# sram_bridge_ws_flat

==> sram_bridge_ws_flat/port_trees.png <==
Drawn at 4 px/µm.
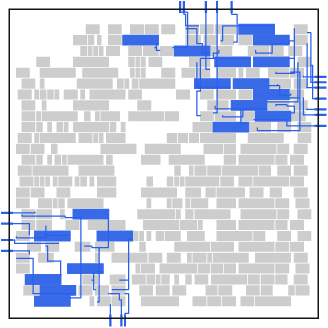
==> sram_bridge_ws_flat/pinout.png <==
Drawn at 6 px/µm. Pins as bars across the die edge, other pins in gray.
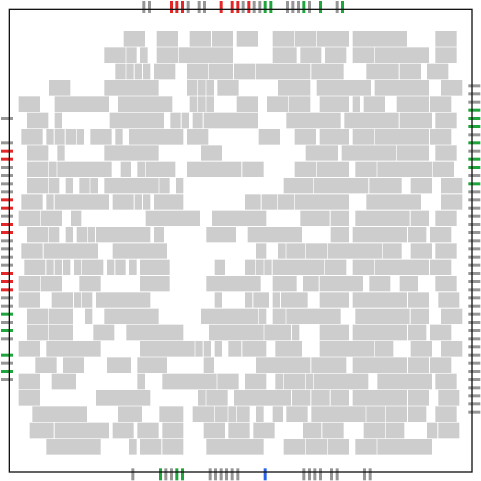
==> sram_bridge_ws_flat/placed.png <==
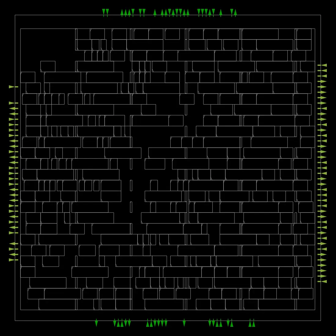
### src/rtl/sram_bridge_pkg.sv
`default_nettype none
// ============================================================================
// Module      : sram_bridge_pkg
// Description : Shared definitions for the Wishbone-to-async-SRAM bridge:
//               FSM state encoding and the wait-state ceiling.
// Revision    : 1.0 - initial release
// ============================================================================
package sram_bridge_pkg;

  // Bridge FSM state encoding (2-bit, fixed values)
  typedef enum logic [1:0] {
    IDLE   = 2'd0,
    SETUP  = 2'd1,
    STROBE = 2'd2,
    ACK    = 2'd3
  } state_t;

  // Largest supported number of extra strobe cycles
  localparam int WAIT_STATES_MAX = 15;

endpackage
`default_nettype wire

### src/rtl/sram_bridge_ws_if.sv
`default_nettype none
// ============================================================================
// Module      : sram_bridge_ws_if
// Description : Bus bundle for sram_bridge_ws: Wishbone B4 pipelined slave
//               signals plus the split-data asynchronous SRAM pins.
//               'slave' is the bridge view, 'master' is the bus master /
//               SRAM device view.
// Revision    : 1.0 - initial release
// ============================================================================
interface sram_bridge_ws_if #(
  parameter int DW = 16,
  parameter int AW = 19
);

  // Wishbone side
  logic            cyc_i;
  logic            stb_i;
  logic            we_i;
  logic [DW/8-1:0] sel_i;
  logic [AW-1:0]   adr_i;
  logic [DW-1:0]   dat_i;
  logic            ack_o;
  logic            stall_o;
  logic [DW-1:0]   dat_o;

  // SRAM side (active-low controls, split data bus)
  logic            _sram_ce;
  logic            _sram_we;
  logic            _sram_oe;
  logic [DW/8-1:0] _sram_bs;
  logic [AW-1:0]   sram_a;
  logic [DW-1:0]   sram_d_out;
  logic            sram_d_oe;
  logic [DW-1:0]   sram_d_in;

  modport slave (
    input  cyc_i, stb_i, we_i, sel_i, adr_i, dat_i, sram_d_in,
    output ack_o, stall_o, dat_o,
    output _sram_ce, _sram_we, _sram_oe, _sram_bs, sram_a, sram_d_out, sram_d_oe
  );

  modport master (
    output cyc_i, stb_i, we_i, sel_i, adr_i, dat_i, sram_d_in,
    input  ack_o, stall_o, dat_o,
    input  _sram_ce, _sram_we, _sram_oe, _sram_bs, sram_a, sram_d_out, sram_d_oe
  );

endinterface
`default_nettype wire

### src/rtl/sram_bridge_ws.sv
`default_nettype none
// ============================================================================
// Module      : sram_bridge_ws
// Description : Wishbone B4 pipelined slave to asynchronous SRAM bridge with
//               a programmable number of wait states. Every SRAM control is
//               a register output. Writes take SETUP + (WAIT_STATES+1) STROBE
//               + ACK cycles; reads take (WAIT_STATES+1) STROBE + ACK cycles.
//               Tri-state binding of the split data bus is left to the chip
//               top level.
//               Build option: define SRAM_BRIDGE_CE_GATE_EN to drive _sram_ce
//               low only while a transfer is in flight (otherwise it is tied
//               low).
// Revision    : 1.0 - initial release
// ============================================================================
module sram_bridge_ws
  import sram_bridge_pkg::*;
#(
  parameter int DW          = 16,
  parameter int AW          = 19,
  parameter int WAIT_STATES = 0
) (
  input  logic             clk_i,
  input  logic             _reset_i,
  sram_bridge_ws_if.slave  bus
);

  // Wait states beyond the supported ceiling are clamped
  localparam int WS_EFF = (WAIT_STATES > WAIT_STATES_MAX) ? WAIT_STATES_MAX : WAIT_STATES;
  // Counter must be at least one bit wide even with zero wait states
  localparam int CW = (WS_EFF > 0) ? $clog2(WS_EFF + 1) : 1;
  localparam logic [CW-1:0] WS_LOAD = CW'(WS_EFF);

  state_t        state;
  logic [CW-1:0] wait_cnt;
  logic          is_write;
  logic          aborted;
  logic          accept;
  logic          abort_now;

  // New request is taken whenever the bridge is not stalling
  assign accept    = bus.cyc_i & bus.stb_i & ~bus.stall_o;
  // Abort is sticky: once cyc_i drops mid-transfer the ack is lost
  assign abort_now = aborted | ~bus.cyc_i;

`ifndef SRAM_BRIDGE_CE_GATE_EN
  // Chip enable permanently asserted
  assign bus._sram_ce = 1'b0;
`endif

  // Transfer FSM; all bus and SRAM outputs are registered here
  always_ff @(posedge clk_i or negedge _reset_i) begin
    if (!_reset_i) begin
      state          <= IDLE;
      wait_cnt       <= '0;
      is_write       <= 1'b0;
      aborted        <= 1'b0;
      bus.ack_o      <= 1'b0;
      bus.stall_o    <= 1'b0;
      bus.dat_o      <= '0;
      bus._sram_we   <= 1'b1;
      bus._sram_oe   <= 1'b1;
      bus._sram_bs   <= '1;
      bus.sram_d_oe  <= 1'b0;
      bus.sram_a     <= '0;
      bus.sram_d_out <= '0;
`ifdef SRAM_BRIDGE_CE_GATE_EN
      bus._sram_ce   <= 1'b1;
`endif
    end else begin
      case (state)
        IDLE, ACK: begin
          // ack and read data live for exactly the one ACK cycle
          bus.ack_o <= 1'b0;
          bus.dat_o <= '0;
          if (accept) begin
            is_write     <= bus.we_i;
            aborted      <= 1'b0;
            bus.sram_a   <= bus.adr_i;
            bus._sram_bs <= ~bus.sel_i;
            bus.stall_o  <= 1'b1;
`ifdef SRAM_BRIDGE_CE_GATE_EN
            bus._sram_ce <= 1'b0;
`endif
            if (bus.we_i) begin
              // Data is driven one cycle before the write strobe
              state          <= SETUP;
              bus.sram_d_out <= bus.dat_i;
              bus.sram_d_oe  <= 1'b1;
            end else begin
              state          <= STROBE;
              wait_cnt       <= WS_LOAD;
              bus._sram_oe   <= 1'b0;
              bus.sram_d_out <= '0;
              bus.sram_d_oe  <= 1'b0;
            end
          end else begin
            state         <= IDLE;
            bus.stall_o   <= 1'b0;
            bus._sram_bs  <= '1;
            bus.sram_d_oe <= 1'b0;
`ifdef SRAM_BRIDGE_CE_GATE_EN
            bus._sram_ce  <= 1'b1;
`endif
          end
        end

        SETUP: begin
          aborted      <= abort_now;
          state        <= STROBE;
          wait_cnt     <= WS_LOAD;
          bus._sram_we <= 1'b0;
        end

        STROBE: begin
          aborted <= abort_now;
          if (wait_cnt == '0) begin
            // Strobes release together; write data stays driven as hold time
            state        <= ACK;
            bus._sram_we <= 1'b1;
            bus._sram_oe <= 1'b1;
            bus.stall_o  <= 1'b0;
            bus.ack_o    <= ~abort_now;
            if (!is_write && !abort_now) begin
              bus.dat_o <= bus.sram_d_in;
            end
          end else begin
            wait_cnt <= wait_cnt - 1'b1;
          end
        end

        default: state <= IDLE;
      endcase
    end
  end

endmodule
`default_nettype wire

### src/flat_wrapper.sv
// flat-port wrapper written by rule: the top's interface ports become plain ports
module sram_bridge_ws_flat import sram_bridge_pkg::*;
#(
  parameter int DW          = 16,
  parameter int AW          = 19,
  parameter int WAIT_STATES = 0
)
  (clk_i, _reset_i, bus_cyc_i, bus_stb_i, bus_we_i, bus_sel_i, bus_adr_i, bus_dat_i, bus_sram_d_in, bus_ack_o, bus_stall_o, bus_dat_o, bus__sram_ce, bus__sram_we, bus__sram_oe, bus__sram_bs, bus_sram_a, bus_sram_d_out, bus_sram_d_oe);
  sram_bridge_ws_if #(.DW(DW), .AW(AW)) bus_i ();
  input  logic clk_i;
  input  logic _reset_i;
  input wire logic [$bits(bus_i.cyc_i)-1:0] bus_cyc_i;
  input wire logic [$bits(bus_i.stb_i)-1:0] bus_stb_i;
  input wire logic [$bits(bus_i.we_i)-1:0] bus_we_i;
  input wire logic [$bits(bus_i.sel_i)-1:0] bus_sel_i;
  input wire logic [$bits(bus_i.adr_i)-1:0] bus_adr_i;
  input wire logic [$bits(bus_i.dat_i)-1:0] bus_dat_i;
  input wire logic [$bits(bus_i.sram_d_in)-1:0] bus_sram_d_in;
  output wire logic [$bits(bus_i.ack_o)-1:0] bus_ack_o;
  output wire logic [$bits(bus_i.stall_o)-1:0] bus_stall_o;
  output wire logic [$bits(bus_i.dat_o)-1:0] bus_dat_o;
  output wire logic [$bits(bus_i._sram_ce)-1:0] bus__sram_ce;
  output wire logic [$bits(bus_i._sram_we)-1:0] bus__sram_we;
  output wire logic [$bits(bus_i._sram_oe)-1:0] bus__sram_oe;
  output wire logic [$bits(bus_i._sram_bs)-1:0] bus__sram_bs;
  output wire logic [$bits(bus_i.sram_a)-1:0] bus_sram_a;
  output wire logic [$bits(bus_i.sram_d_out)-1:0] bus_sram_d_out;
  output wire logic [$bits(bus_i.sram_d_oe)-1:0] bus_sram_d_oe;
  assign bus_i.cyc_i = bus_cyc_i;
  assign bus_i.stb_i = bus_stb_i;
  assign bus_i.we_i = bus_we_i;
  assign bus_i.sel_i = bus_sel_i;
  assign bus_i.adr_i = bus_adr_i;
  assign bus_i.dat_i = bus_dat_i;
  assign bus_i.sram_d_in = bus_sram_d_in;
  assign bus_ack_o = bus_i.ack_o;
  assign bus_stall_o = bus_i.stall_o;
  assign bus_dat_o = bus_i.dat_o;
  assign bus__sram_ce = bus_i._sram_ce;
  assign bus__sram_we = bus_i._sram_we;
  assign bus__sram_oe = bus_i._sram_oe;
  assign bus__sram_bs = bus_i._sram_bs;
  assign bus_sram_a = bus_i.sram_a;
  assign bus_sram_d_out = bus_i.sram_d_out;
  assign bus_sram_d_oe = bus_i.sram_d_oe;
  sram_bridge_ws #(.DW(DW), .AW(AW), .WAIT_STATES(WAIT_STATES)) u_core (.clk_i(clk_i), ._reset_i(_reset_i), .bus(bus_i));
endmodule
### config.mk
export PLATFORM = sky130hd
export DESIGN_NAME = sram_bridge_ws_flat
export DESIGN_NICKNAME = d
export VERILOG_FILES = /design/src/rtl/sram_bridge_pkg.sv /design/src/rtl/sram_bridge_ws_if.sv /design/src/rtl/sram_bridge_ws.sv /design/src/flat_wrapper.sv
export SDC_FILE = /design/constraint.sdc
export NUM_CORES = 1
export LEC_CHECK = 0
export CORE_UTILIZATION = 44
export CTS_CLUSTER_DIAMETER = 30
export DETAILED_ROUTE_END_ITERATION = 6
export MAX_ROUTING_LAYER = met4
export PLACE_DENSITY = 0.9
export SLEW_MARGIN = 20
export SYNTH_ARGS = -nofsm -noshare
export SYNTH_HDL_FRONTEND = slang
export SYNTH_SLANG_ARGS = --single-unit
### constraint.sdc
create_clock -name clk_i -period 2.85 [get_ports clk_i]
set_input_delay 0.7125 -clock clk_i [delete_from_list [all_inputs] [get_ports clk_i]]
set_output_delay 0.7125 -clock clk_i [all_outputs]
set_load 0.05 [all_outputs]
==> impl_metrics.ini <==
; generated from flow reports
[run_status]
status = completed

[logic_synthesis]
synthFlopType = dfrtp_1
avgSynthCellArea_um2 = 12.78
topCellsByArea = dfrtp_1 59%, nand2_1 6.4%, mux2_4 6.1%
ys_seq_share_pct = 63.08
fp_nets = 253
yosysWarnings = 0
xor_area_share_pct = 0
yosysCellCount = 193
syn_inst = 193
yosysUniqueCellTypes = 28
synth-seq-cells = 62
edf_count = 0
top_cell = dfrtp_1

[worst_setup_path]
crit_slowest_cell = clkdlybuf4s50_1
cp.depth = 1
worstSetupStartpoint = u_core.bus._sram_we$_DFFE_PN1P_
cp_top_family = buffers and inverters
critPathBufInv = 1
reg2reg_from = u_core.state[0]$_DFF_PN0_

[placement]
gp_congestion = 0.7722
dpl.hpwl_um = 3985
pre_cts_slack_ps = 312.8
post-place-cells = 370

[final_layout]
top_register = u_core.bus.sram_a
final_common_cell = clkdlybuf4s50_1
final_cells = 386
syn_to_final_growth_pct = 55.78
nMultiInputCombCells = 115
buffers_excl_clock = 119
layout_top_cells = 114 x clkdlybuf4s50_1, 58 x dfrtp_1, 42 x nand2_1
nNonClkInverters = 4
flop_area_um2 = 1556
drive_above_1_share_pct = 11.71
top_regs = u_core.bus.sram_a: 19 flops, u_core.bus.dat_o: 16 flops, u_core.bus.sram_d_out: 16 flops
final-clk-cell-share_pct = 4.720
layout.nonclk_buf_share_pct = 30.92

[clock_network]
clock-root-buffer = clkbuf_8
cts_max_level = 3
clk_path_buf_depth = 2
numClockSinks = 62
path_clk_slew_ps = 60
cts_tree = built
hold_buffers = 0

[final_timing]
setup_violations = 0
period_needed_ps = 2357
relSlewSlack_pct = 56.22
hold_viol_final = 0
rsz0062_at_grt = no
fin_hold_ws_ps = 410.2
final.period_utilization_pct = 82.68

[power]
clkPwrFrac_pct = 12.9
seqPwrFrac_pct = 29.3
powerSeq_w = 0.00157

[floorplanning]
initCoreUtil_pct = 47.11
die_area_um2 = 5911

[routing]
drt-total-wl_um = 5616
vias = 1895

[global_routing]
antenna_found_initial = 0
grt_use_met2_pct = 32.14

[flow_run]
cap_violations = 0
warning_count = 27
Notes on sram_bridge_ws_flat/port_trees.png above:
legend:
  blue:
    port: `bus_sram_a`
    direction: output
    edge: 7 east, 5 north, 4 west, 3 south
    end_cells: 19
    buffers: 19
    wire: 538 µm
Ports: 117
port bufs: 115

Notes on sram_bridge_ws_flat/pinout.png above:
legend:
  green:
    port: `bus_sram_a`
    pins: 19
    direction: output
    edge: 7 east, 5 north, 4 west, 3 south
  red:
    port: `bus_sram_d_out`
    pins: 16
    direction: output
    edge: 9 west, 7 north
  blue:
    port: `bus__sram_oe`
    pins: 1
    direction: output
    edge: south
all pins by edge: 41 east, 30 west, 25 north, 21 south
Die H: 76.89 µm
Chip Width: 76.89 µm

Notes on sram_bridge_ws_flat/placed.png above:
seq_cells: 62
core area: 5238 µm²
Final Util: 73.39%
Seq/total area: 40.49%
TAP cells: 70

==> per-layer routing <==
| layer | routed length, µm | share of wire, % | up-vias |
|---|---|---|---|
| met4 | 32 | 0.57 | 0 |
| met5 | 0 | 0 | - |
| met2 | 2684 | 48 | 82 |
| met1 | 2525 | 45 | 914 |
| li1 | - | - | 895 |
| met3 | 374 | 6.7 | 4 |
==> cell families (layout without fill, tap and decap cells) <==
family,Yosys count,count (layout)
buffers and inverters,16,139
adder cells (fa/ha/maj),2,2
flip-flops,62,62
AND-OR/OR-AND,40,40
AND/OR/NAND/NOR,52,52
other,1,1
multiplexers,20,20

# spi_slave_param

===== src/rtl/spi_pkg.sv =====
// Shared definitions for the parameterised SPI slave: FSM encoding and SPI mode constants.
package spi_pkg;

  typedef enum logic [1:0] {
    StWaitIdle,
    StIdle,
    StActive
  } spi_state_e;

  localparam bit CPOL_IDLE_LOW  = 1'b0;
  localparam bit CPOL_IDLE_HIGH = 1'b1;
  localparam bit CPHA_LEADING   = 1'b0;
  localparam bit CPHA_TRAILING  = 1'b1;

  localparam logic [1:0] SPI_MODE0 = 2'd0;
  localparam logic [1:0] SPI_MODE1 = 2'd1;
  localparam logic [1:0] SPI_MODE2 = 2'd2;
  localparam logic [1:0] SPI_MODE3 = 2'd3;

  function automatic logic [1:0] spi_mode(input bit cpol, input bit cpha);
    return {cpol, cpha};
  endfunction

endpackage


===== src/rtl/spi_sync_edge.sv =====
// Two-flop synchronizer for an asynchronous input, with a third stage for rise/fall detection.
module spi_sync_edge #(
  parameter bit RST_VAL = 1'b0
) (
  input  logic clk,
  input  logic rst,
  input  logic din,
  output logic sync,
  output logic rise,
  output logic fall
);

  logic [2:0] sr_q;

  always_ff @(posedge clk or negedge rst) begin
    if (!rst) begin
      sr_q <= {3{RST_VAL}};
    end else begin
      sr_q <= {sr_q[1:0], din};
    end
  end

  assign sync = sr_q[1];
  assign rise = sr_q[1] & ~sr_q[2];
  assign fall = ~sr_q[1] & sr_q[2];

endmodule


===== src/rtl/spi_slave_param.sv =====
// SPI slave with configurable word length, mode and bit order; oversampled by the system clock.
module spi_slave_param
  import spi_pkg::*;
#(
  parameter int unsigned        DATA_W    = 8,
  parameter bit                 CPOL      = 1'b0,
  parameter bit                 CPHA      = 1'b0,
  parameter bit                 MSB_FIRST = 1'b1,
  parameter logic [DATA_W-1:0]  IDLE_FILL = '1
) (
  input  logic              clk,
  input  logic              rst,
  input  logic              SSEL,
  input  logic              SCK,
  input  logic              MOSI,
  output logic              MISO,
  output logic              MISO_oe,
  input  logic [DATA_W-1:0] tx_data,
  input  logic              tx_valid,
  output logic              tx_ready,
  output logic [DATA_W-1:0] rx_data,
  output logic              rx_valid,
  output logic              underrun,
  output logic              abort,
  output logic              frame_active
);

  localparam int unsigned CntW = $clog2(DATA_W);
  localparam logic [CntW-1:0] CntLast = CntW'(DATA_W - 1);

  logic sck_s, sck_rise, sck_fall;
  logic ssel_s, ssel_rise, ssel_fall;
  logic [1:0] mosi_q;

  spi_sync_edge #(.RST_VAL(CPOL)) u_sync_sck (
    .clk  (clk),
    .rst  (rst),
    .din  (SCK),
    .sync (sck_s),
    .rise (sck_rise),
    .fall (sck_fall)
  );

  // Synchronized SSEL resets low so a frame in progress at reset release is not mistaken for idle.
  spi_sync_edge #(.RST_VAL(1'b0)) u_sync_ssel (
    .clk  (clk),
    .rst  (rst),
    .din  (SSEL),
    .sync (ssel_s),
    .rise (ssel_rise),
    .fall (ssel_fall)
  );

  always_ff @(posedge clk or negedge rst) begin
    if (!rst) begin
      mosi_q <= '0;
    end else begin
      mosi_q <= {mosi_q[0], MOSI};
    end
  end

  // Leading edge moves SCK away from its idle level.
  logic sck_edge, lead_edge, trail_edge, sample_edge, shift_edge;
  assign sck_edge    = sck_rise | sck_fall;
  assign lead_edge   = sck_edge & (sck_s != CPOL);
  assign trail_edge  = sck_edge & (sck_s == CPOL);
  assign sample_edge = (CPHA == CPHA_LEADING) ? lead_edge : trail_edge;
  assign shift_edge  = (CPHA == CPHA_LEADING) ? trail_edge : lead_edge;

  spi_state_e state_q, state_d;

  always_comb begin
    state_d = state_q;
    unique case (state_q)
      StWaitIdle: if (ssel_s)    state_d = StIdle;
      StIdle:     if (ssel_fall) state_d = StActive;
      StActive:   if (ssel_rise) state_d = StIdle;
      default:                   state_d = StWaitIdle;
    endcase
  end

  always_ff @(posedge clk or negedge rst) begin
    if (!rst) begin
      state_q <= StWaitIdle;
    end else begin
      state_q <= state_d;
    end
  end

  logic              active, entry, sample_act, shift_act, load, write, cnt_last;
  logic [CntW-1:0]   cnt_q;
  logic [DATA_W-1:0] shift_q, rx_shift_q, rx_data_q, hold_q;
  logic [DATA_W-1:0] shift_next, rx_next;
  logic              hold_full_q, rx_valid_q, underrun_q, abort_q;

  assign active     = (state_q == StActive);
  assign entry      = (state_q == StIdle) & ssel_fall;
  assign sample_act = active & sample_edge;
  assign shift_act  = active & shift_edge;
  assign cnt_last   = (cnt_q == CntLast);
  // CPHA=0 must have the first bit on MISO before the first edge, so it loads on frame entry too.
  assign load       = ((CPHA == CPHA_LEADING) & entry) | (shift_act & (cnt_q == '0));
  assign write      = tx_valid & ~hold_full_q;

  assign shift_next = MSB_FIRST ? {shift_q[DATA_W-2:0], 1'b0} : {1'b0, shift_q[DATA_W-1:1]};
  assign rx_next    = MSB_FIRST ? {rx_shift_q[DATA_W-2:0], mosi_q[1]}
                                : {mosi_q[1], rx_shift_q[DATA_W-1:1]};

  always_ff @(posedge clk or negedge rst) begin
    if (!rst) begin
      cnt_q       <= '0;
      shift_q     <= '0;
      rx_shift_q  <= '0;
      rx_data_q   <= '0;
      hold_q      <= '0;
      hold_full_q <= 1'b0;
      rx_valid_q  <= 1'b0;
      underrun_q  <= 1'b0;
      abort_q     <= 1'b0;
    end else begin
      rx_valid_q <= 1'b0;
      underrun_q <= 1'b0;
      abort_q    <= 1'b0;
      if (write) begin
        hold_q      <= tx_data;
        hold_full_q <= 1'b1;
      end
      // A write can only happen while the holding register is empty, so it never races a full load.
      if (load) begin
        if (hold_full_q) begin
          shift_q     <= hold_q;
          hold_full_q <= 1'b0;
        end else begin
          shift_q    <= IDLE_FILL;
          underrun_q <= 1'b1;
        end
      end else if (shift_act) begin
        shift_q <= shift_next;
      end
      if (sample_act) begin
        rx_shift_q <= rx_next;
        if (cnt_last) begin
          cnt_q      <= '0;
          rx_data_q  <= rx_next;
          rx_valid_q <= 1'b1;
        end else begin
          cnt_q <= cnt_q + 1'b1;
        end
      end
      if (active && ssel_rise) begin
        cnt_q <= '0;
        if (cnt_q != '0) abort_q <= 1'b1;
      end
    end
  end

  assign MISO         = active & (MSB_FIRST ? shift_q[DATA_W-1] : shift_q[0]);
  assign MISO_oe      = active;
  assign tx_ready     = ~hold_full_q;
  assign rx_data      = rx_data_q;
  assign rx_valid     = rx_valid_q;
  assign underrun     = underrun_q;
  assign abort        = abort_q;
  assign frame_active = active;

endmodule


===== config.mk =====
export PLATFORM = sky130hd
export DESIGN_NAME = spi_slave_param
export DESIGN_NICKNAME = d
export VERILOG_FILES = /design/src/rtl/spi_pkg.sv /design/src/rtl/spi_sync_edge.sv /design/src/rtl/spi_slave_param.sv
export SDC_FILE = /design/constraint.sdc
export NUM_CORES = 1
export LEC_CHECK = 0
export CAP_MARGIN = 20
export CELL_PAD_IN_SITES_DETAIL_PLACEMENT = 1
export CELL_PAD_IN_SITES_GLOBAL_PLACEMENT = 1
export CORE_MARGIN = 1.5
export CORE_UTILIZATION = 48
export CTS_BUF_LIST = sky130_fd_sc_hd__clkbuf_8
export CTS_CLUSTER_DIAMETER = 120
export DETAILED_ROUTE_END_ITERATION = 10
export HOLD_SLACK_MARGIN = 0.12
export PLACE_DENSITY = 0.95
export SLEW_MARGIN = 40
export SYNTH_ARGS = -nofsm -noshare
export SYNTH_HDL_FRONTEND = slang
export SYNTH_SLANG_ARGS = --single-unit

===== constraint.sdc =====
create_clock -name clk -period 2.6 [get_ports clk]
set_clock_uncertainty 0.05 [all_clocks]
set_input_delay 0.39 -clock clk [delete_from_list [all_inputs] [get_ports clk]]
set_output_delay 0.39 -clock clk [all_outputs]
set_load 0.005 [all_outputs]

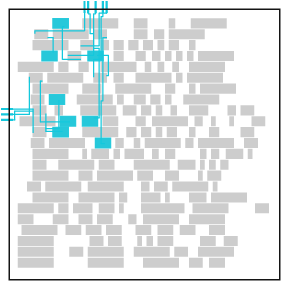
(spi_slave_param/port_trees.png)
Drawn at 4 px/µm.
legend:
  cyan:
    port: `tx_data`
    direction: input
    edge: 5 north, 3 west
    end_cells: 8
    buffers: 8
    wire: 222 µm
Ports: 29
port bufs: 28

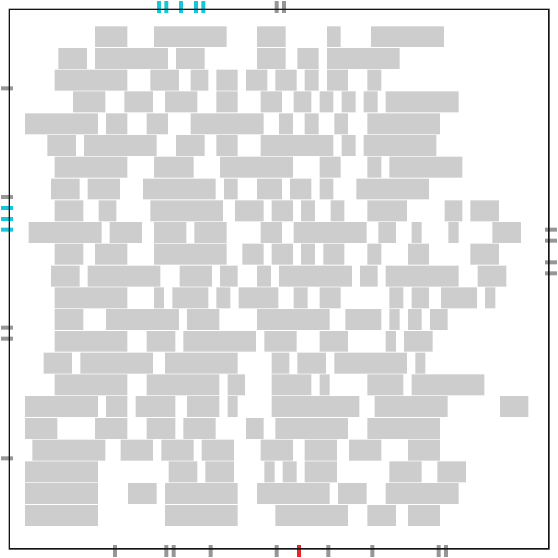
(spi_slave_param/pinout.png)
Drawn at 8 px/µm. Pins as bars across the die edge, other pins in gray.
legend:
  cyan:
    port: `tx_data`
    pins: 8
    direction: input
    edge: 5 north, 3 west
  red:
    port: `rx_valid`
    pins: 1
    direction: output
    edge: south
all pins by edge: 10 south, 8 west, 7 north, 4 east
Chip Width: 67.26 µm
Die H: 67.26 µm

==> registers in the layout, summed over array words and instances, names as in the netlist <==
name and flops:
u_sync_ssel.sr_q 3, hold_q 8, rx_data 8, mosi_q 2, rx_valid 1, abort 1, rx_shift_q 7, state_q 2
shift_q 8, underrun 1, cnt_q 3, hold_full_q 1, u_sync_sck.sr_q 3
==> logic make-up after synthesis <==
group / synth area share, %
DFF: 60.61
and+or+nand+nor: 11.05
muxes: 14.08
AOI/OAI and AO/OA: 7.828
buffers and inverters: 4.545
adders and majority gates: 1.894
==> impl_metrics.ini <==
; generated from flow reports
[clock_network]
insertion_delay_ps = 300
numClockSinks = 48
clk_path_buf_depth = 2
cts_max_level = 2
post_cts_buffers = 0

[logic_synthesis]
top_cell = dfrtp_1
yosysCellCount = 152

[routing]
vias = 1259

[final_layout]
fin_nets = 196
nClkBuffers = 5
fin_area_um2 = 2391
drive_above_1_share_pct = 10.00

[power]
powerClk_w = 0.000532
pg_comb_w = 0.000412
total_power_w = 0.001991
leakage_nw = 1.079

[global_routing]
use_met1_pct = 27.63
grt_pass1_wl_um = 7176
use_met3_pct = 5.167
antenna_found_initial = 0

[worst_setup_path]
cp_cell_sequence = nand2b_1 > inv_1 > and2_1 > clkdlybuf4s50_1
arrival_ps = 1730

[worst_hold_path]
hold_end = u_sync_ssel.sr_q[1]$_DFF_PN0_
worstHoldPathCells = 0

[run_status]
status = completed

[final_timing]
relSlewSlack_pct = 52.30
setup_slack_ps = 431.2
final.period_utilization_pct = 83.42
setup_violations = 0
period_needed_ps = 2169

[placement]
pre_cts_slack_ps = 586.1
post-place-cells = 221

# uart_tx_frame_ctrl

**src/rtl/uart_pkg.sv**
```systemverilog
// Shared definitions for the UART transmit frame controller: state encodings,
// data-length encoding with its last-bit lookup, parity mode constants and the
// latched frame configuration record.
package uart_pkg;

  // State encodings (3-bit)
  localparam logic [2:0] S_IDLE   = 3'd0;
  localparam logic [2:0] S_ARMED  = 3'd1;
  localparam logic [2:0] S_START  = 3'd2;
  localparam logic [2:0] S_DATA   = 3'd3;
  localparam logic [2:0] S_PARITY = 3'd4;
  localparam logic [2:0] S_STOP1  = 3'd5;
  localparam logic [2:0] S_STOP2  = 3'd6;

  // cfg_data_bits encoding
  localparam logic [1:0] DBITS_5 = 2'd0;
  localparam logic [1:0] DBITS_6 = 2'd1;
  localparam logic [1:0] DBITS_7 = 2'd2;
  localparam logic [1:0] DBITS_8 = 2'd3;

  // Parity mode
  localparam logic PARITY_ODD  = 1'b0;
  localparam logic PARITY_EVEN = 1'b1;

  // Frame configuration captured at accept time
  typedef struct packed {
    logic [1:0] data_bits;
    logic       parity_en;
    logic       parity_mode;
    logic       stop2;
  } uart_cfg_t;

  // Index of the last data bit for a given data-length code
  function automatic logic [2:0] last_bit_idx(input logic [1:0] data_bits);
    logic [2:0] idx;
    case (data_bits)
      DBITS_5: idx = 3'd4;
      DBITS_6: idx = 3'd5;
      DBITS_7: idx = 3'd6;
      default: idx = 3'd7;
    endcase
    return idx;
  endfunction

endpackage

```
**src/rtl/uart_parity_bit_compute.sv**
```systemverilog
// Running parity accumulator: XORs each valid data bit and presents the parity
// bit for the selected mode (odd or even). Cleared by rst_i.
module uart_parity_bit_compute
  import uart_pkg::*;
(
  input  logic clk_i,
  input  logic arstn_i,
  input  logic rst_i,
  input  logic valid_i,
  input  logic data_i,
  input  logic mode_i,
  output logic parity_bit_o
);

  logic acc_q;

  // Accumulate the XOR of the data bits seen since the last clear
  always_ff @(posedge clk_i or negedge arstn_i) begin
    if (!arstn_i) begin
      acc_q <= 1'b0;
    end else if (rst_i) begin
      acc_q <= 1'b0;
    end else if (valid_i) begin
      acc_q <= acc_q ^ data_i;
    end
  end

  // Even parity repeats the XOR of the data; odd parity inverts it
  assign parity_bit_o = (mode_i == PARITY_EVEN) ? acc_q : ~acc_q;

endmodule

```
**src/rtl/uart_tx_frame_ctrl.sv**
```systemverilog
// UART transmit frame sequencer. Accepts one byte per valid/ready handshake,
// latches it together with the frame configuration and serialises start, data
// (LSB first), optional parity and one or two stop bits, advancing on each
// baud tick. tx_o is registered and follows the state one clock later.
// Optional build macro: UART_TX_BREAK_EN adds break_i, which holds the line
// low while the controller is idle.
module uart_tx_frame_ctrl
  import uart_pkg::*;
#(
  parameter int unsigned DATA_W  = 8,
  parameter int unsigned STATE_W = 3
) (
  input  logic              clk_i,
  input  logic              arstn_i,
  input  logic              rst_i,
  input  logic              baud_tick_i,
  input  logic [1:0]        cfg_data_bits_i,
  input  logic              cfg_parity_en_i,
  input  logic              cfg_parity_mode_i,
  input  logic              cfg_stop_bits_i,
  input  logic [DATA_W-1:0] tx_data_i,
  input  logic              tx_valid_i,
`ifdef UART_TX_BREAK_EN
  input  logic              break_i,
`endif
  output logic              tx_ready_o,
  output logic              tx_o,
  output logic              busy_o,
  output logic              frame_done_o
);

  typedef enum logic [STATE_W-1:0] {
    IDLE   = STATE_W'(S_IDLE),
    ARMED  = STATE_W'(S_ARMED),
    START  = STATE_W'(S_START),
    DATA   = STATE_W'(S_DATA),
    PARITY = STATE_W'(S_PARITY),
    STOP1  = STATE_W'(S_STOP1),
    STOP2  = STATE_W'(S_STOP2)
  } state_e;

  state_e            state_q;
  logic [2:0]        bit_idx_q;
  logic              tx_q;
  logic              done_q;
  logic [DATA_W-1:0] shift_q;
  uart_cfg_t         cfg_q;

  logic brk;
  logic accept;
  logic data_tick;
  logic last_bit;
  logic parity_bit;

`ifdef UART_TX_BREAK_EN
  assign brk = break_i;
`else
  assign brk = 1'b0;
`endif

  assign tx_ready_o = (state_q == IDLE) & ~brk;
  assign accept     = tx_valid_i & tx_ready_o;
  assign data_tick  = (state_q == DATA) & baud_tick_i;
  assign last_bit   = (bit_idx_q == last_bit_idx(cfg_q.data_bits));

  // Frame sequencer: state, bit index and registered line / done outputs
  always_ff @(posedge clk_i or negedge arstn_i) begin
    if (!arstn_i) begin
      state_q   <= IDLE;
      bit_idx_q <= 3'd0;
      tx_q      <= 1'b1;
      done_q    <= 1'b0;
    end else if (rst_i) begin
      state_q   <= IDLE;
      bit_idx_q <= 3'd0;
      tx_q      <= 1'b1;
      done_q    <= 1'b0;
    end else begin
      done_q <= 1'b0;
      case (state_q)
        IDLE: begin
          tx_q <= ~brk;
          if (accept) state_q <= ARMED;
        end
        ARMED: begin
          tx_q <= 1'b1;
          if (baud_tick_i) state_q <= START;
        end
        START: begin
          tx_q <= 1'b0;
          if (baud_tick_i) begin
            state_q   <= DATA;
            bit_idx_q <= 3'd0;
          end
        end
        DATA: begin
          tx_q <= shift_q[0];
          if (baud_tick_i) begin
            bit_idx_q <= bit_idx_q + 3'd1;
            if (last_bit) state_q <= cfg_q.parity_en ? PARITY : STOP1;
          end
        end
        PARITY: begin
          tx_q <= parity_bit;
          if (baud_tick_i) state_q <= STOP1;
        end
        STOP1: begin
          tx_q <= 1'b1;
          if (baud_tick_i) begin
            if (cfg_q.stop2) begin
              state_q <= STOP2;
            end else begin
              state_q <= IDLE;
              done_q  <= 1'b1;
            end
          end
        end
        STOP2: begin
          tx_q <= 1'b1;
          if (baud_tick_i) begin
            state_q <= IDLE;
            done_q  <= 1'b1;
          end
        end
        default: begin
          state_q <= IDLE;
          tx_q    <= 1'b1;
        end
      endcase
    end
  end

  // Shadow byte and configuration: loaded on accept, data shifted per data tick
  always_ff @(posedge clk_i) begin
    if (accept) begin
      shift_q <= tx_data_i;
      cfg_q   <= '{data_bits:   cfg_data_bits_i,
                   parity_en:   cfg_parity_en_i,
                   parity_mode: cfg_parity_mode_i,
                   stop2:       cfg_stop_bits_i};
    end else if (data_tick) begin
      shift_q <= shift_q >> 1;
    end
  end

  uart_parity_bit_compute u_parity (
    .clk_i        (clk_i),
    .arstn_i      (arstn_i),
    .rst_i        (rst_i | accept),
    .valid_i      (data_tick),
    .data_i       (shift_q[0]),
    .mode_i       (cfg_q.parity_mode),
    .parity_bit_o (parity_bit)
  );

  assign tx_o         = tx_q;
  assign busy_o       = (state_q != IDLE);
  assign frame_done_o = done_q;

endmodule

```
**config.mk**
```make
export PLATFORM = sky130hd
export DESIGN_NAME = uart_tx_frame_ctrl
export DESIGN_NICKNAME = d
export VERILOG_FILES = /design/src/rtl/uart_pkg.sv /design/src/rtl/uart_parity_bit_compute.sv /design/src/rtl/uart_tx_frame_ctrl.sv
export SDC_FILE = /design/constraint.sdc
export NUM_CORES = 1
export LEC_CHECK = 0
export ABC_AREA = 1
export CORE_AREA = 2 2 49 56
export DETAILED_ROUTE_END_ITERATION = 16
export DIE_AREA = 0 0 51 58
export PLACE_DENSITY = 0.88
export SYNTH_ARGS = -nofsm -noshare
export SYNTH_HDL_FRONTEND = slang
export SYNTH_SLANG_ARGS = --single-unit
```
**constraint.sdc**
```tcl
create_clock -name clk_i -period 2.3 [get_ports clk_i]
set_clock_uncertainty 0.05 [all_clocks]
set_input_delay 0.345 -clock clk_i [delete_from_list [all_inputs] [get_ports clk_i]]
set_output_delay 0.345 -clock clk_i [all_outputs]
set_load 0.005 [all_outputs]
```
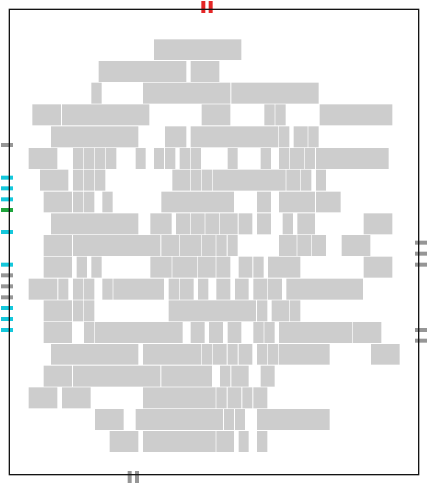
(uart_tx_frame_ctrl/pinout.png)
Drawn at 8 px/µm. Pins as bars across the die edge, other pins in gray.
legend:
  cyan:
    port: `tx_data_i`
    pins: 8
    direction: input
    edge: west
  green:
    port: `cfg_parity_mode_i`
    pins: 1
    direction: input
    edge: west
  red:
    port: `cfg_data_bits_i`
    pins: 2
    direction: input
    edge: north
all pins by edge: 13 west, 5 east, 2 north, 2 south
Die H: 58 µm
Chip Width: 51 µm
port bufs: 21

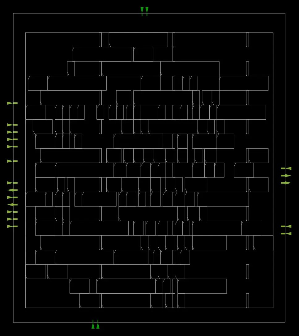
(uart_tx_frame_ctrl/placed.png)
TAP cells: 31
fin cells: 181
Final Util: 60.34%

## kinds of logic after synthesis
group	Yosys count
and+or+nand+nor	71
adders and majority gates	1
DFF	22
buffers and inverters	19
xor gates and xnor gates	2
AOI/OAI and AO/OA	12
## power breakdown
group	internal (W)	switching, W	total [W]
Sequential	0.000578	0.000117	0.000695
Combinational	0.000246	0.000347	0.000592
Clock	0.000176	0.000122	0.000299
## worst reg2reg max path: cells and delay by family, from the launching register on
family                 cells  cell delay [ps]
AOI/OAI and AO/OA          1              130
buffers and inverters      1              200
DFF                        1              580
and+or+nand+nor            2              380
==> impl_metrics.ini <==
; generated from flow reports
[run_status]
status = completed

[routing]
via_per_inst = 5.254
ant_nets = 0
first_pass_iters = 4
top_layer_used = met4
vias = 951
wl_per_cell_um = 13.38

[worst_setup_path]
cp_top_family = flip-flops
start_kind = register
cp_data_required_time_ps = 1900
crit_fanout = 10
r2r_setup_slack_ps = 700
cp.depth = 4
r2r-end = shift_q[6]$_DFFE_PP_
cp_cell_sequence = nor2_8 > nand2_2 > inv_1 > clkdlybuf4s50_1
reg2reg_from = state_q[0]$_DFFE_PN0P_

[logic_synthesis]
synth-seq-cells = 22
synth_area_leader_cell = edfxtp_1
top_cell = nand2_1
synthArstFlopShare_pct = 40.91
synth.top_cell.area_share_pct = 33.26
ys_sh_mux_pct = 0
edf_count = 13
synthFlopType = edfxtp_1

[global_routing]
antenna_found_initial = 0
gr-total-overflow = 0
grt_pass1_vias = 944
grt_use_met2_pct = 33.02
grt_pass1_wl_um = 3919
busiest_layer = met2

[final_layout]
antenna_cells = 0
fin_area_um2 = 1449
fillerInstances = 199
ff_count = 22
buffers_excl_clock = 22
final_common_cell = nand2_1
largest_register_ffs = 8
drive_above_1_share_pct = 12.67
top_regs = shift_q: 8 flops, cfg_q: 5 flops
nMultiInputCombCells = 86
nClkBuffers = 3
nNonClkInverters = 16

[power]
leakage_nw = 0.6350
power.density_nw_per_um2 = 1095

[final_timing]
finalMaxSlewViolations = 0
fmaxAchievable_ghz = 0.4681
setup_violations = 0
period_needed_ps = 2136
hold_viol_final = 0

[clock_network]
cts-buffers-inserted = 3
path_clk_slew_ps = 130
cts_tree = built
numClockSinks = 22
insertion_delay_ps = 310
clock-root-buffer = clkbuf_4

[placement]
gp_congestion = 0.8081
dpl.hpwl_um = 1832
place_area_um2 = 1396

[floorplanning]
initCoreUtil_pct = 48.88
io_pins = 22
rows = 19

# noc_net_iface_flat

==> noc_net_iface_flat/sizing.png <==
Drawn at 2 px/µm.
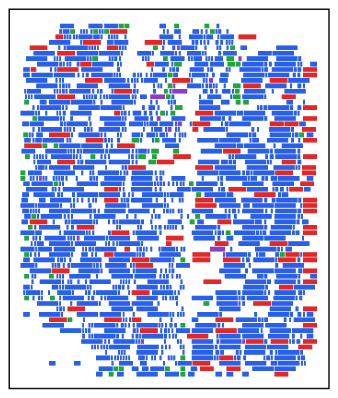
==> noc_net_iface_flat/layers.png <==
Drawn at 2 px/µm. Only two layers are drawn.
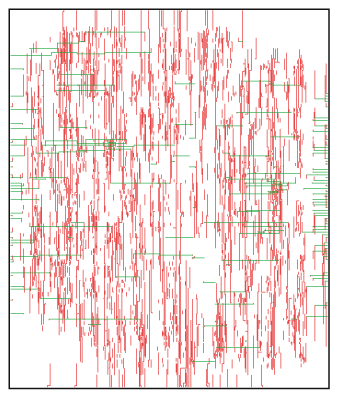
==> noc_net_iface_flat/port_trees.png <==
Drawn at 1.5 px/µm.
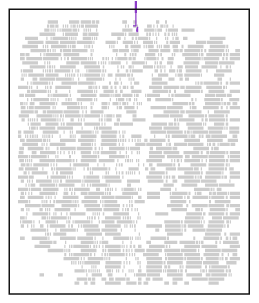
**config.mk**
```make
export PLATFORM = sky130hd
export DESIGN_NAME = noc_net_iface_flat
export DESIGN_NICKNAME = d
export VERILOG_FILES = /design/src/rtl/noc_net_iface_pkg.sv /design/src/rtl/noc_net_iface_if.sv /design/src/rtl/noc_sync_fifo.sv /design/src/rtl/noc_net_iface.sv /design/src/flat_wrapper.sv
export SDC_FILE = /design/constraint.sdc
export NUM_CORES = 1
export LEC_CHECK = 0
export ABC_AREA = 1
export CORE_ASPECT_RATIO = 1.2
export CORE_MARGIN = 5
export CORE_UTILIZATION = 50
export CTS_CLUSTER_DIAMETER = 30
export DETAILED_ROUTE_END_ITERATION = 16
export GPL_ROUTABILITY_DRIVEN = 1
export PLACE_DENSITY = 0.68
export SYNTH_ARGS = -nofsm -noshare
export SYNTH_HDL_FRONTEND = slang
export SYNTH_SLANG_ARGS = --single-unit
```
**constraint.sdc**
```tcl
create_clock -name clk -period 2.87 [get_ports clk]
set_input_delay 0.287 -clock clk [delete_from_list [all_inputs] [get_ports clk]]
set_output_delay 0.287 -clock clk [all_outputs]
set_load 0.1 [all_outputs]
```
**src/rtl/noc_net_iface_pkg.sv**
```systemverilog
// Shared types for the PE <-> router network interface.
//   tx_state_t : TX 4-phase master handshake states
//   rx_state_t : RX 4-phase slave handshake states
//   pkt_width  : header + payload width of one packet
package noc_net_iface_pkg;

   localparam int DEF_PAYLOAD = 32;
   localparam int DEF_X_BITS  = 1;
   localparam int DEF_Y_BITS  = 1;

   typedef enum logic [1:0] {TX_IDLE, TX_REQ, TX_REL} tx_state_t;
   typedef enum logic       {RX_IDLE, RX_ACK}         rx_state_t;

   function automatic int pkt_width(int payload, int x_bits, int y_bits);
      return payload + x_bits + y_bits;
   endfunction

endpackage

```
**src/rtl/noc_net_iface_if.sv**
```systemverilog
// Bundle of all non-clock signals of the network interface.
//   PE side    : tx_valid/tx_ready/tx_dst_x/tx_dst_y/tx_payload, rx_valid/rx_ready/rx_packet
//   Router side: net_req_o/net_data_o/net_ack_i (to proc_input),
//                net_req_i/net_data_i/net_ack_o (from proc_output)
//   slave  : view of the interface block itself
//   master : view of the environment (PE + router)
interface noc_net_iface_if
   import noc_net_iface_pkg::*;
#(
   parameter int PAYLOAD = DEF_PAYLOAD,
   parameter int X_BITS  = DEF_X_BITS,
   parameter int Y_BITS  = DEF_Y_BITS
);
   localparam int PKT_W = pkt_width(PAYLOAD, X_BITS, Y_BITS);

   logic               tx_valid;
   logic               tx_ready;
   logic [X_BITS-1:0]  tx_dst_x;
   logic [Y_BITS-1:0]  tx_dst_y;
   logic [PAYLOAD-1:0] tx_payload;
   logic               rx_valid;
   logic               rx_ready;
   logic [PKT_W-1:0]   rx_packet;
   logic               net_req_o;
   logic [PKT_W-1:0]   net_data_o;
   logic               net_ack_i;
   logic               net_req_i;
   logic [PKT_W-1:0]   net_data_i;
   logic               net_ack_o;

   modport slave (
      input  tx_valid, tx_dst_x, tx_dst_y, tx_payload, rx_ready,
             net_ack_i, net_req_i, net_data_i,
      output tx_ready, rx_valid, rx_packet, net_req_o, net_data_o, net_ack_o
   );

   modport master (
      output tx_valid, tx_dst_x, tx_dst_y, tx_payload, rx_ready,
             net_ack_i, net_req_i, net_data_i,
      input  tx_ready, rx_valid, rx_packet, net_req_o, net_data_o, net_ack_o
   );

endinterface

```
**src/rtl/noc_sync_fifo.sv**
```systemverilog
// Single-clock FIFO with occupancy count.
//   push/din   : write when push && !full
//   pop/dout   : dout is the head (combinational read); removed when pop && !empty
//   full/empty : derived from count
//   count      : $clog2(DEPTH)+1 bits, 0..DEPTH
module noc_sync_fifo #(
   parameter int WIDTH = 34,
   parameter int DEPTH = 4
) (
   input  logic                     clk,
   input  logic                     rst,
   input  logic                     push,
   input  logic [WIDTH-1:0]         din,
   input  logic                     pop,
   output logic [WIDTH-1:0]         dout,
   output logic                     full,
   output logic                     empty,
   output logic [$clog2(DEPTH):0]   count
);
   localparam int AW = $clog2(DEPTH);
   localparam int CW = AW + 1;

   logic [WIDTH-1:0] mem [DEPTH];
   logic [AW-1:0]    wptr, rptr;
   logic             do_push, do_pop;

   // Boundary cases fall out of the gating: push on full and pop on empty are dropped.
   assign do_push = push && !full;
   assign do_pop  = pop && !empty;
   assign full    = (count == CW'(DEPTH));
   assign empty   = (count == '0);
   assign dout    = mem[rptr];

   always_ff @(posedge clk) begin
      if (!rst) begin
         wptr  <= '0;
         rptr  <= '0;
         count <= '0;
      end else begin
         // DEPTH is a power of two, so pointers wrap naturally
         if (do_push) wptr <= wptr + 1'b1;
         if (do_pop)  rptr <= rptr + 1'b1;
         count <= count + CW'(do_push) - CW'(do_pop);
      end
   end

   always_ff @(posedge clk) begin
      if (do_push) mem[wptr] <= din;
   end

endmodule

```
**src/rtl/noc_net_iface.sv**
```systemverilog
// Network interface between a synchronous PE and the proc port of a self-timed router.
//   clk, rst : single clock, synchronous active-low reset (shared with the router)
//   bus      : noc_net_iface_if.slave
//     TX: PE words {dst_x,dst_y,payload} -> TX FIFO -> 4-phase req/ack to router proc_input
//     RX: router proc_output 4-phase req/ack -> RX FIFO -> PE valid/ready
// Asynchronous req/ack inputs pass through SYNC_STAGES-deep flop chains.
module noc_net_iface
   import noc_net_iface_pkg::*;
#(
   parameter int PAYLOAD     = DEF_PAYLOAD,
   parameter int X_BITS      = DEF_X_BITS,
   parameter int Y_BITS      = DEF_Y_BITS,
   parameter int FIFO_DEPTH  = 4,
   parameter int SYNC_STAGES = 2
) (
   input  logic             clk,
   input  logic             rst,
   noc_net_iface_if.slave   bus
);
   localparam int PKT_W = pkt_width(PAYLOAD, X_BITS, Y_BITS);
   localparam int CW    = $clog2(FIFO_DEPTH) + 1;

   // ---------------- synchronizers ----------------
   logic [SYNC_STAGES-1:0] ack_sync, req_sync;
   logic                   ack_s, req_s;

   always_ff @(posedge clk) begin
      if (!rst) begin
         ack_sync <= '0;
         req_sync <= '0;
      end else begin
         ack_sync <= {ack_sync[SYNC_STAGES-2:0], bus.net_ack_i};
         req_sync <= {req_sync[SYNC_STAGES-2:0], bus.net_req_i};
      end
   end

   assign ack_s = ack_sync[SYNC_STAGES-1];
   assign req_s = req_sync[SYNC_STAGES-1];

   // ---------------- TX path ----------------
   logic             tx_push, tx_pop, tx_full, tx_empty;
   logic [PKT_W-1:0] tx_head;
   logic [CW-1:0]    tx_cnt;
   tx_state_t        tx_state, tx_nxt;
   logic             req_q, req_nxt;
   logic [PKT_W-1:0] data_q;

   assign tx_push = bus.tx_valid && !tx_full;

   noc_sync_fifo #(.WIDTH(PKT_W), .DEPTH(FIFO_DEPTH)) u_tx_fifo (
      .clk   (clk),
      .rst   (rst),
      .push  (tx_push),
      .din   ({bus.tx_dst_x, bus.tx_dst_y, bus.tx_payload}),
      .pop   (tx_pop),
      .dout  (tx_head),
      .full  (tx_full),
      .empty (tx_empty),
      .count (tx_cnt)
   );

   always_comb begin
      tx_nxt  = tx_state;
      req_nxt = req_q;
      tx_pop  = 1'b0;
      case (tx_state)
         TX_IDLE: if (!tx_empty) begin
            tx_pop  = 1'b1;
            req_nxt = 1'b1;
            tx_nxt  = TX_REQ;
         end
         TX_REQ: if (ack_s) begin
            req_nxt = 1'b0;
            tx_nxt  = TX_REL;
         end
         TX_REL: if (!ack_s) tx_nxt = TX_IDLE;
         default: begin
            req_nxt = 1'b0;
            tx_nxt  = TX_IDLE;
         end
      endcase
   end

   // data_q loads only when leaving IDLE, so it is bundled-stable for the whole handshake
   always_ff @(posedge clk) begin
      if (!rst) begin
         tx_state <= TX_IDLE;
         req_q    <= 1'b0;
         data_q   <= '0;
      end else begin
         tx_state <= tx_nxt;
         req_q    <= req_nxt;
         if (tx_pop) data_q <= tx_head;
      end
   end

   // ---------------- RX path ----------------
   logic             rx_push, rx_pop, rx_full, rx_empty;
   logic [CW-1:0]    rx_cnt;
   rx_state_t        rx_state, rx_nxt;
   logic             ack_q, ack_nxt;

   assign rx_pop = bus.rx_ready && !rx_empty;

   noc_sync_fifo #(.WIDTH(PKT_W), .DEPTH(FIFO_DEPTH)) u_rx_fifo (
      .clk   (clk),
      .rst   (rst),
      .push  (rx_push),
      .din   (bus.net_data_i),
      .pop   (rx_pop),
      .dout  (bus.rx_packet),
      .full  (rx_full),
      .empty (rx_empty),
      .count (rx_cnt)
   );

   // A full RX FIFO simply withholds ack: the router stalls, nothing is lost.
   always_comb begin
      rx_nxt  = rx_state;
      ack_nxt = ack_q;
      rx_push = 1'b0;
      case (rx_state)
         RX_IDLE: if (req_s && !rx_full) begin
            rx_push = 1'b1;
            ack_nxt = 1'b1;
            rx_nxt  = RX_ACK;
         end
         RX_ACK: if (!req_s) begin
            ack_nxt = 1'b0;
            rx_nxt  = RX_IDLE;
         end
         default: begin
            ack_nxt = 1'b0;
            rx_nxt  = RX_IDLE;
         end
      endcase
   end

   always_ff @(posedge clk) begin
      if (!rst) begin
         rx_state <= RX_IDLE;
         ack_q    <= 1'b0;
      end else begin
         rx_state <= rx_nxt;
         ack_q    <= ack_nxt;
      end
   end

   // Occupancy counts are kept for debug visibility only.
   logic cnt_unused;
   assign cnt_unused = ^{tx_cnt, rx_cnt};

   // ---------------- outputs ----------------
   assign bus.tx_ready   = !tx_full;
   assign bus.rx_valid   = !rx_empty;
   assign bus.net_req_o  = req_q;
   assign bus.net_data_o = data_q;
   assign bus.net_ack_o  = ack_q;

endmodule

```
**src/flat_wrapper.sv**
```systemverilog
// flat-port wrapper written by rule: the top's interface ports become plain ports
module noc_net_iface_flat import noc_net_iface_pkg::*;
#(
   parameter int PAYLOAD     = DEF_PAYLOAD,
   parameter int X_BITS      = DEF_X_BITS,
   parameter int Y_BITS      = DEF_Y_BITS,
   parameter int FIFO_DEPTH  = 4,
   parameter int SYNC_STAGES = 2
)
  (clk, rst, bus_tx_valid, bus_tx_dst_x, bus_tx_dst_y, bus_tx_payload, bus_rx_ready, bus_net_ack_i, bus_net_req_i, bus_net_data_i, bus_tx_ready, bus_rx_valid, bus_rx_packet, bus_net_req_o, bus_net_data_o, bus_net_ack_o);
  noc_net_iface_if #(.PAYLOAD(PAYLOAD), .X_BITS(X_BITS), .Y_BITS(Y_BITS)) bus_i ();
  input  logic clk;
  input  logic rst;
  input wire logic [$bits(bus_i.tx_valid)-1:0] bus_tx_valid;
  input wire logic [$bits(bus_i.tx_dst_x)-1:0] bus_tx_dst_x;
  input wire logic [$bits(bus_i.tx_dst_y)-1:0] bus_tx_dst_y;
  input wire logic [$bits(bus_i.tx_payload)-1:0] bus_tx_payload;
  input wire logic [$bits(bus_i.rx_ready)-1:0] bus_rx_ready;
  input wire logic [$bits(bus_i.net_ack_i)-1:0] bus_net_ack_i;
  input wire logic [$bits(bus_i.net_req_i)-1:0] bus_net_req_i;
  input wire logic [$bits(bus_i.net_data_i)-1:0] bus_net_data_i;
  output wire logic [$bits(bus_i.tx_ready)-1:0] bus_tx_ready;
  output wire logic [$bits(bus_i.rx_valid)-1:0] bus_rx_valid;
  output wire logic [$bits(bus_i.rx_packet)-1:0] bus_rx_packet;
  output wire logic [$bits(bus_i.net_req_o)-1:0] bus_net_req_o;
  output wire logic [$bits(bus_i.net_data_o)-1:0] bus_net_data_o;
  output wire logic [$bits(bus_i.net_ack_o)-1:0] bus_net_ack_o;
  assign bus_i.tx_valid = bus_tx_valid;
  assign bus_i.tx_dst_x = bus_tx_dst_x;
  assign bus_i.tx_dst_y = bus_tx_dst_y;
  assign bus_i.tx_payload = bus_tx_payload;
  assign bus_i.rx_ready = bus_rx_ready;
  assign bus_i.net_ack_i = bus_net_ack_i;
  assign bus_i.net_req_i = bus_net_req_i;
  assign bus_i.net_data_i = bus_net_data_i;
  assign bus_tx_ready = bus_i.tx_ready;
  assign bus_rx_valid = bus_i.rx_valid;
  assign bus_rx_packet = bus_i.rx_packet;
  assign bus_net_req_o = bus_i.net_req_o;
  assign bus_net_data_o = bus_i.net_data_o;
  assign bus_net_ack_o = bus_i.net_ack_o;
  noc_net_iface #(.PAYLOAD(PAYLOAD), .X_BITS(X_BITS), .Y_BITS(Y_BITS), .FIFO_DEPTH(FIFO_DEPTH), .SYNC_STAGES(SYNC_STAGES)) u_core (.clk(clk), .rst(rst), .bus(bus_i));
endmodule
```
==> impl_metrics.ini <==
; generated from flow reports
[clock_network]
clock-root-buffer = clkbuf_16
cts-buffers-inserted = 48
clk_path_buf_depth = 3

[final_layout]
fin_nets = 1480

[worst_setup_path]
setup.worst_path.end = bus_rx_packet[1]
crit_fanout = 68

[power]
pg_comb_w = 0.00819

[worst_hold_path]
worstHoldPathCells = 3

[logic_synthesis]
synth_area_leader_cell = edfxtp_1
yosysChipArea_um2 = 13330

[global_routing]
antenna_found_initial = 0

[floorplanning]
initCoreUtil_pct = 50.76

[run_status]
status = completed

[final_timing]
relSlewSlack_pct = 47.30

[routing]
via_per_inst = 4.924
About noc_net_iface_flat/sizing.png:
legend:
  purple:
    size: x2
    cells: 15
    most_used: clkinv_2
  green:
    size: x3 and x4
    cells: 71
    most_used: buf_4
  blue:
    size: x1 and smaller
    cells: 1241
    most_used: nand2_1
  red:
    size: x6 and larger
    cells: 104
    most_used: clkbuf_16
final setup margin: 412.7 ps
Signal buffers: 162

About noc_net_iface_flat/layers.png:
legend:
  green:
    layer: M3
    wire_length: 1670 µm
  red:
    layer: M2
    wire_length: 13300 µm
DR vias: 8696
drt total wl: 26860 µm
drt wl/cell: 15.21 µm

About noc_net_iface_flat/port_trees.png:
legend:
  purple:
    port: `bus_net_req_i`
    direction: input
    edge: north
    end_cells: 1
    buffers: 1
    wire: 15.2 µm
port bufs: 145
Ports: 146

[area by class of cell]
| type | instances | area [µm²] |
|---|---|---|
| flip-flops and latches | 331 | 9353 |
| fillers | 1972 | 9255 |
| multi-input cells | 639 | 2918 |
| repair buffers | 162 | 1869 |
| clock buffers | 57 | 1276 |
| inverters | 210 | 790.8 |
| well taps | 335 | 419.2 |
| clock inverters | 32 | 387.9 |
[layer usage]
metal  wire length, µm  part of all wire [%]  global-route usage (%)
met1             11500                    43                   23.59
met5                 0                     0                       0
met2             13280                    49                   30.69
met4               405                   1.5                   4.135
met3              1672                   6.2                   3.571

# crossing_scheduler

==> crossing_scheduler/port_trees.png <==
Drawn at 6 px/µm.
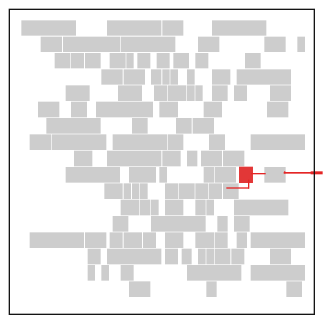
==> crossing_scheduler/sizing.png <==
Drawn at 10 px/µm.
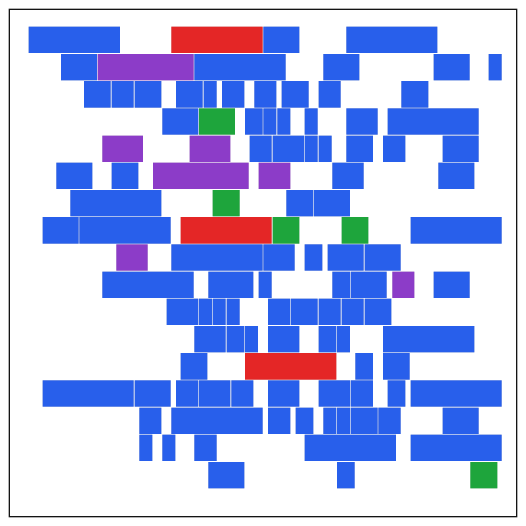
===== config.mk =====
export PLATFORM = sky130hd
export DESIGN_NAME = crossing_scheduler
export DESIGN_NICKNAME = d
export VERILOG_FILES = /design/src/rtl/crossing_pkg.sv /design/src/rtl/crossing_scheduler_rr_arbiter.sv /design/src/rtl/crossing_scheduler.sv
export SDC_FILE = /design/constraint.sdc
export NUM_CORES = 1
export LEC_CHECK = 0
export CAP_MARGIN = 20
export CORE_UTILIZATION = 40
export CTS_BUF_LIST = sky130_fd_sc_hd__clkbuf_16
export CTS_CLUSTER_SIZE = 40
export DETAILED_ROUTE_END_ITERATION = 8
export PLACE_DENSITY_LB_ADDON = 0.08
export SYNTH_ARGS = -nofsm -noshare
export SYNTH_HDL_FRONTEND = slang
export SYNTH_HIERARCHICAL = 1
export SYNTH_SLANG_ARGS = --single-unit
export TNS_END_PERCENT = 5

===== constraint.sdc =====
create_clock -name clk -period 2 [get_ports clk]
set_input_delay 0.2 -clock clk [delete_from_list [all_inputs] [get_ports clk]]
set_output_delay 0.2 -clock clk [all_outputs]
set_load 0.02 [all_outputs]

===== src/rtl/crossing_pkg.sv =====
// crossing_pkg: shared state encoding, default sizing and counter-width helper
// for the crosswalk crossing scheduler.
package crossing_pkg;

    localparam int DEF_N_REQ   = 4;
    localparam int DEF_MIN_GAP = 8;
    localparam int DEF_TIMEOUT = 64;

    typedef enum logic [1:0] {
        IDLE  = 2'd0,
        ISSUE = 2'd1,
        WAIT  = 2'd2,
        GAP   = 2'd3
    } state_t;

    // One extra bit over the larger count so a counter never wraps in operation.
    function automatic int cnt_width(input int min_gap, input int timeout);
        return $clog2((min_gap > timeout) ? min_gap : timeout) + 1;
    endfunction

endpackage


===== src/rtl/crossing_scheduler_rr_arbiter.sv =====
// rr_arbiter: combinational round-robin pick over the pending crosswalks,
// searching upward from the slot after last_sel and wrapping at N_REQ-1.
module rr_arbiter #(
    parameter int N_REQ = crossing_pkg::DEF_N_REQ
) (
    input  logic [N_REQ-1:0]         pending,
    input  logic [$clog2(N_REQ)-1:0] last_sel,
    output logic [$clog2(N_REQ)-1:0] winner,
    output logic                     valid
);

    localparam int SW = $clog2(N_REQ);

    logic [SW-1:0] cand [N_REQ];

    // cand[k] is the index visited (k+1) steps after last_sel.
    for (genvar gi = 0; gi < N_REQ; gi++) begin : g_cand
        assign cand[gi] = SW'((int'(last_sel) + gi + 1) % N_REQ);
    end

    // Scanning from the farthest candidate lets the nearest set bit win last.
    always_comb begin
        winner = '0;
        valid  = 1'b0;
        for (int k = N_REQ - 1; k >= 0; k--) begin
            if (pending[cand[k]]) begin
                winner = cand[k];
                valid  = 1'b1;
            end
        end
    end

endmodule


===== src/rtl/crossing_scheduler.sv =====
// crossing_scheduler: round-robin grant of one shared crossing sequencer to N_REQ crosswalks.
// Define CROSS_TIMEOUT_EN to bound WAIT by TIMEOUT cycles and raise the sticky err flag.
module crossing_scheduler
    import crossing_pkg::*;
#(
    parameter int N_REQ   = DEF_N_REQ,
    parameter int MIN_GAP = DEF_MIN_GAP,
    parameter int TIMEOUT = DEF_TIMEOUT
) (
    input  logic                     clk,
    input  logic                     reset,
    input  logic [N_REQ-1:0]         req,
    input  logic                     seq_ok,
    output logic                     seq_trg,
    output logic [$clog2(N_REQ)-1:0] sel,
    output logic [N_REQ-1:0]         pending,
    output logic                     busy,
    output logic                     err
);

    localparam int SW = $clog2(N_REQ);
    localparam int CW = cnt_width(MIN_GAP, TIMEOUT);
    localparam logic [N_REQ-1:0] ONE = N_REQ'(1);

    state_t           state_reg, state_next;
    logic [N_REQ-1:0] pending_reg;
    logic [SW-1:0]    sel_reg, last_sel_reg, winner;
    logic             win_valid;
    logic [CW-1:0]    gap_cnt_reg;
    logic             timeout_hit;
    logic [N_REQ-1:0] grant_mask;

    rr_arbiter #(.N_REQ(N_REQ)) u_arb (
        .pending (pending_reg),
        .last_sel(last_sel_reg),
        .winner  (winner),
        .valid   (win_valid)
    );

`ifdef CROSS_TIMEOUT_EN
    logic [CW-1:0] wait_cnt_reg;
    logic          err_reg;

    assign timeout_hit = (state_reg == WAIT) && !seq_ok && (wait_cnt_reg == CW'(TIMEOUT - 1));

    always_ff @(posedge clk or negedge reset) begin
        if (!reset) begin
            wait_cnt_reg <= '0;
            err_reg      <= 1'b0;
        end else begin
            wait_cnt_reg <= (state_reg == WAIT) ? wait_cnt_reg + 1'b1 : '0;
            if (timeout_hit) begin
                err_reg <= 1'b1;
            end
        end
    end

    assign err = err_reg;
`else
    assign timeout_hit = 1'b0;
    assign err         = 1'b0;
`endif

    // The winner's bit is cleared on the edge entering ISSUE; a same-cycle req re-sets it.
    assign grant_mask = (state_reg == IDLE && win_valid) ? (ONE << winner) : '0;

    always_ff @(posedge clk or negedge reset) begin
        if (!reset) begin
            state_reg <= IDLE;
        end else begin
            state_reg <= state_next;
        end
    end

    always_comb begin
        state_next = state_reg;
        seq_trg    = 1'b0;
        busy       = 1'b1;
        unique case (state_reg)
            IDLE: begin
                busy = 1'b0;
                if (win_valid) begin
                    state_next = ISSUE;
                end
            end
            ISSUE: begin
                seq_trg    = 1'b1;
                state_next = WAIT;
            end
            WAIT: begin
                if (seq_ok || timeout_hit) begin
                    state_next = GAP;
                end
            end
            GAP: begin
                if (gap_cnt_reg == '0) begin
                    state_next = IDLE;
                end
            end
            default: state_next = IDLE;
        endcase
    end

    always_ff @(posedge clk or negedge reset) begin
        if (!reset) begin
            pending_reg  <= '0;
            sel_reg      <= '0;
            last_sel_reg <= SW'(N_REQ - 1);
            gap_cnt_reg  <= '0;
        end else begin
            pending_reg <= (pending_reg & ~grant_mask) | req;
            if (state_reg == IDLE && win_valid) begin
                sel_reg      <= winner;
                last_sel_reg <= winner;
            end
            if (state_reg == WAIT && state_next == GAP) begin
                gap_cnt_reg <= CW'(MIN_GAP - 1);
            end else if (state_reg == GAP && gap_cnt_reg != '0) begin
                gap_cnt_reg <= gap_cnt_reg - 1'b1;
            end
        end
    end

    assign sel     = sel_reg;
    assign pending = pending_reg;

endmodule


==> impl_metrics.ini <==
; generated from flow reports
[run_status]
status = completed

[logic_synthesis]
ys_seq_share_pct = 45.30
topCellsByArea = dfrtp_1 40%, dfstp_2 5.6%, a21o_1 4.8%
ys_sh_simple_pct = 22.25
synthFlopType = dfrtp_1

[final_layout]
nMultiInputCombCells = 70
sh_seq_area_pct = 35.63
post-route-util_pct = 54.30
ff_count = 17
antenna_cells = 0

[final_timing]
final.period_utilization_pct = 92.55
setup_violations = 0

[global_routing]
grt_pass1_wl_um = 3422

[power]
switchingPower_w = 0.0005203

[worst_setup_path]
r2r_cells = 5
worstSetupStartpoint = state_reg[0]$_DFF_PN0_

[floorplanning]
rows = 17

[routing]
top_layer_used = met3

[placement]
gp_congestion = 0.8394
About crossing_scheduler/port_trees.png:
legend:
  red:
    port: `busy`
    direction: output
    edge: east
    end_cells: 1
    buffers: 1
    wire: 11.9 µm
port bufs: 14
Ports: 16

About crossing_scheduler/sizing.png:
legend:
  blue:
    size: x1 and smaller
    cells: 98
    most_used: dfrtp_1
  red:
    size: x6 and larger
    cells: 3
    most_used: clkbuf_16
  purple:
    size: x2
    cells: 7
  green:
    size: x3 and x4
    cells: 5
    most_used: buf_4
Layout area overhead: 27.15%
Signal buffers: 18
final setup margin: 149.0 ps
final instance area: 1201 µm²

worst register-to-register path, delay by kind of cell (launching register included):
| kind | cells | cell delay (ps) |
|---|---|---|
| DFF | 1 | 410 |
| buffers and inverters | 1 | 70 |
| and+or+nand+nor | 1 | 460 |
| adders and majority gates | 1 | 190 |
| AOI/OAI and AO/OA | 2 | 520 |
cell usage after synthesis, types with 2 or more instances:
cell type and count:
nand2_1 4, or3b_1 3, nand2b_1 7, o21ai_0 6, a21boi_0 2, nor2_1 7, dfrtp_1 15, a21o_1 6
o21a_1 2, nor2b_1 3, clkbuf_1 4, mux2_2 2, inv_1 4, o22ai_1 2, dfstp_2 2

# shared_mem_arbiter

==> shared_mem_arbiter/port_trees.png <==
Drawn at 3 px/µm.
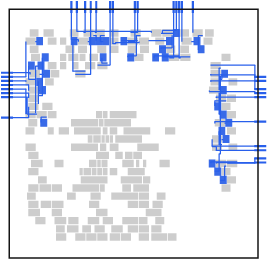
==> shared_mem_arbiter/sizing.png <==
Drawn at 6 px/µm.
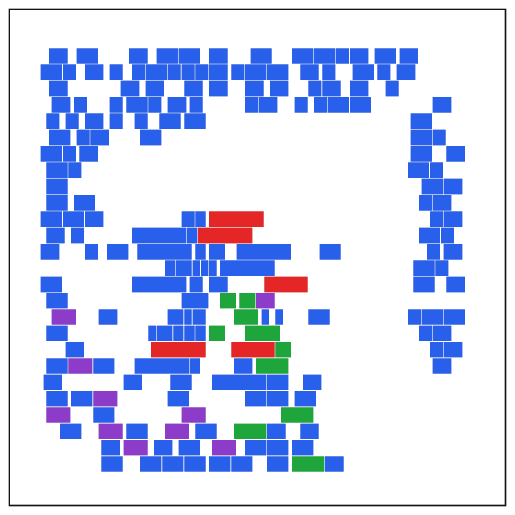
### src/rtl/shared_mem_arbiter.sv
// ============================================================================
// Module   : shared_mem_arbiter
// Purpose  : Two-port (IF read / D read-write) arbiter for one single-port,
//            1-cycle-latency block RAM; D has default priority and a
//            starvation counter guarantees IF forward progress.
//            Optional perf counters: define SHARED_MEM_ARBITER_PERF_EN.
// Revision : 1.0 - initial release
// ============================================================================
`default_nettype none

module shared_mem_arbiter #(
  parameter int ADDR_W     = 12,
  parameter int DATA_W     = 32,
  parameter int MAX_STARVE = 4
) (
  input  logic              clk,
  input  logic              rst_n,
  input  logic              if_req,
  input  logic [ADDR_W-1:0] if_addr,
  output logic              if_gnt,
  output logic              if_rvalid,
  output logic [DATA_W-1:0] if_rdata,
  input  logic              d_req,
  input  logic [3:0]        d_we,
  input  logic [ADDR_W-1:0] d_addr,
  input  logic [DATA_W-1:0] d_wdata,
  output logic              d_gnt,
  output logic              d_rvalid,
  output logic [DATA_W-1:0] d_rdata,
  output logic              mem_en,
  output logic [3:0]        mem_we,
  output logic [ADDR_W-1:0] mem_addr,
  output logic [DATA_W-1:0] mem_wdata,
  input  logic [DATA_W-1:0] mem_rdata
`ifdef SHARED_MEM_ARBITER_PERF_EN
  ,
  output logic [31:0]       perf_conflicts,
  output logic [31:0]       perf_if_stalls
`endif
);

  localparam logic [3:0] c_max_starve = 4'(MAX_STARVE);
  localparam logic [3:0] c_starve_sat = 4'hF;

  typedef enum logic [0:0] {
    PRI_D  = 1'b0,
    PRI_IF = 1'b1
  } state_t;

  state_t      r_state;
  logic [3:0]  r_starve;
  logic        r_if_rvalid;
  logic        r_d_rvalid;

  logic        w_if_gnt;
  logic        w_d_gnt;
  logic        w_if_denied;
  logic [3:0]  w_starve_nxt;

  // Grants are forced low while reset is asserted, even with requests held.
  assign w_if_gnt    = rst_n & if_req & (~d_req | (r_state == PRI_IF));
  assign w_d_gnt     = rst_n & d_req & ~w_if_gnt;
  assign w_if_denied = if_req & ~w_if_gnt;

  always_comb begin
    w_starve_nxt = r_starve;
    if (w_if_gnt) begin
      w_starve_nxt = 4'h0;
    end else if (w_if_denied && (r_starve != c_starve_sat)) begin
      w_starve_nxt = r_starve + 4'h1;
    end
  end

  always_ff @(posedge clk or negedge rst_n) begin
    if (!rst_n) begin
      r_state     <= PRI_D;
      r_starve    <= 4'h0;
      r_if_rvalid <= 1'b0;
      r_d_rvalid  <= 1'b0;
    end else begin
      r_starve    <= w_starve_nxt;
      r_if_rvalid <= w_if_gnt;
      r_d_rvalid  <= w_d_gnt & (d_we == 4'h0);
      case (r_state)
        PRI_D: begin
          if (!w_if_gnt && (w_starve_nxt >= c_max_starve)) begin
            r_state <= PRI_IF;
          end
        end
        PRI_IF: begin
          if (w_if_gnt) begin
            r_state <= PRI_D;
          end
        end
        default: r_state <= PRI_D;
      endcase
    end
  end

  assign if_gnt    = w_if_gnt;
  assign d_gnt     = w_d_gnt;
  assign if_rvalid = r_if_rvalid;
  assign d_rvalid  = r_d_rvalid;
  assign if_rdata  = mem_rdata;
  assign d_rdata   = mem_rdata;

  assign mem_en    = w_if_gnt | w_d_gnt;
  assign mem_we    = w_d_gnt ? d_we : 4'h0;
  assign mem_addr  = w_if_gnt ? if_addr : d_addr;
  assign mem_wdata = w_d_gnt ? d_wdata : '0;

`ifdef SHARED_MEM_ARBITER_PERF_EN
  logic [31:0] r_perf_conflicts;
  logic [31:0] r_perf_if_stalls;

  always_ff @(posedge clk or negedge rst_n) begin
    if (!rst_n) begin
      r_perf_conflicts <= '0;
      r_perf_if_stalls <= '0;
    end else begin
      if (if_req && d_req && (r_perf_conflicts != '1)) begin
        r_perf_conflicts <= r_perf_conflicts + 32'd1;
      end
      if (w_if_denied && (r_perf_if_stalls != '1)) begin
        r_perf_if_stalls <= r_perf_if_stalls + 32'd1;
      end
    end
  end

  assign perf_conflicts = r_perf_conflicts;
  assign perf_if_stalls = r_perf_if_stalls;
`endif

endmodule

`default_nettype wire

### config.mk
export PLATFORM = sky130hd
export DESIGN_NAME = shared_mem_arbiter
export DESIGN_NICKNAME = d
export VERILOG_FILES = /design/src/rtl/shared_mem_arbiter.sv
export SDC_FILE = /design/constraint.sdc
export NUM_CORES = 1
export LEC_CHECK = 0
export CORE_MARGIN = 5
export CORE_UTILIZATION = 24
export CTS_BUF_LIST = sky130_fd_sc_hd__clkbuf_16
export DETAILED_ROUTE_END_ITERATION = 7
export PLACE_DENSITY = 0.89
export SLEW_MARGIN = 5
export SYNTH_ARGS = -nofsm -noshare
export SYNTH_HDL_FRONTEND = slang
export SYNTH_SLANG_ARGS = --single-unit
### constraint.sdc
create_clock -name clk -period 2.24 [get_ports clk]
set_input_delay 0.448 -clock clk [delete_from_list [all_inputs] [get_ports clk]]
set_output_delay 0.448 -clock clk [all_outputs]
set_load 0.02 [all_outputs]
==> impl_metrics.ini <==
; generated from flow reports
[run_status]
status = completed

[logic_synthesis]
synth.cell_area_um2 = 1260
synth_area_leader_cell = buf_4
yosysCellCount = 153
top_cell = buf_4
logic_family = buffers and inverters
ys_sh_mux_pct = 11.92
ys_sh_simple_pct = 23.93
topCellsByArea = buf_4 38%, and2_1 18%, dfrtp_1 14%
avgSynthCellArea_um2 = 8.235
synth-seq-cells = 7
ys_sh_aoi_pct = 6.157
yosysUniqueCellTypes = 27
ys_sh_adder_pct = 0.9930

[placement]
place_area_um2 = 2051
pre_cts_slack_ps = -454.1
gp_congestion = 0.6857

[worst_setup_path]
r2r-end = r_starve[0]$_DFF_PN0_
setup.worst_path.end = mem_addr[4]
arrival_ps = 1710
end_kind = primary output
r2r_setup_slack_ps = 790
critPathMaxStageDelay_ps = 330

[final_timing]
relSlewSlack_pct = 74.24
fin_hold_ws_ps = 338.9
fmaxAchievable_ghz = 0.4634
setup_violations = 0
fin_skew_ps = 1.212

[global_routing]
grt_max_degree = 39

[routing]
initialDrtViolationCount = 7
vias = 1113
via_per_inst = 3.989
wl_per_cell_um = 13.66
first_pass_iters = 4

[clock_network]
cts_max_level = 1
clock-root-buffer = clkbuf_16

[final_layout]
biggestCellCategory = non-clock buffers
comb_area_share_pct = 26.34
final-clk-cell-share_pct = 3.807
syn_to_final_growth_pct = 64.35
post-route-util_pct = 40.54
nNonClkInverters = 3
drive_above_1_share_pct = 11.96

[floorplanning]
core_area_um2 = 5107
tap_cells = 70

[power]
power.density_nw_per_um2 = 473.8
switchingPower_w = 0.0003230
powerClk_w = 0.000296
leakage_nw = 1.011
clkPwrFrac_pct = 30.2
Notes on shared_mem_arbiter/port_trees.png above:
legend:
  blue:
    port: `d_wdata`
    direction: input
    edge: 14 north, 10 east, 8 west
    end_cells: 32
    buffers: 32
    wire: 664 µm
port bufs: 116
Ports: 213

Notes on shared_mem_arbiter/sizing.png above:
legend:
  red:
    size: x6 and larger
    cells: 5
    most_used: clkbuf_16
  blue:
    size: x1 and smaller
    cells: 184
    most_used: clkdlybuf4s50_1
  purple:
    size: x2
    cells: 10
    most_used: mux2_2
  green:
    size: x3 and x4
    cells: 10
final setup margin: 82.12 ps
final instance area: 2071 µm²
Signal buffers: 122

[what timing repair did]
action | in CTS | in global routing
endpoints found under the setup margin | 51 | 1
pin swaps | 0 | 0
resized | 58 | 1
hold buffers | 0 | 0
buffers inserted | 0 | 0
hold endpoints to repair | 0 | 0
[registers in the layout, summed over array words and instances (netlist names)]
signal	flops
d_rvalid	1
if_rvalid	1
r_state	1
r_starve	4
[routing by layer]
metal	vias to the layer above	global-route usage (%)	routed length, µm
li1	540	-	-
met1	470	10.36	1251
met2	83	16.11	1791
met3	20	6.616	630
met4	0	6.977	138
met5	-	0	0

# sync_coupled_cell

==> sync_coupled_cell/layers.png <==
Drawn at 10 px/µm. Only two layers are drawn.
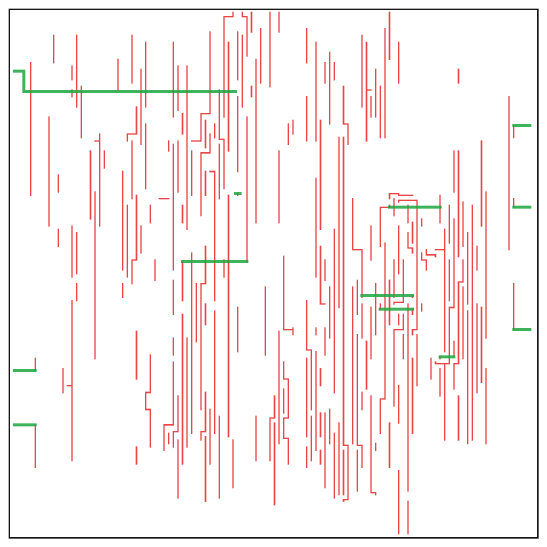
==> sync_coupled_cell/port_trees.png <==
Drawn at 4 px/µm.
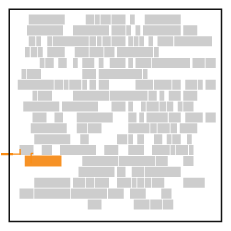
## config.mk

```make
export PLATFORM = sky130hd
export DESIGN_NAME = sync_coupled_cell
export DESIGN_NICKNAME = d
export VERILOG_FILES = /design/src/rtl/sync_coupled_pkg.sv /design/src/rtl/tap_delay_line.sv /design/src/rtl/sync_coupled_cell.sv
export SDC_FILE = /design/constraint.sdc
export NUM_CORES = 1
export LEC_CHECK = 0
export CAP_MARGIN = 5
export CORE_MARGIN = 1
export CORE_UTILIZATION = 55
export DETAILED_ROUTE_END_ITERATION = 10
export PLACE_DENSITY = 0.76
export SYNTH_ARGS = -nofsm -noshare
export SYNTH_HDL_FRONTEND = slang
export SYNTH_SLANG_ARGS = --single-unit
```

## constraint.sdc

```tcl
create_clock -name clk -period 2.65 [get_ports clk]
set_input_delay 0.3975 -clock clk [delete_from_list [all_inputs] [get_ports clk]]
set_output_delay 0.3975 -clock clk [all_outputs]
set_load 0.1 [all_outputs]
```

## src/rtl/sync_coupled_pkg.sv

```systemverilog
// Shared types, default parameters and weight-code decoding for sync_coupled_cell.
package sync_coupled_pkg;

  typedef enum logic {
    ST_IDLE = 1'b0,
    ST_PEND = 1'b1
  } wt_state_e;

  localparam int unsigned DEF_WEIGHT_W = 3;
  localparam int unsigned DEF_MAX_W    = 2;
  localparam int unsigned DEF_NOM_DLY  = 3;
  localparam int unsigned DEF_TIMEOUT  = 64;
  localparam int unsigned DEF_CNT_W    = 16;

  localparam logic [DEF_WEIGHT_W-1:0] DEF_ZERO_CODE = DEF_WEIGHT_W'(DEF_MAX_W);

  // Offset-binary code to path delay; out-of-range codes behave as zero coupling.
  function automatic int unsigned code_to_delay(input int unsigned code,
                                                input logic        mis,
                                                input int unsigned max_w,
                                                input int unsigned nom_dly);
    int unsigned dly;
    dly = nom_dly;
    if (code <= 2 * max_w) begin
      if (code > max_w)
        dly = mis ? nom_dly + (code - max_w) : nom_dly - (code - max_w);
      else
        dly = mis ? nom_dly - (max_w - code) : nom_dly + (max_w - code);
    end
    return dly;
  endfunction

endpackage

```

## src/rtl/tap_delay_line.sv

```systemverilog
// Shift register sampling d_in every cycle with a registered, runtime-selected tap.
module tap_delay_line #(
  parameter int unsigned DEPTH = 5,
  parameter int unsigned SEL_W = $clog2(DEPTH)
) (
  input  logic             clk,
  input  logic             rst_n,
  input  logic             d_in,
  input  logic [SEL_W-1:0] sel,
  output logic             q_first,
  output logic             q_out,
  output logic             quiet
);

  logic [DEPTH-1:0] line;
  logic             tap;

  always_ff @(posedge clk or negedge rst_n) begin
    if (!rst_n) begin
      line  <= '0;
      q_out <= 1'b0;
    end else begin
      line  <= {line[DEPTH-2:0], d_in};
      q_out <= tap;
    end
  end

  // line[i] holds the sample taken i+1 edges ago, so sel = delay-1.
  always_comb begin
    tap = 1'b0;
    for (int unsigned i = 0; i < DEPTH; i++) begin
      if (sel == SEL_W'(i)) tap = line[i];
    end
  end

  assign q_first = line[0];
  assign quiet   = (line == '0) || (line == '1);

endmodule

```

## src/rtl/sync_coupled_cell.sv

```systemverilog
// Coupled oscillator cell: two weight-modulated delay paths plus a weight-load FSM.
// Optional mismatch statistics enabled by SYNC_COUPLED_CELL_STATS_EN.
module sync_coupled_cell
  import sync_coupled_pkg::*;
#(
  parameter int unsigned WEIGHT_W = DEF_WEIGHT_W,
  parameter int unsigned MAX_W    = DEF_MAX_W,
  parameter int unsigned NOM_DLY  = DEF_NOM_DLY,
  parameter int unsigned TIMEOUT  = DEF_TIMEOUT,
  parameter int unsigned CNT_W    = DEF_CNT_W
) (
  input  logic                clk,
  input  logic                rst_n,
`ifdef SYNC_COUPLED_CELL_STATS_EN
  input  logic                stat_clr,
  output logic [CNT_W-1:0]    mism_cnt,
`endif
  input  logic                sin,
  input  logic                din,
  output logic                sout,
  output logic                dout,
  input  logic [WEIGHT_W-1:0] wt_in,
  input  logic                wt_valid,
  output logic                wt_ready,
  output logic [WEIGHT_W-1:0] wt_active
);

  localparam int unsigned DEPTH = NOM_DLY + MAX_W;
  localparam int unsigned SEL_W = $clog2(DEPTH);
  localparam int unsigned TMO_W = $clog2(TIMEOUT + 1);
  localparam logic [WEIGHT_W-1:0] ZERO_CODE = WEIGHT_W'(MAX_W);

  logic             sin_q, din_q;
  logic             quiet_s, quiet_d;
  logic             mis_s, mis_d;
  logic [SEL_W-1:0] sel_s, sel_d;
  int unsigned      dly_s, dly_d;

  wt_state_e            state, state_nxt;
  logic [WEIGHT_W-1:0]  shadow, shadow_nxt, active_nxt;
  logic [TMO_W-1:0]     tmo_cnt, tmo_cnt_nxt;

  // Mismatch uses only registered values, so there is no loop through the taps.
  assign mis_s = sin_q ^ dout;
  assign mis_d = din_q ^ sout;

  always_comb begin
    dly_s = code_to_delay(32'(wt_active), mis_s, MAX_W, NOM_DLY);
    dly_d = code_to_delay(32'(wt_active), mis_d, MAX_W, NOM_DLY);
    sel_s = SEL_W'(dly_s - 1);
    sel_d = SEL_W'(dly_d - 1);
  end

  tap_delay_line #(.DEPTH(DEPTH), .SEL_W(SEL_W)) u_line_s (
    .clk     (clk),
    .rst_n   (rst_n),
    .d_in    (sin),
    .sel     (sel_s),
    .q_first (sin_q),
    .q_out   (sout),
    .quiet   (quiet_s)
  );

  tap_delay_line #(.DEPTH(DEPTH), .SEL_W(SEL_W)) u_line_d (
    .clk     (clk),
    .rst_n   (rst_n),
    .d_in    (din),
    .sel     (sel_d),
    .q_first (din_q),
    .q_out   (dout),
    .quiet   (quiet_d)
  );

  always_ff @(posedge clk or negedge rst_n) begin
    if (!rst_n) begin
      state     <= ST_IDLE;
      shadow    <= ZERO_CODE;
      wt_active <= ZERO_CODE;
      tmo_cnt   <= '0;
    end else begin
      state     <= state_nxt;
      shadow    <= shadow_nxt;
      wt_active <= active_nxt;
      tmo_cnt   <= tmo_cnt_nxt;
    end
  end

  always_comb begin
    state_nxt   = state;
    shadow_nxt  = shadow;
    active_nxt  = wt_active;
    tmo_cnt_nxt = tmo_cnt;
    wt_ready    = (state == ST_IDLE);
    case (state)
      ST_IDLE: begin
        if (wt_valid) begin
          shadow_nxt  = wt_in;
          tmo_cnt_nxt = '0;
          state_nxt   = ST_PEND;
        end
      end
      ST_PEND: begin
        if ((quiet_s && quiet_d) || (tmo_cnt == TMO_W'(TIMEOUT - 1))) begin
          active_nxt = shadow;
          state_nxt  = ST_IDLE;
        end else begin
          tmo_cnt_nxt = tmo_cnt + 1'b1;
        end
      end
      default: state_nxt = ST_IDLE;
    endcase
  end

`ifdef SYNC_COUPLED_CELL_STATS_EN
  always_ff @(posedge clk or negedge rst_n) begin
    if (!rst_n)
      mism_cnt <= '0;
    else if (stat_clr)
      mism_cnt <= '0;
    else if (mis_d && (mism_cnt != '1))
      mism_cnt <= mism_cnt + 1'b1;
  end
`endif

endmodule

```

==> impl_metrics.ini <==
; generated from flow reports
[run_status]
status = completed

[power]
powerClk_w = 0.000263
power.density_nw_per_um2 = 1113
leakage_nw = 0.7476

[clock_network]
numClockSinks = 26
cts_tree = built

[final_layout]
fillerInstances = 185
nNonClkInverters = 6
final_cells = 179
sh_seq_area_pct = 40.81

[logic_synthesis]
ys_sh_aoi_pct = 14.34
synthArstFlopShare_pct = 100.0

[floorplanning]
rows = 18

[placement]
dpl.hpwl_um = 1935

[routing]
ant_nets = 0

[final_timing]
rsz0062_at_grt = no
fin_skew_ps = 5.718
period_needed_ps = 2271

[worst_setup_path]
crit_fanout = 12

[global_routing]
antenna_found_initial = 0
Notes on sync_coupled_cell/layers.png above:
legend:
  red:
    layer: M2
    wire_length: 1350 µm
  green:
    layer: M3
    wire_length: 54.5 µm
Total Routing Usage GR: 20.87%
drt total wl: 2528 µm

Notes on sync_coupled_cell/port_trees.png above:
legend:
  orange:
    port: `sin`
    direction: input
    edge: west
    end_cells: 1
    buffers: 1
    wire: 6.10 µm
port bufs: 13
Ports: 14

[cells in the final DEF, fill, tap and decap left out, types with 2 or more instances in the layout]
master,count
a21oi_1,5
o21ai_0,4
nor2b_1,3
nor4_1,2
mux2i_1,9
nand2_1,25
ha_1,5
nor2_1,4
buf_4,7
xnor2_1,3
mux2_2,5
and2_1,2
clkbuf_4,3
dfrtp_1,22
inv_1,5
clkdlybuf4s50_1,7
o21ai_1,2
nand4_1,3
dfstp_2,2
dfrtp_2,2

# mem_port_arbiter

==> mem_port_arbiter/layers.png <==
Drawn at 6 px/µm. Only two layers are drawn.
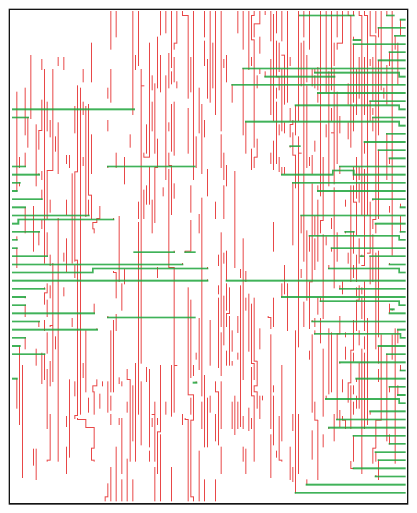
==> mem_port_arbiter/port_trees.png <==
Drawn at 3 px/µm.
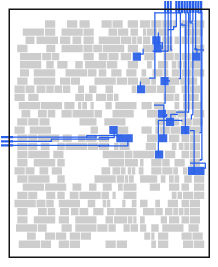
==> mem_port_arbiter/sizing.png <==
Drawn at 6 px/µm.
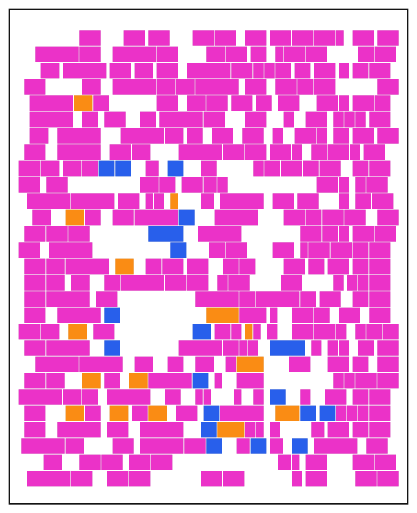
### config.mk
export PLATFORM = sky130hd
export DESIGN_NAME = mem_port_arbiter
export DESIGN_NICKNAME = d
export VERILOG_FILES = /design/src/rtl/mem_arb_pkg.sv /design/src/rtl/arb_starve_counter.sv /design/src/rtl/mem_port_arbiter.sv
export SDC_FILE = /design/constraint.sdc
export NUM_CORES = 1
export LEC_CHECK = 0
export CAP_MARGIN = 20
export CORE_ASPECT_RATIO = 1.25
export CORE_UTILIZATION = 39
export CTS_BUF_LIST = sky130_fd_sc_hd__clkbuf_4
export CTS_CLUSTER_SIZE = 28
export DETAILED_ROUTE_END_ITERATION = 12
export PLACE_DENSITY = 0.88
export SLEW_MARGIN = 40
export SYNTH_ARGS = -nofsm -noshare
export SYNTH_HDL_FRONTEND = slang
export SYNTH_HIERARCHICAL = 1
export SYNTH_SLANG_ARGS = --single-unit
### constraint.sdc
create_clock -name clk -period 4.8 [get_ports clk]
set_clock_uncertainty 0.2 [all_clocks]
set_input_delay 1.2 -clock clk [delete_from_list [all_inputs] [get_ports clk]]
set_output_delay 1.2 -clock clk [all_outputs]
set_load 0.01 [all_outputs]
### src/rtl/mem_arb_pkg.sv
// Shared definitions for the instruction/data memory port arbiter.
//   PORT_IF / PORT_DM : port identifiers used for the grant winner
//   STARVE_LIMIT_DEF  : default fetch starvation bound
//   STARVE_W          : width of the fetch starvation counter
package mem_arb_pkg;

  typedef enum logic {
    PORT_IF = 1'b0,
    PORT_DM = 1'b1
  } port_e;

  localparam int unsigned STARVE_LIMIT_DEF = 4;
  localparam int unsigned STARVE_W         = 4;

endpackage

### src/rtl/arb_starve_counter.sv
// Saturating count of consecutive fetch denials.
//   clk, rst     : clock, synchronous active-high reset
//   inc          : fetch requested but not granted this cycle
//   clr          : fetch granted or not requesting this cycle
//   cnt          : current denial count
//   limit_hit_c  : cnt has reached LIMIT (fetch wins next contest)
module arb_starve_counter
  import mem_arb_pkg::*;
#(
  parameter int unsigned LIMIT = STARVE_LIMIT_DEF
) (
  input  logic                clk,
  input  logic                rst,
  input  logic                inc,
  input  logic                clr,
  output logic [STARVE_W-1:0] cnt,
  output logic                limit_hit_c
);

  assign limit_hit_c = (cnt == STARVE_W'(LIMIT));

  // Clear has priority over increment; saturate at LIMIT.
  always_ff @(posedge clk) begin
    if (rst || clr) begin
      cnt <= '0;
    end else if (inc && !limit_hit_c) begin
      cnt <= cnt + STARVE_W'(1);
    end
  end

endmodule

### src/rtl/mem_port_arbiter.sv
// Arbitrates one single-port combinational-read memory between the fetch (if)
// and data (dm) ports. Data wins contention unless fetch has been denied
// STARVE_LIMIT times in a row. Responses are registered one cycle after grant;
// misaligned (odd byte address) accesses are granted but never reach memory.
//   clk, rst                                : clock, synchronous active-high reset
//   if_req/if_addr -> if_gnt                : fetch request, combinational grant
//   if_rvalid/if_rdata/if_err               : registered fetch response
//   dm_req/dm_wr/dm_addr/dm_wdata -> dm_gnt : data request, combinational grant
//   dm_rvalid/dm_rdata/dm_err               : registered data response
//   mem_enable/mem_wr/mem_addr/mem_wdata    : memory drive
//   mem_rdata                               : memory combinational read data
module mem_port_arbiter
  import mem_arb_pkg::*;
#(
  parameter int unsigned DWIDTH       = 16,
  parameter int unsigned AWIDTH       = 16,
  parameter int unsigned STARVE_LIMIT = STARVE_LIMIT_DEF
) (
  input  logic              clk,
  input  logic              rst,
  input  logic              if_req,
  input  logic [AWIDTH-1:0] if_addr,
  output logic              if_gnt,
  output logic              if_rvalid,
  output logic [DWIDTH-1:0] if_rdata,
  output logic              if_err,
  input  logic              dm_req,
  input  logic              dm_wr,
  input  logic [AWIDTH-1:0] dm_addr,
  input  logic [DWIDTH-1:0] dm_wdata,
  output logic              dm_gnt,
  output logic              dm_rvalid,
  output logic [DWIDTH-1:0] dm_rdata,
  output logic              dm_err,
  output logic              mem_enable,
  output logic              mem_wr,
  output logic [AWIDTH-1:0] mem_addr,
  output logic [DWIDTH-1:0] mem_wdata,
  input  logic [DWIDTH-1:0] mem_rdata
);

  port_e               winner;
  logic                gnt_any;
  logic                aligned;
  logic [AWIDTH-1:0]   gnt_addr;
  logic                limit_hit;
  logic [STARVE_W-1:0] starve_cnt;

  // Winner selection; only meaningful when gnt_any is set.
  always_comb begin
    winner = PORT_DM;
    if (if_req && (!dm_req || limit_hit)) begin
      winner = PORT_IF;
    end
  end

  assign gnt_any  = !rst && (if_req || dm_req);
  assign if_gnt   = gnt_any && (winner == PORT_IF);
  assign dm_gnt   = gnt_any && (winner == PORT_DM);
  assign gnt_addr = (winner == PORT_IF) ? if_addr : dm_addr;
  assign aligned  = gnt_any && !gnt_addr[0];

  // Memory sees only aligned grants; everything is zero otherwise.
  assign mem_enable = aligned;
  assign mem_wr     = aligned && dm_gnt && dm_wr;
  assign mem_addr   = aligned ? gnt_addr : '0;
  assign mem_wdata  = aligned ? dm_wdata : '0;

  arb_starve_counter #(
    .LIMIT(STARVE_LIMIT)
  ) u_starve (
    .clk        (clk),
    .rst        (rst),
    .inc        (if_req && !if_gnt),
    .clr        (if_gnt || !if_req),
    .cnt        (starve_cnt),
    .limit_hit_c(limit_hit)
  );

  // Response registers; a port's rdata holds while it is not granted.
  always_ff @(posedge clk) begin
    if (rst) begin
      if_rvalid <= 1'b0;
      if_err    <= 1'b0;
      if_rdata  <= '0;
      dm_rvalid <= 1'b0;
      dm_err    <= 1'b0;
      dm_rdata  <= '0;
    end else begin
      if_rvalid <= if_gnt;
      if_err    <= if_gnt && if_addr[0];
      dm_rvalid <= dm_gnt;
      dm_err    <= dm_gnt && dm_addr[0];
      if (if_gnt) begin
        if_rdata <= if_addr[0] ? '0 : mem_rdata;
      end
      if (dm_gnt) begin
        dm_rdata <= (dm_addr[0] || dm_wr) ? '0 : mem_rdata;
      end
    end
  end

endmodule

==> impl_metrics.ini <==
; generated from flow reports
[final_timing]
fin_hold_ws_ps = 294.7
rsz0062_at_grt = no
finalMaxSlewViolations = 0
final.period_utilization_pct = 95.65
period_needed_ps = 4591

[run_status]
status = completed

[clock_network]
cts_tree = built

[worst_setup_path]
cp_cell_sequence = clkdlybuf4s50_1 > buf_4 > inv_1 > o21ai_0 > a22oi_1 > clkdlybuf4s50_1
crit_fanout = 17

[logic_synthesis]
ys_sh_adder_pct = 1.248
synth.top_cell.area_share_pct = 39.93
yosysUniqueCellTypes = 35

[placement]
place_area_um2 = 3411

[power]
leakage_nw = 1.271
seqPwrFrac_pct = 49.4
combinationalPowerShare_pct = 24.8

[final_layout]
top_regs = dm_rdata: 16 flops, if_rdata: 16 flops, u_starve/cnt: 4 flops
## Picture notes: mem_port_arbiter/layers.png
legend:
  red:
    layer: M2
    wire_length: 3340 µm
  green:
    layer: M3
    wire_length: 867 µm
DR vias: 2193
Total Routing Usage GR: 24.83%

## Picture notes: mem_port_arbiter/port_trees.png
legend:
  blue:
    port: `mem_wdata`
    direction: output
    edge: 13 north, 3 west
    end_cells: 16
    buffers: 16
    wire: 598 µm
port bufs: 139
Ports: 141

## Picture notes: mem_port_arbiter/sizing.png
legend:
  magenta:
    size: x1 and smaller
    cells: 317
    most_used: clkdlybuf4s50_1
  blue:
    size: x3 and x4
    cells: 19
    most_used: buf_4
  orange:
    size: x2
    cells: 15
    most_used: a31o_2
final instance area: 3480 µm²
Signal buffers: 148
final setup margin: 208.8 ps
Layout area overhead: 73.49%

layout make-up:
class / count / area [µm²]
Inverter: 7 / 26.28
Multi-Input combinational cell: 148 / 1057
Tap cell: 60 / 75.07
Clock buffer: 6 / 45.04
Sequential cell: 40 / 800.8
Clock inverter: 2 / 16.27
Fill cell: 385 / 1355
Timing Repair Buffer: 148 / 1459
routing by layer:
layer	track usage (%)	part of all wire [%]
met5	0	0
met4	8.511	2.4
met3	10.99	13
met2	45.31	49
met1	24.89	36

# delta_trig_decoder

--- config.mk ---
export PLATFORM = sky130hd
export DESIGN_NAME = delta_trig_decoder
export DESIGN_NICKNAME = d
export VERILOG_FILES = /design/src/rtl/delta_trig_decoder.sv
export SDC_FILE = /design/constraint.sdc
export NUM_CORES = 1
export LEC_CHECK = 0
export CAP_MARGIN = 15
export CORE_UTILIZATION = 40
export DETAILED_ROUTE_END_ITERATION = 8
export PLACE_DENSITY = 0.6
export RECOVER_POWER = 50
export SYNTH_ARGS = -nofsm -noshare
export SYNTH_HDL_FRONTEND = slang
export SYNTH_SLANG_ARGS = --single-unit
export TNS_END_PERCENT = 50
--- constraint.sdc ---
create_clock -name clk -period 2.9 [get_ports clk]
set_input_delay 0.435 -clock clk [delete_from_list [all_inputs] [get_ports clk]]
set_output_delay 0.435 -clock clk [all_outputs]
set_load 0.05 [all_outputs]
--- src/rtl/delta_trig_decoder.sv ---
// rtl/delta_trig_decoder.sv - validates 1-0-0-1 trigger headers and emits one pulse per good header
module delta_trig_decoder #(
    parameter int CNT_W = 16,
    parameter int GAP_W = 32
) (
    input  logic             clk,
    input  logic             rst_n,
    input  logic             in_live,
    input  logic             in_trig,
    input  logic [GAP_W-1:0] user_min_gap,
    input  logic             clr_cnt,
    output logic             trig_out,
    output logic [CNT_W-1:0] trig_cnt,
    output logic [CNT_W-1:0] err_cnt,
    output logic [GAP_W-1:0] last_gap,
    output logic             busy
);

    typedef enum logic [1:0] {
        IDLE = 2'd0,
        H1   = 2'd1,
        H2   = 2'd2,
        H3   = 2'd3
    } state_t;

    state_t           state;
    logic [GAP_W-1:0] gap_cnt;
    logic [GAP_W-1:0] start_gap;
    logic             close_flag;
    logic             seen_one;

    logic             hdr_start;
    logic             hdr_err;
    logic             hdr_done;
    logic             accept;
    logic             err_evt;
    logic             start_close;

    // Classify the current sample: header start, malformed header, or completed header
    always_comb begin
        hdr_start = 1'b0;
        hdr_err   = 1'b0;
        hdr_done  = 1'b0;
        if (in_live) begin
            case (state)
                IDLE: hdr_start = in_trig;
                H1, H2: begin
                    // A 1 where a 0 was expected is both an error and a fresh header start
                    if (in_trig) begin
                        hdr_err   = 1'b1;
                        hdr_start = 1'b1;
                    end
                end
                H3: begin
                    if (in_trig) hdr_done = 1'b1;
                    else         hdr_err  = 1'b1;
                end
                default: ;
            endcase
        end
    end

    // A completed header counts as an error instead of a trigger when it started too soon
    assign accept      = hdr_done && !close_flag;
    assign err_evt     = hdr_err || (hdr_done && close_flag);
    assign start_close = seen_one && (gap_cnt < user_min_gap);

    // Header FSM; busy is registered alongside the state
    always_ff @(posedge clk or negedge rst_n) begin
        if (!rst_n) begin
            state <= IDLE;
            busy  <= 1'b0;
        end else if (!in_live) begin
            state <= IDLE;
            busy  <= 1'b0;
        end else begin
            case (state)
                IDLE: begin
                    if (in_trig) begin
                        state <= H1;
                        busy  <= 1'b1;
                    end else begin
                        state <= IDLE;
                        busy  <= 1'b0;
                    end
                end
                H1: begin
                    state <= in_trig ? H1 : H2;
                    busy  <= 1'b1;
                end
                H2: begin
                    state <= in_trig ? H1 : H3;
                    busy  <= 1'b1;
                end
                H3: begin
                    state <= IDLE;
                    busy  <= 1'b0;
                end
                default: begin
                    state <= IDLE;
                    busy  <= 1'b0;
                end
            endcase
        end
    end

    // Gap tracking: cycles since the last header start, plus the too-close decision for it
    always_ff @(posedge clk or negedge rst_n) begin
        if (!rst_n) begin
            gap_cnt    <= '0;
            start_gap  <= '0;
            close_flag <= 1'b0;
            seen_one   <= 1'b0;
        end else if (!in_live) begin
            gap_cnt    <= '0;
            close_flag <= 1'b0;
            seen_one   <= 1'b0;
        end else if (hdr_start) begin
            gap_cnt    <= GAP_W'(1);
            start_gap  <= gap_cnt;
            close_flag <= start_close;
            seen_one   <= 1'b1;
        end else if (gap_cnt != {GAP_W{1'b1}}) begin
            gap_cnt    <= gap_cnt + GAP_W'(1);
        end
    end

    // One-cycle trigger pulse the cycle after an accepted header's final 1
    always_ff @(posedge clk or negedge rst_n) begin
        if (!rst_n) trig_out <= 1'b0;
        else        trig_out <= accept;
    end

    // Saturating statistics; a clear wins over a same-cycle increment
    always_ff @(posedge clk or negedge rst_n) begin
        if (!rst_n) begin
            trig_cnt <= '0;
            err_cnt  <= '0;
            last_gap <= '0;
        end else if (clr_cnt) begin
            trig_cnt <= '0;
            err_cnt  <= '0;
            last_gap <= '0;
        end else begin
            if (accept) begin
                last_gap <= start_gap;
                if (trig_cnt != {CNT_W{1'b1}}) trig_cnt <= trig_cnt + CNT_W'(1);
            end
            if (err_evt && (err_cnt != {CNT_W{1'b1}})) begin
                err_cnt <= err_cnt + CNT_W'(1);
            end
        end
    end

endmodule

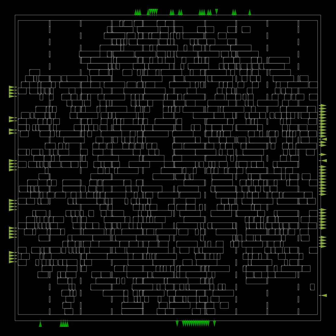
(delta_trig_decoder/placed.png)
Seq/total area: 37.14%
TAP cells: 225
Final Util: 52.01%
core area: 17360 µm²
fin cells: 1076

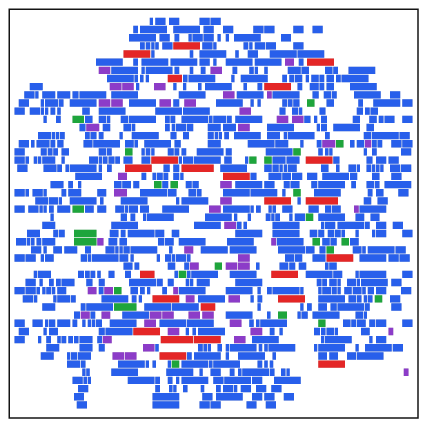
(delta_trig_decoder/sizing.png)
Drawn at 3 px/µm.
legend:
  blue:
    size: x1 and smaller
    cells: 748
    most_used: dfrtp_1
  green:
    size: x3 and x4
    cells: 25
    most_used: buf_4
  red:
    size: x6 and larger
    cells: 23
    most_used: clkbuf_16
  purple:
    size: x2
    cells: 55
    most_used: mux2_2
final instance area: 9027 µm²
final setup margin: 575.5 ps
Signal buffers: 118

==> through the flow <==
step / cell area (µm²) / total power (W) / setup WS (ps) / hold WS (ps) / std cells
floorplan: 7152 / 0.002016 / 671.7 / 139.4 / 733
global placement: 8431 / 0.002135 / 435.4 / 481.5 / 1044
detailed placement: 8431 / 0.002143 / 416.0 / 487.4 / 1044
CTS: 9049 / 0.004379 / 592.1 / 36.68 / 1076
global route: 9027 / 0.004490 / 453.3 / 331.3 / 1076
finish: 9027 / 0.004328 / 575.5 / 236.3 / 1076
==> impl_metrics.ini <==
; generated from flow reports
[routing]
ant_nets = 0
wl_per_cell_um = 15.96
routed-wl-met2_um = 8062

[logic_synthesis]
yosysChipArea_um2 = 7152
edf_count = 0
synth.cell_area_um2 = 7152
ys_sh_mux_pct = 6.053
synthArstFlopShare_pct = 100.0

[global_routing]
busiest_layer = met2

[clock_network]
cts_tree = built
hold_buffers = 0

[run_status]
status = completed

[final_timing]
fmaxAchievable_ghz = 0.4302

[placement]
io_buffers = 102

[final_layout]
biggestCellCategory = combinational gates

# gpio_ir_arbiter

--- src/rtl/gpio_ir_arbiter.sv ---
// gpio_ir_arbiter
//
// Round-robin interrupt arbiter/sequencer between the per-port gpio interrupt
// handshakes and a single host interrupt channel. One pending, unmasked port is
// selected at a time, presented to the host, and only cleared in gpio (via its
// ir handshake) after the host signals end-of-interrupt.
//
// Ports:
//   clock       single clock, rising edge
//   reset       asynchronous active-low reset
//   ir_valid    per-port interrupt pending, from gpio
//   ir_ready    per-port interrupt clear pulse, to gpio (one-hot or zero)
//   mask_valid  mask write request
//   mask_ready  mask write accept (always 1)
//   mask        new mask; bit=1 blocks that port from arbitration
//   irq_valid   interrupt presented to host
//   irq_ready   host accepts interrupt
//   irq_id      index of the presented port
//   eoi_valid   host end-of-interrupt
//   eoi_ready   end-of-interrupt accept
//   busy        an interrupt is in flight

module gpio_ir_arbiter #(
    parameter int unsigned PORT_NUM = 8,
    parameter int unsigned ID_WIDTH = 3
) (
    input  logic                clock,
    input  logic                reset,
    input  logic [PORT_NUM-1:0] ir_valid,
    output logic [PORT_NUM-1:0] ir_ready,
    input  logic                mask_valid,
    output logic                mask_ready,
    input  logic [PORT_NUM-1:0] mask,
    output logic                irq_valid,
    input  logic                irq_ready,
    output logic [ID_WIDTH-1:0] irq_id,
    input  logic                eoi_valid,
    output logic                eoi_ready,
    output logic                busy
);

    typedef enum logic [1:0] {StIdle, StIssue, StService, StClear} state_e;

    localparam logic [ID_WIDTH-1:0] LastId   = ID_WIDTH'(PORT_NUM - 1);
    localparam logic [ID_WIDTH:0]   PortNumW = (ID_WIDTH + 1)'(PORT_NUM);

    state_e                state_q, state_d;
    logic [ID_WIDTH-1:0]   sel_q, sel_d;
    logic [ID_WIDTH-1:0]   ptr_q, ptr_d;
    logic [PORT_NUM-1:0]   mask_q, mask_d;

    logic [PORT_NUM-1:0]   eligible;
    logic                  found;
    logic [ID_WIDTH-1:0]   pick;
    logic [ID_WIDTH:0]     idx;

    // Round-robin search: first eligible port at or above ptr_q, wrapping at
    // PORT_NUM. ptr_q < PORT_NUM always holds, so one subtraction suffices.
    always_comb begin
        eligible = ir_valid & ~mask_q;
        found    = 1'b0;
        pick     = '0;
        idx      = '0;
        for (int i = 0; i < int'(PORT_NUM); i++) begin
            idx = {1'b0, ptr_q} + (ID_WIDTH + 1)'(i);
            if (idx >= PortNumW) begin
                idx = idx - PortNumW;
            end
            if (!found && eligible[idx[ID_WIDTH-1:0]]) begin
                found = 1'b1;
                pick  = idx[ID_WIDTH-1:0];
            end
        end
    end

    always_comb begin
        state_d   = state_q;
        sel_d     = sel_q;
        ptr_d     = ptr_q;
        mask_d    = mask_valid ? mask : mask_q;
        irq_valid = 1'b0;
        eoi_ready = 1'b0;
        ir_ready  = '0;
        unique case (state_q)
            StIdle: begin
                if (found) begin
                    sel_d   = pick;
                    state_d = StIssue;
                end
            end
            // Request is committed: mask writes or ir_valid drops do not withdraw it.
            StIssue: begin
                irq_valid = 1'b1;
                if (irq_ready) begin
                    state_d = StService;
                end
            end
            StService: begin
                eoi_ready = 1'b1;
                if (eoi_valid) begin
                    state_d = StClear;
                end
            end
            StClear: begin
                ir_ready[sel_q] = 1'b1;
                ptr_d           = (sel_q == LastId) ? '0 : sel_q + 1'b1;
                state_d         = StIdle;
            end
            default: begin
                state_d = StIdle;
            end
        endcase
    end

    assign irq_id     = irq_valid ? sel_q : '0;
    assign busy       = (state_q != StIdle);
    assign mask_ready = 1'b1;

    always_ff @(posedge clock or negedge reset) begin
        if (!reset) begin
            state_q <= StIdle;
            sel_q   <= '0;
            ptr_q   <= '0;
            mask_q  <= '0;
        end else begin
            state_q <= state_d;
            sel_q   <= sel_d;
            ptr_q   <= ptr_d;
            mask_q  <= mask_d;
        end
    end

endmodule

--- config.mk ---
export PLATFORM = sky130hd
export DESIGN_NAME = gpio_ir_arbiter
export DESIGN_NICKNAME = d
export VERILOG_FILES = /design/src/rtl/gpio_ir_arbiter.sv
export SDC_FILE = /design/constraint.sdc
export NUM_CORES = 1
export LEC_CHECK = 0
export CORE_MARGIN = 2
export CORE_UTILIZATION = 55
export DETAILED_ROUTE_END_ITERATION = 12
export PLACE_DENSITY = 0.95
export SLEW_MARGIN = 30
export SYNTH_ARGS = -nofsm -noshare
export SYNTH_HDL_FRONTEND = slang
export SYNTH_SLANG_ARGS = --single-unit
--- constraint.sdc ---
create_clock -name clock -period 5.35 [get_ports clock]
set_input_delay 1.07 -clock clock [delete_from_list [all_inputs] [get_ports clock]]
set_output_delay 1.07 -clock clock [all_outputs]
set_load 0.005 [all_outputs]
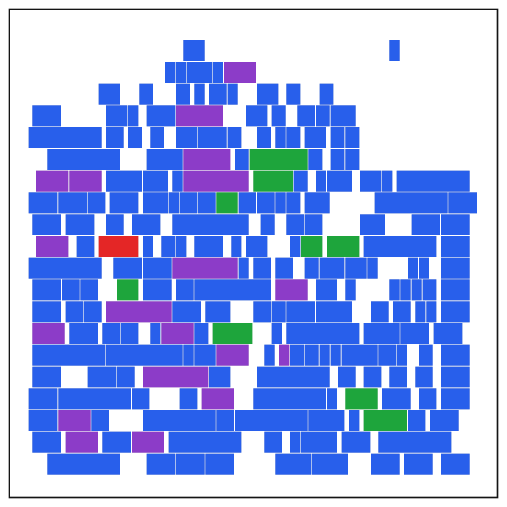
(gpio_ir_arbiter/sizing.png)
Drawn at 8 px/µm.
legend:
  green:
    size: x3 and x4
    cells: 9
    most_used: clkbuf_4
  purple:
    size: x2
    cells: 19
    most_used: mux2_2
  blue:
    size: x1 and smaller
    cells: 197
    most_used: clkdlybuf4s50_1
  red:
    size: x6 and larger
    cells: 1
    most_used: clkbuf_8
final instance area: 2167 µm²
Layout area overhead: 21.97%

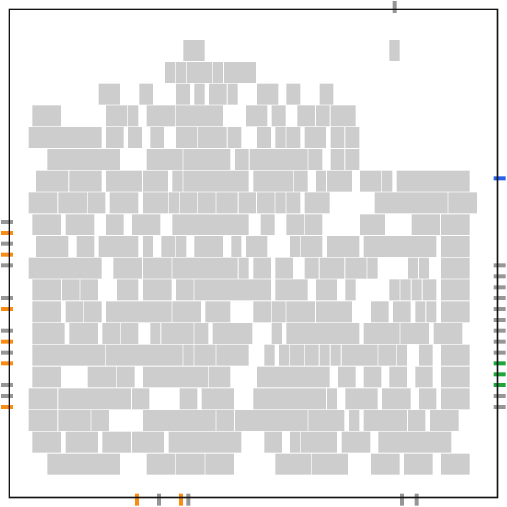
(gpio_ir_arbiter/pinout.png)
Drawn at 8 px/µm. Pins as bars across the die edge, other pins in gray.
legend:
  orange:
    port: `mask`
    pins: 8
    direction: input
    edge: 6 west, 2 south
  green:
    port: `irq_id`
    pins: 3
    direction: output
    edge: east
  blue:
    port: `busy`
    pins: 1
    direction: output
    edge: east
Chip Width: 60.84 µm
Die H: 60.84 µm

[cells by family (layout without fill, tap and decap cells)]
family                   after synthesis  in the layout  synth area share [%]
AND-OR/OR-AND                         47             47                 18.59
XOR/XNOR                               3              3                 2.324
adder cells (fa/ha/maj)                9              9                 6.338
buffers and inverters                 14             46                 4.014
flip-flops                            16             16                 22.53
multiplexers                          28             28                 22.39
other                                  1              1                0.2111
AND/OR/NAND/NOR                       76             76                 23.59
[per-stage QoR]
step,hold WS (ps),util (%)
after CTS,515.6,70.98
after global placement,483.6,69.80
after floorplan,471.6,-
after global routing,536.0,70.98
final,511.0,70.98
after detailed placement,491.5,69.80
==> impl_metrics.ini <==
; generated from flow reports
[logic_synthesis]
synth_area_leader_cell = dfrtp_1
edf_count = 0
synth.top_cell.area_share_pct = 22.54
yosysChipArea_um2 = 1777
yosysUniqueCellTypes = 48
yosysWarnings = 0
fp_nets = 224
topCellsByArea = dfrtp_1 23%, mux2_2 7.0%, ha_1 6.3%
synthFlopType = dfrtp_1

[power]
leakage_nw = 0.8940
combinationalPowerShare_pct = 73.9
power.density_nw_per_um2 = 566.6
powerClk_w = 0.0000849

[final_layout]
largest_register_ffs = 8
nClkBuffers = 4
final_common_cell = clkdlybuf4s50_1
nNonClkInverters = 8
layout_top_cells = 34 x clkdlybuf4s50_1, 16 x nand2b_1, 16 x nand2_1, 16 x dfrtp_1
sh_seq_area_pct = 18.48
fillerInstances = 254
layout.nonclk_buf_share_pct = 15.70
fin_nets = 257
ff_count = 16

[final_timing]
fmaxAchievable_ghz = 0.2947
relSlewSlack_pct = 50.63
tightest_slew_ps = 738.3

[worst_setup_path]
crit_slowest_cell = clkdlybuf4s50_1
r2r_setup_slack_ps = 1980
cp.depth = 9
cp_cell_sequence = clkdlybuf4s50_1 > nor2b_1 > mux2i_1 > mux4_1 > o2111a_4 > nand2b_4 > or4_4 > and3_4 > mux2_4
r2r-end = state_q[1]$_DFFE_PN0P_
worstSetupStartpoint = ir_valid[3]
end_kind = register

[routing]
ant_nets = 0
via_per_inst = 6.174

[floorplanning]
die_area_um2 = 3701
rows = 20
core_area_um2 = 3053

[placement]
gp_congestion = 0.9909
io_buffers = 34
post-place-cells = 266
pre_cts_slack_ps = 1687

[global_routing]
use_met1_pct = 31.99
busiest_layer = met2
grt_usage_pct = 25.50
antenna_found_initial = 0

[worst_hold_path]
worstHoldPathCells = 1

[flow_run]
cap_violations = 0

[clock_network]
post_cts_buffers = 0

[run_status]
status = completed

# hazard_scoreboard

==> config.mk <==
export PLATFORM = sky130hd
export DESIGN_NAME = hazard_scoreboard
export DESIGN_NICKNAME = d
export VERILOG_FILES = /design/src/rtl/hazard_scoreboard_pkg.sv /design/src/rtl/hazard_scoreboard_fwd_port_sel.sv /design/src/rtl/hazard_scoreboard.sv
export SDC_FILE = /design/constraint.sdc
export NUM_CORES = 1
export LEC_CHECK = 0
export ABC_AREA = 1
export ABC_CLOCK_PERIOD_IN_PS = 2450
export CAP_MARGIN = 20
export CORE_MARGIN = 2
export CORE_UTILIZATION = 40
export CTS_CLUSTER_SIZE = 8
export DETAILED_ROUTE_END_ITERATION = 8
export GPL_TIMING_DRIVEN = 0
export HOLD_SLACK_MARGIN = 0.08
export PLACE_DENSITY = 0.59
export SLEW_MARGIN = 20
export SYNTH_ARGS = -nofsm -noshare
export SYNTH_HDL_FRONTEND = slang
export SYNTH_SLANG_ARGS = --single-unit
==> constraint.sdc <==
create_clock -name clk -period 2.45 [get_ports clk]
set_input_delay 0.245 -clock clk [delete_from_list [all_inputs] [get_ports clk]]
set_output_delay 0.245 -clock clk [all_outputs]
set_load 0.03 [all_outputs]
==> src/rtl/hazard_scoreboard_pkg.sv <==
// Shared constants for the hazard scoreboard: register file geometry and bypass-select encoding.
package hazard_scoreboard_pkg;

    localparam int unsigned REG_ADDR_W = 5;
    localparam int unsigned NUM_REGS   = 32;

    // fwd_sel value meaning "read from the register file"; k>0 selects stage k-1.
    localparam int unsigned FWD_RF = 0;

    typedef logic [REG_ADDR_W-1:0] reg_addr_t;

endpackage

==> src/rtl/hazard_scoreboard_fwd_port_sel.sv <==
// Per-read-port bypass priority match: youngest writing stage with a matching destination wins.
module fwd_port_sel
    import hazard_scoreboard_pkg::*;
#(
    parameter int unsigned NUM_FWD = 2,
    parameter int unsigned SEL_W   = 2
) (
    input  logic [REG_ADDR_W-1:0]              rd_addr,
    input  logic [NUM_FWD-1:0][REG_ADDR_W-1:0] fwd_waddr,
    input  logic [NUM_FWD-1:0]                 fwd_wen,
    input  logic [NUM_FWD-1:0]                 fwd_dvalid,
    output logic [SEL_W-1:0]                   sel,
    output logic                               not_ready
);

    // Scan oldest to youngest so the lowest-index match is the one left standing; x0 never matches.
    always_comb begin
        sel       = SEL_W'(FWD_RF);
        not_ready = 1'b0;
        if (rd_addr != '0) begin
            for (int k = int'(NUM_FWD) - 1; k >= 0; k--) begin
                if (fwd_wen[k] && (fwd_waddr[k] == rd_addr)) begin
                    sel       = SEL_W'(k + 1);
                    not_ready = ~fwd_dvalid[k];
                end
            end
        end
    end

endmodule

==> src/rtl/hazard_scoreboard.sv <==
// Register hazard scoreboard: bypass selection, load-use / latency stall, and stall statistics.
module hazard_scoreboard
    import hazard_scoreboard_pkg::*;
#(
    parameter int unsigned NUM_RD  = 2,
    parameter int unsigned NUM_FWD = 2,
    parameter int unsigned LAT_W   = 3,
    parameter int unsigned CNT_W   = 16,
    localparam int unsigned SEL_W  = $clog2(NUM_FWD + 1)
) (
    input  logic                               clk,
    input  logic                               rst_n,
    input  logic [NUM_RD-1:0][REG_ADDR_W-1:0]  rd_addr,
    input  logic [NUM_RD-1:0]                  rd_used,
    input  logic [NUM_FWD-1:0][REG_ADDR_W-1:0] fwd_waddr,
    input  logic [NUM_FWD-1:0]                 fwd_wen,
    input  logic [NUM_FWD-1:0]                 fwd_dvalid,
    input  logic                               iss_valid,
    input  logic [REG_ADDR_W-1:0]              iss_rd,
    input  logic                               iss_wen,
    input  logic [LAT_W-1:0]                   iss_lat,
    input  logic                               flush,
    output logic [NUM_RD-1:0][SEL_W-1:0]       fwd_sel,
    output logic                               stall,
    output logic [NUM_REGS-1:0]                pending,
    output logic [CNT_W-1:0]                   stall_cycles
);

    logic [NUM_RD-1:0]                 not_ready;
    logic [NUM_REGS-1:0][LAT_W-1:0]    count_q, count_d;
    logic [CNT_W-1:0]                  stall_cycles_q, stall_cycles_d;
    logic                              issue_load;

    for (genvar p = 0; p < NUM_RD; p++) begin : g_port
        fwd_port_sel #(
            .NUM_FWD (NUM_FWD),
            .SEL_W   (SEL_W)
        ) u_sel (
            .rd_addr    (rd_addr[p]),
            .fwd_waddr  (fwd_waddr),
            .fwd_wen    (fwd_wen),
            .fwd_dvalid (fwd_dvalid),
            .sel        (fwd_sel[p]),
            .not_ready  (not_ready[p])
        );
    end

    // Pending bitmap straight from the countdowns, so a count of 0 releases the stall that cycle.
    always_comb begin
        pending = '0;
        for (int r = 1; r < int'(NUM_REGS); r++) begin
            pending[r] = (count_q[r] != '0);
        end
    end

    // Stall when a consumed operand is still counting down or its bypass source is not ready yet.
    always_comb begin
        stall = 1'b0;
        for (int p = 0; p < int'(NUM_RD); p++) begin
            if (rd_used[p] && (rd_addr[p] != '0) && (pending[rd_addr[p]] || not_ready[p])) begin
                stall = 1'b1;
            end
        end
    end

    assign issue_load = iss_valid && !stall && iss_wen && (iss_rd != '0);

    // Countdown next state: decrement all, issue load overrides its own entry, flush clears all.
    always_comb begin
        count_d = count_q;
        for (int r = 1; r < int'(NUM_REGS); r++) begin
            if (count_q[r] != '0) begin
                count_d[r] = count_q[r] - LAT_W'(1);
            end
        end
        if (issue_load) begin
            count_d[iss_rd] = iss_lat;
        end
        if (flush) begin
            count_d = '0;
        end
        count_d[0] = '0;
    end

    // Stall statistics: count stalled, non-flushed cycles and stick at all-ones.
    always_comb begin
        stall_cycles_d = stall_cycles_q;
        if (stall && !flush && (stall_cycles_q != '1)) begin
            stall_cycles_d = stall_cycles_q + CNT_W'(1);
        end
    end

    // State registers; reset discards every outstanding latency.
    always_ff @(posedge clk or negedge rst_n) begin
        if (!rst_n) begin
            count_q        <= '0;
            stall_cycles_q <= '0;
        end else begin
            count_q        <= count_d;
            stall_cycles_q <= stall_cycles_d;
        end
    end

    assign stall_cycles = stall_cycles_q;

endmodule

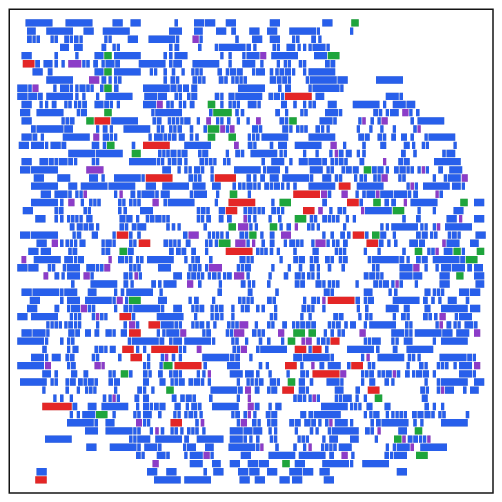
(hazard_scoreboard/sizing.png)
Drawn at 3 px/µm.
legend:
  purple:
    size: x2
    cells: 107
    most_used: inv_2
  red:
    size: x6 and larger
    cells: 36
    most_used: buf_6
  green:
    size: x3 and x4
    cells: 47
    most_used: buf_4
  blue:
    size: x1 and smaller
    cells: 1504
    most_used: nand2_1
final setup margin: -68.30 ps
Layout area overhead: 21.20%
Signal buffers: 179
final instance area: 11910 µm²

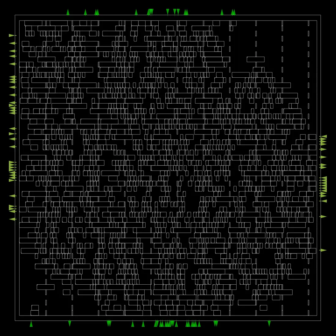
(hazard_scoreboard/placed.png)
FP Rows: 57
seq_cells: 109
Seq/total area: 22.91%
Final Util: 49.10%
fin cells: 2018

==> impl_metrics.ini <==
; generated from flow reports
[power]
leakage_nw = 6.407
total_power_w = 0.01490

[global_routing]
use_met1_pct = 34.01
busiest_layer = met2
use_met3_pct = 2.376
grt_pass1_vias = 9335
grt_max_degree = 66
grt_use_met2_pct = 37.62

[worst_setup_path]
worstSetupPathType = input pin to primary output
critPathMaxStageDelay_ps = 540
crit_slowest_cell = clkdlybuf4s50_1
r2r_cells = 17
arrival_ps = 2270
cp_top_family = buffers and inverters
cp.depth = 14
worstSetupStartpoint = rd_addr[6]
r2r_setup_slack_ps = 100
r2r-end = count_q[35]$_DFF_PN0_
start_kind = input pin

[final_layout]
final-clk-cell-share_pct = 2.438
drive_above_1_share_pct = 11.22
flop_area_um2 = 2728
nNonClkInverters = 233
nClkBuffers = 9
layout_top_cells = 508 x nand2_1, 187 x inv_1, 137 x o21ai_0
biggestCellCategory = combinational gates
fin_nets = 1791

[clock_network]
cts.repair.resized = 41
cts-buffers-inserted = 9
insertion_delay_ps = 370
cts_max_level = 3
clock-root-buffer = clkbuf_16
clk_path_buf_depth = 2

[flow_run]
cap_violations = 0

[floorplanning]
tap_cells = 324
die_area_um2 = 25830
initCoreUtil_pct = 40.51
die_w_um = 160.7

[placement]
dpl.hpwl_um = 21410
gp_congestion = 0.9418

[run_status]
violations = negative setup slack
status = finished with violations

[logic_synthesis]
ys_sh_mux_pct = 0
topCellsByArea = dfrtp_1 28%, nand2_1 20%, ha_1 8.0%
fp_nets = 1671
edf_count = 0
synth.top_cell.area_share_pct = 27.77
common_cells = 533 x nand2_1, 194 x inv_1, 149 x nor2_1, 138 x o21ai_0, 109 x dfrtp_1
synth_area_leader_cell = dfrtp_1
ys_sh_aoi_pct = 8.012

[final_timing]
finalMaxSlewViolations = 0
setup_tns_ps = -68.30
setup_slack_ps = -68.30
setup_violations = 1
relSlewSlack_pct = 41.83
final.period_utilization_pct = 102.8

[routing]
initialDrtViolationCount = 674
top_layer_used = met4
m1WireLength_um = 14560
vias = 10160
route.met3.wl_um = 1710
first_pass_iters = 5
ant_nets = 0
registers in the layout, summed over array words and instances, names as in the netlist:
register	count
count_q	93
stall_cycles	16
power by group:
group	internal [W]	switching, W	total [W]
Combinational	0.00400	0.00646	0.0105
Sequential	0.00251	0.000400	0.00291
Clock	0.000719	0.000805	0.00152
Total	0.00723	0.00767	0.0149
through the flow:
stage	instance area, µm²	cells	hold slack [ps]
3_3_place_gp	11100	1980	515.5
5_1_grt	11910	2018	411.8
2_1_floorplan	9823	1569	-50.59
3_5_place_dp	11130	1981	220.3
4_1_cts	11510	1998	385.2
6_report	11910	2018	366.3

# vga_control_flat

==> vga_control_flat/pinout.png <==
Drawn at 4 px/µm. Pins as bars across the die edge, other pins in gray.
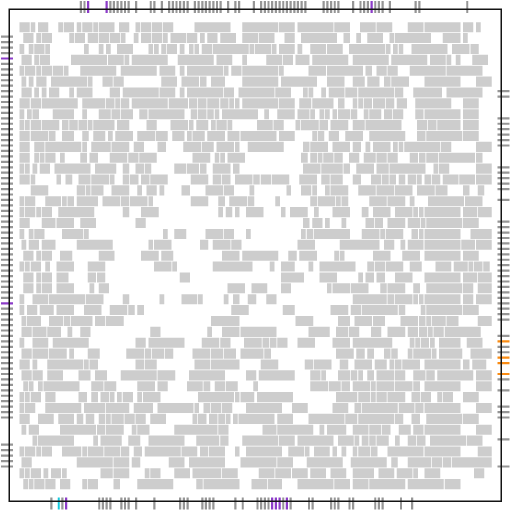
**config.mk**
```make
export PLATFORM = sky130hd
export DESIGN_NAME = vga_control_flat
export DESIGN_NICKNAME = d
export VERILOG_FILES = /design/src/rtl/vga_control_if.sv /design/src/rtl/vga_control.sv /design/src/flat_wrapper.sv
export SDC_FILE = /design/constraint.sdc
export NUM_CORES = 1
export LEC_CHECK = 0
export ABC_CLOCK_PERIOD_IN_PS = 1400
export CAP_MARGIN = 30
export CORE_MARGIN = 2
export CORE_UTILIZATION = 46
export DETAILED_ROUTE_END_ITERATION = 16
export GPL_TIMING_DRIVEN = 0
export PLACE_DENSITY_LB_ADDON = 0.08
export RECOVER_POWER = 50
export SLEW_MARGIN = 10
export SYNTH_ARGS = -nofsm -noshare
export SYNTH_HDL_FRONTEND = slang
export SYNTH_SLANG_ARGS = --single-unit
```
**constraint.sdc**
```tcl
create_clock -name in_clk -period 1.4 [get_ports in_clk]
set_clock_uncertainty 0.15 [all_clocks]
set_input_delay 0.28 -clock in_clk [delete_from_list [all_inputs] [get_ports in_clk]]
set_output_delay 0.28 -clock in_clk [all_outputs]
set_load 0.1 [all_outputs]
```
**src/rtl/vga_control_if.sv**
```systemverilog
// Piece-geometry bundle between game logic and the VGA playfield block:
// cell coordinates in, pixel-space bounds and validity flags back out.
interface vga_control_if;
  logic [3:0] block1_x, block2_x, block3_x, block4_x;
  logic [4:0] block1_y, block2_y, block3_y, block4_y;
  logic [9:0] newblock1_x1, newblock1_x2, newblock1_y1, newblock1_y2;
  logic [9:0] newblock2_x1, newblock2_x2, newblock2_y1, newblock2_y2;
  logic [9:0] newblock3_x1, newblock3_x2, newblock3_y1, newblock3_y2;
  logic [9:0] newblock4_x1, newblock4_x2, newblock4_y1, newblock4_y2;
  logic [3:0] block_valid;

  modport master (
    output block1_x, block2_x, block3_x, block4_x,
    output block1_y, block2_y, block3_y, block4_y,
    input  newblock1_x1, newblock1_x2, newblock1_y1, newblock1_y2,
    input  newblock2_x1, newblock2_x2, newblock2_y1, newblock2_y2,
    input  newblock3_x1, newblock3_x2, newblock3_y1, newblock3_y2,
    input  newblock4_x1, newblock4_x2, newblock4_y1, newblock4_y2,
    input  block_valid
  );

  modport slave (
    input  block1_x, block2_x, block3_x, block4_x,
    input  block1_y, block2_y, block3_y, block4_y,
    output newblock1_x1, newblock1_x2, newblock1_y1, newblock1_y2,
    output newblock2_x1, newblock2_x2, newblock2_y1, newblock2_y2,
    output newblock3_x1, newblock3_x2, newblock3_y1, newblock3_y2,
    output newblock4_x1, newblock4_x2, newblock4_y1, newblock4_y2,
    output block_valid
  );
endinterface

```
**src/rtl/vga_control.sv**
```systemverilog
// Tetris playfield geometry: pixel-clock divider, cell-to-pixel bound
// mapping and the per-pixel piece hit test feeding the raster colour mux.
module vga_control #(
  parameter int DIV   = 4,
  parameter int CELL  = 16,
  parameter int COLS  = 10,
  parameter int ROWS  = 20,
  parameter int X_OFF = 235,
  parameter int Y_OFF = 60
) (
  input  logic         in_clk,
  input  logic         rst_n,
  vga_control_if.slave pieces,
  input  logic         currentmap,
  input  logic [9:0]   h_pos,
  input  logic [9:0]   v_pos,
  output logic         pix_en,
  output logic         pix_clk,
  output logic [2:0]   hit,
  output logic         newmap
);

  localparam int CW = $clog2(DIV);
  localparam int SH = $clog2(CELL);

  logic [CW-1:0] r_cnt;

  // Outputs are decoded from the counter value of the previous cycle, so the
  // first strobe lands DIV clocks after reset release.
  always_ff @(posedge in_clk or negedge rst_n) begin
    if (!rst_n) begin
      r_cnt   <= '0;
      pix_en  <= 1'b0;
      pix_clk <= 1'b0;
    end else begin
      r_cnt   <= (r_cnt == CW'(DIV - 1)) ? '0 : r_cnt + 1'b1;
      pix_en  <= (r_cnt == CW'(DIV - 1));
      pix_clk <= (r_cnt >= CW'(DIV / 2));
    end
  end

  logic [3:0]  w_x  [4];
  logic [4:0]  w_y  [4];
  logic [9:0]  w_x1 [4];
  logic [9:0]  w_x2 [4];
  logic [9:0]  w_y1 [4];
  logic [9:0]  w_y2 [4];
  logic [3:0]  w_valid;
  logic [2:0]  w_hit;
  logic [10:0] w_h;
  logic [10:0] w_v;

  assign w_x[0] = pieces.block1_x;
  assign w_x[1] = pieces.block2_x;
  assign w_x[2] = pieces.block3_x;
  assign w_x[3] = pieces.block4_x;
  assign w_y[0] = pieces.block1_y;
  assign w_y[1] = pieces.block2_y;
  assign w_y[2] = pieces.block3_y;
  assign w_y[3] = pieces.block4_y;
  assign w_h    = {1'b0, h_pos};
  assign w_v    = {1'b0, v_pos};

  always_comb begin
    for (int n = 0; n < 4; n++) begin
      w_valid[n] = (32'(w_x[n]) < COLS) && (32'(w_y[n]) < ROWS);
      w_x1[n]    = '0;
      w_x2[n]    = '0;
      w_y1[n]    = '0;
      w_y2[n]    = '0;
      if (w_valid[n]) begin
        w_x1[n] = 10'(w_x[n]) << SH;
        w_x2[n] = (10'(w_x[n]) << SH) + 10'(CELL);
        w_y1[n] = 10'(w_y[n]) << SH;
        w_y2[n] = (10'(w_y[n]) << SH) + 10'(CELL);
      end
    end
  end

  // Scanning from cell 4 down to 1 lets the lowest index win on overlap.
  always_comb begin
    w_hit = '0;
    for (int n = 3; n >= 0; n--) begin
      if (w_valid[n] &&
          (11'(X_OFF) + {1'b0, w_x1[n]} < w_h) && (w_h < 11'(X_OFF) + {1'b0, w_x2[n]}) &&
          (11'(Y_OFF) + {1'b0, w_y1[n]} < w_v) && (w_v < 11'(Y_OFF) + {1'b0, w_y2[n]}))
        w_hit = 3'(n + 1);
    end
  end

  always_ff @(posedge in_clk or negedge rst_n) begin
    if (!rst_n) begin
      pieces.newblock1_x1 <= '0;
      pieces.newblock1_x2 <= '0;
      pieces.newblock1_y1 <= '0;
      pieces.newblock1_y2 <= '0;
      pieces.newblock2_x1 <= '0;
      pieces.newblock2_x2 <= '0;
      pieces.newblock2_y1 <= '0;
      pieces.newblock2_y2 <= '0;
      pieces.newblock3_x1 <= '0;
      pieces.newblock3_x2 <= '0;
      pieces.newblock3_y1 <= '0;
      pieces.newblock3_y2 <= '0;
      pieces.newblock4_x1 <= '0;
      pieces.newblock4_x2 <= '0;
      pieces.newblock4_y1 <= '0;
      pieces.newblock4_y2 <= '0;
      pieces.block_valid  <= '0;
      hit                 <= '0;
      newmap              <= 1'b0;
    end else begin
      pieces.newblock1_x1 <= w_x1[0];
      pieces.newblock1_x2 <= w_x2[0];
      pieces.newblock1_y1 <= w_y1[0];
      pieces.newblock1_y2 <= w_y2[0];
      pieces.newblock2_x1 <= w_x1[1];
      pieces.newblock2_x2 <= w_x2[1];
      pieces.newblock2_y1 <= w_y1[1];
      pieces.newblock2_y2 <= w_y2[1];
      pieces.newblock3_x1 <= w_x1[2];
      pieces.newblock3_x2 <= w_x2[2];
      pieces.newblock3_y1 <= w_y1[2];
      pieces.newblock3_y2 <= w_y2[2];
      pieces.newblock4_x1 <= w_x1[3];
      pieces.newblock4_x2 <= w_x2[3];
      pieces.newblock4_y1 <= w_y1[3];
      pieces.newblock4_y2 <= w_y2[3];
      pieces.block_valid  <= w_valid;
      hit                 <= w_hit;
      newmap              <= currentmap;
    end
  end

endmodule

```
**src/flat_wrapper.sv**
```systemverilog
// flat-port wrapper written by rule: the top's interface ports become plain ports
module vga_control_flat 
#(
  parameter int DIV   = 4,
  parameter int CELL  = 16,
  parameter int COLS  = 10,
  parameter int ROWS  = 20,
  parameter int X_OFF = 235,
  parameter int Y_OFF = 60
)
  (in_clk, rst_n, currentmap, h_pos, v_pos, pix_en, pix_clk, hit, newmap, pieces_block1_x, pieces_block2_x, pieces_block3_x, pieces_block4_x, pieces_block1_y, pieces_block2_y, pieces_block3_y, pieces_block4_y, pieces_newblock1_x1, pieces_newblock1_x2, pieces_newblock1_y1, pieces_newblock1_y2, pieces_newblock2_x1, pieces_newblock2_x2, pieces_newblock2_y1, pieces_newblock2_y2, pieces_newblock3_x1, pieces_newblock3_x2, pieces_newblock3_y1, pieces_newblock3_y2, pieces_newblock4_x1, pieces_newblock4_x2, pieces_newblock4_y1, pieces_newblock4_y2, pieces_block_valid);
  vga_control_if pieces_i ();
  input  logic in_clk;
  input  logic rst_n;
  input  logic currentmap;
  input  logic [9:0] h_pos;
  input  logic [9:0] v_pos;
  output logic pix_en;
  output logic pix_clk;
  output logic [2:0] hit;
  output logic newmap;
  input wire logic [$bits(pieces_i.block1_x)-1:0] pieces_block1_x;
  input wire logic [$bits(pieces_i.block2_x)-1:0] pieces_block2_x;
  input wire logic [$bits(pieces_i.block3_x)-1:0] pieces_block3_x;
  input wire logic [$bits(pieces_i.block4_x)-1:0] pieces_block4_x;
  input wire logic [$bits(pieces_i.block1_y)-1:0] pieces_block1_y;
  input wire logic [$bits(pieces_i.block2_y)-1:0] pieces_block2_y;
  input wire logic [$bits(pieces_i.block3_y)-1:0] pieces_block3_y;
  input wire logic [$bits(pieces_i.block4_y)-1:0] pieces_block4_y;
  output wire logic [$bits(pieces_i.newblock1_x1)-1:0] pieces_newblock1_x1;
  output wire logic [$bits(pieces_i.newblock1_x2)-1:0] pieces_newblock1_x2;
  output wire logic [$bits(pieces_i.newblock1_y1)-1:0] pieces_newblock1_y1;
  output wire logic [$bits(pieces_i.newblock1_y2)-1:0] pieces_newblock1_y2;
  output wire logic [$bits(pieces_i.newblock2_x1)-1:0] pieces_newblock2_x1;
  output wire logic [$bits(pieces_i.newblock2_x2)-1:0] pieces_newblock2_x2;
  output wire logic [$bits(pieces_i.newblock2_y1)-1:0] pieces_newblock2_y1;
  output wire logic [$bits(pieces_i.newblock2_y2)-1:0] pieces_newblock2_y2;
  output wire logic [$bits(pieces_i.newblock3_x1)-1:0] pieces_newblock3_x1;
  output wire logic [$bits(pieces_i.newblock3_x2)-1:0] pieces_newblock3_x2;
  output wire logic [$bits(pieces_i.newblock3_y1)-1:0] pieces_newblock3_y1;
  output wire logic [$bits(pieces_i.newblock3_y2)-1:0] pieces_newblock3_y2;
  output wire logic [$bits(pieces_i.newblock4_x1)-1:0] pieces_newblock4_x1;
  output wire logic [$bits(pieces_i.newblock4_x2)-1:0] pieces_newblock4_x2;
  output wire logic [$bits(pieces_i.newblock4_y1)-1:0] pieces_newblock4_y1;
  output wire logic [$bits(pieces_i.newblock4_y2)-1:0] pieces_newblock4_y2;
  output wire logic [$bits(pieces_i.block_valid)-1:0] pieces_block_valid;
  assign pieces_i.block1_x = pieces_block1_x;
  assign pieces_i.block2_x = pieces_block2_x;
  assign pieces_i.block3_x = pieces_block3_x;
  assign pieces_i.block4_x = pieces_block4_x;
  assign pieces_i.block1_y = pieces_block1_y;
  assign pieces_i.block2_y = pieces_block2_y;
  assign pieces_i.block3_y = pieces_block3_y;
  assign pieces_i.block4_y = pieces_block4_y;
  assign pieces_newblock1_x1 = pieces_i.newblock1_x1;
  assign pieces_newblock1_x2 = pieces_i.newblock1_x2;
  assign pieces_newblock1_y1 = pieces_i.newblock1_y1;
  assign pieces_newblock1_y2 = pieces_i.newblock1_y2;
  assign pieces_newblock2_x1 = pieces_i.newblock2_x1;
  assign pieces_newblock2_x2 = pieces_i.newblock2_x2;
  assign pieces_newblock2_y1 = pieces_i.newblock2_y1;
  assign pieces_newblock2_y2 = pieces_i.newblock2_y2;
  assign pieces_newblock3_x1 = pieces_i.newblock3_x1;
  assign pieces_newblock3_x2 = pieces_i.newblock3_x2;
  assign pieces_newblock3_y1 = pieces_i.newblock3_y1;
  assign pieces_newblock3_y2 = pieces_i.newblock3_y2;
  assign pieces_newblock4_x1 = pieces_i.newblock4_x1;
  assign pieces_newblock4_x2 = pieces_i.newblock4_x2;
  assign pieces_newblock4_y1 = pieces_i.newblock4_y1;
  assign pieces_newblock4_y2 = pieces_i.newblock4_y2;
  assign pieces_block_valid = pieces_i.block_valid;
  vga_control #(.DIV(DIV), .CELL(CELL), .COLS(COLS), .ROWS(ROWS), .X_OFF(X_OFF), .Y_OFF(Y_OFF)) u_core (.in_clk(in_clk), .rst_n(rst_n), .pieces(pieces_i), .currentmap(currentmap), .h_pos(h_pos), .v_pos(v_pos), .pix_en(pix_en), .pix_clk(pix_clk), .hit(hit), .newmap(newmap));
endmodule
```
==> impl_metrics.ini <==
; generated from flow reports
[logic_synthesis]
synth.top_cell.area_share_pct = 35.57
top_cell = ha_1
synthArstFlopShare_pct = 100.0

[worst_hold_path]
worstHoldPathCells = 3

[worst_setup_path]
crit_fanout = 5
arrival_ps = 3130
r2r-end = u_core.pix_clk$_DFF_PN0_
end_kind = register

[run_status]
violations = negative setup slack
status = finished with violations

[floorplanning]
core_area_um2 = 13830

[final_timing]
setup_slack_ps = -1642
setup_violations = 3
final.period_utilization_pct = 217.3

[power]
switching_share_pct = 44.81
seqPwrFrac_pct = 27.9
intPower_w = 0.005751

[clock_network]
numClockSinks = 92

[final_layout]
fin_nets = 1142
ff_count = 92
comb_area_share_pct = 41.25
## Picture notes: vga_control_flat/pinout.png
legend:
  purple:
    port: `pieces_newblock3_x2`
    pins: 10
    direction: output
    edge: 5 south, 3 north, 2 west
  orange:
    port: `pieces_block1_x`
    pins: 4
    direction: input
    edge: east
  cyan:
    port: `in_clk`
    pins: 1
    direction: input
    edge: south
all pins by edge: 76 west, 62 north, 47 east, 44 south
Die H: 122.6 µm
Chip Width: 122.6 µm

critical path: stages:
cell and delay, ps:
buf_12 110, o21ai_4 180, nand2_4 80, clkinv_4 70, clkbuf_16 170, nand2_8 60, ha_4 160, xor2_2 170
ha_1 320, a21o_1 190, a32oi_1 210, o211ai_1 120, a2111o_1 330, or4_4 450, and4b_1 220
cell usage in the layout, fill, tap and decap left out, types with 20 or more instances in the layout:
cell,instances
conb_1,100
clkdlybuf4s50_1,20
inv_1,71
nor2_1,21
and3_1,24
ha_1,104
xor2_1,20
dfrtp_1,92
nand2_1,24
buf_6,88
a21oi_1,32
buf_4,122

# div_unit

==> div_unit/pinout.png <==
Drawn at 2 px/µm. Pins as bars across the die edge, other pins in gray.
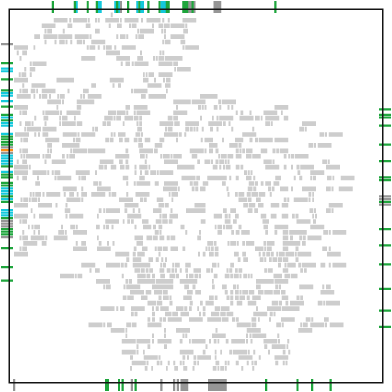
==> div_unit/port_trees.png <==
Drawn at 1.5 px/µm.
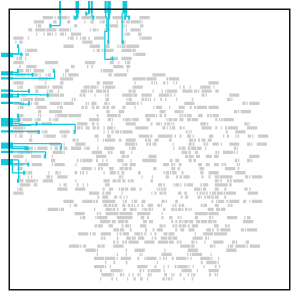
<file path="config.mk">
export PLATFORM = sky130hd
export DESIGN_NAME = div_unit
export DESIGN_NICKNAME = d
export VERILOG_FILES = /design/src/rtl/div_unit.sv
export SDC_FILE = /design/constraint.sdc
export NUM_CORES = 1
export LEC_CHECK = 0
export CAP_MARGIN = 20
export CORE_UTILIZATION = 25
export DETAILED_ROUTE_END_ITERATION = 10
export DONT_BUFFER_PORTS = 1
export PLACE_DENSITY = 0.43
export SLEW_MARGIN = 25
export SYNTH_ARGS = -nofsm -noshare
export SYNTH_HDL_FRONTEND = slang
export SYNTH_SLANG_ARGS = --single-unit
</file>
<file path="constraint.sdc">
create_clock -name clk -period 5.6 [get_ports clk]
set_input_delay 1.12 -clock clk [delete_from_list [all_inputs] [get_ports clk]]
set_output_delay 1.12 -clock clk [all_outputs]
set_load 0.05 [all_outputs]
</file>
<file path="src/rtl/div_unit.sv">
// Multi-cycle radix-2 restoring divider for DIV/DIVU; returns {remainder, quotient}.
// Define SIGNED_DIV_EN to honour signed_div_i (sign pre/post correction); otherwise every operation is unsigned.
//
//   state   | meaning
//   FREE    | idle, waiting for a launch
//   BY_ZERO | divisor was zero, result forced to 0
//   ON      | iterating, one quotient bit per cycle
//   END     | result valid, held until start_i drops
module div_unit #(
    parameter int WIDTH = 32
) (
    input  logic                 clk,
    input  logic                 rst,
    input  logic                 signed_div_i,
    input  logic [WIDTH-1:0]     opdata1_i,
    input  logic [WIDTH-1:0]     opdata2_i,
    input  logic                 start_i,
    input  logic                 annul_i,
    output logic [2*WIDTH-1:0]   result_o,
    output logic                 ready_o
);

    localparam int CNT_W = $clog2(WIDTH + 1);

    typedef enum logic [1:0] {
        FREE    = 2'd0,
        BY_ZERO = 2'd1,
        ON      = 2'd2,
        END     = 2'd3
    } state_t;

    state_t             state_q, state_d;
    logic [WIDTH-1:0]   rem_q, dvd_q, dvs_q;
    logic [CNT_W-1:0]   cnt_q;
    logic               launch, iterate;
    logic [WIDTH-1:0]   abs_a, abs_b, quo_fix, rem_fix;
    logic [WIDTH:0]     partial, diff;
    logic               fits;
    logic [2*WIDTH-1:0] result_d;
    logic               ready_d;

`ifdef SIGNED_DIV_EN
    logic neg_a, neg_b, neg_q_q, neg_r_q;

    always_comb begin
        neg_a   = signed_div_i & opdata1_i[WIDTH-1];
        neg_b   = signed_div_i & opdata2_i[WIDTH-1];
        abs_a   = neg_a ? -opdata1_i : opdata1_i;
        abs_b   = neg_b ? -opdata2_i : opdata2_i;
        quo_fix = neg_q_q ? -dvd_q : dvd_q;
        rem_fix = neg_r_q ? -rem_q : rem_q;
    end

    // Remainder follows the dividend sign; quotient is negative when the signs differ.
    always_ff @(posedge clk) begin
        if (rst) begin
            neg_q_q <= 1'b0;
            neg_r_q <= 1'b0;
        end else if (launch) begin
            neg_q_q <= neg_a ^ neg_b;
            neg_r_q <= neg_a;
        end
    end
`else
    logic unused_signed_div;
    assign unused_signed_div = signed_div_i;
    assign abs_a   = opdata1_i;
    assign abs_b   = opdata2_i;
    assign quo_fix = dvd_q;
    assign rem_fix = rem_q;
`endif

    // Invariant rem_q < dvs_q keeps diff below 2^WIDTH whenever it does not borrow.
    assign partial = {rem_q, dvd_q[WIDTH-1]};
    assign diff    = partial - {1'b0, dvs_q};
    assign fits    = ~diff[WIDTH];

    always_comb begin
        state_d  = state_q;
        launch   = 1'b0;
        iterate  = 1'b0;
        result_d = result_o;
        ready_d  = ready_o;
        case (state_q)
            FREE: begin
                result_d = '0;
                ready_d  = 1'b0;
                if (start_i && !annul_i) begin
                    launch  = 1'b1;
                    state_d = (opdata2_i == '0) ? BY_ZERO : ON;
                end
            end
            BY_ZERO: begin
                result_d = '0;
                ready_d  = 1'b1;
                state_d  = END;
            end
            ON: begin
                if (annul_i) begin
                    result_d = '0;
                    ready_d  = 1'b0;
                    state_d  = FREE;
                end else if (cnt_q == '0) begin
                    result_d = {rem_fix, quo_fix};
                    ready_d  = 1'b1;
                    state_d  = END;
                end else begin
                    iterate = 1'b1;
                end
            end
            END: begin
                if (!start_i) begin
                    result_d = '0;
                    ready_d  = 1'b0;
                    state_d  = FREE;
                end
            end
            default: begin
                result_d = '0;
                ready_d  = 1'b0;
                state_d  = FREE;
            end
        endcase
    end

    always_ff @(posedge clk) begin
        if (rst) begin
            state_q  <= FREE;
            rem_q    <= '0;
            dvd_q    <= '0;
            dvs_q    <= '0;
            cnt_q    <= '0;
            result_o <= '0;
            ready_o  <= 1'b0;
        end else begin
            state_q  <= state_d;
            result_o <= result_d;
            ready_o  <= ready_d;
            if (launch) begin
                dvd_q <= abs_a;
                dvs_q <= abs_b;
                rem_q <= '0;
                cnt_q <= CNT_W'(WIDTH);
            end else if (iterate) begin
                rem_q <= fits ? diff[WIDTH-1:0] : partial[WIDTH-1:0];
                dvd_q <= {dvd_q[WIDTH-2:0], fits};
                cnt_q <= cnt_q - CNT_W'(1);
            end
        end
    end

endmodule

</file>
==> impl_metrics.ini <==
; generated from flow reports
[clock_network]
cts.repair.resized = 0
cts-buffers-inserted = 17
numClockSinks = 169

[power]
pg_comb_w = 0.00161
power.group.top = combinational logic
clkPwrFrac_pct = 28.0
switching_share_pct = 39.31

[worst_setup_path]
worstSetupPathType = register to register
setup.worst_path.end = rem_fix[23]$_SDFFE_PP0P_
r2r-end = rem_fix[23]$_SDFFE_PP0P_
cp_data_required_time_ps = 5890
arrival_ps = 4120

[logic_synthesis]
ys_sh_aoi_pct = 22.75
logic_family = AND-OR/OR-AND gates
ys_seq_share_pct = 39.96
fp_nets = 1166
synthArstFlopShare_pct = 0

[final_layout]
comb_area_um2 = 4638
antenna_cells = 0
nNonClkInverters = 42
nMultiInputCombCells = 771
syn_to_final_growth_pct = 10.77
comb_area_share_pct = 49.46

[placement]
place_area_um2 = 8807
dpl.hpwl_um = 17870

[worst_hold_path]
worstHoldPathCells = 2
min_from = dvs_q[4]$_SDFFE_PP0P_

[final_timing]
period_needed_ps = 3832
final.period_utilization_pct = 68.43
setup_slack_ps = 1768
rsz0062_at_grt = no
fmaxAchievable_ghz = 0.2610

[global_routing]
gr-total-overflow = 0

[run_status]
status = completed

[routing]
first_pass_iters = 5
wl_per_cell_um = 17.61
## Picture notes: div_unit/pinout.png
legend:
  orange:
    port: `start_i`
    pins: 1
    direction: input
    edge: west
  cyan:
    port: `opdata1_i`
    pins: 32
    direction: input
    edge: 21 west, 11 north
  green:
    port: `result_o`
    pins: 64
    direction: output
    edge: 24 west, 16 north, 15 east, 9 south
Chip Width: 186.0 µm
Die H: 186.0 µm
port bufs: 0

## Picture notes: div_unit/port_trees.png
legend:
  cyan:
    port: `opdata1_i`
    direction: input
    edge: 21 west, 11 north
    end_cells: 32
    buffers: 0
    wire: 511 µm
Ports: 134

critical path, cell delays in order, from the launching register on:
cell and delay [ps]:
dfxtp_1 350, inv_1 80, ha_1 250, fa_1 410
nand2b_1 200, a21o_1 190, a21oi_1 210, a21oi_1 120
a31oi_2 270, a41oi_4 250, xnor2_4 570, buf_4 390
mux2i_1 290, a211oi_2 90
routing by layer:
metal  track usage [%]  routed length, µm
met3             4.657               1677
met4             4.623                442
met1             20.23              12070
met2             24.18              11710
met5                 0                  0
registers in the layout, indices dropped and copies added (netlist names):
register  flops
rem_fix      32
dvs_q        32
ready_o       1
result_o     64
state_q       2
cnt_q         6
dvd_q        32

# sensor_cmd_tx

==> sensor_cmd_tx/layers.png <==
Drawn at 4 px/µm. Only two layers are drawn.
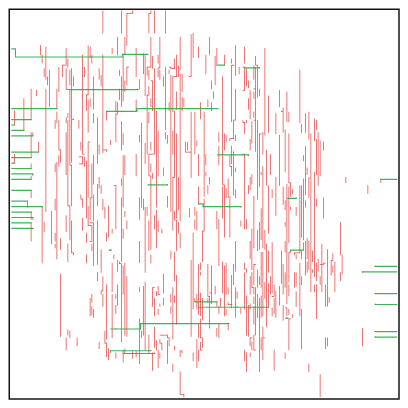
[src/rtl/sensor_cmd_tx.sv]
// UART 8N1 transmitter that sends fixed 5-byte sensor configuration frames
// (FF AA reg data_lo data_hi) onto the sensor's wireless_rx line.
module sensor_cmd_tx #(
    parameter int CLKS_PER_BIT = 96,
    parameter int GAP_BITS     = 10
) (
    input  logic        clk_uart,
    input  logic        reset_n,
    input  logic        cmd_valid,
    output logic        cmd_ready,
    input  logic [7:0]  cmd_reg,
    input  logic [15:0] cmd_data,
    output logic        tx,
    output logic        busy,
    output logic        done,
    output logic [2:0]  fsm_state
);

    localparam int BAUD_W = (CLKS_PER_BIT > 1) ? $clog2(CLKS_PER_BIT) : 1;
    localparam int GAP_W  = (GAP_BITS > 1) ? $clog2(GAP_BITS) : 1;
    localparam logic [BAUD_W-1:0] BAUD_LAST = BAUD_W'(CLKS_PER_BIT - 1);
    localparam logic [GAP_W-1:0]  GAP_LAST  = GAP_W'((GAP_BITS > 0) ? GAP_BITS - 1 : 0);
    localparam logic [2:0]        LAST_BYTE = 3'd4;

    typedef enum logic [2:0] {
        S_IDLE  = 3'd0,
        S_START = 3'd1,
        S_DATA  = 3'd2,
        S_STOP  = 3'd3,
        S_GAP   = 3'd4
    } state_t;

    state_t              state_q, state_d;
    logic [BAUD_W-1:0]   baud_q, baud_d;
    logic [2:0]          bit_q, bit_d;
    logic [2:0]          byte_q, byte_d;
    logic [GAP_W-1:0]    gap_q, gap_d;
    logic [39:0]         shift_q, shift_d;
    logic [7:0]          cur_byte_d;
    logic                baud_end;
    logic                tx_d, ready_d, busy_d, done_d;

    assign baud_end   = (baud_q == BAUD_LAST);
    assign cur_byte_d = shift_d[7:0];
    assign fsm_state  = state_q;

    // Handshake: a frame is accepted on any edge where cmd_valid && cmd_ready;
    // cmd_ready is high exactly while the FSM sits in IDLE (including the done cycle).
    always_ff @(posedge clk_uart) begin
        if (!reset_n) begin
            state_q   <= S_IDLE;
            baud_q    <= '0;
            bit_q     <= '0;
            byte_q    <= '0;
            gap_q     <= '0;
            shift_q   <= '0;
            tx        <= 1'b1;
            cmd_ready <= 1'b1;
            busy      <= 1'b0;
            done      <= 1'b0;
        end else begin
            state_q   <= state_d;
            baud_q    <= baud_d;
            bit_q     <= bit_d;
            byte_q    <= byte_d;
            gap_q     <= gap_d;
            shift_q   <= shift_d;
            tx        <= tx_d;
            cmd_ready <= ready_d;
            busy      <= busy_d;
            done      <= done_d;
        end
    end

    always_comb begin
        state_d = state_q;
        baud_d  = baud_q;
        bit_d   = bit_q;
        byte_d  = byte_q;
        gap_d   = gap_q;
        shift_d = shift_q;

        if (state_q != S_IDLE) begin
            baud_d = baud_end ? '0 : baud_q + 1'b1;
        end

        case (state_q)
            S_IDLE: begin
                baud_d = '0;
                if (cmd_valid) begin
                    shift_d = {cmd_data[15:8], cmd_data[7:0], cmd_reg, 8'hAA, 8'hFF};
                    byte_d  = '0;
                    bit_d   = '0;
                    gap_d   = '0;
                    state_d = S_START;
                end
            end
            S_START: begin
                if (baud_end) begin
                    bit_d   = '0;
                    state_d = S_DATA;
                end
            end
            S_DATA: begin
                if (baud_end) begin
                    if (bit_q == 3'd7) begin
                        state_d = S_STOP;
                    end else begin
                        bit_d = bit_q + 3'd1;
                    end
                end
            end
            S_STOP: begin
                // Bytes follow each other with no idle; the gap only trails the frame.
                if (baud_end) begin
                    if (byte_q < LAST_BYTE) begin
                        byte_d  = byte_q + 3'd1;
                        shift_d = {8'h00, shift_q[39:8]};
                        state_d = S_START;
                    end else if (GAP_BITS == 0) begin
                        state_d = S_IDLE;
                    end else begin
                        gap_d   = '0;
                        state_d = S_GAP;
                    end
                end
            end
            S_GAP: begin
                if (baud_end) begin
                    if (gap_q == GAP_LAST) begin
                        state_d = S_IDLE;
                    end else begin
                        gap_d = gap_q + 1'b1;
                    end
                end
            end
            default: begin
                state_d = S_IDLE;
            end
        endcase
    end

    // Outputs are decoded from the next state so they can be registered
    // and still line up with the state they describe.
    always_comb begin
        case (state_d)
            S_START: tx_d = 1'b0;
            S_DATA:  tx_d = cur_byte_d[bit_d];
            default: tx_d = 1'b1;
        endcase
        ready_d = (state_d == S_IDLE);
        busy_d  = (state_d != S_IDLE);
        done_d  = (state_q != S_IDLE) && (state_d == S_IDLE);
    end

endmodule
[config.mk]
export PLATFORM = sky130hd
export DESIGN_NAME = sensor_cmd_tx
export DESIGN_NICKNAME = d
export VERILOG_FILES = /design/src/rtl/sensor_cmd_tx.sv
export SDC_FILE = /design/constraint.sdc
export NUM_CORES = 1
export LEC_CHECK = 0
export CAP_MARGIN = 25
export CORE_MARGIN = 3
export CORE_UTILIZATION = 35
export DETAILED_ROUTE_END_ITERATION = 8
export GPL_TIMING_DRIVEN = 0
export PLACE_DENSITY = 0.54
export SETUP_SLACK_MARGIN = 0.15
export SYNTH_ARGS = -nofsm -noshare
export SYNTH_HDL_FRONTEND = slang
export SYNTH_SLANG_ARGS = --single-unit
[constraint.sdc]
create_clock -name clk_uart -period 3.87 [get_ports clk_uart]
set_clock_uncertainty 0.1 [all_clocks]
set_input_delay 0.5805 -clock clk_uart [delete_from_list [all_inputs] [get_ports clk_uart]]
set_output_delay 0.5805 -clock clk_uart [all_outputs]
set_load 0.02 [all_outputs]
==> impl_metrics.ini <==
; generated from flow reports
[logic_synthesis]
edf_count = 0
synthArstFlopShare_pct = 0
syn_inst = 336
synthFlopType = dfxtp_1
ys_sh_adder_pct = 2.154
ys_sh_aoi_pct = 18.01
xor_area_share_pct = 1.508

[floorplanning]
io_pins = 34
tap_cells = 102
die_area_um2 = 9426
die_w_um = 97.09
rows = 32
core_area_um2 = 7888

[routing]
ant_nets = 0
via_per_inst = 5.214

[worst_setup_path]
arrival_ps = 2800
r2r-end = tx$_SDFF_PN1_
crit_slowest_cell = clkdlybuf4s50_1
critPathMaxStageDelay_ps = 570
cp_top_family = buffers and inverters
cp.depth = 6

[final_timing]
fmaxAchievable_ghz = 0.3794
tightest_slew_ps = 606.7
setup_tns_ps = 0
setup_violations = 0

[flow_run]
warning_count = 27
cap_violations = 0

[worst_hold_path]
worstHoldPathCells = 1

[clock_network]
numClockSinks = 64
cts.repair.resized = 0
hold_buffers = 0
cts-buffers-inserted = 9
clk_path_buf_depth = 2
path_clk_slew_ps = 70

[final_layout]
nNonClkInverters = 4
fillerInstances = 793
buffers_excl_clock = 55
flop_area_um2 = 1281
fin_nets = 412
nClkBuffers = 13
comb_area_share_pct = 42.45

[run_status]
status = completed

[placement]
gp_congestion = 0.8596
io_buffers = 33
## Picture notes: sensor_cmd_tx/layers.png
legend:
  green:
    layer: M3
    wire_length: 317 µm
  red:
    layer: M2
    wire_length: 3160 µm
Total Routing Usage GR: 15.91%
drt total wl: 7164 µm
drt wl/cell: 14.71 µm

[where the power goes]
group          leakage [nW]  switching, W  internal [W]  total (W)
combinational         0.692     0.0000776     0.0000720   0.000150
clock                0.0834      0.000252      0.000249   0.000501
sequential            0.524     0.0000160      0.000690   0.000706
total                  1.30      0.000346       0.00101    0.00136
[flip-flops by register name, summed over array words and instances (netlist names)]
name and count:
shift_q 40, baud_q 7, gap_q 4, bit_q 3
byte_q 3, fsm_state 3, busy 1, cmd_ready 1
done 1, tx 1
[cells by family after synthesis]
group	Yosys count
simple gates	142
compound gates	80
flops	64
buf+inv	26
mux	14
xor+xnor	5
fa+ha+maj	5

# stg_xtq

==> stg_xtq/sizing.png <==
Drawn at 2 px/µm.
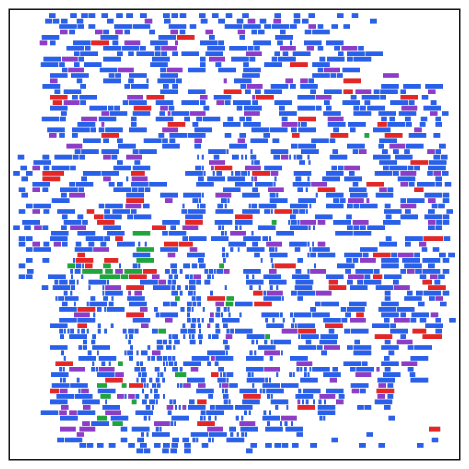
==> stg_xtq/placed.png <==
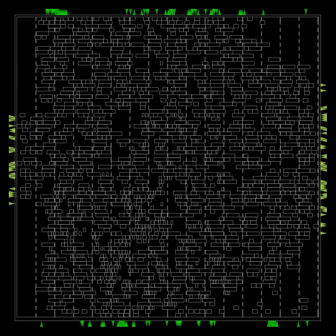
==> stg_xtq/pinout.png <==
Drawn at 2 px/µm. Pins as bars across the die edge, other pins in gray.
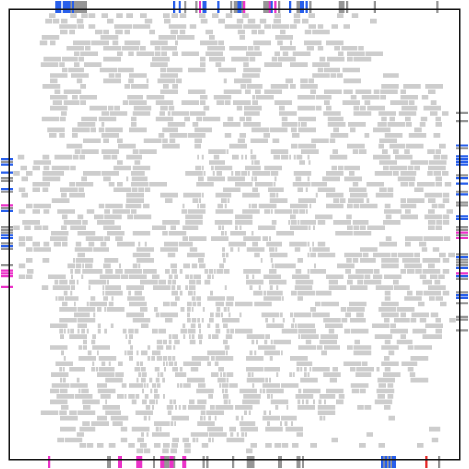
**src/rtl/stg_xtq.sv**
```systemverilog
// stg_xtq: XT translate stage. Expands macro-ops into µop sequences and
// buffers the µops in a QDEPTH-entry queue, each tagged with its parent PC,
// its position in the sequence and a last flag.
// Optional feature macro: XT_CALLRET_EN (JSR*/BSR*/RET expansion).
// Ports:
//   iw_clk, iw_rst          clock, asynchronous active-high reset
//   iw_valid/ow_ready       macro-instruction input handshake
//   iw_pc, iw_instr         input macro PC and instruction
//   iw_flush                drop the queue and any expansion in progress
//   ow_valid/iw_ready       head µop output handshake
//   ow_pc, ow_instr         parent PC and µop at the queue head
//   ow_uop_idx, ow_uop_last head µop sequence position / last-of-macro flag
// Encoding: opcode in the top 8 bits, AR and SR fields 2 bits, DR fields 4 bits.
module stg_xtq #(
  parameter int unsigned INSTR_W = 24,
  parameter int unsigned PC_W    = 48,
  parameter int unsigned QDEPTH  = 4,
  parameter int unsigned IDX_W   = 2
) (
  input  logic               iw_clk,
  input  logic               iw_rst,
  input  logic               iw_valid,
  output logic               ow_ready,
  input  logic [PC_W-1:0]    iw_pc,
  input  logic [INSTR_W-1:0] iw_instr,
  input  logic               iw_flush,
  output logic               ow_valid,
  input  logic               iw_ready,
  output logic [PC_W-1:0]    ow_pc,
  output logic [INSTR_W-1:0] ow_instr,
  output logic [IDX_W-1:0]   ow_uop_idx,
  output logic               ow_uop_last
);

  localparam int unsigned PTR_W = $clog2(QDEPTH);
  localparam int unsigned CNT_W = PTR_W + 1;

  // Macro opcodes
  localparam logic [7:0] OPC_NOP      = 8'h00;
  localparam logic [7:0] OPC_BTP      = 8'h01;
  localparam logic [7:0] OPC_SETSSP   = 8'h02;
  localparam logic [7:0] OPC_PUSHUR   = 8'h03;
  localparam logic [7:0] OPC_PUSHAUR  = 8'h04;
  localparam logic [7:0] OPC_POPUR    = 8'h05;
  localparam logic [7:0] OPC_POPAUR   = 8'h06;
  // µop opcodes
  localparam logic [7:0] OPC_SUBASI   = 8'h20;
  localparam logic [7:0] OPC_ADDASI   = 8'h21;
  localparam logic [7:0] OPC_STUR     = 8'h22;
  localparam logic [7:0] OPC_STASO    = 8'h23;
  localparam logic [7:0] OPC_LDSO     = 8'h24;
  localparam logic [7:0] OPC_LDASO    = 8'h25;
  localparam logic [7:0] OPC_SRMOVAUR = 8'h26;
  localparam logic [1:0] SR_IDX_SSP   = 2'd1;
`ifdef XT_CALLRET_EN
  localparam logic [7:0] OPC_JSRUR    = 8'h07;
  localparam logic [7:0] OPC_JSRUI    = 8'h08;
  localparam logic [7:0] OPC_BSRSR    = 8'h09;
  localparam logic [7:0] OPC_BSRSO    = 8'h0A;
  localparam logic [7:0] OPC_RET      = 8'h0B;
  localparam logic [7:0] OPC_JCCUR    = 8'h10;
  localparam logic [7:0] OPC_JCCUI    = 8'h11;
  localparam logic [7:0] OPC_BCCSR    = 8'h12;
  localparam logic [7:0] OPC_BALSO    = 8'h14;
  localparam logic [7:0] OPC_SRSUBSI  = 8'h30;
  localparam logic [7:0] OPC_SRSTSO   = 8'h31;
  localparam logic [7:0] OPC_SRMOVUR  = 8'h32;
  localparam logic [7:0] OPC_SRADDSI  = 8'h33;
  localparam logic [7:0] OPC_SRLDSO   = 8'h34;
  localparam logic [7:0] OPC_SRJCCSO  = 8'h35;
  localparam logic [1:0] SR_IDX_LR    = 2'd2;
  localparam logic [1:0] SR_IDX_PC    = 2'd3;
`endif

  typedef enum logic {S_IDLE, S_EXPAND} state_t;

  // Number of µops a macro expands into
  function automatic logic [2:0] uop_len(input logic [7:0] opc);
    logic [2:0] n;
    n = 3'd1;
    case (opc)
      OPC_PUSHUR, OPC_PUSHAUR, OPC_POPUR, OPC_POPAUR: n = 3'd2;
`ifdef XT_CALLRET_EN
      OPC_JSRUR, OPC_JSRUI, OPC_BSRSR, OPC_BSRSO:     n = 3'd4;
      OPC_RET:                                        n = 3'd3;
`endif
      default:                                        n = 3'd1;
    endcase
    return n;
  endfunction

  // µop number k of macro mi
  function automatic logic [INSTR_W-1:0] uop_at(input logic [INSTR_W-1:0] mi,
                                                input logic [1:0] k);
    logic [7:0]  opc;
    logic [23:0] u;
    opc = mi[INSTR_W-1 -: 8];
    u   = 24'(mi);
    case (opc)
      OPC_BTP:     u = {OPC_NOP, 16'b0};
      OPC_SETSSP:  u = {OPC_SRMOVAUR, SR_IDX_SSP, mi[15:14], 12'b0};
      OPC_PUSHUR:  u = (k == 2'd0) ? {OPC_SUBASI, mi[15:14], 14'd1}
                                   : {OPC_STUR, mi[15:14], mi[13:10], 10'b0};
      OPC_PUSHAUR: u = (k == 2'd0) ? {OPC_SUBASI, mi[15:14], 14'd2}
                                   : {OPC_STASO, mi[15:14], mi[13:12], 12'd0};
      OPC_POPUR:   u = (k == 2'd0) ? {OPC_ADDASI, mi[11:10], 14'd1}
                                   : {OPC_LDSO, mi[15:12], mi[11:10], 10'h3FF};
      OPC_POPAUR:  u = (k == 2'd0) ? {OPC_ADDASI, mi[13:12], 14'd2}
                                   : {OPC_LDASO, mi[15:14], mi[13:12], 12'hFFE};
`ifdef XT_CALLRET_EN
      OPC_JSRUR, OPC_JSRUI, OPC_BSRSR, OPC_BSRSO: begin
        case (k)
          2'd0:    u = {OPC_SRSUBSI, SR_IDX_SSP, 14'd2};
          2'd1:    u = {OPC_SRSTSO, SR_IDX_SSP, SR_IDX_LR, 12'd0};
          2'd2:    u = {OPC_SRMOVUR, SR_IDX_LR, SR_IDX_PC, 12'b0};
          default: begin
            case (opc)
              OPC_JSRUR: u = {OPC_JCCUR, mi[15:14], 4'b0, 10'b0};
              OPC_JSRUI: u = {OPC_JCCUI, 4'b0, mi[11:0]};
              OPC_BSRSR: u = {OPC_BCCSR, mi[15:12], 4'b0, 8'b0};
              default:   u = {OPC_BALSO, mi[15:0]};
            endcase
          end
        endcase
      end
      OPC_RET: begin
        case (k)
          2'd0:    u = {OPC_SRADDSI, SR_IDX_SSP, 14'd2};
          2'd1:    u = {OPC_SRLDSO, SR_IDX_LR, SR_IDX_SSP, 12'hFFE};
          default: u = {OPC_SRJCCSO, SR_IDX_LR, 4'b0, 10'd1};
        endcase
      end
`endif
      default:     u = 24'(mi);
    endcase
    return INSTR_W'(u);
  endfunction

  state_t               state_q, state_d;
  logic [INSTR_W-1:0]   cur_instr;
  logic [PC_W-1:0]      cur_pc;
  logic [IDX_W-1:0]     cur_idx, idx_d;
  logic                 latch;

  logic [INSTR_W-1:0]   q_instr [QDEPTH];
  logic [PC_W-1:0]      q_pc    [QDEPTH];
  logic [IDX_W-1:0]     q_idx   [QDEPTH];
  logic                 q_last  [QDEPTH];
  logic [PTR_W-1:0]     wr_ptr, rd_ptr;
  logic [CNT_W-1:0]     count;

  logic                 pop, space, push, push_last;
  logic [INSTR_W-1:0]   push_instr;
  logic [PC_W-1:0]      push_pc;
  logic [IDX_W-1:0]     push_idx;
  logic [2:0]           len_in, len_cur;

  assign ow_valid    = (count != '0);
  assign ow_instr    = q_instr[rd_ptr];
  assign ow_pc       = q_pc[rd_ptr];
  assign ow_uop_idx  = q_idx[rd_ptr];
  assign ow_uop_last = q_last[rd_ptr];

  // State register
  always_ff @(posedge iw_clk or posedge iw_rst) begin
    if (iw_rst) state_q <= S_IDLE;
    else        state_q <= state_d;
  end

  // Next state, push selection and input ready
  always_comb begin
    state_d    = state_q;
    idx_d      = cur_idx;
    latch      = 1'b0;
    push       = 1'b0;
    push_instr = '0;
    push_pc    = '0;
    push_idx   = '0;
    push_last  = 1'b0;
    len_in     = uop_len(iw_instr[INSTR_W-1 -: 8]);
    len_cur    = uop_len(cur_instr[INSTR_W-1 -: 8]);
    pop        = ow_valid && iw_ready;
    // A full queue that is popped this cycle still has room for one push
    space      = (count < CNT_W'(QDEPTH)) || pop;
    ow_ready   = (state_q == S_IDLE) && space;
    case (state_q)
      S_IDLE: begin
        if (iw_valid && ow_ready && !iw_flush) begin
          push       = 1'b1;
          push_instr = uop_at(iw_instr, 2'd0);
          push_pc    = iw_pc;
          push_last  = (len_in == 3'd1);
          if (len_in != 3'd1) begin
            latch   = 1'b1;
            idx_d   = IDX_W'(1);
            state_d = S_EXPAND;
          end
        end
      end
      S_EXPAND: begin
        if (space && !iw_flush) begin
          push       = 1'b1;
          push_instr = uop_at(cur_instr, 2'(cur_idx));
          push_pc    = cur_pc;
          push_idx   = cur_idx;
          push_last  = ((3'(cur_idx) + 3'd1) == len_cur);
          if (push_last) state_d = S_IDLE;
          else           idx_d   = cur_idx + IDX_W'(1);
        end
      end
      default: state_d = S_IDLE;
    endcase
    if (iw_flush) state_d = S_IDLE;
  end

  // Expansion context
  always_ff @(posedge iw_clk or posedge iw_rst) begin
    if (iw_rst) begin
      cur_instr <= '0;
      cur_pc    <= '0;
      cur_idx   <= '0;
    end else begin
      if (latch) begin
        cur_instr <= iw_instr;
        cur_pc    <= iw_pc;
      end
      cur_idx <= idx_d;
    end
  end

  // µop queue
  always_ff @(posedge iw_clk or posedge iw_rst) begin
    if (iw_rst) begin
      wr_ptr <= '0;
      rd_ptr <= '0;
      count  <= '0;
      for (int i = 0; i < int'(QDEPTH); i++) begin
        q_instr[i] <= '0;
        q_pc[i]    <= '0;
        q_idx[i]   <= '0;
        q_last[i]  <= 1'b0;
      end
    end else if (iw_flush) begin
      wr_ptr <= '0;
      rd_ptr <= '0;
      count  <= '0;
    end else begin
      if (push) begin
        q_instr[wr_ptr] <= push_instr;
        q_pc[wr_ptr]    <= push_pc;
        q_idx[wr_ptr]   <= push_idx;
        q_last[wr_ptr]  <= push_last;
        wr_ptr          <= wr_ptr + PTR_W'(1);
      end
      if (pop) rd_ptr <= rd_ptr + PTR_W'(1);
      count <= count + CNT_W'(push) - CNT_W'(pop);
    end
  end

endmodule
```
**config.mk**
```make
export PLATFORM = sky130hd
export DESIGN_NAME = stg_xtq
export DESIGN_NICKNAME = d
export VERILOG_FILES = /design/src/rtl/stg_xtq.sv
export SDC_FILE = /design/constraint.sdc
export NUM_CORES = 1
export LEC_CHECK = 0
export CORE_UTILIZATION = 35
export DETAILED_ROUTE_END_ITERATION = 12
export GPL_ROUTABILITY_DRIVEN = 0
export PLACE_DENSITY_LB_ADDON = 0.1
export SLEW_MARGIN = 40
export SYNTH_ARGS = -nofsm -noshare
export SYNTH_HDL_FRONTEND = slang
export SYNTH_SLANG_ARGS = --single-unit
```
**constraint.sdc**
```tcl
create_clock -name iw_clk -period 18.27 [get_ports iw_clk]
set_input_delay 1.827 -clock iw_clk [delete_from_list [all_inputs] [get_ports iw_clk]]
set_output_delay 1.827 -clock iw_clk [all_outputs]
set_load 0.05 [all_outputs]
```
==> impl_metrics.ini <==
; generated from flow reports
[run_status]
status = completed

[logic_synthesis]
logic_family = AND-OR/OR-AND gates
synth_area_leader_cell = dfrtp_1
syn_inst = 1342
yosysUniqueCellTypes = 68
ys_sh_aoi_pct = 19.46
avgSynthCellArea_um2 = 12.91
common_cells = 382 x dfrtp_1, 245 x a22o_1, 115 x nand2_1, 98 x clkbuf_1
ys_sh_simple_pct = 6.218
yosysChipArea_um2 = 17330
xor_area_share_pct = 0.3538
top_cell = dfrtp_1
fp_nets = 1427
ys_sh_adder_pct = 0.6788

[final_timing]
rsz0062_at_grt = no
final.period_utilization_pct = 30.41
hold_viol_final = 0
setup_violations = 0
fmaxAchievable_ghz = 0.1800

[final_layout]
final_cells = 2144
flop_area_um2 = 9567
comb_area_um2 = 7350
final_common_cell = dfrtp_1

[worst_setup_path]
r2r_cells = 6
arrival_ps = 3730
r2r-end = cur_pc[20]$_DFFE_PP0P_
worstSetupPathType = input pin to primary output
start_kind = input pin
worstSetupStartpoint = iw_ready

[clock_network]
hold_buffers = 0
clock-root-buffer = clkbuf_16
cts_tree = built
cts-buffers-inserted = 44
clk_path_buf_depth = 3

[flow_run]
warning_count = 33

[power]
combinationalPowerShare_pct = 36.1
switching_share_pct = 35.42
total_power_w = 0.003320
power.group.top = sequential cells
clkPwrFrac_pct = 26.6
switchingPower_w = 0.001176
powerClk_w = 0.000884
vdd_drop_max_v = 0.0001218

[global_routing]
grt_usage_pct = 20.52
gr-total-overflow = 0
antenna_found_initial = 1
grt_use_met2_pct = 32.73
use_met3_pct = 3.005

[placement]
post-place-cells = 2061
pre_cts_slack_ps = 12690
place_area_um2 = 19670

[floorplanning]
die_area_um2 = 50400
io_pins = 154
initCoreUtil_pct = 35.47

[routing]
first_pass_iters = 5
initialDrtViolationCount = 940
wl_per_cell_um = 23.69
routed-wl-met2_um = 23930

[worst_hold_path]
hold_end = q_instr[47]$_DFFE_PP0P_
hp-class = register to register
Notes on stg_xtq/sizing.png above:
legend:
  green:
    size: x3 and x4
    cells: 26
    most_used: buf_4
  purple:
    size: x2
    cells: 176
  blue:
    size: x1 and smaller
    cells: 1200
    most_used: dfrtp_1
  red:
    size: x6 and larger
    cells: 77
    most_used: clkbuf_16
final instance area: 21150 µm²
Layout area overhead: 22.04%
Signal buffers: 178
final setup margin: 12710 ps

Notes on stg_xtq/placed.png above:
FP Rows: 81
TAP cells: 664
Final Util: 43.29%
core area: 48850 µm²

Notes on stg_xtq/pinout.png above:
legend:
  red:
    port: `iw_rst`
    pins: 1
    direction: input
    edge: south
  magenta:
    port: `iw_instr`
    pins: 24
    direction: input
    edge: 12 south, 5 west, 4 north, 3 east
  blue:
    port: `iw_pc`
    pins: 48
    direction: input
    edge: 20 north, 15 east, 8 west, 5 south
all pins by edge: 51 north, 41 south, 38 east, 24 west
Die H: 224.5 µm
Chip Width: 224.5 µm
port bufs: 153

==> cell type report <==
| type | instances | share of cell area [%] |
|---|---|---|
| Antenna cell | 1 | 0.01183 |
| Clock buffer | 66 | 6.266 |
| Clock inverter | 14 | 0.5680 |
| Inverter | 14 | 0.3077 |
| Multi-Input combinational cell | 825 | 34.76 |
| Sequential cell | 382 | 45.24 |
| Tap cell | 664 | 3.929 |
| Timing Repair Buffer | 178 | 8.917 |
==> worst max-delay path, stage by stage <==
cell	delay (ps)
clkdlybuf4s50_1	460
nor2b_1	590
nor2_1	110
clkdlybuf4s50_1	730

# seq_glide

==> seq_glide/sizing.png <==
Drawn at 6 px/µm.
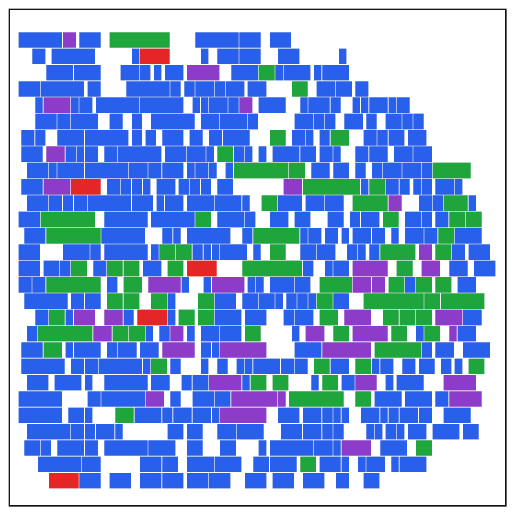
==> seq_glide/port_trees.png <==
Drawn at 3 px/µm.
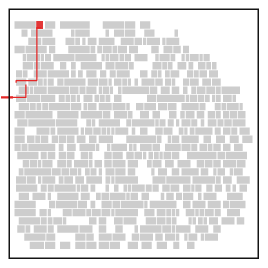
`config.mk`:
```
export PLATFORM = sky130hd
export DESIGN_NAME = seq_glide
export DESIGN_NICKNAME = d
export VERILOG_FILES = /design/src/rtl/seq_glide.sv
export SDC_FILE = /design/constraint.sdc
export NUM_CORES = 1
export LEC_CHECK = 0
export CORE_UTILIZATION = 53
export DETAILED_ROUTE_END_ITERATION = 8
export PLACE_DENSITY = 0.78
export SYNTH_ARGS = -nofsm -noshare
export SYNTH_HDL_FRONTEND = slang
export SYNTH_SLANG_ARGS = --single-unit
```
`constraint.sdc`:
```
create_clock -name clk -period 5.55 [get_ports clk]
set_input_delay 0.8325 -clock clk [delete_from_list [all_inputs] [get_ports clk]]
set_output_delay 0.8325 -clock clk [all_outputs]
set_load 0.02 [all_outputs]
```
`src/rtl/seq_glide.sv`:
```
// Portamento stage: slews a stepped signed control value toward each new step.
// Optional `SEQ_GLIDE_TRIG_EN adds a one-cycle trig output on every target change.
`ifndef BITS
`define BITS 12
`endif

module seq_glide #(
    parameter int unsigned RATE_DIV = 16
) (
    input  logic                    clk,
    input  logic                    rst,
    input  logic signed [`BITS-1:0] sigIn,
    input  logic [7:0]              slew,
    output logic signed [`BITS-1:0] sigOut,
`ifdef SEQ_GLIDE_TRIG_EN
    output logic                    trig,
`endif
    output logic                    busy
);

    localparam int W = `BITS;
    localparam int unsigned CntW = (RATE_DIV > 1) ? $clog2(RATE_DIV) : 1;
    localparam logic [CntW-1:0] CntMax = CntW'(RATE_DIV - 1);

    typedef enum logic [1:0] {StIdle, StRise, StFall} state_e;

    state_e                 state_q, state_d;
    logic signed [W-1:0]    target_q, target_d;
    logic signed [W-1:0]    sig_q, sig_d;
    logic [CntW-1:0]        cnt_q, cnt_d;
    logic                   tick;

    logic signed [W:0]      diff, mag, slew_ext, step_sum;

    assign target_d = sigIn;
    assign tick     = (cnt_q == CntMax);
    assign cnt_d    = tick ? '0 : cnt_q + 1'b1;

    // One extra bit keeps the full-scale distance and the stepped sum from wrapping.
    always_comb begin
        diff     = {target_q[W-1], target_q} - {sig_q[W-1], sig_q};
        mag      = diff[W] ? -diff : diff;
        slew_ext = $signed((W + 1)'(slew));
        step_sum = diff[W] ? ({sig_q[W-1], sig_q} - slew_ext)
                           : ({sig_q[W-1], sig_q} + slew_ext);
        sig_d    = sig_q;
        if (slew == 8'd0) begin
            sig_d = target_q;
        end else if (tick) begin
            if (mag <= slew_ext) begin
                sig_d = target_q;
            end else begin
                sig_d = step_sum[W-1:0];
            end
        end
    end

    always_ff @(posedge clk) begin
        if (rst) begin
            target_q <= '0;
            sig_q    <= '0;
            cnt_q    <= '0;
        end else begin
            target_q <= target_d;
            sig_q    <= sig_d;
            cnt_q    <= cnt_d;
        end
    end

    // State reflects the post-update values, so busy drops on the snap edge itself.
    always_ff @(posedge clk) begin
        if (rst) begin
            state_q <= StIdle;
        end else begin
            state_q <= state_d;
        end
    end

    always_comb begin
        state_d = StIdle;
        if (target_d > sig_d) begin
            state_d = StRise;
        end else if (target_d < sig_d) begin
            state_d = StFall;
        end
    end

    always_comb begin
        busy = (state_q != StIdle);
    end

    assign sigOut = sig_q;

`ifdef SEQ_GLIDE_TRIG_EN
    logic trig_q, trig_d;

    assign trig_d = (sigIn != target_q);

    always_ff @(posedge clk) begin
        if (rst) begin
            trig_q <= 1'b0;
        end else begin
            trig_q <= trig_d;
        end
    end

    assign trig = trig_q;
`endif

endmodule

```
==> impl_metrics.ini <==
; generated from flow reports
[logic_synthesis]
ys_seq_share_pct = 17.48
avgSynthCellArea_um2 = 8.103
synth.top_cell.area_share_pct = 17.48
ys_sh_simple_pct = 20.68
synth-seq-cells = 30
yosysWarnings = 0
synthFlopType = dfxtp_1
ys_sh_aoi_pct = 28.66

[clock_network]
post_cts_buffers = 10
cts-buffers-inserted = 5

[worst_setup_path]
cp_data_required_time_ps = 5680
worstSetupPathType = register to register
critPathMaxStageDelay_ps = 350
crit_fanout = 6
r2r_setup_slack_ps = 20

[final_layout]
final_cells = 579
syn_to_final_growth_pct = 31.68

[power]
total_power_w = 0.0007940

[final_timing]
setup_slack_ps = 17.53
rsz0062_at_grt = yes
fin_skew_ps = 5.642
period_needed_ps = 5532

[run_status]
status = completed

[floorplanning]
die_h_um = 82.52
core_area_um2 = 6096

[placement]
place_area_um2 = 4149
gp_congestion = 0.9502
Notes on seq_glide/sizing.png above:
legend:
  green:
    size: x3 and x4
    cells: 75
    most_used: buf_4
  purple:
    size: x2
    cells: 36
    most_used: nor2_2
  red:
    size: x6 and larger
    cells: 5
    most_used: clkbuf_8
  blue:
    size: x1 and smaller
    cells: 388
    most_used: ha_1
Signal buffers: 86
final instance area: 4524 µm²

Notes on seq_glide/port_trees.png above:
legend:
  red:
    port: `busy`
    direction: output
    edge: west
    end_cells: 1
    buffers: 1
    wire: 35.7 µm
Ports: 35
port bufs: 34

-- report_power, final --
part	switching (W)	internal, W	total (W)	leakage [nW]
combinational	0.000212	0.000187	0.000399	1.62
sequential	0.00000620	0.000223	0.000230	0.247
clock	0.0000794	0.0000860	0.000165	0.0383
-- layout make-up --
cell class                      count  area (µm²)  share of cell area [%]
Multi-Input combinational cell    348        2895                   63.99
Timing Repair Buffer               86       730.7                   16.15
Sequential cell                    30       604.3                   13.36
Inverter                           33       123.9                   2.738
Tap cell                           75       93.84                   2.074
Clock buffer                        7       76.32                   1.687

# uart_core_os

==> uart_core_os/port_trees.png <==
Drawn at 3 px/µm.
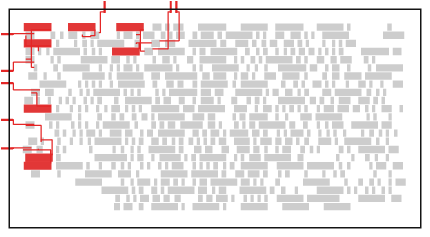
==> uart_core_os/sizing.png <==
Drawn at 4 px/µm.
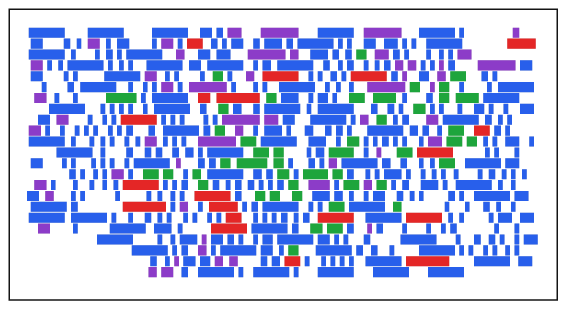
===== config.mk =====
export PLATFORM = sky130hd
export DESIGN_NAME = uart_core_os
export DESIGN_NICKNAME = d
export VERILOG_FILES = /design/src/rtl/uart_core_os.sv
export SDC_FILE = /design/constraint.sdc
export NUM_CORES = 1
export LEC_CHECK = 0
export ABC_AREA = 1
export CELL_PAD_IN_SITES_DETAIL_PLACEMENT = 1
export CELL_PAD_IN_SITES_GLOBAL_PLACEMENT = 1
export CORE_ASPECT_RATIO = 0.5
export CORE_MARGIN = 4
export CORE_UTILIZATION = 44
export CTS_CLUSTER_DIAMETER = 30
export DETAILED_ROUTE_END_ITERATION = 6
export PLACE_DENSITY = 0.81
export SETUP_SLACK_MARGIN = 0.4
export SYNTH_ARGS = -nofsm -noshare
export SYNTH_HDL_FRONTEND = slang
export SYNTH_SLANG_ARGS = --single-unit

===== constraint.sdc =====
create_clock -name i_clk -period 2.1 [get_ports i_clk]
set_input_delay 0.42 -clock i_clk [delete_from_list [all_inputs] [get_ports i_clk]]
set_output_delay 0.42 -clock i_clk [all_outputs]
set_load 0.02 [all_outputs]

===== src/rtl/uart_core_os.sv =====
// Single-clock UART transceiver driven by oversample clock-enable ticks.
// TX: valid/ready in, LSB-first frame out. RX: resynchronises on each start
// edge, majority-votes three mid-bit samples, reports parity/framing errors.
module uart_core_os #(
    parameter int unsigned P_SYSTEM_CLK      = 50_000_000,
    parameter int unsigned P_UART_BURD_RATE  = 9600,
    parameter int unsigned P_UART_DATA_WIDTH = 8,
    parameter int unsigned P_UART_CHECK_ON   = 0,
    parameter int unsigned P_UART_STOP_WIDTH = 1,
    parameter int unsigned P_OVERSAMPLE      = 16
) (
    input  logic                         i_clk,
    input  logic                         i_rst_n,
    input  logic [P_UART_DATA_WIDTH-1:0] i_user_tx_data,
    input  logic                         i_user_tx_valid,
    output logic                         o_user_tx_ready,
    output logic                         o_uart_tx,
    input  logic                         i_uart_rx,
    output logic [P_UART_DATA_WIDTH-1:0] o_uart_rx_data,
    output logic                         o_uart_rx_valid,
    output logic                         o_uart_rx_parity_err,
    output logic                         o_uart_rx_frame_err
);

    localparam int unsigned L_OS_DIV = P_SYSTEM_CLK / (P_UART_BURD_RATE * P_OVERSAMPLE);
    localparam int unsigned L_DIV_W  = $clog2(L_OS_DIV);
    localparam int unsigned L_SUB_W  = $clog2(P_OVERSAMPLE);
    localparam int unsigned L_BIT_W  = $clog2(P_UART_DATA_WIDTH + 1);
    localparam int unsigned L_DW     = P_UART_DATA_WIDTH;

    localparam logic [L_DIV_W-1:0] L_DIV_LAST  = L_DIV_W'(L_OS_DIV - 1);
    localparam logic [L_SUB_W-1:0] L_SUB_LAST  = L_SUB_W'(P_OVERSAMPLE - 1);
    localparam logic [L_SUB_W-1:0] L_SMP_LO    = L_SUB_W'(P_OVERSAMPLE / 2 - 1);
    localparam logic [L_SUB_W-1:0] L_SMP_MID   = L_SUB_W'(P_OVERSAMPLE / 2);
    localparam logic [L_SUB_W-1:0] L_SMP_HI    = L_SUB_W'(P_OVERSAMPLE / 2 + 1);
    localparam logic [L_BIT_W-1:0] L_DATA_LAST = L_BIT_W'(L_DW - 1);
    localparam logic [L_BIT_W-1:0] L_STOP_LAST = L_BIT_W'(P_UART_STOP_WIDTH - 1);
    localparam bit                 L_PAR_EN    = (P_UART_CHECK_ON != 0);
    localparam bit                 L_PAR_ODD   = (P_UART_CHECK_ON == 1);

    typedef enum logic [2:0] {TX_IDLE, TX_START, TX_DATA, TX_PARITY, TX_STOP} tx_state_e;
    typedef enum logic [2:0] {RX_IDLE, RX_START, RX_DATA, RX_PARITY, RX_STOP} rx_state_e;

    // Parity bit that accompanies a data word in the configured mode
    function automatic logic par_of(input logic [L_DW-1:0] d);
        return L_PAR_ODD ? ~(^d) : (^d);
    endfunction

    logic [L_DIV_W-1:0] os_cnt;
    logic               os_tick;

    assign os_tick = (os_cnt == L_DIV_LAST);

    // Free-running oversample tick divider
    always_ff @(posedge i_clk or negedge i_rst_n) begin
        if (!i_rst_n)     os_cnt <= '0;
        else if (os_tick) os_cnt <= '0;
        else              os_cnt <= os_cnt + L_DIV_W'(1);
    end

    // ---------------- transmitter ----------------
    tx_state_e         tx_state_q, tx_state_d;
    logic [L_SUB_W-1:0] tx_sub_q, tx_sub_d;
    logic [L_BIT_W-1:0] tx_bit_q, tx_bit_d;
    logic [L_DW-1:0]    tx_shreg_q, tx_shreg_d;
    logic               tx_par_q, tx_par_d;
    logic               tx_line_d, tx_ready_d;
    logic               tx_bit_end;

    assign tx_bit_end = os_tick && (tx_sub_q == L_SUB_LAST);

    // TX state and output registers
    always_ff @(posedge i_clk or negedge i_rst_n) begin
        if (!i_rst_n) begin
            tx_state_q      <= TX_IDLE;
            tx_sub_q        <= '0;
            tx_bit_q        <= '0;
            tx_shreg_q      <= '0;
            tx_par_q        <= 1'b0;
            o_uart_tx       <= 1'b1;
            o_user_tx_ready <= 1'b1;
        end else begin
            tx_state_q      <= tx_state_d;
            tx_sub_q        <= tx_sub_d;
            tx_bit_q        <= tx_bit_d;
            tx_shreg_q      <= tx_shreg_d;
            tx_par_q        <= tx_par_d;
            o_uart_tx       <= tx_line_d;
            o_user_tx_ready <= tx_ready_d;
        end
    end

    // TX next state: handshake, then one bit per P_OVERSAMPLE ticks
    always_comb begin
        tx_state_d = tx_state_q;
        tx_sub_d   = tx_sub_q;
        tx_bit_d   = tx_bit_q;
        tx_shreg_d = tx_shreg_q;
        tx_par_d   = tx_par_q;
        tx_line_d  = o_uart_tx;
        tx_ready_d = o_user_tx_ready;
        if (os_tick && (tx_state_q != TX_IDLE))
            tx_sub_d = tx_bit_end ? '0 : tx_sub_q + L_SUB_W'(1);
        case (tx_state_q)
            TX_IDLE: begin
                if (o_user_tx_ready) begin
                    if (i_user_tx_valid) begin
                        tx_shreg_d = i_user_tx_data;
                        tx_par_d   = par_of(i_user_tx_data);
                        tx_ready_d = 1'b0;
                    end
                end else if (os_tick) begin
                    tx_state_d = TX_START;
                    tx_line_d  = 1'b0;
                    tx_sub_d   = '0;
                end
            end
            TX_START: begin
                if (tx_bit_end) begin
                    tx_state_d = TX_DATA;
                    tx_line_d  = tx_shreg_q[0];
                    tx_shreg_d = {1'b0, tx_shreg_q[L_DW-1:1]};
                    tx_bit_d   = '0;
                end
            end
            TX_DATA: begin
                if (tx_bit_end) begin
                    if (tx_bit_q == L_DATA_LAST) begin
                        tx_bit_d = '0;
                        if (L_PAR_EN) begin
                            tx_state_d = TX_PARITY;
                            tx_line_d  = tx_par_q;
                        end else begin
                            tx_state_d = TX_STOP;
                            tx_line_d  = 1'b1;
                        end
                    end else begin
                        tx_bit_d   = tx_bit_q + L_BIT_W'(1);
                        tx_line_d  = tx_shreg_q[0];
                        tx_shreg_d = {1'b0, tx_shreg_q[L_DW-1:1]};
                    end
                end
            end
            TX_PARITY: begin
                if (tx_bit_end) begin
                    tx_state_d = TX_STOP;
                    tx_line_d  = 1'b1;
                    tx_bit_d   = '0;
                end
            end
            TX_STOP: begin
                if (tx_bit_end) begin
                    if (tx_bit_q == L_STOP_LAST) begin
                        tx_state_d = TX_IDLE;
                        tx_ready_d = 1'b1;
                    end else begin
                        tx_bit_d = tx_bit_q + L_BIT_W'(1);
                    end
                end
            end
            default: tx_state_d = TX_IDLE;
        endcase
    end

    // ---------------- receiver ----------------
    logic rx_meta, rx_sync, rx_prev, rx_fall, rx_maj;

    // Two-flop synchroniser plus one history flop for edge detection
    always_ff @(posedge i_clk or negedge i_rst_n) begin
        if (!i_rst_n) begin
            rx_meta <= 1'b1;
            rx_sync <= 1'b1;
            rx_prev <= 1'b1;
        end else begin
            rx_meta <= i_uart_rx;
            rx_sync <= rx_meta;
            rx_prev <= rx_sync;
        end
    end

    rx_state_e          rx_state_q, rx_state_d;
    logic [L_SUB_W-1:0] rx_sub_q, rx_sub_d;
    logic [L_BIT_W-1:0] rx_bit_q, rx_bit_d;
    logic [L_DW-1:0]    rx_shreg_q, rx_shreg_d;
    logic               rx_v0_q, rx_v0_d, rx_v1_q, rx_v1_d;
    logic               rx_perr_q, rx_perr_d, rx_ferr_q, rx_ferr_d;
    logic [L_DW-1:0]    rx_data_d;
    logic               rx_valid_d, rx_perr_out_d, rx_ferr_out_d;

    assign rx_fall = rx_prev & ~rx_sync;
    assign rx_maj  = (rx_v0_q & rx_v1_q) | (rx_v0_q & rx_sync) | (rx_v1_q & rx_sync);

    // RX state and output registers
    always_ff @(posedge i_clk or negedge i_rst_n) begin
        if (!i_rst_n) begin
            rx_state_q           <= RX_IDLE;
            rx_sub_q             <= '0;
            rx_bit_q             <= '0;
            rx_shreg_q           <= '0;
            rx_v0_q              <= 1'b1;
            rx_v1_q              <= 1'b1;
            rx_perr_q            <= 1'b0;
            rx_ferr_q            <= 1'b0;
            o_uart_rx_data       <= '0;
            o_uart_rx_valid      <= 1'b0;
            o_uart_rx_parity_err <= 1'b0;
            o_uart_rx_frame_err  <= 1'b0;
        end else begin
            rx_state_q           <= rx_state_d;
            rx_sub_q             <= rx_sub_d;
            rx_bit_q             <= rx_bit_d;
            rx_shreg_q           <= rx_shreg_d;
            rx_v0_q              <= rx_v0_d;
            rx_v1_q              <= rx_v1_d;
            rx_perr_q            <= rx_perr_d;
            rx_ferr_q            <= rx_ferr_d;
            o_uart_rx_data       <= rx_data_d;
            o_uart_rx_valid      <= rx_valid_d;
            o_uart_rx_parity_err <= rx_perr_out_d;
            o_uart_rx_frame_err  <= rx_ferr_out_d;
        end
    end

    // RX next state: edge-aligned sub-count, 3-sample vote, finish at last stop mid-sample
    always_comb begin
        rx_state_d    = rx_state_q;
        rx_sub_d      = rx_sub_q;
        rx_bit_d      = rx_bit_q;
        rx_shreg_d    = rx_shreg_q;
        rx_v0_d       = rx_v0_q;
        rx_v1_d       = rx_v1_q;
        rx_perr_d     = rx_perr_q;
        rx_ferr_d     = rx_ferr_q;
        rx_data_d     = o_uart_rx_data;
        rx_valid_d    = 1'b0;
        rx_perr_out_d = o_uart_rx_parity_err;
        rx_ferr_out_d = o_uart_rx_frame_err;
        if (rx_state_q == RX_IDLE) begin
            if (rx_fall) begin
                rx_state_d = RX_START;
                rx_sub_d   = '0;
                rx_perr_d  = 1'b0;
                rx_ferr_d  = 1'b0;
            end
        end else if (os_tick) begin
            rx_sub_d = (rx_sub_q == L_SUB_LAST) ? '0 : rx_sub_q + L_SUB_W'(1);
            if (rx_sub_q == L_SMP_LO) rx_v0_d = rx_sync;
            if (rx_sub_q == L_SMP_MID) begin
                rx_v1_d = rx_sync;
                // final stop bit closes the frame so the next start edge is not missed
                if ((rx_state_q == RX_STOP) && (rx_bit_q == L_STOP_LAST)) begin
                    rx_state_d    = RX_IDLE;
                    rx_data_d     = rx_shreg_q;
                    rx_perr_out_d = rx_perr_q;
                    rx_ferr_out_d = rx_ferr_q | ~(rx_v0_q & rx_sync);
                    rx_valid_d    = 1'b1;
                end
            end
            if (rx_sub_q == L_SMP_HI) begin
                case (rx_state_q)
                    RX_START: begin
                        if (rx_maj) begin
                            rx_state_d = RX_IDLE;
                        end else begin
                            rx_state_d = RX_DATA;
                            rx_bit_d   = '0;
                        end
                    end
                    RX_DATA: begin
                        rx_shreg_d = {rx_maj, rx_shreg_q[L_DW-1:1]};
                        if (rx_bit_q == L_DATA_LAST) begin
                            rx_bit_d   = '0;
                            rx_state_d = L_PAR_EN ? RX_PARITY : RX_STOP;
                        end else begin
                            rx_bit_d = rx_bit_q + L_BIT_W'(1);
                        end
                    end
                    RX_PARITY: begin
                        rx_perr_d  = (rx_maj != par_of(rx_shreg_q));
                        rx_state_d = RX_STOP;
                        rx_bit_d   = '0;
                    end
                    RX_STOP: begin
                        if (!rx_maj) rx_ferr_d = 1'b1;
                        rx_bit_d = rx_bit_q + L_BIT_W'(1);
                    end
                    default: ;
                endcase
            end
        end
    end

endmodule


==> impl_metrics.ini <==
; generated from flow reports
[placement]
gp_congestion = 0.8320
dpl.hpwl_um = 5934
pre_cts_slack_ps = 280.5

[global_routing]
grt_pass1_wl_um = 16390
grt_usage_pct = 21.04
use_met3_pct = 5.194
busiest_layer = met2
use_met1_pct = 25.64

[worst_setup_path]
cp_data_required_time_ps = 2310
crit_fanout = 5
r2r_setup_slack_ps = 320
cp.depth = 10
critPathMaxStageDelay_ps = 390
start_kind = register
cp_top_family = simple AND/OR/NAND/NOR gates
reg2reg_from = os_cnt[0]$_DFF_PN0_
arrival_ps = 2000
r2r-end = rx_bit_q[1]$_DFFE_PN0P_

[power]
combinationalPowerShare_pct = 4.1
powerSeq_w = 0.00134
switching_share_pct = 22.12
switchingPower_w = 0.0007193

[clock_network]
path_clk_slew_ps = 60
clock-root-buffer = clkbuf_16
cts_tree = built
cts.repair.resized = 20
hold_buffers = 0

[logic_synthesis]
top_cell = nand2_1
ys_sh_mux_pct = 0
fp_nets = 492
synth.top_cell.area_share_pct = 41.24

[run_status]
status = completed

[final_layout]
final_common_cell = nand2_1
fillerInstances = 966
fin_nets = 550
comb_area_share_pct = 38.61
antenna_cells = 0
largest_register_ffs = 9

[routing]
first_pass_iters = 4
vias = 3329
top_layer_used = met4
route.met3.wl_um = 373
ant_nets = 0

[final_timing]
relSlewSlack_pct = 71.02
tightest_slew_ps = 430.2
setup_tns_ps = 0
hold_viol_final = 0
period_needed_ps = 1783
rsz0062_at_grt = yes
finalMaxSlewViolations = 0

[floorplanning]
core_area_um2 = 8029
tap_cells = 112
About uart_core_os/port_trees.png:
legend:
  red:
    port: `o_uart_rx_data`
    direction: output
    edge: 5 west, 3 north
    end_cells: 8
    buffers: 8
    wire: 196 µm
Ports: 25
port bufs: 24

About uart_core_os/sizing.png:
legend:
  purple:
    size: x2
    cells: 53
    most_used: o21ai_2
  blue:
    size: x1 and smaller
    cells: 415
    most_used: nand2_1
  red:
    size: x6 and larger
    cells: 19
    most_used: clkbuf_16
  green:
    size: x3 and x4
    cells: 46
    most_used: buf_4
Layout area overhead: 29.86%
Signal buffers: 49
final setup margin: 317.4 ps
final instance area: 4728 µm²

[stage by stage]
step / hold slack [ps] / power (W) / cells / instance area, µm² / utilization [%]
after floorplan: 124.4 / 0.001403 / 470 / 3641 / -
after global placement: 347.3 / 0.001468 / 607 / 4029 / 50.18
after detailed placement: 360.5 / 0.001470 / 607 / 4029 / 50.18
after CTS: 120.8 / 0.003257 / 628 / 4423 / 55.09
after global routing: 126.5 / 0.003356 / 645 / 4728 / 58.89
final: 71.98 / 0.003252 / 645 / 4728 / 58.89

# hist_frame_ctrl

==> hist_frame_ctrl/placed.png <==
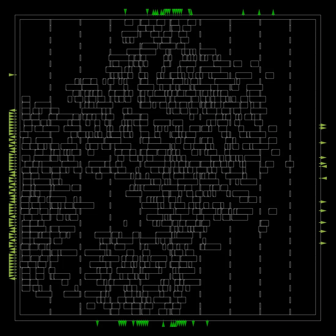
==> hist_frame_ctrl/pinout.png <==
Drawn at 3 px/µm. Pins as bars across the die edge, other pins in gray.
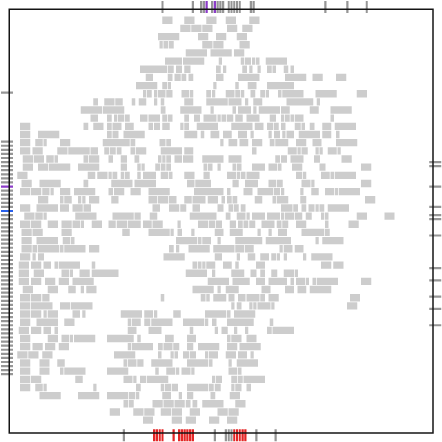
--- src/rtl/hist_frame_ctrl.sv ---
// Frame sequencer for the histogramming core: round-robin merge of two sample
// requesters into the core for frame_len samples, then bin readout tracking.
module hist_frame_ctrl #(
    parameter int DATA_W  = 16,
    parameter int CNT_W   = 16,
    parameter int TIMEOUT = 1024
) (
    input  logic              clk,
    input  logic              reset,
    input  logic              start,
    input  logic              abort,
    input  logic [CNT_W-1:0]  frame_len,
    input  logic              req0,
    input  logic [DATA_W-1:0] data0,
    output logic              ack0,
    input  logic              req1,
    input  logic [DATA_W-1:0] data1,
    output logic              ack1,
    output logic [DATA_W-1:0] core_data,
    output logic              core_write_en,
    input  logic              core_ready,
    input  logic              core_valid_out,
    input  logic              core_last_bin,
    output logic              busy,
    output logic              done,
    output logic              error,
    output logic [CNT_W-1:0]  sample_cnt,
    output logic [CNT_W-1:0]  bin_cnt,
    output logic [2:0]        dbg_state
);

    localparam int TW = $clog2(TIMEOUT + 1);

    typedef enum logic [2:0] {
        S_IDLE    = 3'd0,
        S_ACCUM   = 3'd1,
        S_WAIT_RD = 3'd2,
        S_READOUT = 3'd3,
        S_DONE    = 3'd4
    } state_t;

    state_t            state_q;
    logic [CNT_W-1:0]  len_q;
    logic [CNT_W-1:0]  sample_cnt_q;
    logic [CNT_W-1:0]  sample_cnt_d;
    logic [CNT_W-1:0]  bin_cnt_q;
    logic [CNT_W-1:0]  bin_cnt_d;
    logic [TW-1:0]     wait_cnt_q;
    logic [DATA_W-1:0] core_data_q;
    logic              core_write_en_q;
    logic              rr_q;
    logic              done_q;
    logic              error_q;
    logic              grant;
    logic              pick1;
    logic              final_grant;

    // Handshake: a requester holds reqN high with dataN stable; the sample is
    // consumed in the cycle ackN is high and appears on core_data one cycle later.
    always_comb begin
        grant        = (state_q == S_ACCUM) && core_ready &&
                       (sample_cnt_q < len_q) && (req0 || req1);
        pick1        = req1 && (!req0 || rr_q);
        sample_cnt_d = sample_cnt_q + 1'b1;
        bin_cnt_d    = (&bin_cnt_q) ? bin_cnt_q : bin_cnt_q + 1'b1;
        final_grant  = grant && (sample_cnt_d == len_q);
    end

    assign ack0          = grant && !pick1;
    assign ack1          = grant && pick1;
    assign core_data     = core_data_q;
    assign core_write_en = core_write_en_q;
    assign busy          = (state_q != S_IDLE);
    assign done          = done_q;
    assign error         = error_q;
    assign sample_cnt    = sample_cnt_q;
    assign bin_cnt       = bin_cnt_q;
    assign dbg_state     = state_q;

    always_ff @(posedge clk) begin
        if (reset) begin
            state_q         <= S_IDLE;
            len_q           <= '0;
            sample_cnt_q    <= '0;
            bin_cnt_q       <= '0;
            wait_cnt_q      <= '0;
            core_data_q     <= '0;
            core_write_en_q <= 1'b0;
            rr_q            <= 1'b0;
            done_q          <= 1'b0;
            error_q         <= 1'b0;
        end else begin
            done_q          <= 1'b0;
            core_write_en_q <= grant;
            if (grant) begin
                core_data_q  <= pick1 ? data1 : data0;
                sample_cnt_q <= sample_cnt_d;
                rr_q         <= !pick1;
            end

            // abort also masks start while idle, so it wins every transition
            if (abort) begin
                state_q <= S_IDLE;
            end else begin
                case (state_q)
                    S_IDLE: begin
                        if (start) begin
                            len_q        <= frame_len;
                            sample_cnt_q <= '0;
                            bin_cnt_q    <= '0;
                            error_q      <= 1'b0;
                            if (frame_len == '0) begin
                                state_q <= S_DONE;
                                done_q  <= 1'b1;
                            end else begin
                                state_q <= S_ACCUM;
                            end
                        end
                    end
                    S_ACCUM: begin
                        if (final_grant) begin
                            state_q    <= S_WAIT_RD;
                            wait_cnt_q <= '0;
                        end
                    end
                    S_WAIT_RD: begin
                        if (core_valid_out) begin
                            bin_cnt_q <= bin_cnt_d;
                            if (core_last_bin) begin
                                state_q <= S_DONE;
                                done_q  <= 1'b1;
                            end else begin
                                state_q <= S_READOUT;
                            end
                        end else if (wait_cnt_q == TW'(TIMEOUT - 1)) begin
                            error_q <= 1'b1;
                            state_q <= S_DONE;
                            done_q  <= 1'b1;
                        end else begin
                            wait_cnt_q <= wait_cnt_q + 1'b1;
                        end
                    end
                    S_READOUT: begin
                        if (core_valid_out) begin
                            bin_cnt_q <= bin_cnt_d;
                            if (core_last_bin) begin
                                state_q <= S_DONE;
                                done_q  <= 1'b1;
                            end
                        end
                    end
                    S_DONE:  state_q <= S_IDLE;
                    default: state_q <= S_IDLE;
                endcase
            end
        end
    end

endmodule
--- config.mk ---
export PLATFORM = sky130hd
export DESIGN_NAME = hist_frame_ctrl
export DESIGN_NICKNAME = d
export VERILOG_FILES = /design/src/rtl/hist_frame_ctrl.sv
export SDC_FILE = /design/constraint.sdc
export NUM_CORES = 1
export LEC_CHECK = 0
export CORE_MARGIN = 2
export CORE_UTILIZATION = 26
export CTS_BUF_LIST = sky130_fd_sc_hd__clkbuf_16
export DETAILED_ROUTE_END_ITERATION = 16
export GPL_TIMING_DRIVEN = 1
export SETUP_SLACK_MARGIN = 0.4
export SLEW_MARGIN = 25
export SYNTH_ARGS = -nofsm -noshare
export SYNTH_HDL_FRONTEND = slang
export SYNTH_SLANG_ARGS = --single-unit
--- constraint.sdc ---
create_clock -name clk -period 5.3 [get_ports clk]
set_clock_uncertainty 0.2 [all_clocks]
set_input_delay 0.795 -clock clk [delete_from_list [all_inputs] [get_ports clk]]
set_output_delay 0.795 -clock clk [all_outputs]
set_load 0.01 [all_outputs]
==> impl_metrics.ini <==
; generated from flow reports
[run_status]
status = completed

[worst_setup_path]
critPathMaxStageDelay_ps = 670
cp_data_required_time_ps = 4300
end_kind = primary output
arrival_ps = 3130
cp_top_family = simple AND/OR/NAND/NOR gates
crit_top_cell = a21oi_1
crit_fanout = 8
r2r_cells = 8

[power]
switchingPower_w = 0.0003623
powerClk_w = 0.000573
intPower_w = 0.001034

[routing]
vias = 4333
initialDrtViolationCount = 309
drt-total-wl_um = 13410
route.met3.wl_um = 950

[floorplanning]
die_area_um2 = 19820

[placement]
io_buffers = 113
place_area_um2 = 6162

[clock_network]
clock-root-buffer = clkbuf_16
path_clk_slew_ps = 60
insertion_delay_ps = 350
cts_max_level = 3

[global_routing]
grt_pass1_wl_um = 21910
use_met3_pct = 4.450
grt_pass1_vias = 4121
grt_max_degree = 46

[logic_synthesis]
yosysCellCount = 585
synth-seq-cells = 82
ys_sh_simple_pct = 28.73
ys_sh_adder_pct = 4.887
xor_area_share_pct = 8.282
synthFlopType = dfxtp_1

[final_layout]
fin_nets = 757
final_common_cell = clkdlybuf4s50_1

[worst_hold_path]
hp-class = register to register

[final_timing]
period_needed_ps = 4126
Notes on hist_frame_ctrl/placed.png above:
TAP cells: 234
Seq/total area: 25.56%
fin cells: 920
FP Rows: 50

Notes on hist_frame_ctrl/pinout.png above:
legend:
  blue:
    port: `req1`
    pins: 1
    direction: input
    edge: west
  purple:
    port: `dbg_state`
    pins: 3
    direction: output
    edge: 2 north, 1 west
  red:
    port: `bin_cnt`
    pins: 16
    direction: output
    edge: south
Chip Width: 140.8 µm
Die H: 140.8 µm

[logic make-up (layout without fill, tap and decap cells)]
family                   after synthesis  count (layout)
AND/OR/NAND/NOR                      258             258
AND-OR/OR-AND                         94              94
flip-flops                            82              82
buffers and inverters                 58             159
XOR/XNOR                              46              46
multiplexers                          28              28
adder cells (fa/ha/maj)               19              19
[cell type report]
class,instances,area [µm²]
multi-input cells,445,2965
inverters,25,93.84
clock buffers,9,225.2
flip-flops and latches,82,1642
clock inverters,7,36.28
fillers,1941,12090
well taps,234,292.8
repair buffers,118,1169

# bcd_stopwatch_ctrl_flat

==> bcd_stopwatch_ctrl_flat/pinout.png <==
Drawn at 6 px/µm. Pins as bars across the die edge, other pins in gray.
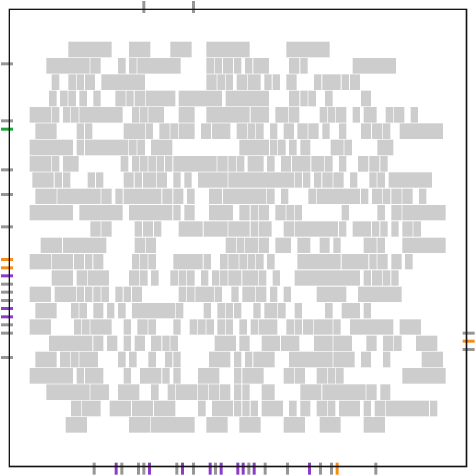
==> bcd_stopwatch_ctrl_flat/layers.png <==
Drawn at 6 px/µm. Only two layers are drawn.
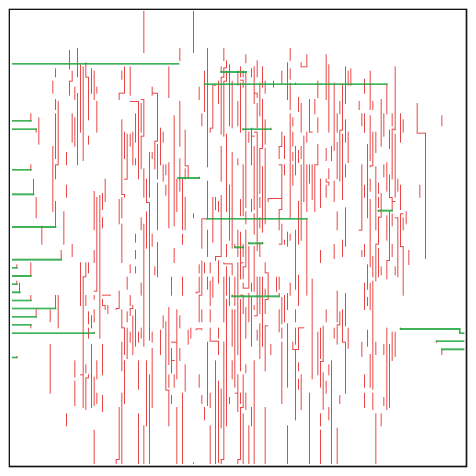
==> bcd_stopwatch_ctrl_flat/port_trees.png <==
Drawn at 4 px/µm.
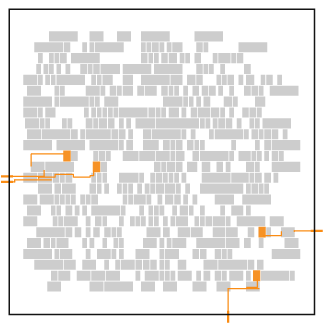
[src/rtl/bcd_stopwatch_ctrl_if.sv]
// Signal bundle between the stopwatch controller and the buttons, target and
// 3-digit BCD counter it sequences.
interface bcd_stopwatch_ctrl_if;
    logic        BtnStartStop;
    logic        BtnLap;
    logic        BtnClear;
    logic [11:0] Target;
    logic [3:0]  Co1;
    logic [3:0]  Co10;
    logic [3:0]  Co100;
    logic        CntEnable;
    logic        CntnReset;
    logic [3:0]  Disp1;
    logic [3:0]  Disp10;
    logic [3:0]  Disp100;
    logic        Running;
    logic        Done;

    modport master (
        output BtnStartStop, BtnLap, BtnClear, Target, Co1, Co10, Co100,
        input  CntEnable, CntnReset, Disp1, Disp10, Disp100, Running, Done
    );

    modport slave (
        input  BtnStartStop, BtnLap, BtnClear, Target, Co1, Co10, Co100,
        output CntEnable, CntnReset, Disp1, Disp10, Disp100, Running, Done
    );
endinterface

[src/rtl/bcd_stopwatch_ctrl.sv]
// Stopwatch sequencer for a cascaded 3-digit BCD counter: prescaled count
// enable, start/stop, lap freeze, clear and stop-at-target.
module bcd_stopwatch_ctrl #(
    parameter int PRESCALE = 4,
    parameter int PW       = 16
) (
    input  logic               Clock,
    input  logic               nReset,
    bcd_stopwatch_ctrl_if.slave bus
);

    typedef enum logic [2:0] {
        IDLE,
        RUN,
        LAP,
        PAUSE,
        DONE
    } state_t;

    state_t      state, state_n;
    logic [PW-1:0] presc, presc_n;
    logic [11:0] lap_q, lap_n;
    logic        tick_n;
    logic        cnt_en, cnt_nrst;
    logic        running, done;
    logic        prev_ss, prev_lap, prev_clr;
    logic        ev_clr, ev_ss, ev_lap;
    logic [11:0] count;
    logic        target_ok, match, wrap;

    assign count = {bus.Co100, bus.Co10, bus.Co1};

    // Clear outranks StartStop, which outranks Lap; losers are dropped
    assign ev_clr = bus.BtnClear & ~prev_clr;
    assign ev_ss  = bus.BtnStartStop & ~prev_ss & ~ev_clr;
    assign ev_lap = bus.BtnLap & ~prev_lap & ~ev_clr & ~ev_ss;

    assign target_ok = (bus.Target != 12'h000) && (bus.Target[3:0] <= 4'd9) &&
                       (bus.Target[7:4] <= 4'd9) && (bus.Target[11:8] <= 4'd9);
    assign match = target_ok && (count == bus.Target) && (state == RUN || state == LAP);
    assign wrap  = (presc == PW'(PRESCALE - 1));

    always_comb begin
        state_n = state;
        presc_n = presc;
        lap_n   = lap_q;
        tick_n  = 1'b0;
        case (state)
            IDLE: begin
                presc_n = '0;
                if (ev_ss) state_n = RUN;
            end
            RUN, LAP: begin
                if (match) begin
                    state_n = DONE;
                    presc_n = '0;
                end else begin
                    if (wrap) begin
                        presc_n = '0;
                        tick_n  = 1'b1;
                    end else begin
                        presc_n = presc + 1'b1;
                    end
                    if (ev_ss) begin
                        state_n = PAUSE;
                    end else if (ev_lap) begin
                        if (state == RUN) begin
                            state_n = LAP;
                            lap_n   = count;
                        end else begin
                            state_n = RUN;
                        end
                    end
                end
            end
            PAUSE: begin
                if (ev_ss) state_n = RUN;
            end
            DONE: begin
                presc_n = '0;
            end
            default: begin
                state_n = IDLE;
                presc_n = '0;
            end
        endcase
        if (ev_clr) begin
            state_n = IDLE;
            presc_n = '0;
            lap_n   = '0;
            tick_n  = 1'b0;
        end
    end

    always_ff @(posedge Clock) begin
        if (!nReset) begin
            state    <= IDLE;
            presc    <= '0;
            lap_q    <= '0;
            cnt_en   <= 1'b0;
            cnt_nrst <= 1'b0;
            running  <= 1'b0;
            done     <= 1'b0;
            prev_ss  <= 1'b0;
            prev_lap <= 1'b0;
            prev_clr <= 1'b0;
        end else begin
            state    <= state_n;
            presc    <= presc_n;
            lap_q    <= lap_n;
            cnt_en   <= tick_n;
            cnt_nrst <= ~ev_clr;
            running  <= (state_n == RUN) || (state_n == LAP);
            done     <= (state_n == DONE);
            prev_ss  <= bus.BtnStartStop;
            prev_lap <= bus.BtnLap;
            prev_clr <= bus.BtnClear;
        end
    end

    assign bus.CntEnable = cnt_en;
    assign bus.CntnReset = cnt_nrst;
    assign bus.Running   = running;
    assign bus.Done      = done;
    assign {bus.Disp100, bus.Disp10, bus.Disp1} = (state == LAP) ? lap_q : count;

endmodule

[src/flat_wrapper.sv]
// flat-port wrapper written by rule: the top's interface ports become plain ports
module bcd_stopwatch_ctrl_flat 
#(
    parameter int PRESCALE = 4,
    parameter int PW       = 16
)
  (Clock, nReset, bus_BtnStartStop, bus_BtnLap, bus_BtnClear, bus_Target, bus_Co1, bus_Co10, bus_Co100, bus_CntEnable, bus_CntnReset, bus_Disp1, bus_Disp10, bus_Disp100, bus_Running, bus_Done);
  bcd_stopwatch_ctrl_if bus_i ();
  input  logic Clock;
  input  logic nReset;
  input wire logic [$bits(bus_i.BtnStartStop)-1:0] bus_BtnStartStop;
  input wire logic [$bits(bus_i.BtnLap)-1:0] bus_BtnLap;
  input wire logic [$bits(bus_i.BtnClear)-1:0] bus_BtnClear;
  input wire logic [$bits(bus_i.Target)-1:0] bus_Target;
  input wire logic [$bits(bus_i.Co1)-1:0] bus_Co1;
  input wire logic [$bits(bus_i.Co10)-1:0] bus_Co10;
  input wire logic [$bits(bus_i.Co100)-1:0] bus_Co100;
  output wire logic [$bits(bus_i.CntEnable)-1:0] bus_CntEnable;
  output wire logic [$bits(bus_i.CntnReset)-1:0] bus_CntnReset;
  output wire logic [$bits(bus_i.Disp1)-1:0] bus_Disp1;
  output wire logic [$bits(bus_i.Disp10)-1:0] bus_Disp10;
  output wire logic [$bits(bus_i.Disp100)-1:0] bus_Disp100;
  output wire logic [$bits(bus_i.Running)-1:0] bus_Running;
  output wire logic [$bits(bus_i.Done)-1:0] bus_Done;
  assign bus_i.BtnStartStop = bus_BtnStartStop;
  assign bus_i.BtnLap = bus_BtnLap;
  assign bus_i.BtnClear = bus_BtnClear;
  assign bus_i.Target = bus_Target;
  assign bus_i.Co1 = bus_Co1;
  assign bus_i.Co10 = bus_Co10;
  assign bus_i.Co100 = bus_Co100;
  assign bus_CntEnable = bus_i.CntEnable;
  assign bus_CntnReset = bus_i.CntnReset;
  assign bus_Disp1 = bus_i.Disp1;
  assign bus_Disp10 = bus_i.Disp10;
  assign bus_Disp100 = bus_i.Disp100;
  assign bus_Running = bus_i.Running;
  assign bus_Done = bus_i.Done;
  bcd_stopwatch_ctrl #(.PRESCALE(PRESCALE), .PW(PW)) u_core (.Clock(Clock), .nReset(nReset), .bus(bus_i));
endmodule
[config.mk]
export PLATFORM = sky130hd
export DESIGN_NAME = bcd_stopwatch_ctrl_flat
export DESIGN_NICKNAME = d
export VERILOG_FILES = /design/src/rtl/bcd_stopwatch_ctrl_if.sv /design/src/rtl/bcd_stopwatch_ctrl.sv /design/src/flat_wrapper.sv
export SDC_FILE = /design/constraint.sdc
export NUM_CORES = 1
export LEC_CHECK = 0
export ABC_AREA = 1
export CAP_MARGIN = 10
export CORE_MARGIN = 3
export CORE_UTILIZATION = 48
export DETAILED_ROUTE_END_ITERATION = 16
export PLACE_DENSITY_LB_ADDON = 0.1
export SETUP_SLACK_MARGIN = 0.02
export SYNTH_ARGS = -nofsm -noshare
export SYNTH_HDL_FRONTEND = slang
export SYNTH_SLANG_ARGS = --single-unit
[constraint.sdc]
create_clock -name Clock -period 2.7 [get_ports Clock]
set_input_delay 0.54 -clock Clock [delete_from_list [all_inputs] [get_ports Clock]]
set_output_delay 0.54 -clock Clock [all_outputs]
set_load 0.005 [all_outputs]
==> impl_metrics.ini <==
; generated from flow reports
[placement]
place_area_um2 = 2860

[worst_setup_path]
setup.worst_path.end = bus_Disp1[0]
reg2reg_from = u_core.state[1]$_SDFF_PN0_
worstSetupPathType = register to primary output

[global_routing]
grt_pass1_vias = 2300

[final_timing]
fin_hold_ws_ps = 452.9
tightest_slew_ps = 444.7

[worst_hold_path]
hold_end = u_core.lap_q[2]$_SDFFE_PP0P_

[power]
combinationalPowerShare_pct = 15.0
powerSeq_w = 0.000572

[logic_synthesis]
yosysWarnings = 0
synth-seq-cells = 38

[final_layout]
sh_seq_area_pct = 25.31
nNonClkInverters = 53
final-clk-cell-share_pct = 4.580

[run_status]
status = completed
Notes on bcd_stopwatch_ctrl_flat/pinout.png above:
legend:
  orange:
    port: `bus_Disp1`
    pins: 4
    direction: output
    edge: 2 west, 1 east, 1 south
  green:
    port: `nReset`
    pins: 1
    direction: input
    edge: west
  purple:
    port: `bus_Target`
    pins: 12
    direction: input
    edge: 9 south, 3 west
all pins by edge: 23 south, 17 west, 3 east, 2 north
port bufs: 44
Die H: 75.95 µm
Chip Width: 75.95 µm

Notes on bcd_stopwatch_ctrl_flat/layers.png above:
legend:
  green:
    layer: M3
    wire_length: 185 µm
  red:
    layer: M2
    wire_length: 2570 µm
drt total wl: 5547 µm
Total Routing Usage GR: 20.60%
DR vias: 2410
drt wl/cell: 11.30 µm

Notes on bcd_stopwatch_ctrl_flat/port_trees.png above:
legend:
  orange:
    port: `bus_Disp1`
    direction: output
    edge: 2 west, 1 east, 1 south
    end_cells: 4
    buffers: 4
    wire: 77.4 µm
Ports: 45

metal layers:
layer	part of all wire [%]	up-vias	routed length (µm)	GRT usage, %
li1	-	1295	-	-
met1	50	1075	2773	27.94
met2	46	38	2569	33.78
met3	3.3	2	184	4.384
met4	0.34	0	19	4.348
met5	0	-	0	0
flip-flops by register name, summed over array words and instances, names as in the netlist:
name	cells
u_core.bus.Done	1
u_core.lap_q	12
u_core.prev_ss	1
u_core.bus.CntnReset	1
u_core.state	3
u_core.prev_lap	1
u_core.prev_clr	1
u_core.bus.Running	1
u_core.bus.CntEnable	1
u_core.presc	16

# sba_master

**config.mk**
```make
export PLATFORM = sky130hd
export DESIGN_NAME = sba_master
export DESIGN_NICKNAME = d
export VERILOG_FILES = /design/src/rtl/sba_pkg.sv /design/src/rtl/sba_lane_align.sv /design/src/rtl/sba_master.sv
export SDC_FILE = /design/constraint.sdc
export NUM_CORES = 1
export LEC_CHECK = 0
export CAP_MARGIN = 20
export CORE_AREA = 2 2 139 141
export DETAILED_ROUTE_END_ITERATION = 6
export DIE_AREA = 0 0 141 143
export GPL_TIMING_DRIVEN = 0
export PLACE_DENSITY = 0.77
export SYNTH_ARGS = -nofsm -noshare
export SYNTH_HDL_FRONTEND = slang
export SYNTH_SLANG_ARGS = --single-unit
```
**constraint.sdc**
```tcl
create_clock -name clk -period 4.2 [get_ports clk]
set_input_delay 0.84 -clock clk [delete_from_list [all_inputs] [get_ports clk]]
set_output_delay 0.84 -clock clk [all_outputs]
set_load 0.02 [all_outputs]
```
**src/rtl/sba_pkg.sv**
```systemverilog
`default_nettype none
// ============================================================================
// Module      : sba_pkg
// Description : Shared types and constants for the System Bus Access engine.
// Revision    : 1.0 - initial release
// ============================================================================
package sba_pkg;

   typedef enum logic [2:0] {
      ERR_NONE    = 3'd0,
      ERR_TIMEOUT = 3'd1,
      ERR_ALIGN   = 3'd3,
      ERR_SIZE    = 3'd4
   } sberror_e;

   localparam int c_SBCS_BUSYERROR  = 22;
   localparam int c_SBCS_BUSY       = 21;
   localparam int c_SBCS_READONADDR = 20;
   localparam int c_SBCS_ACCESS_LSB = 17;
   localparam int c_SBCS_AUTOINC    = 16;
   localparam int c_SBCS_READONDATA = 15;
   localparam int c_SBCS_ERROR_LSB  = 12;
   localparam int c_SBCS_ASIZE_LSB  = 5;
   localparam int c_SBCS_VER_LSB    = 29;

   localparam logic [2:0] c_ACCESS_8  = 3'd0;
   localparam logic [2:0] c_ACCESS_16 = 3'd1;
   localparam logic [2:0] c_ACCESS_32 = 3'd2;

   typedef enum logic [1:0] {
      S_IDLE   = 2'd0,
      S_REQ_RD = 2'd1,
      S_REQ_WR = 2'd2
   } sba_state_e;

endpackage
`default_nettype wire

```
**src/rtl/sba_lane_align.sv**
```systemverilog
`default_nettype none
// ============================================================================
// Module      : sba_lane_align
// Description : Byte-lane steering: enables, write replication, read extract.
// Revision    : 1.0 - initial release
// ============================================================================
module sba_lane_align
   import sba_pkg::*;
(
   input  logic [1:0]  i_addr_lo,
   input  logic [2:0]  i_access,
   input  logic [31:0] i_wdata,
   input  logic [31:0] i_rdata,
   output logic [3:0]  o_be,
   output logic [31:0] o_wdata,
   output logic [31:0] o_rdata
);

   logic [31:0] w_shifted;

   always_comb begin
      w_shifted = i_rdata >> {i_addr_lo, 3'b000};
      o_be      = 4'hF;
      o_wdata   = i_wdata;
      o_rdata   = w_shifted;
      case (i_access)
         c_ACCESS_8: begin
            o_be    = 4'b0001 << i_addr_lo;
            o_wdata = {4{i_wdata[7:0]}};
            o_rdata = {24'd0, w_shifted[7:0]};
         end
         c_ACCESS_16: begin
            o_be    = 4'b0011 << i_addr_lo;
            o_wdata = {2{i_wdata[15:0]}};
            o_rdata = {16'd0, w_shifted[15:0]};
         end
         default: ;
      endcase
   end

endmodule
`default_nettype wire

```
**src/rtl/sba_master.sv**
```systemverilog
`default_nettype none
// ============================================================================
// Module      : sba_master
// Description : Debug-module SBA engine turning sbcs/sbaddress0/sbdata0
//               accesses into single-beat system bus reads and writes.
// Revision    : 1.0 - initial release
// ============================================================================
module sba_master
   import sba_pkg::*;
#(
   parameter int TimeoutCycles = 256,
   parameter int XLEN          = 32
) (
   input  logic            clk,
   input  logic            rst_n,
   input  logic [XLEN-1:0] dm_wdata,
   input  logic            sbcs_write,
   input  logic            sbaddress0_write,
   input  logic            sbdata0_write,
   input  logic            sbdata0_read,
   output logic [31:0]     sbcs_rdata,
   output logic [XLEN-1:0] sbaddress0_rdata,
   output logic [XLEN-1:0] sbdata0_rdata,
   output logic [XLEN-1:0] bus_addr,
   output logic [XLEN-1:0] bus_wdata,
   output logic [3:0]      bus_be,
   output logic            bus_rd,
   output logic            bus_wr,
   input  logic [XLEN-1:0] bus_rdata,
   input  logic            bus_ack
);

   localparam int             c_TW         = $clog2(TimeoutCycles + 1);
   localparam logic [c_TW-1:0] c_TIMER_LAST = c_TW'(TimeoutCycles - 1);

   sba_state_e      r_state;
   logic [c_TW-1:0] r_timer;
   logic [XLEN-1:0] r_addr;
   logic [XLEN-1:0] r_data;
   logic            r_readonaddr;
   logic [2:0]      r_access;
   logic            r_autoinc;
   logic            r_readondata;
   logic [2:0]      r_sberror;
   logic            r_busyerror;

   logic            w_busy;
   logic            w_go;
   logic            w_addr_strobe;
   logic            w_wdata_strobe;
   logic            w_rdata_strobe;
   logic            w_start_rd;
   logic            w_start_wr;
   logic [XLEN-1:0] w_start_addr;
   logic            w_size_err;
   logic            w_align_err;
   logic [1:0]      w_lane_addr;
   logic [3:0]      w_be;
   logic [31:0]     w_lane_wdata;
   logic [31:0]     w_lane_rdata;
   logic [XLEN-1:0] w_incr;

   // Strobe priority: sbcs > sbaddress0 write > sbdata0 write > sbdata0 read.
   assign w_busy         = (r_state != S_IDLE);
   assign w_go           = (r_sberror == ERR_NONE) && !r_busyerror;
   assign w_addr_strobe  = sbaddress0_write && !sbcs_write;
   assign w_wdata_strobe = sbdata0_write && !sbcs_write && !sbaddress0_write;
   assign w_rdata_strobe = sbdata0_read && !sbcs_write && !sbaddress0_write && !sbdata0_write;
   assign w_start_rd     = !w_busy && w_go &&
                           ((w_addr_strobe && r_readonaddr) || (w_rdata_strobe && r_readondata));
   assign w_start_wr     = !w_busy && w_go && w_wdata_strobe;
   assign w_start_addr   = w_addr_strobe ? dm_wdata : r_addr;
   assign w_size_err     = (r_access > c_ACCESS_32);
   assign w_align_err    = ((r_access == c_ACCESS_16) && w_start_addr[0]) ||
                           ((r_access == c_ACCESS_32) && (w_start_addr[1:0] != 2'b00));
   // While a request is outstanding the held address selects the read lanes.
   assign w_lane_addr    = w_busy ? r_addr[1:0] : w_start_addr[1:0];
   assign w_incr         = XLEN'(1) << r_access;

   sba_lane_align u_lane_align (
      .i_addr_lo (w_lane_addr),
      .i_access  (r_access),
      .i_wdata   (dm_wdata),
      .i_rdata   (bus_rdata),
      .o_be      (w_be),
      .o_wdata   (w_lane_wdata),
      .o_rdata   (w_lane_rdata)
   );

   always_comb begin
      sbcs_rdata                                         = 32'd0;
      sbcs_rdata[c_SBCS_VER_LSB +: 3]                    = 3'd1;
      sbcs_rdata[c_SBCS_BUSYERROR]                       = r_busyerror;
      sbcs_rdata[c_SBCS_BUSY]                            = w_busy;
      sbcs_rdata[c_SBCS_READONADDR]                      = r_readonaddr;
      sbcs_rdata[c_SBCS_ACCESS_LSB +: 3]                 = r_access;
      sbcs_rdata[c_SBCS_AUTOINC]                         = r_autoinc;
      sbcs_rdata[c_SBCS_READONDATA]                      = r_readondata;
      sbcs_rdata[c_SBCS_ERROR_LSB +: 3]                  = r_sberror;
      sbcs_rdata[c_SBCS_ASIZE_LSB +: 7]                  = 7'd32;
      sbcs_rdata[2:0]                                    = 3'b111;
   end

   assign sbaddress0_rdata = r_addr;
   assign sbdata0_rdata    = r_data;

   always_ff @(posedge clk or negedge rst_n) begin
      if (!rst_n) begin
         r_state      <= S_IDLE;
         r_timer      <= '0;
         r_addr       <= '0;
         r_data       <= '0;
         r_readonaddr <= 1'b0;
         r_access     <= 3'd0;
         r_autoinc    <= 1'b0;
         r_readondata <= 1'b0;
         r_sberror    <= ERR_NONE;
         r_busyerror  <= 1'b0;
         bus_addr     <= '0;
         bus_wdata    <= '0;
         bus_be       <= 4'd0;
         bus_rd       <= 1'b0;
         bus_wr       <= 1'b0;
      end else begin
         if (sbcs_write) begin
            r_sberror   <= r_sberror & ~dm_wdata[c_SBCS_ERROR_LSB +: 3];
            r_busyerror <= r_busyerror & ~dm_wdata[c_SBCS_BUSYERROR];
         end
         case (r_state)
            S_IDLE: begin
               if (sbcs_write) begin
                  r_readonaddr <= dm_wdata[c_SBCS_READONADDR];
                  r_access     <= dm_wdata[c_SBCS_ACCESS_LSB +: 3];
                  r_autoinc    <= dm_wdata[c_SBCS_AUTOINC];
                  r_readondata <= dm_wdata[c_SBCS_READONDATA];
               end else if (w_addr_strobe) begin
                  r_addr <= dm_wdata;
               end else if (w_wdata_strobe) begin
                  r_data <= dm_wdata;
               end
               if (w_start_rd || w_start_wr) begin
                  if (w_size_err) begin
                     r_sberror <= ERR_SIZE;
                  end else if (w_align_err) begin
                     r_sberror <= ERR_ALIGN;
                  end else begin
                     r_state   <= w_start_rd ? S_REQ_RD : S_REQ_WR;
                     bus_rd    <= w_start_rd;
                     bus_wr    <= w_start_wr;
                     bus_addr  <= {w_start_addr[XLEN-1:2], 2'b00};
                     bus_be    <= w_be;
                     bus_wdata <= w_lane_wdata;
                     r_timer   <= '0;
                  end
               end
            end
            S_REQ_RD, S_REQ_WR: begin
               if (w_addr_strobe || w_wdata_strobe || w_rdata_strobe) begin
                  r_busyerror <= 1'b1;
               end
               // An ack in the final timeout cycle still completes the access.
               if (bus_ack) begin
                  r_state <= S_IDLE;
                  bus_rd  <= 1'b0;
                  bus_wr  <= 1'b0;
                  if (r_state == S_REQ_RD) begin
                     r_data <= w_lane_rdata;
                  end
                  if (r_autoinc) begin
                     r_addr <= r_addr + w_incr;
                  end
               end else if (r_timer == c_TIMER_LAST) begin
                  r_state   <= S_IDLE;
                  bus_rd    <= 1'b0;
                  bus_wr    <= 1'b0;
                  r_sberror <= ERR_TIMEOUT;
               end else begin
                  r_timer <= r_timer + c_TW'(1);
               end
            end
            default: begin
               r_state <= S_IDLE;
               bus_rd  <= 1'b0;
               bus_wr  <= 1'b0;
            end
         endcase
      end
   end

endmodule
`default_nettype wire

```
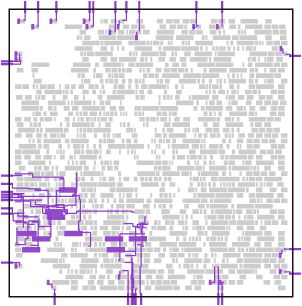
(sba_master/port_trees.png)
Drawn at 2 px/µm.
legend:
  purple:
    port: `sbcs_rdata`
    direction: output
    edge: 11 west, 10 north, 8 south, 3 east
    end_cells: 32
    buffers: 37
    wire: 843 µm
Ports: 237
port bufs: 211

==> impl_metrics.ini <==
; generated from flow reports
[worst_setup_path]
setup.worst_path.end = sbaddress0_rdata[14]$_DFFE_PN0P_
arrival_ps = 4270
end_kind = register
crit_fanout = 10
start_kind = register
cp_data_required_time_ps = 4560

[global_routing]
use_met1_pct = 44.74
use_met3_pct = 6.170

[final_layout]
comb_area_share_pct = 39.42
nMultiInputCombCells = 757

[final_timing]
setup_tns_ps = 0

[logic_synthesis]
common_cells = 152 x dfrtp_1, 128 x nand2_1, 106 x o21ai_0, 99 x mux2i_1, 59 x nor2_1
ys_sh_aoi_pct = 19.46
yosysWarnings = 0
ys_sh_adder_pct = 1.781
yosysCellCount = 1008
synthFlopType = dfrtp_1

[routing]
wl_per_cell_um = 23.80
route.met3.wl_um = 3336
via_per_inst = 6.230
top_layer_used = met4
drt-total-wl_um = 35890

[run_status]
status = completed

[power]
leakage_nw = 5.440
pg_comb_w = 0.00642

[placement]
place_area_um2 = 11640
pre_cts_slack_ps = -54.19

[clock_network]
hold_buffers = 0
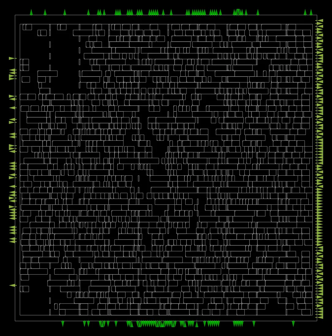
(sba_master/placed.png)
core area: 18580 µm²
Final Util: 65.89%
Seq/total area: 31.07%
fin cells: 1508
TAP cells: 234

what timing repair did:
item / in CTS / in global routing
gates resized: 1 / 4
buffers inserted: 0 / 1
pin swaps: 0 / 1
endpoints found under the setup margin: 2 / 12
worst max-delay path, stage by stage (launching register included):
cell and delay, ps:
dfrtp_1 440, clkbuf_2 260, or3_1 420, clkbuf_1 280, clkbuf_2 300, inv_1 90, ha_1 260, ha_1 230
a21oi_1 80, o21a_1 170, nor3b_4 390, o21ai_2 250, or4_1 560, nand3_1 90

# mac_stream_acc

==> mac_stream_acc/sizing.png <==
Drawn at 3 px/µm.
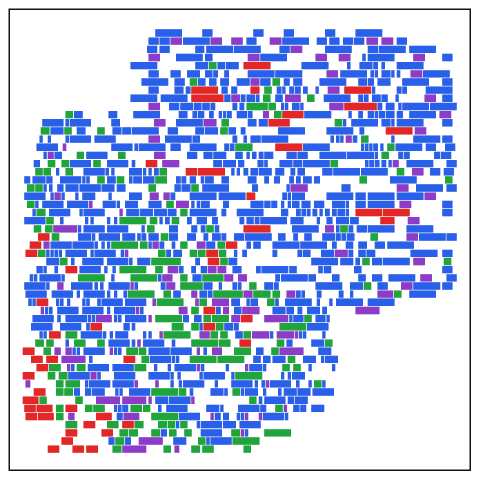
==> mac_stream_acc/placed.png <==
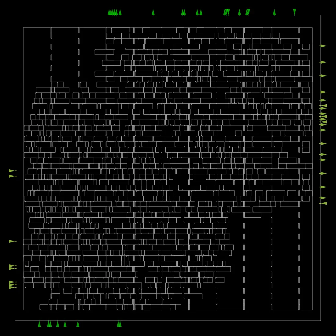
`config.mk`:
```
export PLATFORM = sky130hd
export DESIGN_NAME = mac_stream_acc
export DESIGN_NICKNAME = d
export VERILOG_FILES = /design/src/rtl/mac_stream_acc.sv
export SDC_FILE = /design/constraint.sdc
export NUM_CORES = 1
export LEC_CHECK = 0
export CORE_MARGIN = 4
export CORE_UTILIZATION = 40
export DETAILED_ROUTE_END_ITERATION = 10
export SETUP_SLACK_MARGIN = 0.05
export SYNTH_ARGS = -nofsm -noshare
export SYNTH_HDL_FRONTEND = slang
export SYNTH_SLANG_ARGS = --single-unit
export TNS_END_PERCENT = 30
```
`constraint.sdc`:
```
create_clock -name clk -period 2.9 [get_ports clk]
set_input_delay 0.29 -clock clk [delete_from_list [all_inputs] [get_ports clk]]
set_output_delay 0.29 -clock clk [all_outputs]
set_load 0.05 [all_outputs]
```
`src/rtl/mac_stream_acc.sv`:
```
// Streaming multiply-accumulate engine.
// Takes (a, b) operand beats over a valid/ready handshake, multiplies each pair,
// and accumulates the products as signed or unsigned values, wrapping or
// saturating on overflow. When the beat marked last has been accumulated, one
// result beat is emitted with the beat count and a sticky overflow flag.
// Pipeline: stage 1 registers the product, stage 2 adds it to the accumulator.
module mac_stream_acc #(
    parameter int DATA_W = 8,
    parameter int ACC_W  = 20,
    parameter int CNT_W  = 8
) (
    input  logic              clk,
    input  logic              rst_n,
    input  logic              clr,
    input  logic              in_valid,
    output logic              in_ready,
    input  logic              in_last,
    input  logic [DATA_W-1:0] a,
    input  logic [DATA_W-1:0] b,
    input  logic              mode_signed,
    input  logic              sat_en,
    output logic              out_valid,
    input  logic              out_ready,
    output logic [ACC_W-1:0]  acc_out,
    output logic [CNT_W-1:0]  count_out,
    output logic              ovf_out
);

    localparam int PW = 2 * DATA_W;
    localparam int XW = ACC_W + 1 - PW;

    localparam logic [1:0] ST_ACC   = 2'd0;
    localparam logic [1:0] ST_FLUSH = 2'd1;
    localparam logic [1:0] ST_HOLD  = 2'd2;

    logic [1:0]          state_q;
    logic                sgn_q;
    logic                sat_q;
    logic [PW-1:0]       p_q;
    logic                p_valid_q;
    logic                p_last_q;
    logic                done_q;
    logic [ACC_W-1:0]    acc_q;
    logic                ovf_q;
    logic [CNT_W-1:0]    cnt_q;

    logic                accept;
    logic                first;
    logic                sgn_eff;
    logic signed [PW-1:0] prod_s;
    logic [PW-1:0]       prod_u;
    logic [PW-1:0]       prod;
    logic [ACC_W:0]      p_ext;
    logic [ACC_W:0]      acc_ext;
    logic [ACC_W:0]      sum;
    logic                add_ovf;
    logic [ACC_W-1:0]    acc_nxt;

    assign in_ready = (state_q == ST_ACC) && !clr;
    assign accept   = in_valid && in_ready;
    // An empty counter marks the first beat; its mode bits take effect at once.
    assign first    = (cnt_q == '0);
    assign sgn_eff  = first ? mode_signed : sgn_q;

    assign prod_s = $signed(a) * $signed(b);
    assign prod_u = a * b;
    assign prod   = sgn_eff ? prod_s : prod_u;

    // Stage-2 adder with one guard bit for overflow detection and clamping.
    always_comb begin
        p_ext   = sgn_q ? {{XW{p_q[PW-1]}}, p_q} : {{XW{1'b0}}, p_q};
        acc_ext = sgn_q ? {acc_q[ACC_W-1], acc_q} : {1'b0, acc_q};
        sum     = acc_ext + p_ext;
        add_ovf = sgn_q ? (sum[ACC_W] ^ sum[ACC_W-1]) : sum[ACC_W];
        acc_nxt = sum[ACC_W-1:0];
        if (add_ovf && sat_q) begin
            if (!sgn_q) begin
                acc_nxt = '1;
            end else if (sum[ACC_W]) begin
                acc_nxt = {1'b1, {(ACC_W-1){1'b0}}};
            end else begin
                acc_nxt = {1'b0, {(ACC_W-1){1'b1}}};
            end
        end
    end

    // Latch mode and saturation control on the first beat of a sequence.
    always_ff @(posedge clk or negedge rst_n) begin
        if (!rst_n) begin
            sgn_q <= 1'b0;
            sat_q <= 1'b0;
        end else if (accept && first) begin
            sgn_q <= mode_signed;
            sat_q <= sat_en;
        end
    end

    // Stage 1: product register plus valid/last tags; done_q marks the last add.
    always_ff @(posedge clk or negedge rst_n) begin
        if (!rst_n) begin
            p_q       <= '0;
            p_valid_q <= 1'b0;
            p_last_q  <= 1'b0;
            done_q    <= 1'b0;
        end else if (clr) begin
            p_q       <= '0;
            p_valid_q <= 1'b0;
            p_last_q  <= 1'b0;
            done_q    <= 1'b0;
        end else begin
            p_valid_q <= accept;
            p_last_q  <= accept && in_last;
            done_q    <= p_valid_q && p_last_q;
            if (accept) begin
                p_q <= prod;
            end
        end
    end

    // Stage 2: accumulator and sticky overflow, cleared when the result is loaded.
    always_ff @(posedge clk or negedge rst_n) begin
        if (!rst_n) begin
            acc_q <= '0;
            ovf_q <= 1'b0;
        end else if (clr || done_q) begin
            acc_q <= '0;
            ovf_q <= 1'b0;
        end else if (p_valid_q) begin
            acc_q <= acc_nxt;
            ovf_q <= ovf_q | add_ovf;
        end
    end

    // Beat counter, saturating at its maximum.
    always_ff @(posedge clk or negedge rst_n) begin
        if (!rst_n) begin
            cnt_q <= '0;
        end else if (clr || done_q) begin
            cnt_q <= '0;
        end else if (accept && (cnt_q != '1)) begin
            cnt_q <= cnt_q + CNT_W'(1);
        end
    end

    // Result registers: loaded once the last product is in, held until taken.
    always_ff @(posedge clk or negedge rst_n) begin
        if (!rst_n) begin
            out_valid <= 1'b0;
            acc_out   <= '0;
            count_out <= '0;
            ovf_out   <= 1'b0;
        end else if (clr) begin
            out_valid <= 1'b0;
        end else if (done_q) begin
            out_valid <= 1'b1;
            acc_out   <= acc_q;
            count_out <= cnt_q;
            ovf_out   <= ovf_q;
        end else if (out_valid && out_ready) begin
            out_valid <= 1'b0;
        end
    end

    // Sequence control: accept beats, drain the pipeline, hold the result.
    always_ff @(posedge clk or negedge rst_n) begin
        if (!rst_n) begin
            state_q <= ST_ACC;
        end else if (clr) begin
            state_q <= ST_ACC;
        end else begin
            case (state_q)
                ST_ACC:   if (accept && in_last) state_q <= ST_FLUSH;
                ST_FLUSH: if (done_q) state_q <= ST_HOLD;
                ST_HOLD:  if (out_ready) state_q <= ST_ACC;
                default:  state_q <= ST_ACC;
            endcase
        end
    end

endmodule
```
==> impl_metrics.ini <==
; generated from flow reports
[run_status]
status = finished with violations
violations = negative setup slack

[floorplanning]
tap_cells = 270
die_area_um2 = 23470

[worst_setup_path]
crit_top_cell = inv_2
end_kind = register
arrival_ps = 4370
reg2reg_from = p_q[0]$_DFFE_PN0P_
r2r_setup_slack_ps = 80
cp.depth = 21

[final_timing]
finalMaxSlewViolations = 0
setup_slack_ps = -1250
fin_skew_ps = 9.743
rsz0062_at_grt = yes
setup_violations = 11

[placement]
gp_congestion = 0.8345
place_area_um2 = 10350
io_buffers = 54

[power]
powerSeq_w = 0.00134
switching_share_pct = 40.59
power.group.top = combinational logic
switchingPower_w = 0.003312

[clock_network]
insertion_delay_ps = 340
clk_path_buf_depth = 2
cts-buffers-inserted = 9
clock-root-buffer = clkbuf_16
cts_max_level = 3
numClockSinks = 82

[logic_synthesis]
ys_sh_aoi_pct = 12.42
ys_sh_mux_pct = 4.615
top_cell = inv_1

[global_routing]
gr-total-overflow = 0
use_met1_pct = 23.17
busiest_layer = met2
antenna_found_initial = 0
grt_max_degree = 46
use_met3_pct = 2.036

[final_layout]
nMultiInputCombCells = 615
biggestCellCategory = combinational gates
ff_count = 82
drive_above_1_share_pct = 31.77

[routing]
via_per_inst = 4.890
routed-wl-met2_um = 9457
wl_per_cell_um = 14.44

[flow_run]
cap_violations = 0
Notes on mac_stream_acc/sizing.png above:
legend:
  blue:
    size: x1 and smaller
    cells: 726
    most_used: inv_1
  red:
    size: x6 and larger
    cells: 54
    most_used: buf_6
  purple:
    size: x2
    cells: 117
    most_used: mux2_2
  green:
    size: x3 and x4
    cells: 167
    most_used: buf_4
Signal buffers: 187
final instance area: 11320 µm²
final setup margin: -1250 ps
Layout area overhead: 34.23%

Notes on mac_stream_acc/placed.png above:
Fillers: 1860
core area: 20490 µm²
Seq/total area: 18.13%
FP Rows: 52

[metrics by stage]
step	instances	setup WS [ps]	total power, W	hold WS, ps	utilization (%)
after floorplan	883	-1342	0.004617	-5.591	-
after global placement	1300	-2057	0.005996	321.1	50.51
after detailed placement	1300	-2103	0.006030	325.6	50.51
after CTS	1326	-1231	0.007812	454.7	53.93
after global routing	1334	-1477	0.008901	492.3	55.23
final	1334	-1250	0.008161	458.1	55.23
[timing repair]
item	CTS	global route
endpoints found under the setup margin	31	31
hold buffers	1	0
pin swaps	77	66
resized	165	56
endpoints found under the hold margin	43	0
setup buffers	9	10

# instr_fetch_unit

==> instr_fetch_unit/placed.png <==
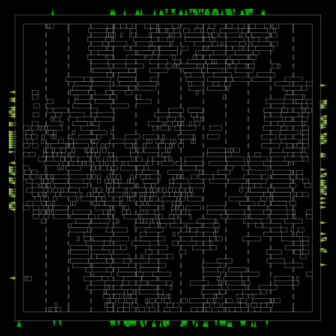
==> instr_fetch_unit/pinout.png <==
Drawn at 2 px/µm. Pins as bars across the die edge, other pins in gray.
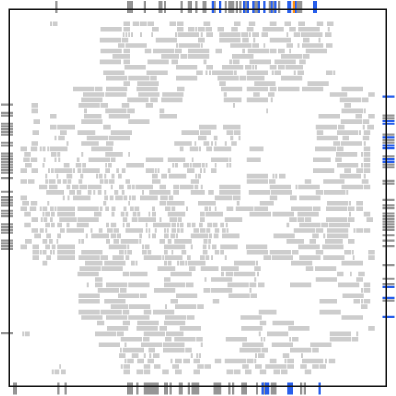
File: src/rtl/instr_fetch_unit.sv
// -----------------------------------------------------------------------------
// instr_fetch_unit
//
// Instruction fetch stage in front of the CPU core. Owns the fetch PC, issues
// word requests to instruction memory (valid/ready request, in-order response
// with no backpressure), buffers returned words in a small prefetch FIFO and
// presents Instr/PC pairs to the core. A jump redirect flushes the FIFO and
// marks every request still in flight as stale so that its response is dropped.
//
// Parameters:
//   RESET_PC        first fetch address after reset
//   FIFO_DEPTH      prefetch FIFO entries (power of two, 2..8)
//   MAX_OUTSTANDING max accepted-but-unanswered requests (<= FIFO_DEPTH)
//
// Ports:
//   clk, reset            clock (rising edge), asynchronous active-low reset
//   pc_redirect           single-cycle jump pulse from the core
//   redirect_addr[31:0]   jump target (low two bits ignored)
//   imem_req_valid/ready  request handshake to instruction memory
//   imem_req_addr[31:0]   word-aligned request address
//   imem_rsp_valid        in-order response strobe
//   imem_rsp_data[31:0]   returned instruction word
//   instr_valid/ready     handshake towards the core
//   instr[31:0]           instruction word (NOP when the FIFO is empty)
//   instr_pc[31:0]        address of instr
//
// Optional build macro IFU_PERF_CNT_EN adds two saturating counters:
//   perf_stall_cnt[31:0]   cycles with a blocked request or spent in STALL
//   perf_discard_cnt[31:0] responses thrown away because of a redirect
// -----------------------------------------------------------------------------
module instr_fetch_unit #(
  parameter logic [31:0] RESET_PC        = 32'h0000_0000,
  parameter int          FIFO_DEPTH      = 2,
  parameter int          MAX_OUTSTANDING = 2
) (
  input  logic        clk,
  input  logic        reset,
  input  logic        pc_redirect,
  input  logic [31:0] redirect_addr,
  output logic        imem_req_valid,
  input  logic        imem_req_ready,
  output logic [31:0] imem_req_addr,
  input  logic        imem_rsp_valid,
  input  logic [31:0] imem_rsp_data,
  output logic        instr_valid,
  input  logic        instr_ready,
  output logic [31:0] instr,
  output logic [31:0] instr_pc
`ifdef IFU_PERF_CNT_EN
  ,
  output logic [31:0] perf_stall_cnt,
  output logic [31:0] perf_discard_cnt
`endif
);

  localparam int PTR_W = (FIFO_DEPTH > 1) ? $clog2(FIFO_DEPTH) : 1;
  localparam int CNT_W = $clog2(FIFO_DEPTH + 1);
  localparam int Q_W   = (MAX_OUTSTANDING > 1) ? $clog2(MAX_OUTSTANDING) : 1;

  localparam logic [CNT_W:0]   DEPTH_L = (CNT_W + 1)'(FIFO_DEPTH);
  localparam logic [CNT_W-1:0] MAXO_L  = CNT_W'(MAX_OUTSTANDING);
  localparam logic [Q_W-1:0]   Q_LAST  = Q_W'(MAX_OUTSTANDING - 1);
  localparam logic [31:0]      NOP     = 32'h0000_0013;
  localparam logic [31:0]      PC_INIT = {RESET_PC[31:2], 2'b00};

  typedef enum logic [1:0] {
    S_IDLE  = 2'd0,
    S_FETCH = 2'd1,
    S_STALL = 2'd2
  } state_t;

  state_t r_state;
  state_t w_state_next;

  logic [31:0]      r_fetch_pc;
  logic [CNT_W-1:0] r_count;
  logic [CNT_W-1:0] r_outst;
  logic [CNT_W-1:0] r_discard;
  logic [PTR_W-1:0] r_wr_ptr;
  logic [PTR_W-1:0] r_rd_ptr;
  logic [Q_W-1:0]   r_q_wr;
  logic [Q_W-1:0]   r_q_rd;

  // Storage arrays: no reset needed, validity is tracked by counters.
  logic [31:0] r_fifo_instr [FIFO_DEPTH];
  logic [31:0] r_fifo_pc    [FIFO_DEPTH];
  logic [31:0] r_pcq        [MAX_OUTSTANDING];

  logic             w_accept;
  logic             w_rsp;
  logic             w_drop;
  logic             w_push;
  logic             w_pop;
  logic             w_empty;
  logic             w_credit;
  logic [CNT_W:0]   w_inflight;
  logic [CNT_W-1:0] w_outst_next;
  logic [31:0]      w_redirect_pc;

  assign w_redirect_pc = redirect_addr & 32'hFFFF_FFFC;

  assign w_accept = imem_req_valid & imem_req_ready;
  // A response with nothing outstanding is a protocol error and is ignored.
  assign w_rsp    = imem_rsp_valid & (r_outst != '0);
  assign w_drop   = w_rsp & (r_discard != '0);
  // A live response arriving in the redirect cycle belongs to the old stream,
  // so the flush wins over the push.
  assign w_push   = w_rsp & ~w_drop & ~pc_redirect;
  assign w_pop    = instr_valid & instr_ready;
  assign w_empty  = (r_count == '0);

  // Every live request in flight already owns a FIFO slot; stale ones do not,
  // because their responses never reach the FIFO.
  assign w_inflight   = {1'b0, r_count} + {1'b0, r_outst} - {1'b0, r_discard};
  assign w_credit     = (w_inflight < DEPTH_L) && (r_outst < MAXO_L);
  assign w_outst_next = r_outst + CNT_W'(w_accept) - CNT_W'(w_rsp);

  // ---------------------------------------------------------------------------
  // FSM
  // ---------------------------------------------------------------------------
  always_ff @(posedge clk or negedge reset) begin
    if (!reset) begin
      r_state <= S_IDLE;
    end else begin
      r_state <= w_state_next;
    end
  end

  always_comb begin
    w_state_next   = r_state;
    imem_req_valid = 1'b0;
    case (r_state)
      S_IDLE: begin
        w_state_next = S_FETCH;
      end
      S_FETCH: begin
        imem_req_valid = w_credit;
        if (!w_credit) begin
          w_state_next = S_STALL;
        end
      end
      S_STALL: begin
        if (w_credit) begin
          w_state_next = S_FETCH;
        end
      end
      default: begin
        w_state_next = S_IDLE;
      end
    endcase
    if (pc_redirect && (r_state != S_IDLE)) begin
      w_state_next = S_FETCH;
    end
  end

  // ---------------------------------------------------------------------------
  // PC, counters and pointers
  // ---------------------------------------------------------------------------
  always_ff @(posedge clk or negedge reset) begin
    if (!reset) begin
      r_fetch_pc <= PC_INIT;
      r_count    <= '0;
      r_outst    <= '0;
      r_discard  <= '0;
      r_wr_ptr   <= '0;
      r_rd_ptr   <= '0;
      r_q_wr     <= '0;
      r_q_rd     <= '0;
    end else begin
      r_outst <= w_outst_next;

      // The PC queue follows the memory's in-order stream, stale or not.
      if (w_accept) begin
        r_q_wr <= (r_q_wr == Q_LAST) ? '0 : r_q_wr + Q_W'(1);
      end
      if (w_rsp) begin
        r_q_rd <= (r_q_rd == Q_LAST) ? '0 : r_q_rd + Q_W'(1);
      end

      if (pc_redirect) begin
        r_fetch_pc <= w_redirect_pc;
        r_count    <= '0;
        r_wr_ptr   <= '0;
        r_rd_ptr   <= '0;
        // Everything still in flight after this cycle, including a request
        // accepted right now, belongs to the abandoned stream.
        r_discard  <= w_outst_next;
      end else begin
        if (w_accept) begin
          r_fetch_pc <= r_fetch_pc + 32'd4;
        end
        if (w_drop) begin
          r_discard <= r_discard - CNT_W'(1);
        end
        if (w_push) begin
          r_wr_ptr <= r_wr_ptr + PTR_W'(1);
        end
        if (w_pop) begin
          r_rd_ptr <= r_rd_ptr + PTR_W'(1);
        end
        r_count <= r_count + CNT_W'(w_push) - CNT_W'(w_pop);
      end
    end
  end

  // ---------------------------------------------------------------------------
  // Storage
  // ---------------------------------------------------------------------------
  always_ff @(posedge clk) begin
    if (w_accept) begin
      r_pcq[r_q_wr] <= r_fetch_pc;
    end
    if (w_push) begin
      r_fifo_instr[r_wr_ptr] <= imem_rsp_data;
      r_fifo_pc[r_wr_ptr]    <= r_pcq[r_q_rd];
    end
  end

  // ---------------------------------------------------------------------------
  // Outputs
  // ---------------------------------------------------------------------------
  assign imem_req_addr = r_fetch_pc;
  // The head must not be offered to the core in the cycle it is being flushed.
  assign instr_valid   = ~w_empty & ~pc_redirect;
  assign instr         = w_empty ? NOP   : r_fifo_instr[r_rd_ptr];
  assign instr_pc      = w_empty ? 32'd0 : r_fifo_pc[r_rd_ptr];

`ifdef IFU_PERF_CNT_EN
  logic w_stall_evt;
  logic w_discard_evt;

  assign w_stall_evt   = (imem_req_valid & ~imem_req_ready) | (r_state == S_STALL);
  assign w_discard_evt = w_rsp & (w_drop | pc_redirect);

  always_ff @(posedge clk or negedge reset) begin
    if (!reset) begin
      perf_stall_cnt   <= '0;
      perf_discard_cnt <= '0;
    end else begin
      if (w_stall_evt && (perf_stall_cnt != 32'hFFFF_FFFF)) begin
        perf_stall_cnt <= perf_stall_cnt + 32'd1;
      end
      if (w_discard_evt && (perf_discard_cnt != 32'hFFFF_FFFF)) begin
        perf_discard_cnt <= perf_discard_cnt + 32'd1;
      end
    end
  end
`endif

endmodule
File: config.mk
export PLATFORM = sky130hd
export DESIGN_NAME = instr_fetch_unit
export DESIGN_NICKNAME = d
export VERILOG_FILES = /design/src/rtl/instr_fetch_unit.sv
export SDC_FILE = /design/constraint.sdc
export NUM_CORES = 1
export LEC_CHECK = 0
export ABC_CLOCK_PERIOD_IN_PS = 5200
export CAP_MARGIN = 5
export CORE_MARGIN = 5
export CORE_UTILIZATION = 30
export CTS_CLUSTER_SIZE = 25
export DETAILED_ROUTE_END_ITERATION = 7
export GPL_TIMING_DRIVEN = 0
export RECOVER_POWER = 50
export SETUP_SLACK_MARGIN = 0.2
export SYNTH_ARGS = -nofsm -noshare
export SYNTH_HDL_FRONTEND = slang
export SYNTH_SLANG_ARGS = --single-unit
export TNS_END_PERCENT = 20
File: constraint.sdc
create_clock -name clk -period 5.2 [get_ports clk]
set_input_delay 0.52 -clock clk [delete_from_list [all_inputs] [get_ports clk]]
set_output_delay 0.52 -clock clk [all_outputs]
set_load 0.05 [all_outputs]
==> impl_metrics.ini <==
; generated from flow reports
[final_timing]
hold_viol_final = 0
final.period_utilization_pct = 86.21
finalMaxSlewViolations = 70
fin_hold_ws_ps = 537.5

[placement]
gp_congestion = 0.7976

[clock_network]
post_cts_buffers = 0
path_clk_slew_ps = 60
cts_tree = built

[power]
powerSeq_w = 0.00234
total_power_w = 0.006031
switching_share_pct = 34.06

[routing]
first_pass_iters = 4
drt-total-wl_um = 23490
ant_nets = 0
vias = 6093

[floorplanning]
tap_cells = 402
die_area_um2 = 35260

[run_status]
status = finished with violations
violations = max-capacitance violations, max-slew violations

[logic_synthesis]
yosysUniqueCellTypes = 46
synth.cell_area_um2 = 9480
top_cell = edfxtp_1
ys_sh_simple_pct = 10.98

[worst_hold_path]
hp-class = input pin to asynchronous set/reset pin

[final_layout]
largest_register_ffs = 64
post-route-util_pct = 40.12
top_regs = r_fifo_instr: 64 flops, r_fifo_pc: 60 flops, r_pcq: 60 flops
drive_above_1_share_pct = 7.395
fin_area_um2 = 12590
biggestCellCategory = flip-flops and latches

[flow_run]
cap_violations = 3
Notes on instr_fetch_unit/placed.png above:
Fillers: 2936
core area: 31390 µm²

Notes on instr_fetch_unit/pinout.png above:
legend:
  blue:
    port: `instr`
    pins: 32
    direction: output
    edge: 14 north, 11 east, 7 south
  orange:
    port: `clk`
    pins: 1
    direction: input
    edge: north
all pins by edge: 49 south, 45 north, 38 east, 36 west
port bufs: 161
Die H: 187.8 µm
Chip Width: 187.8 µm

-- per-layer routing --
metal  track usage, %  part of all wire (%)
met5                0                     0
met3            2.048                   5.1
met1            17.04                    44
met4            3.360                   2.1
met2            22.08                    49
-- worst max-delay path, delay by kind of cell (launching register included) --
family | cells | cell delay (ps)
XOR/XNOR | 1 | 670
flip-flops | 1 | 490
AND/OR/NAND/NOR | 1 | 300
buffers and inverters | 4 | 970
adder cells (fa/ha/maj) | 2 | 1030
-- what timing repair did --
action / CTS / global route
gates resized: 0 / 1
hold buffers: 1 / 0
endpoints found under the hold margin: 11 / 0
setup endpoints to repair: 0 / 1

# zoorgi_game_controller

===== config.mk =====
export PLATFORM = sky130hd
export DESIGN_NAME = zoorgi_game_controller
export DESIGN_NICKNAME = d
export VERILOG_FILES = /design/src/rtl/zoorgi_game_controller.sv
export SDC_FILE = /design/constraint.sdc
export NUM_CORES = 1
export LEC_CHECK = 0
export CAP_MARGIN = 15
export CELL_PAD_IN_SITES_DETAIL_PLACEMENT = 0
export CELL_PAD_IN_SITES_GLOBAL_PLACEMENT = 2
export CORE_UTILIZATION = 32
export CTS_CLUSTER_DIAMETER = 40
export CTS_CLUSTER_SIZE = 28
export DETAILED_ROUTE_END_ITERATION = 10
export PLACE_DENSITY = 0.95
export SLEW_MARGIN = 25
export SYNTH_ARGS = -nofsm -noshare
export SYNTH_HDL_FRONTEND = slang
export SYNTH_SLANG_ARGS = --single-unit
export TNS_END_PERCENT = 30

===== constraint.sdc =====
create_clock -name CLOCK_50 -period 4.47 [get_ports CLOCK_50]
set_input_delay 0.894 -clock CLOCK_50 [delete_from_list [all_inputs] [get_ports CLOCK_50]]
set_output_delay 0.894 -clock CLOCK_50 [all_outputs]
set_load 0.05 [all_outputs]

===== src/rtl/zoorgi_game_controller.sv =====
// Game sequencer: coin credit, pattern load, guess-round counting and WIN/LOSE outcome.
// Every output is a flop; events show up one clock after the input cycle.
module zoorgi_game_controller #(
  parameter int COST       = 4,
  parameter int MAX_CREDIT = 28,
  parameter int MAX_ROUNDS = 8
) (
  input  logic        CLOCK_50,
  input  logic        reset,
  input  logic        CoinInserted,
  input  logic [1:0]  CoinValue,
  input  logic        StartGame,
  input  logic        LoadShapeNow,
  input  logic [1:0]  ShapeLocation,
  input  logic [2:0]  LoadShape,
  input  logic        GradeIt,
  input  logic [3:0]  Znarly,
  output logic [4:0]  Credits,
  output logic [11:0] Pattern,
  output logic        PatternReady,
  output logic [3:0]  RoundNumber,
  output logic        GradeEn,
  output logic        GameWon,
  output logic        GameLost,
  output logic [2:0]  State
);

  typedef enum logic [2:0] {
    S_IDLE = 3'd0,
    S_LOAD = 3'd1,
    S_PLAY = 3'd2,
    S_WIN  = 3'd3,
    S_LOSE = 3'd4
  } state_e;

  localparam logic [5:0] COST6 = 6'(COST);
  localparam logic [5:0] MAX6  = 6'(MAX_CREDIT);
  localparam logic [3:0] MAXR  = 4'(MAX_ROUNDS);

  state_e      state_q;
  logic [4:0]  credits_q;
  logic [2:0]  slot_q [4];
  logic [3:0]  filled_q;
  logic [3:0]  round_q;
  logic        ready_q, grade_en_q, won_q, lost_q;

  logic [5:0]  coin, charge, sum;
  logic [4:0]  credits_d;
  logic        start_ok, shape_ok;

  always_comb begin
    coin = '0;
    if (CoinInserted) begin
      case (CoinValue)
        2'b01:   coin = 6'd1;
        2'b10:   coin = 6'd3;
        2'b11:   coin = 6'd5;
        default: coin = 6'd0;
      endcase
    end
    // start is qualified on the balance before this cycle's coin
    start_ok  = StartGame && ({1'b0, credits_q} >= COST6) &&
                (state_q == S_IDLE || state_q == S_WIN || state_q == S_LOSE);
    charge    = start_ok ? COST6 : 6'd0;
    sum       = {1'b0, credits_q} + coin - charge;
    credits_d = (sum > MAX6) ? MAX6[4:0] : sum[4:0];
    shape_ok  = (LoadShape != 3'd0) && (LoadShape != 3'd7);
  end

  always_ff @(posedge CLOCK_50) begin
    if (reset) begin
      state_q    <= S_IDLE;
      credits_q  <= '0;
      for (int i = 0; i < 4; i++) slot_q[i] <= '0;
      filled_q   <= '0;
      round_q    <= '0;
      ready_q    <= 1'b0;
      grade_en_q <= 1'b0;
      won_q      <= 1'b0;
      lost_q     <= 1'b0;
    end else begin
      credits_q  <= credits_d;
      grade_en_q <= 1'b0;
      case (state_q)
        S_IDLE, S_WIN, S_LOSE: begin
          if (start_ok) begin
            state_q  <= S_LOAD;
            for (int i = 0; i < 4; i++) slot_q[i] <= '0;
            filled_q <= '0;
            round_q  <= '0;
            ready_q  <= 1'b0;
            won_q    <= 1'b0;
            lost_q   <= 1'b0;
          end
        end
        S_LOAD: begin
          if (&filled_q) begin
            state_q <= S_PLAY;
            ready_q <= 1'b1;
            round_q <= 4'd1;
          end else if (LoadShapeNow && shape_ok && !filled_q[ShapeLocation]) begin
            slot_q[ShapeLocation]   <= LoadShape;
            filled_q[ShapeLocation] <= 1'b1;
          end
        end
        S_PLAY: begin
          if (GradeIt) begin
            grade_en_q <= 1'b1;
            if (Znarly == 4'd4) begin
              state_q <= S_WIN;
              won_q   <= 1'b1;
            end else if (round_q == MAXR) begin
              state_q <= S_LOSE;
              lost_q  <= 1'b1;
            end else begin
              round_q <= round_q + 4'd1;
            end
          end
        end
        default: state_q <= S_IDLE;
      endcase
    end
  end

  assign Credits      = credits_q;
  assign Pattern      = {slot_q[0], slot_q[1], slot_q[2], slot_q[3]};
  assign PatternReady = ready_q;
  assign RoundNumber  = round_q;
  assign GradeEn      = grade_en_q;
  assign GameWon      = won_q;
  assign GameLost     = lost_q;
  assign State        = state_q;

endmodule

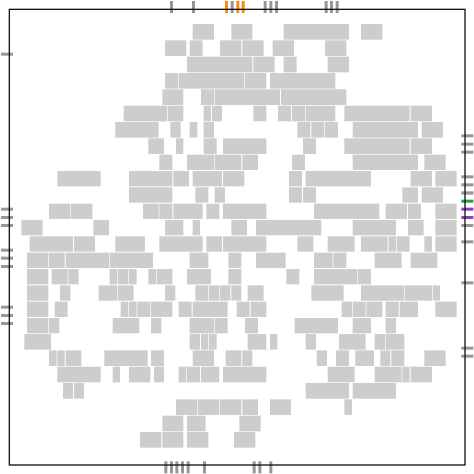
(zoorgi_game_controller/pinout.png)
Drawn at 6 px/µm. Pins as bars across the die edge, other pins in gray.
legend:
  orange:
    port: `LoadShape`
    pins: 3
    direction: input
    edge: north
  green:
    port: `CoinInserted`
    pins: 1
    direction: input
    edge: east
  purple:
    port: `CoinValue`
    pins: 2
    direction: input
    edge: east
all pins by edge: 14 east, 12 north, 10 west, 9 south
Chip Width: 75.72 µm
port bufs: 44
Die H: 75.72 µm

==> impl_metrics.ini <==
; generated from flow reports
[final_timing]
setup_slack_ps = 816.7
hold_viol_final = 0
fmaxAchievable_ghz = 0.2737
rsz0062_at_grt = no
setup_tns_ps = 0
setup_violations = 0

[worst_setup_path]
critPathBufInv = 1
r2r-end = Credits[0]$_SDFF_PP0_
cp.depth = 10
worstSetupStartpoint = StartGame
start_kind = input pin
worstSetupPathType = input pin to register
end_kind = register
cp_top_family = simple AND/OR/NAND/NOR gates
cp_cell_sequence = clkdlybuf4s50_1 > nand2_1 > a21o_1 > fa_1 > ha_1 > nor2b_1 > o21a_1 > or3_1 > a2111oi_2 > and4bb_1
r2r_cells = 12

[clock_network]
hold_buffers = 0
cts-buffers-inserted = 5
clock-root-buffer = clkbuf_8
insertion_delay_ps = 280
post_cts_buffers = 0

[logic_synthesis]
synth.top_cell.area_share_pct = 23.02
yosysChipArea_um2 = 1739
avgSynthCellArea_um2 = 10.11
ys_sh_aoi_pct = 15.90
ys_sh_simple_pct = 26.26
yosysCellCount = 172
ys_sh_mux_pct = 1.151
edf_count = 12
ys_seq_share_pct = 43.74
yosysUniqueCellTypes = 49
ys_sh_adder_pct = 7.626

[floorplanning]
io_pins = 45
rows = 26
die_area_um2 = 5734
core_area_um2 = 5172

[global_routing]
grt_pass1_vias = 1240
grt_max_degree = 17
grt_pass1_wl_um = 5699
antenna_found_initial = 0

[power]
clkPwrFrac_pct = 18.0
combinationalPowerShare_pct = 54.2
vdd_drop_max_v = 0.0003324
power.density_nw_per_um2 = 637.6
switching_share_pct = 43.82
power.group.top = combinational logic
leakage_nw = 0.9052

[run_status]
status = completed

[worst_hold_path]
worstHoldPathCells = 1
hp-class = register to register
hold_end = GameWon$_SDFFE_PP0P_

[final_layout]
final_common_cell = clkdlybuf4s50_1
top_register = slot_q
layout_top_cells = 44 x clkdlybuf4s50_1, 20 x dfxtp_1, 13 x and2_1
comb_area_um2 = 912.1
largest_register_ffs = 12
antenna_cells = 0

[placement]
place_area_um2 = 2253
dpl.hpwl_um = 2696

[routing]
initialDrtViolationCount = 26
-- layer usage --
layer / vias up / global-route usage [%] / share of wire [%]
li1: 725 / - / -
met1: 648 / 17.32 / 50
met2: 33 / 20.93 / 44
met3: 6 / 3.836 / 4.9
met4: 0 / 4.938 / 1.1
met5: - / 0 / 0
-- final cells by class --
type | instances | share of cell area, %
flip-flops and latches | 32 | 32.17
clock inverters | 3 | 1.799
well taps | 70 | 3.704
repair buffers | 46 | 19.26
multi-input cells | 125 | 38.57
inverters | 10 | 1.587
clock buffers | 5 | 2.910


==> gallery <==
I/O pins on the die edge.
Plate I
Drawn at 10 px/µm. Pins as bars across the die edge, other pins in gray.
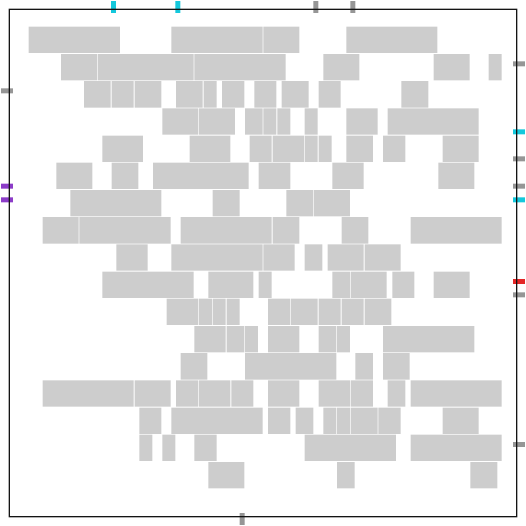
Plate II
Drawn at 10 px/µm. Pins as bars across the die edge, other pins in gray.
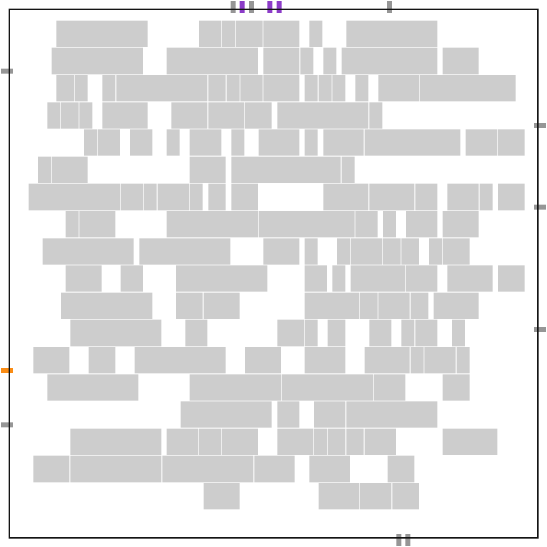
Plate III
Drawn at 3 px/µm. Pins as bars across the die edge, other pins in gray.
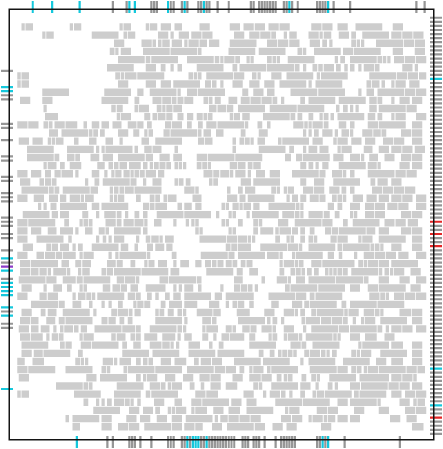
Plate IV
Drawn at 3 px/µm. Pins as bars across the die edge, other pins in gray.
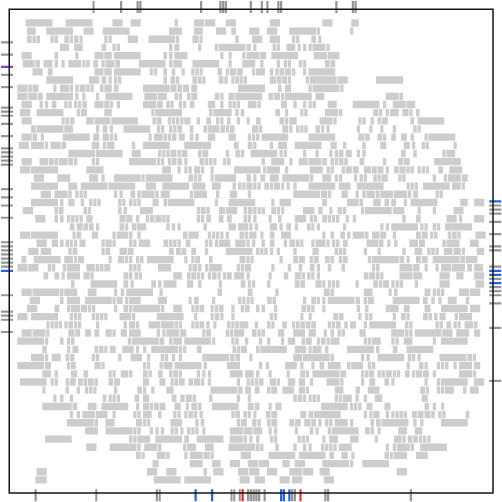
Plate V
Drawn at 6 px/µm. Pins as bars across the die edge, other pins in gray.
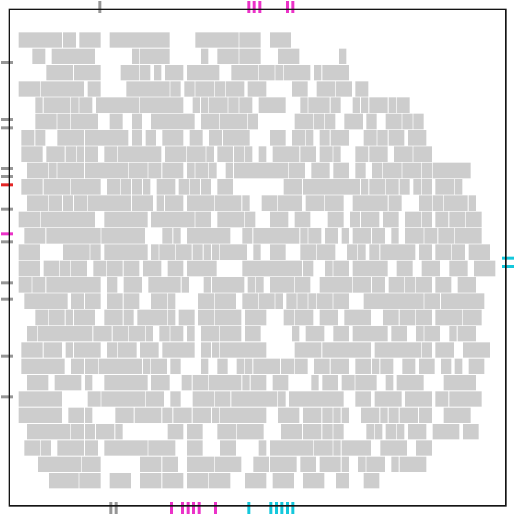
Plate VI
Drawn at 6 px/µm. Pins as bars across the die edge, other pins in gray.
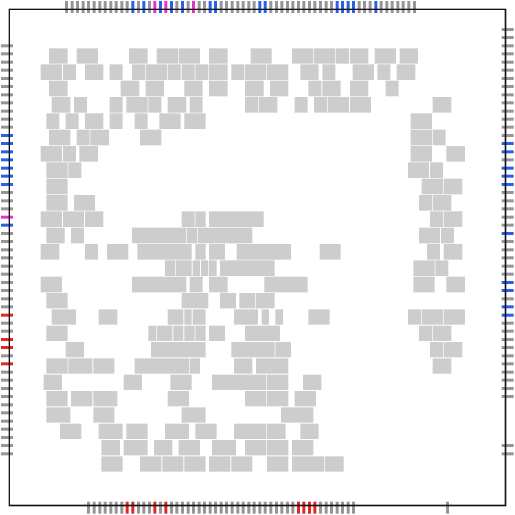
Of these, largest die: Plate IV
crossing_scheduler: Plate I
hazard_scoreboard: Plate IV
seq_glide: Plate V
sba_master: Plate III
sync_coupled_cell: Plate II
shared_mem_arbiter: Plate VI

Key to Plate IV:
legend:
  purple:
    port: `stall`
    pins: 1
    direction: output
    edge: west
  red:
    port: `fwd_wen`
    pins: 2
    direction: input
    edge: south
  blue:
    port: `rd_addr`
    pins: 10
    direction: input
    edge: 5 south, 4 east, 1 west


==> layout pictures side by side <==
Port wiring.
shot_01.png
Drawn at 4 px/µm.
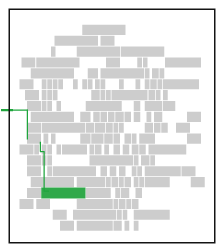
shot_02.png
Drawn at 1 px/µm.
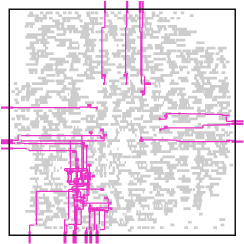
shot_03.png
Drawn at 2 px/µm.
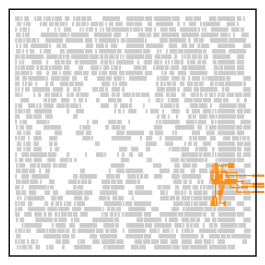
shot_04.png
Drawn at 2 px/µm.
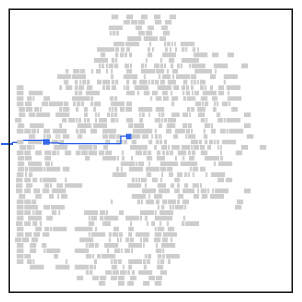
shot_05.png
Drawn at 3 px/µm.
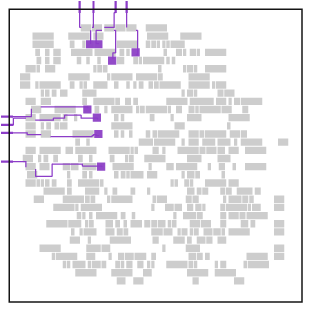
shot_06.png
Drawn at 2 px/µm.
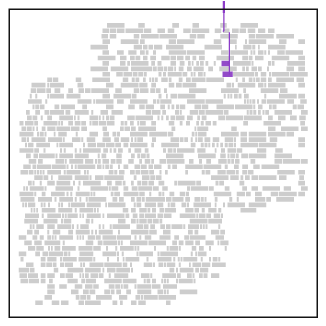
Of these, most cells: shot_02.png
Of these, smallest die: shot_01.png
shot_03.png is vga_control_flat.
shot_01.png is uart_tx_frame_ctrl.
shot_06.png is mac_stream_acc.
shot_05.png is sensor_cmd_tx.
shot_04.png is hist_frame_ctrl.
shot_02.png is stg_xtq.

Power and IR drop assume default switching activity.
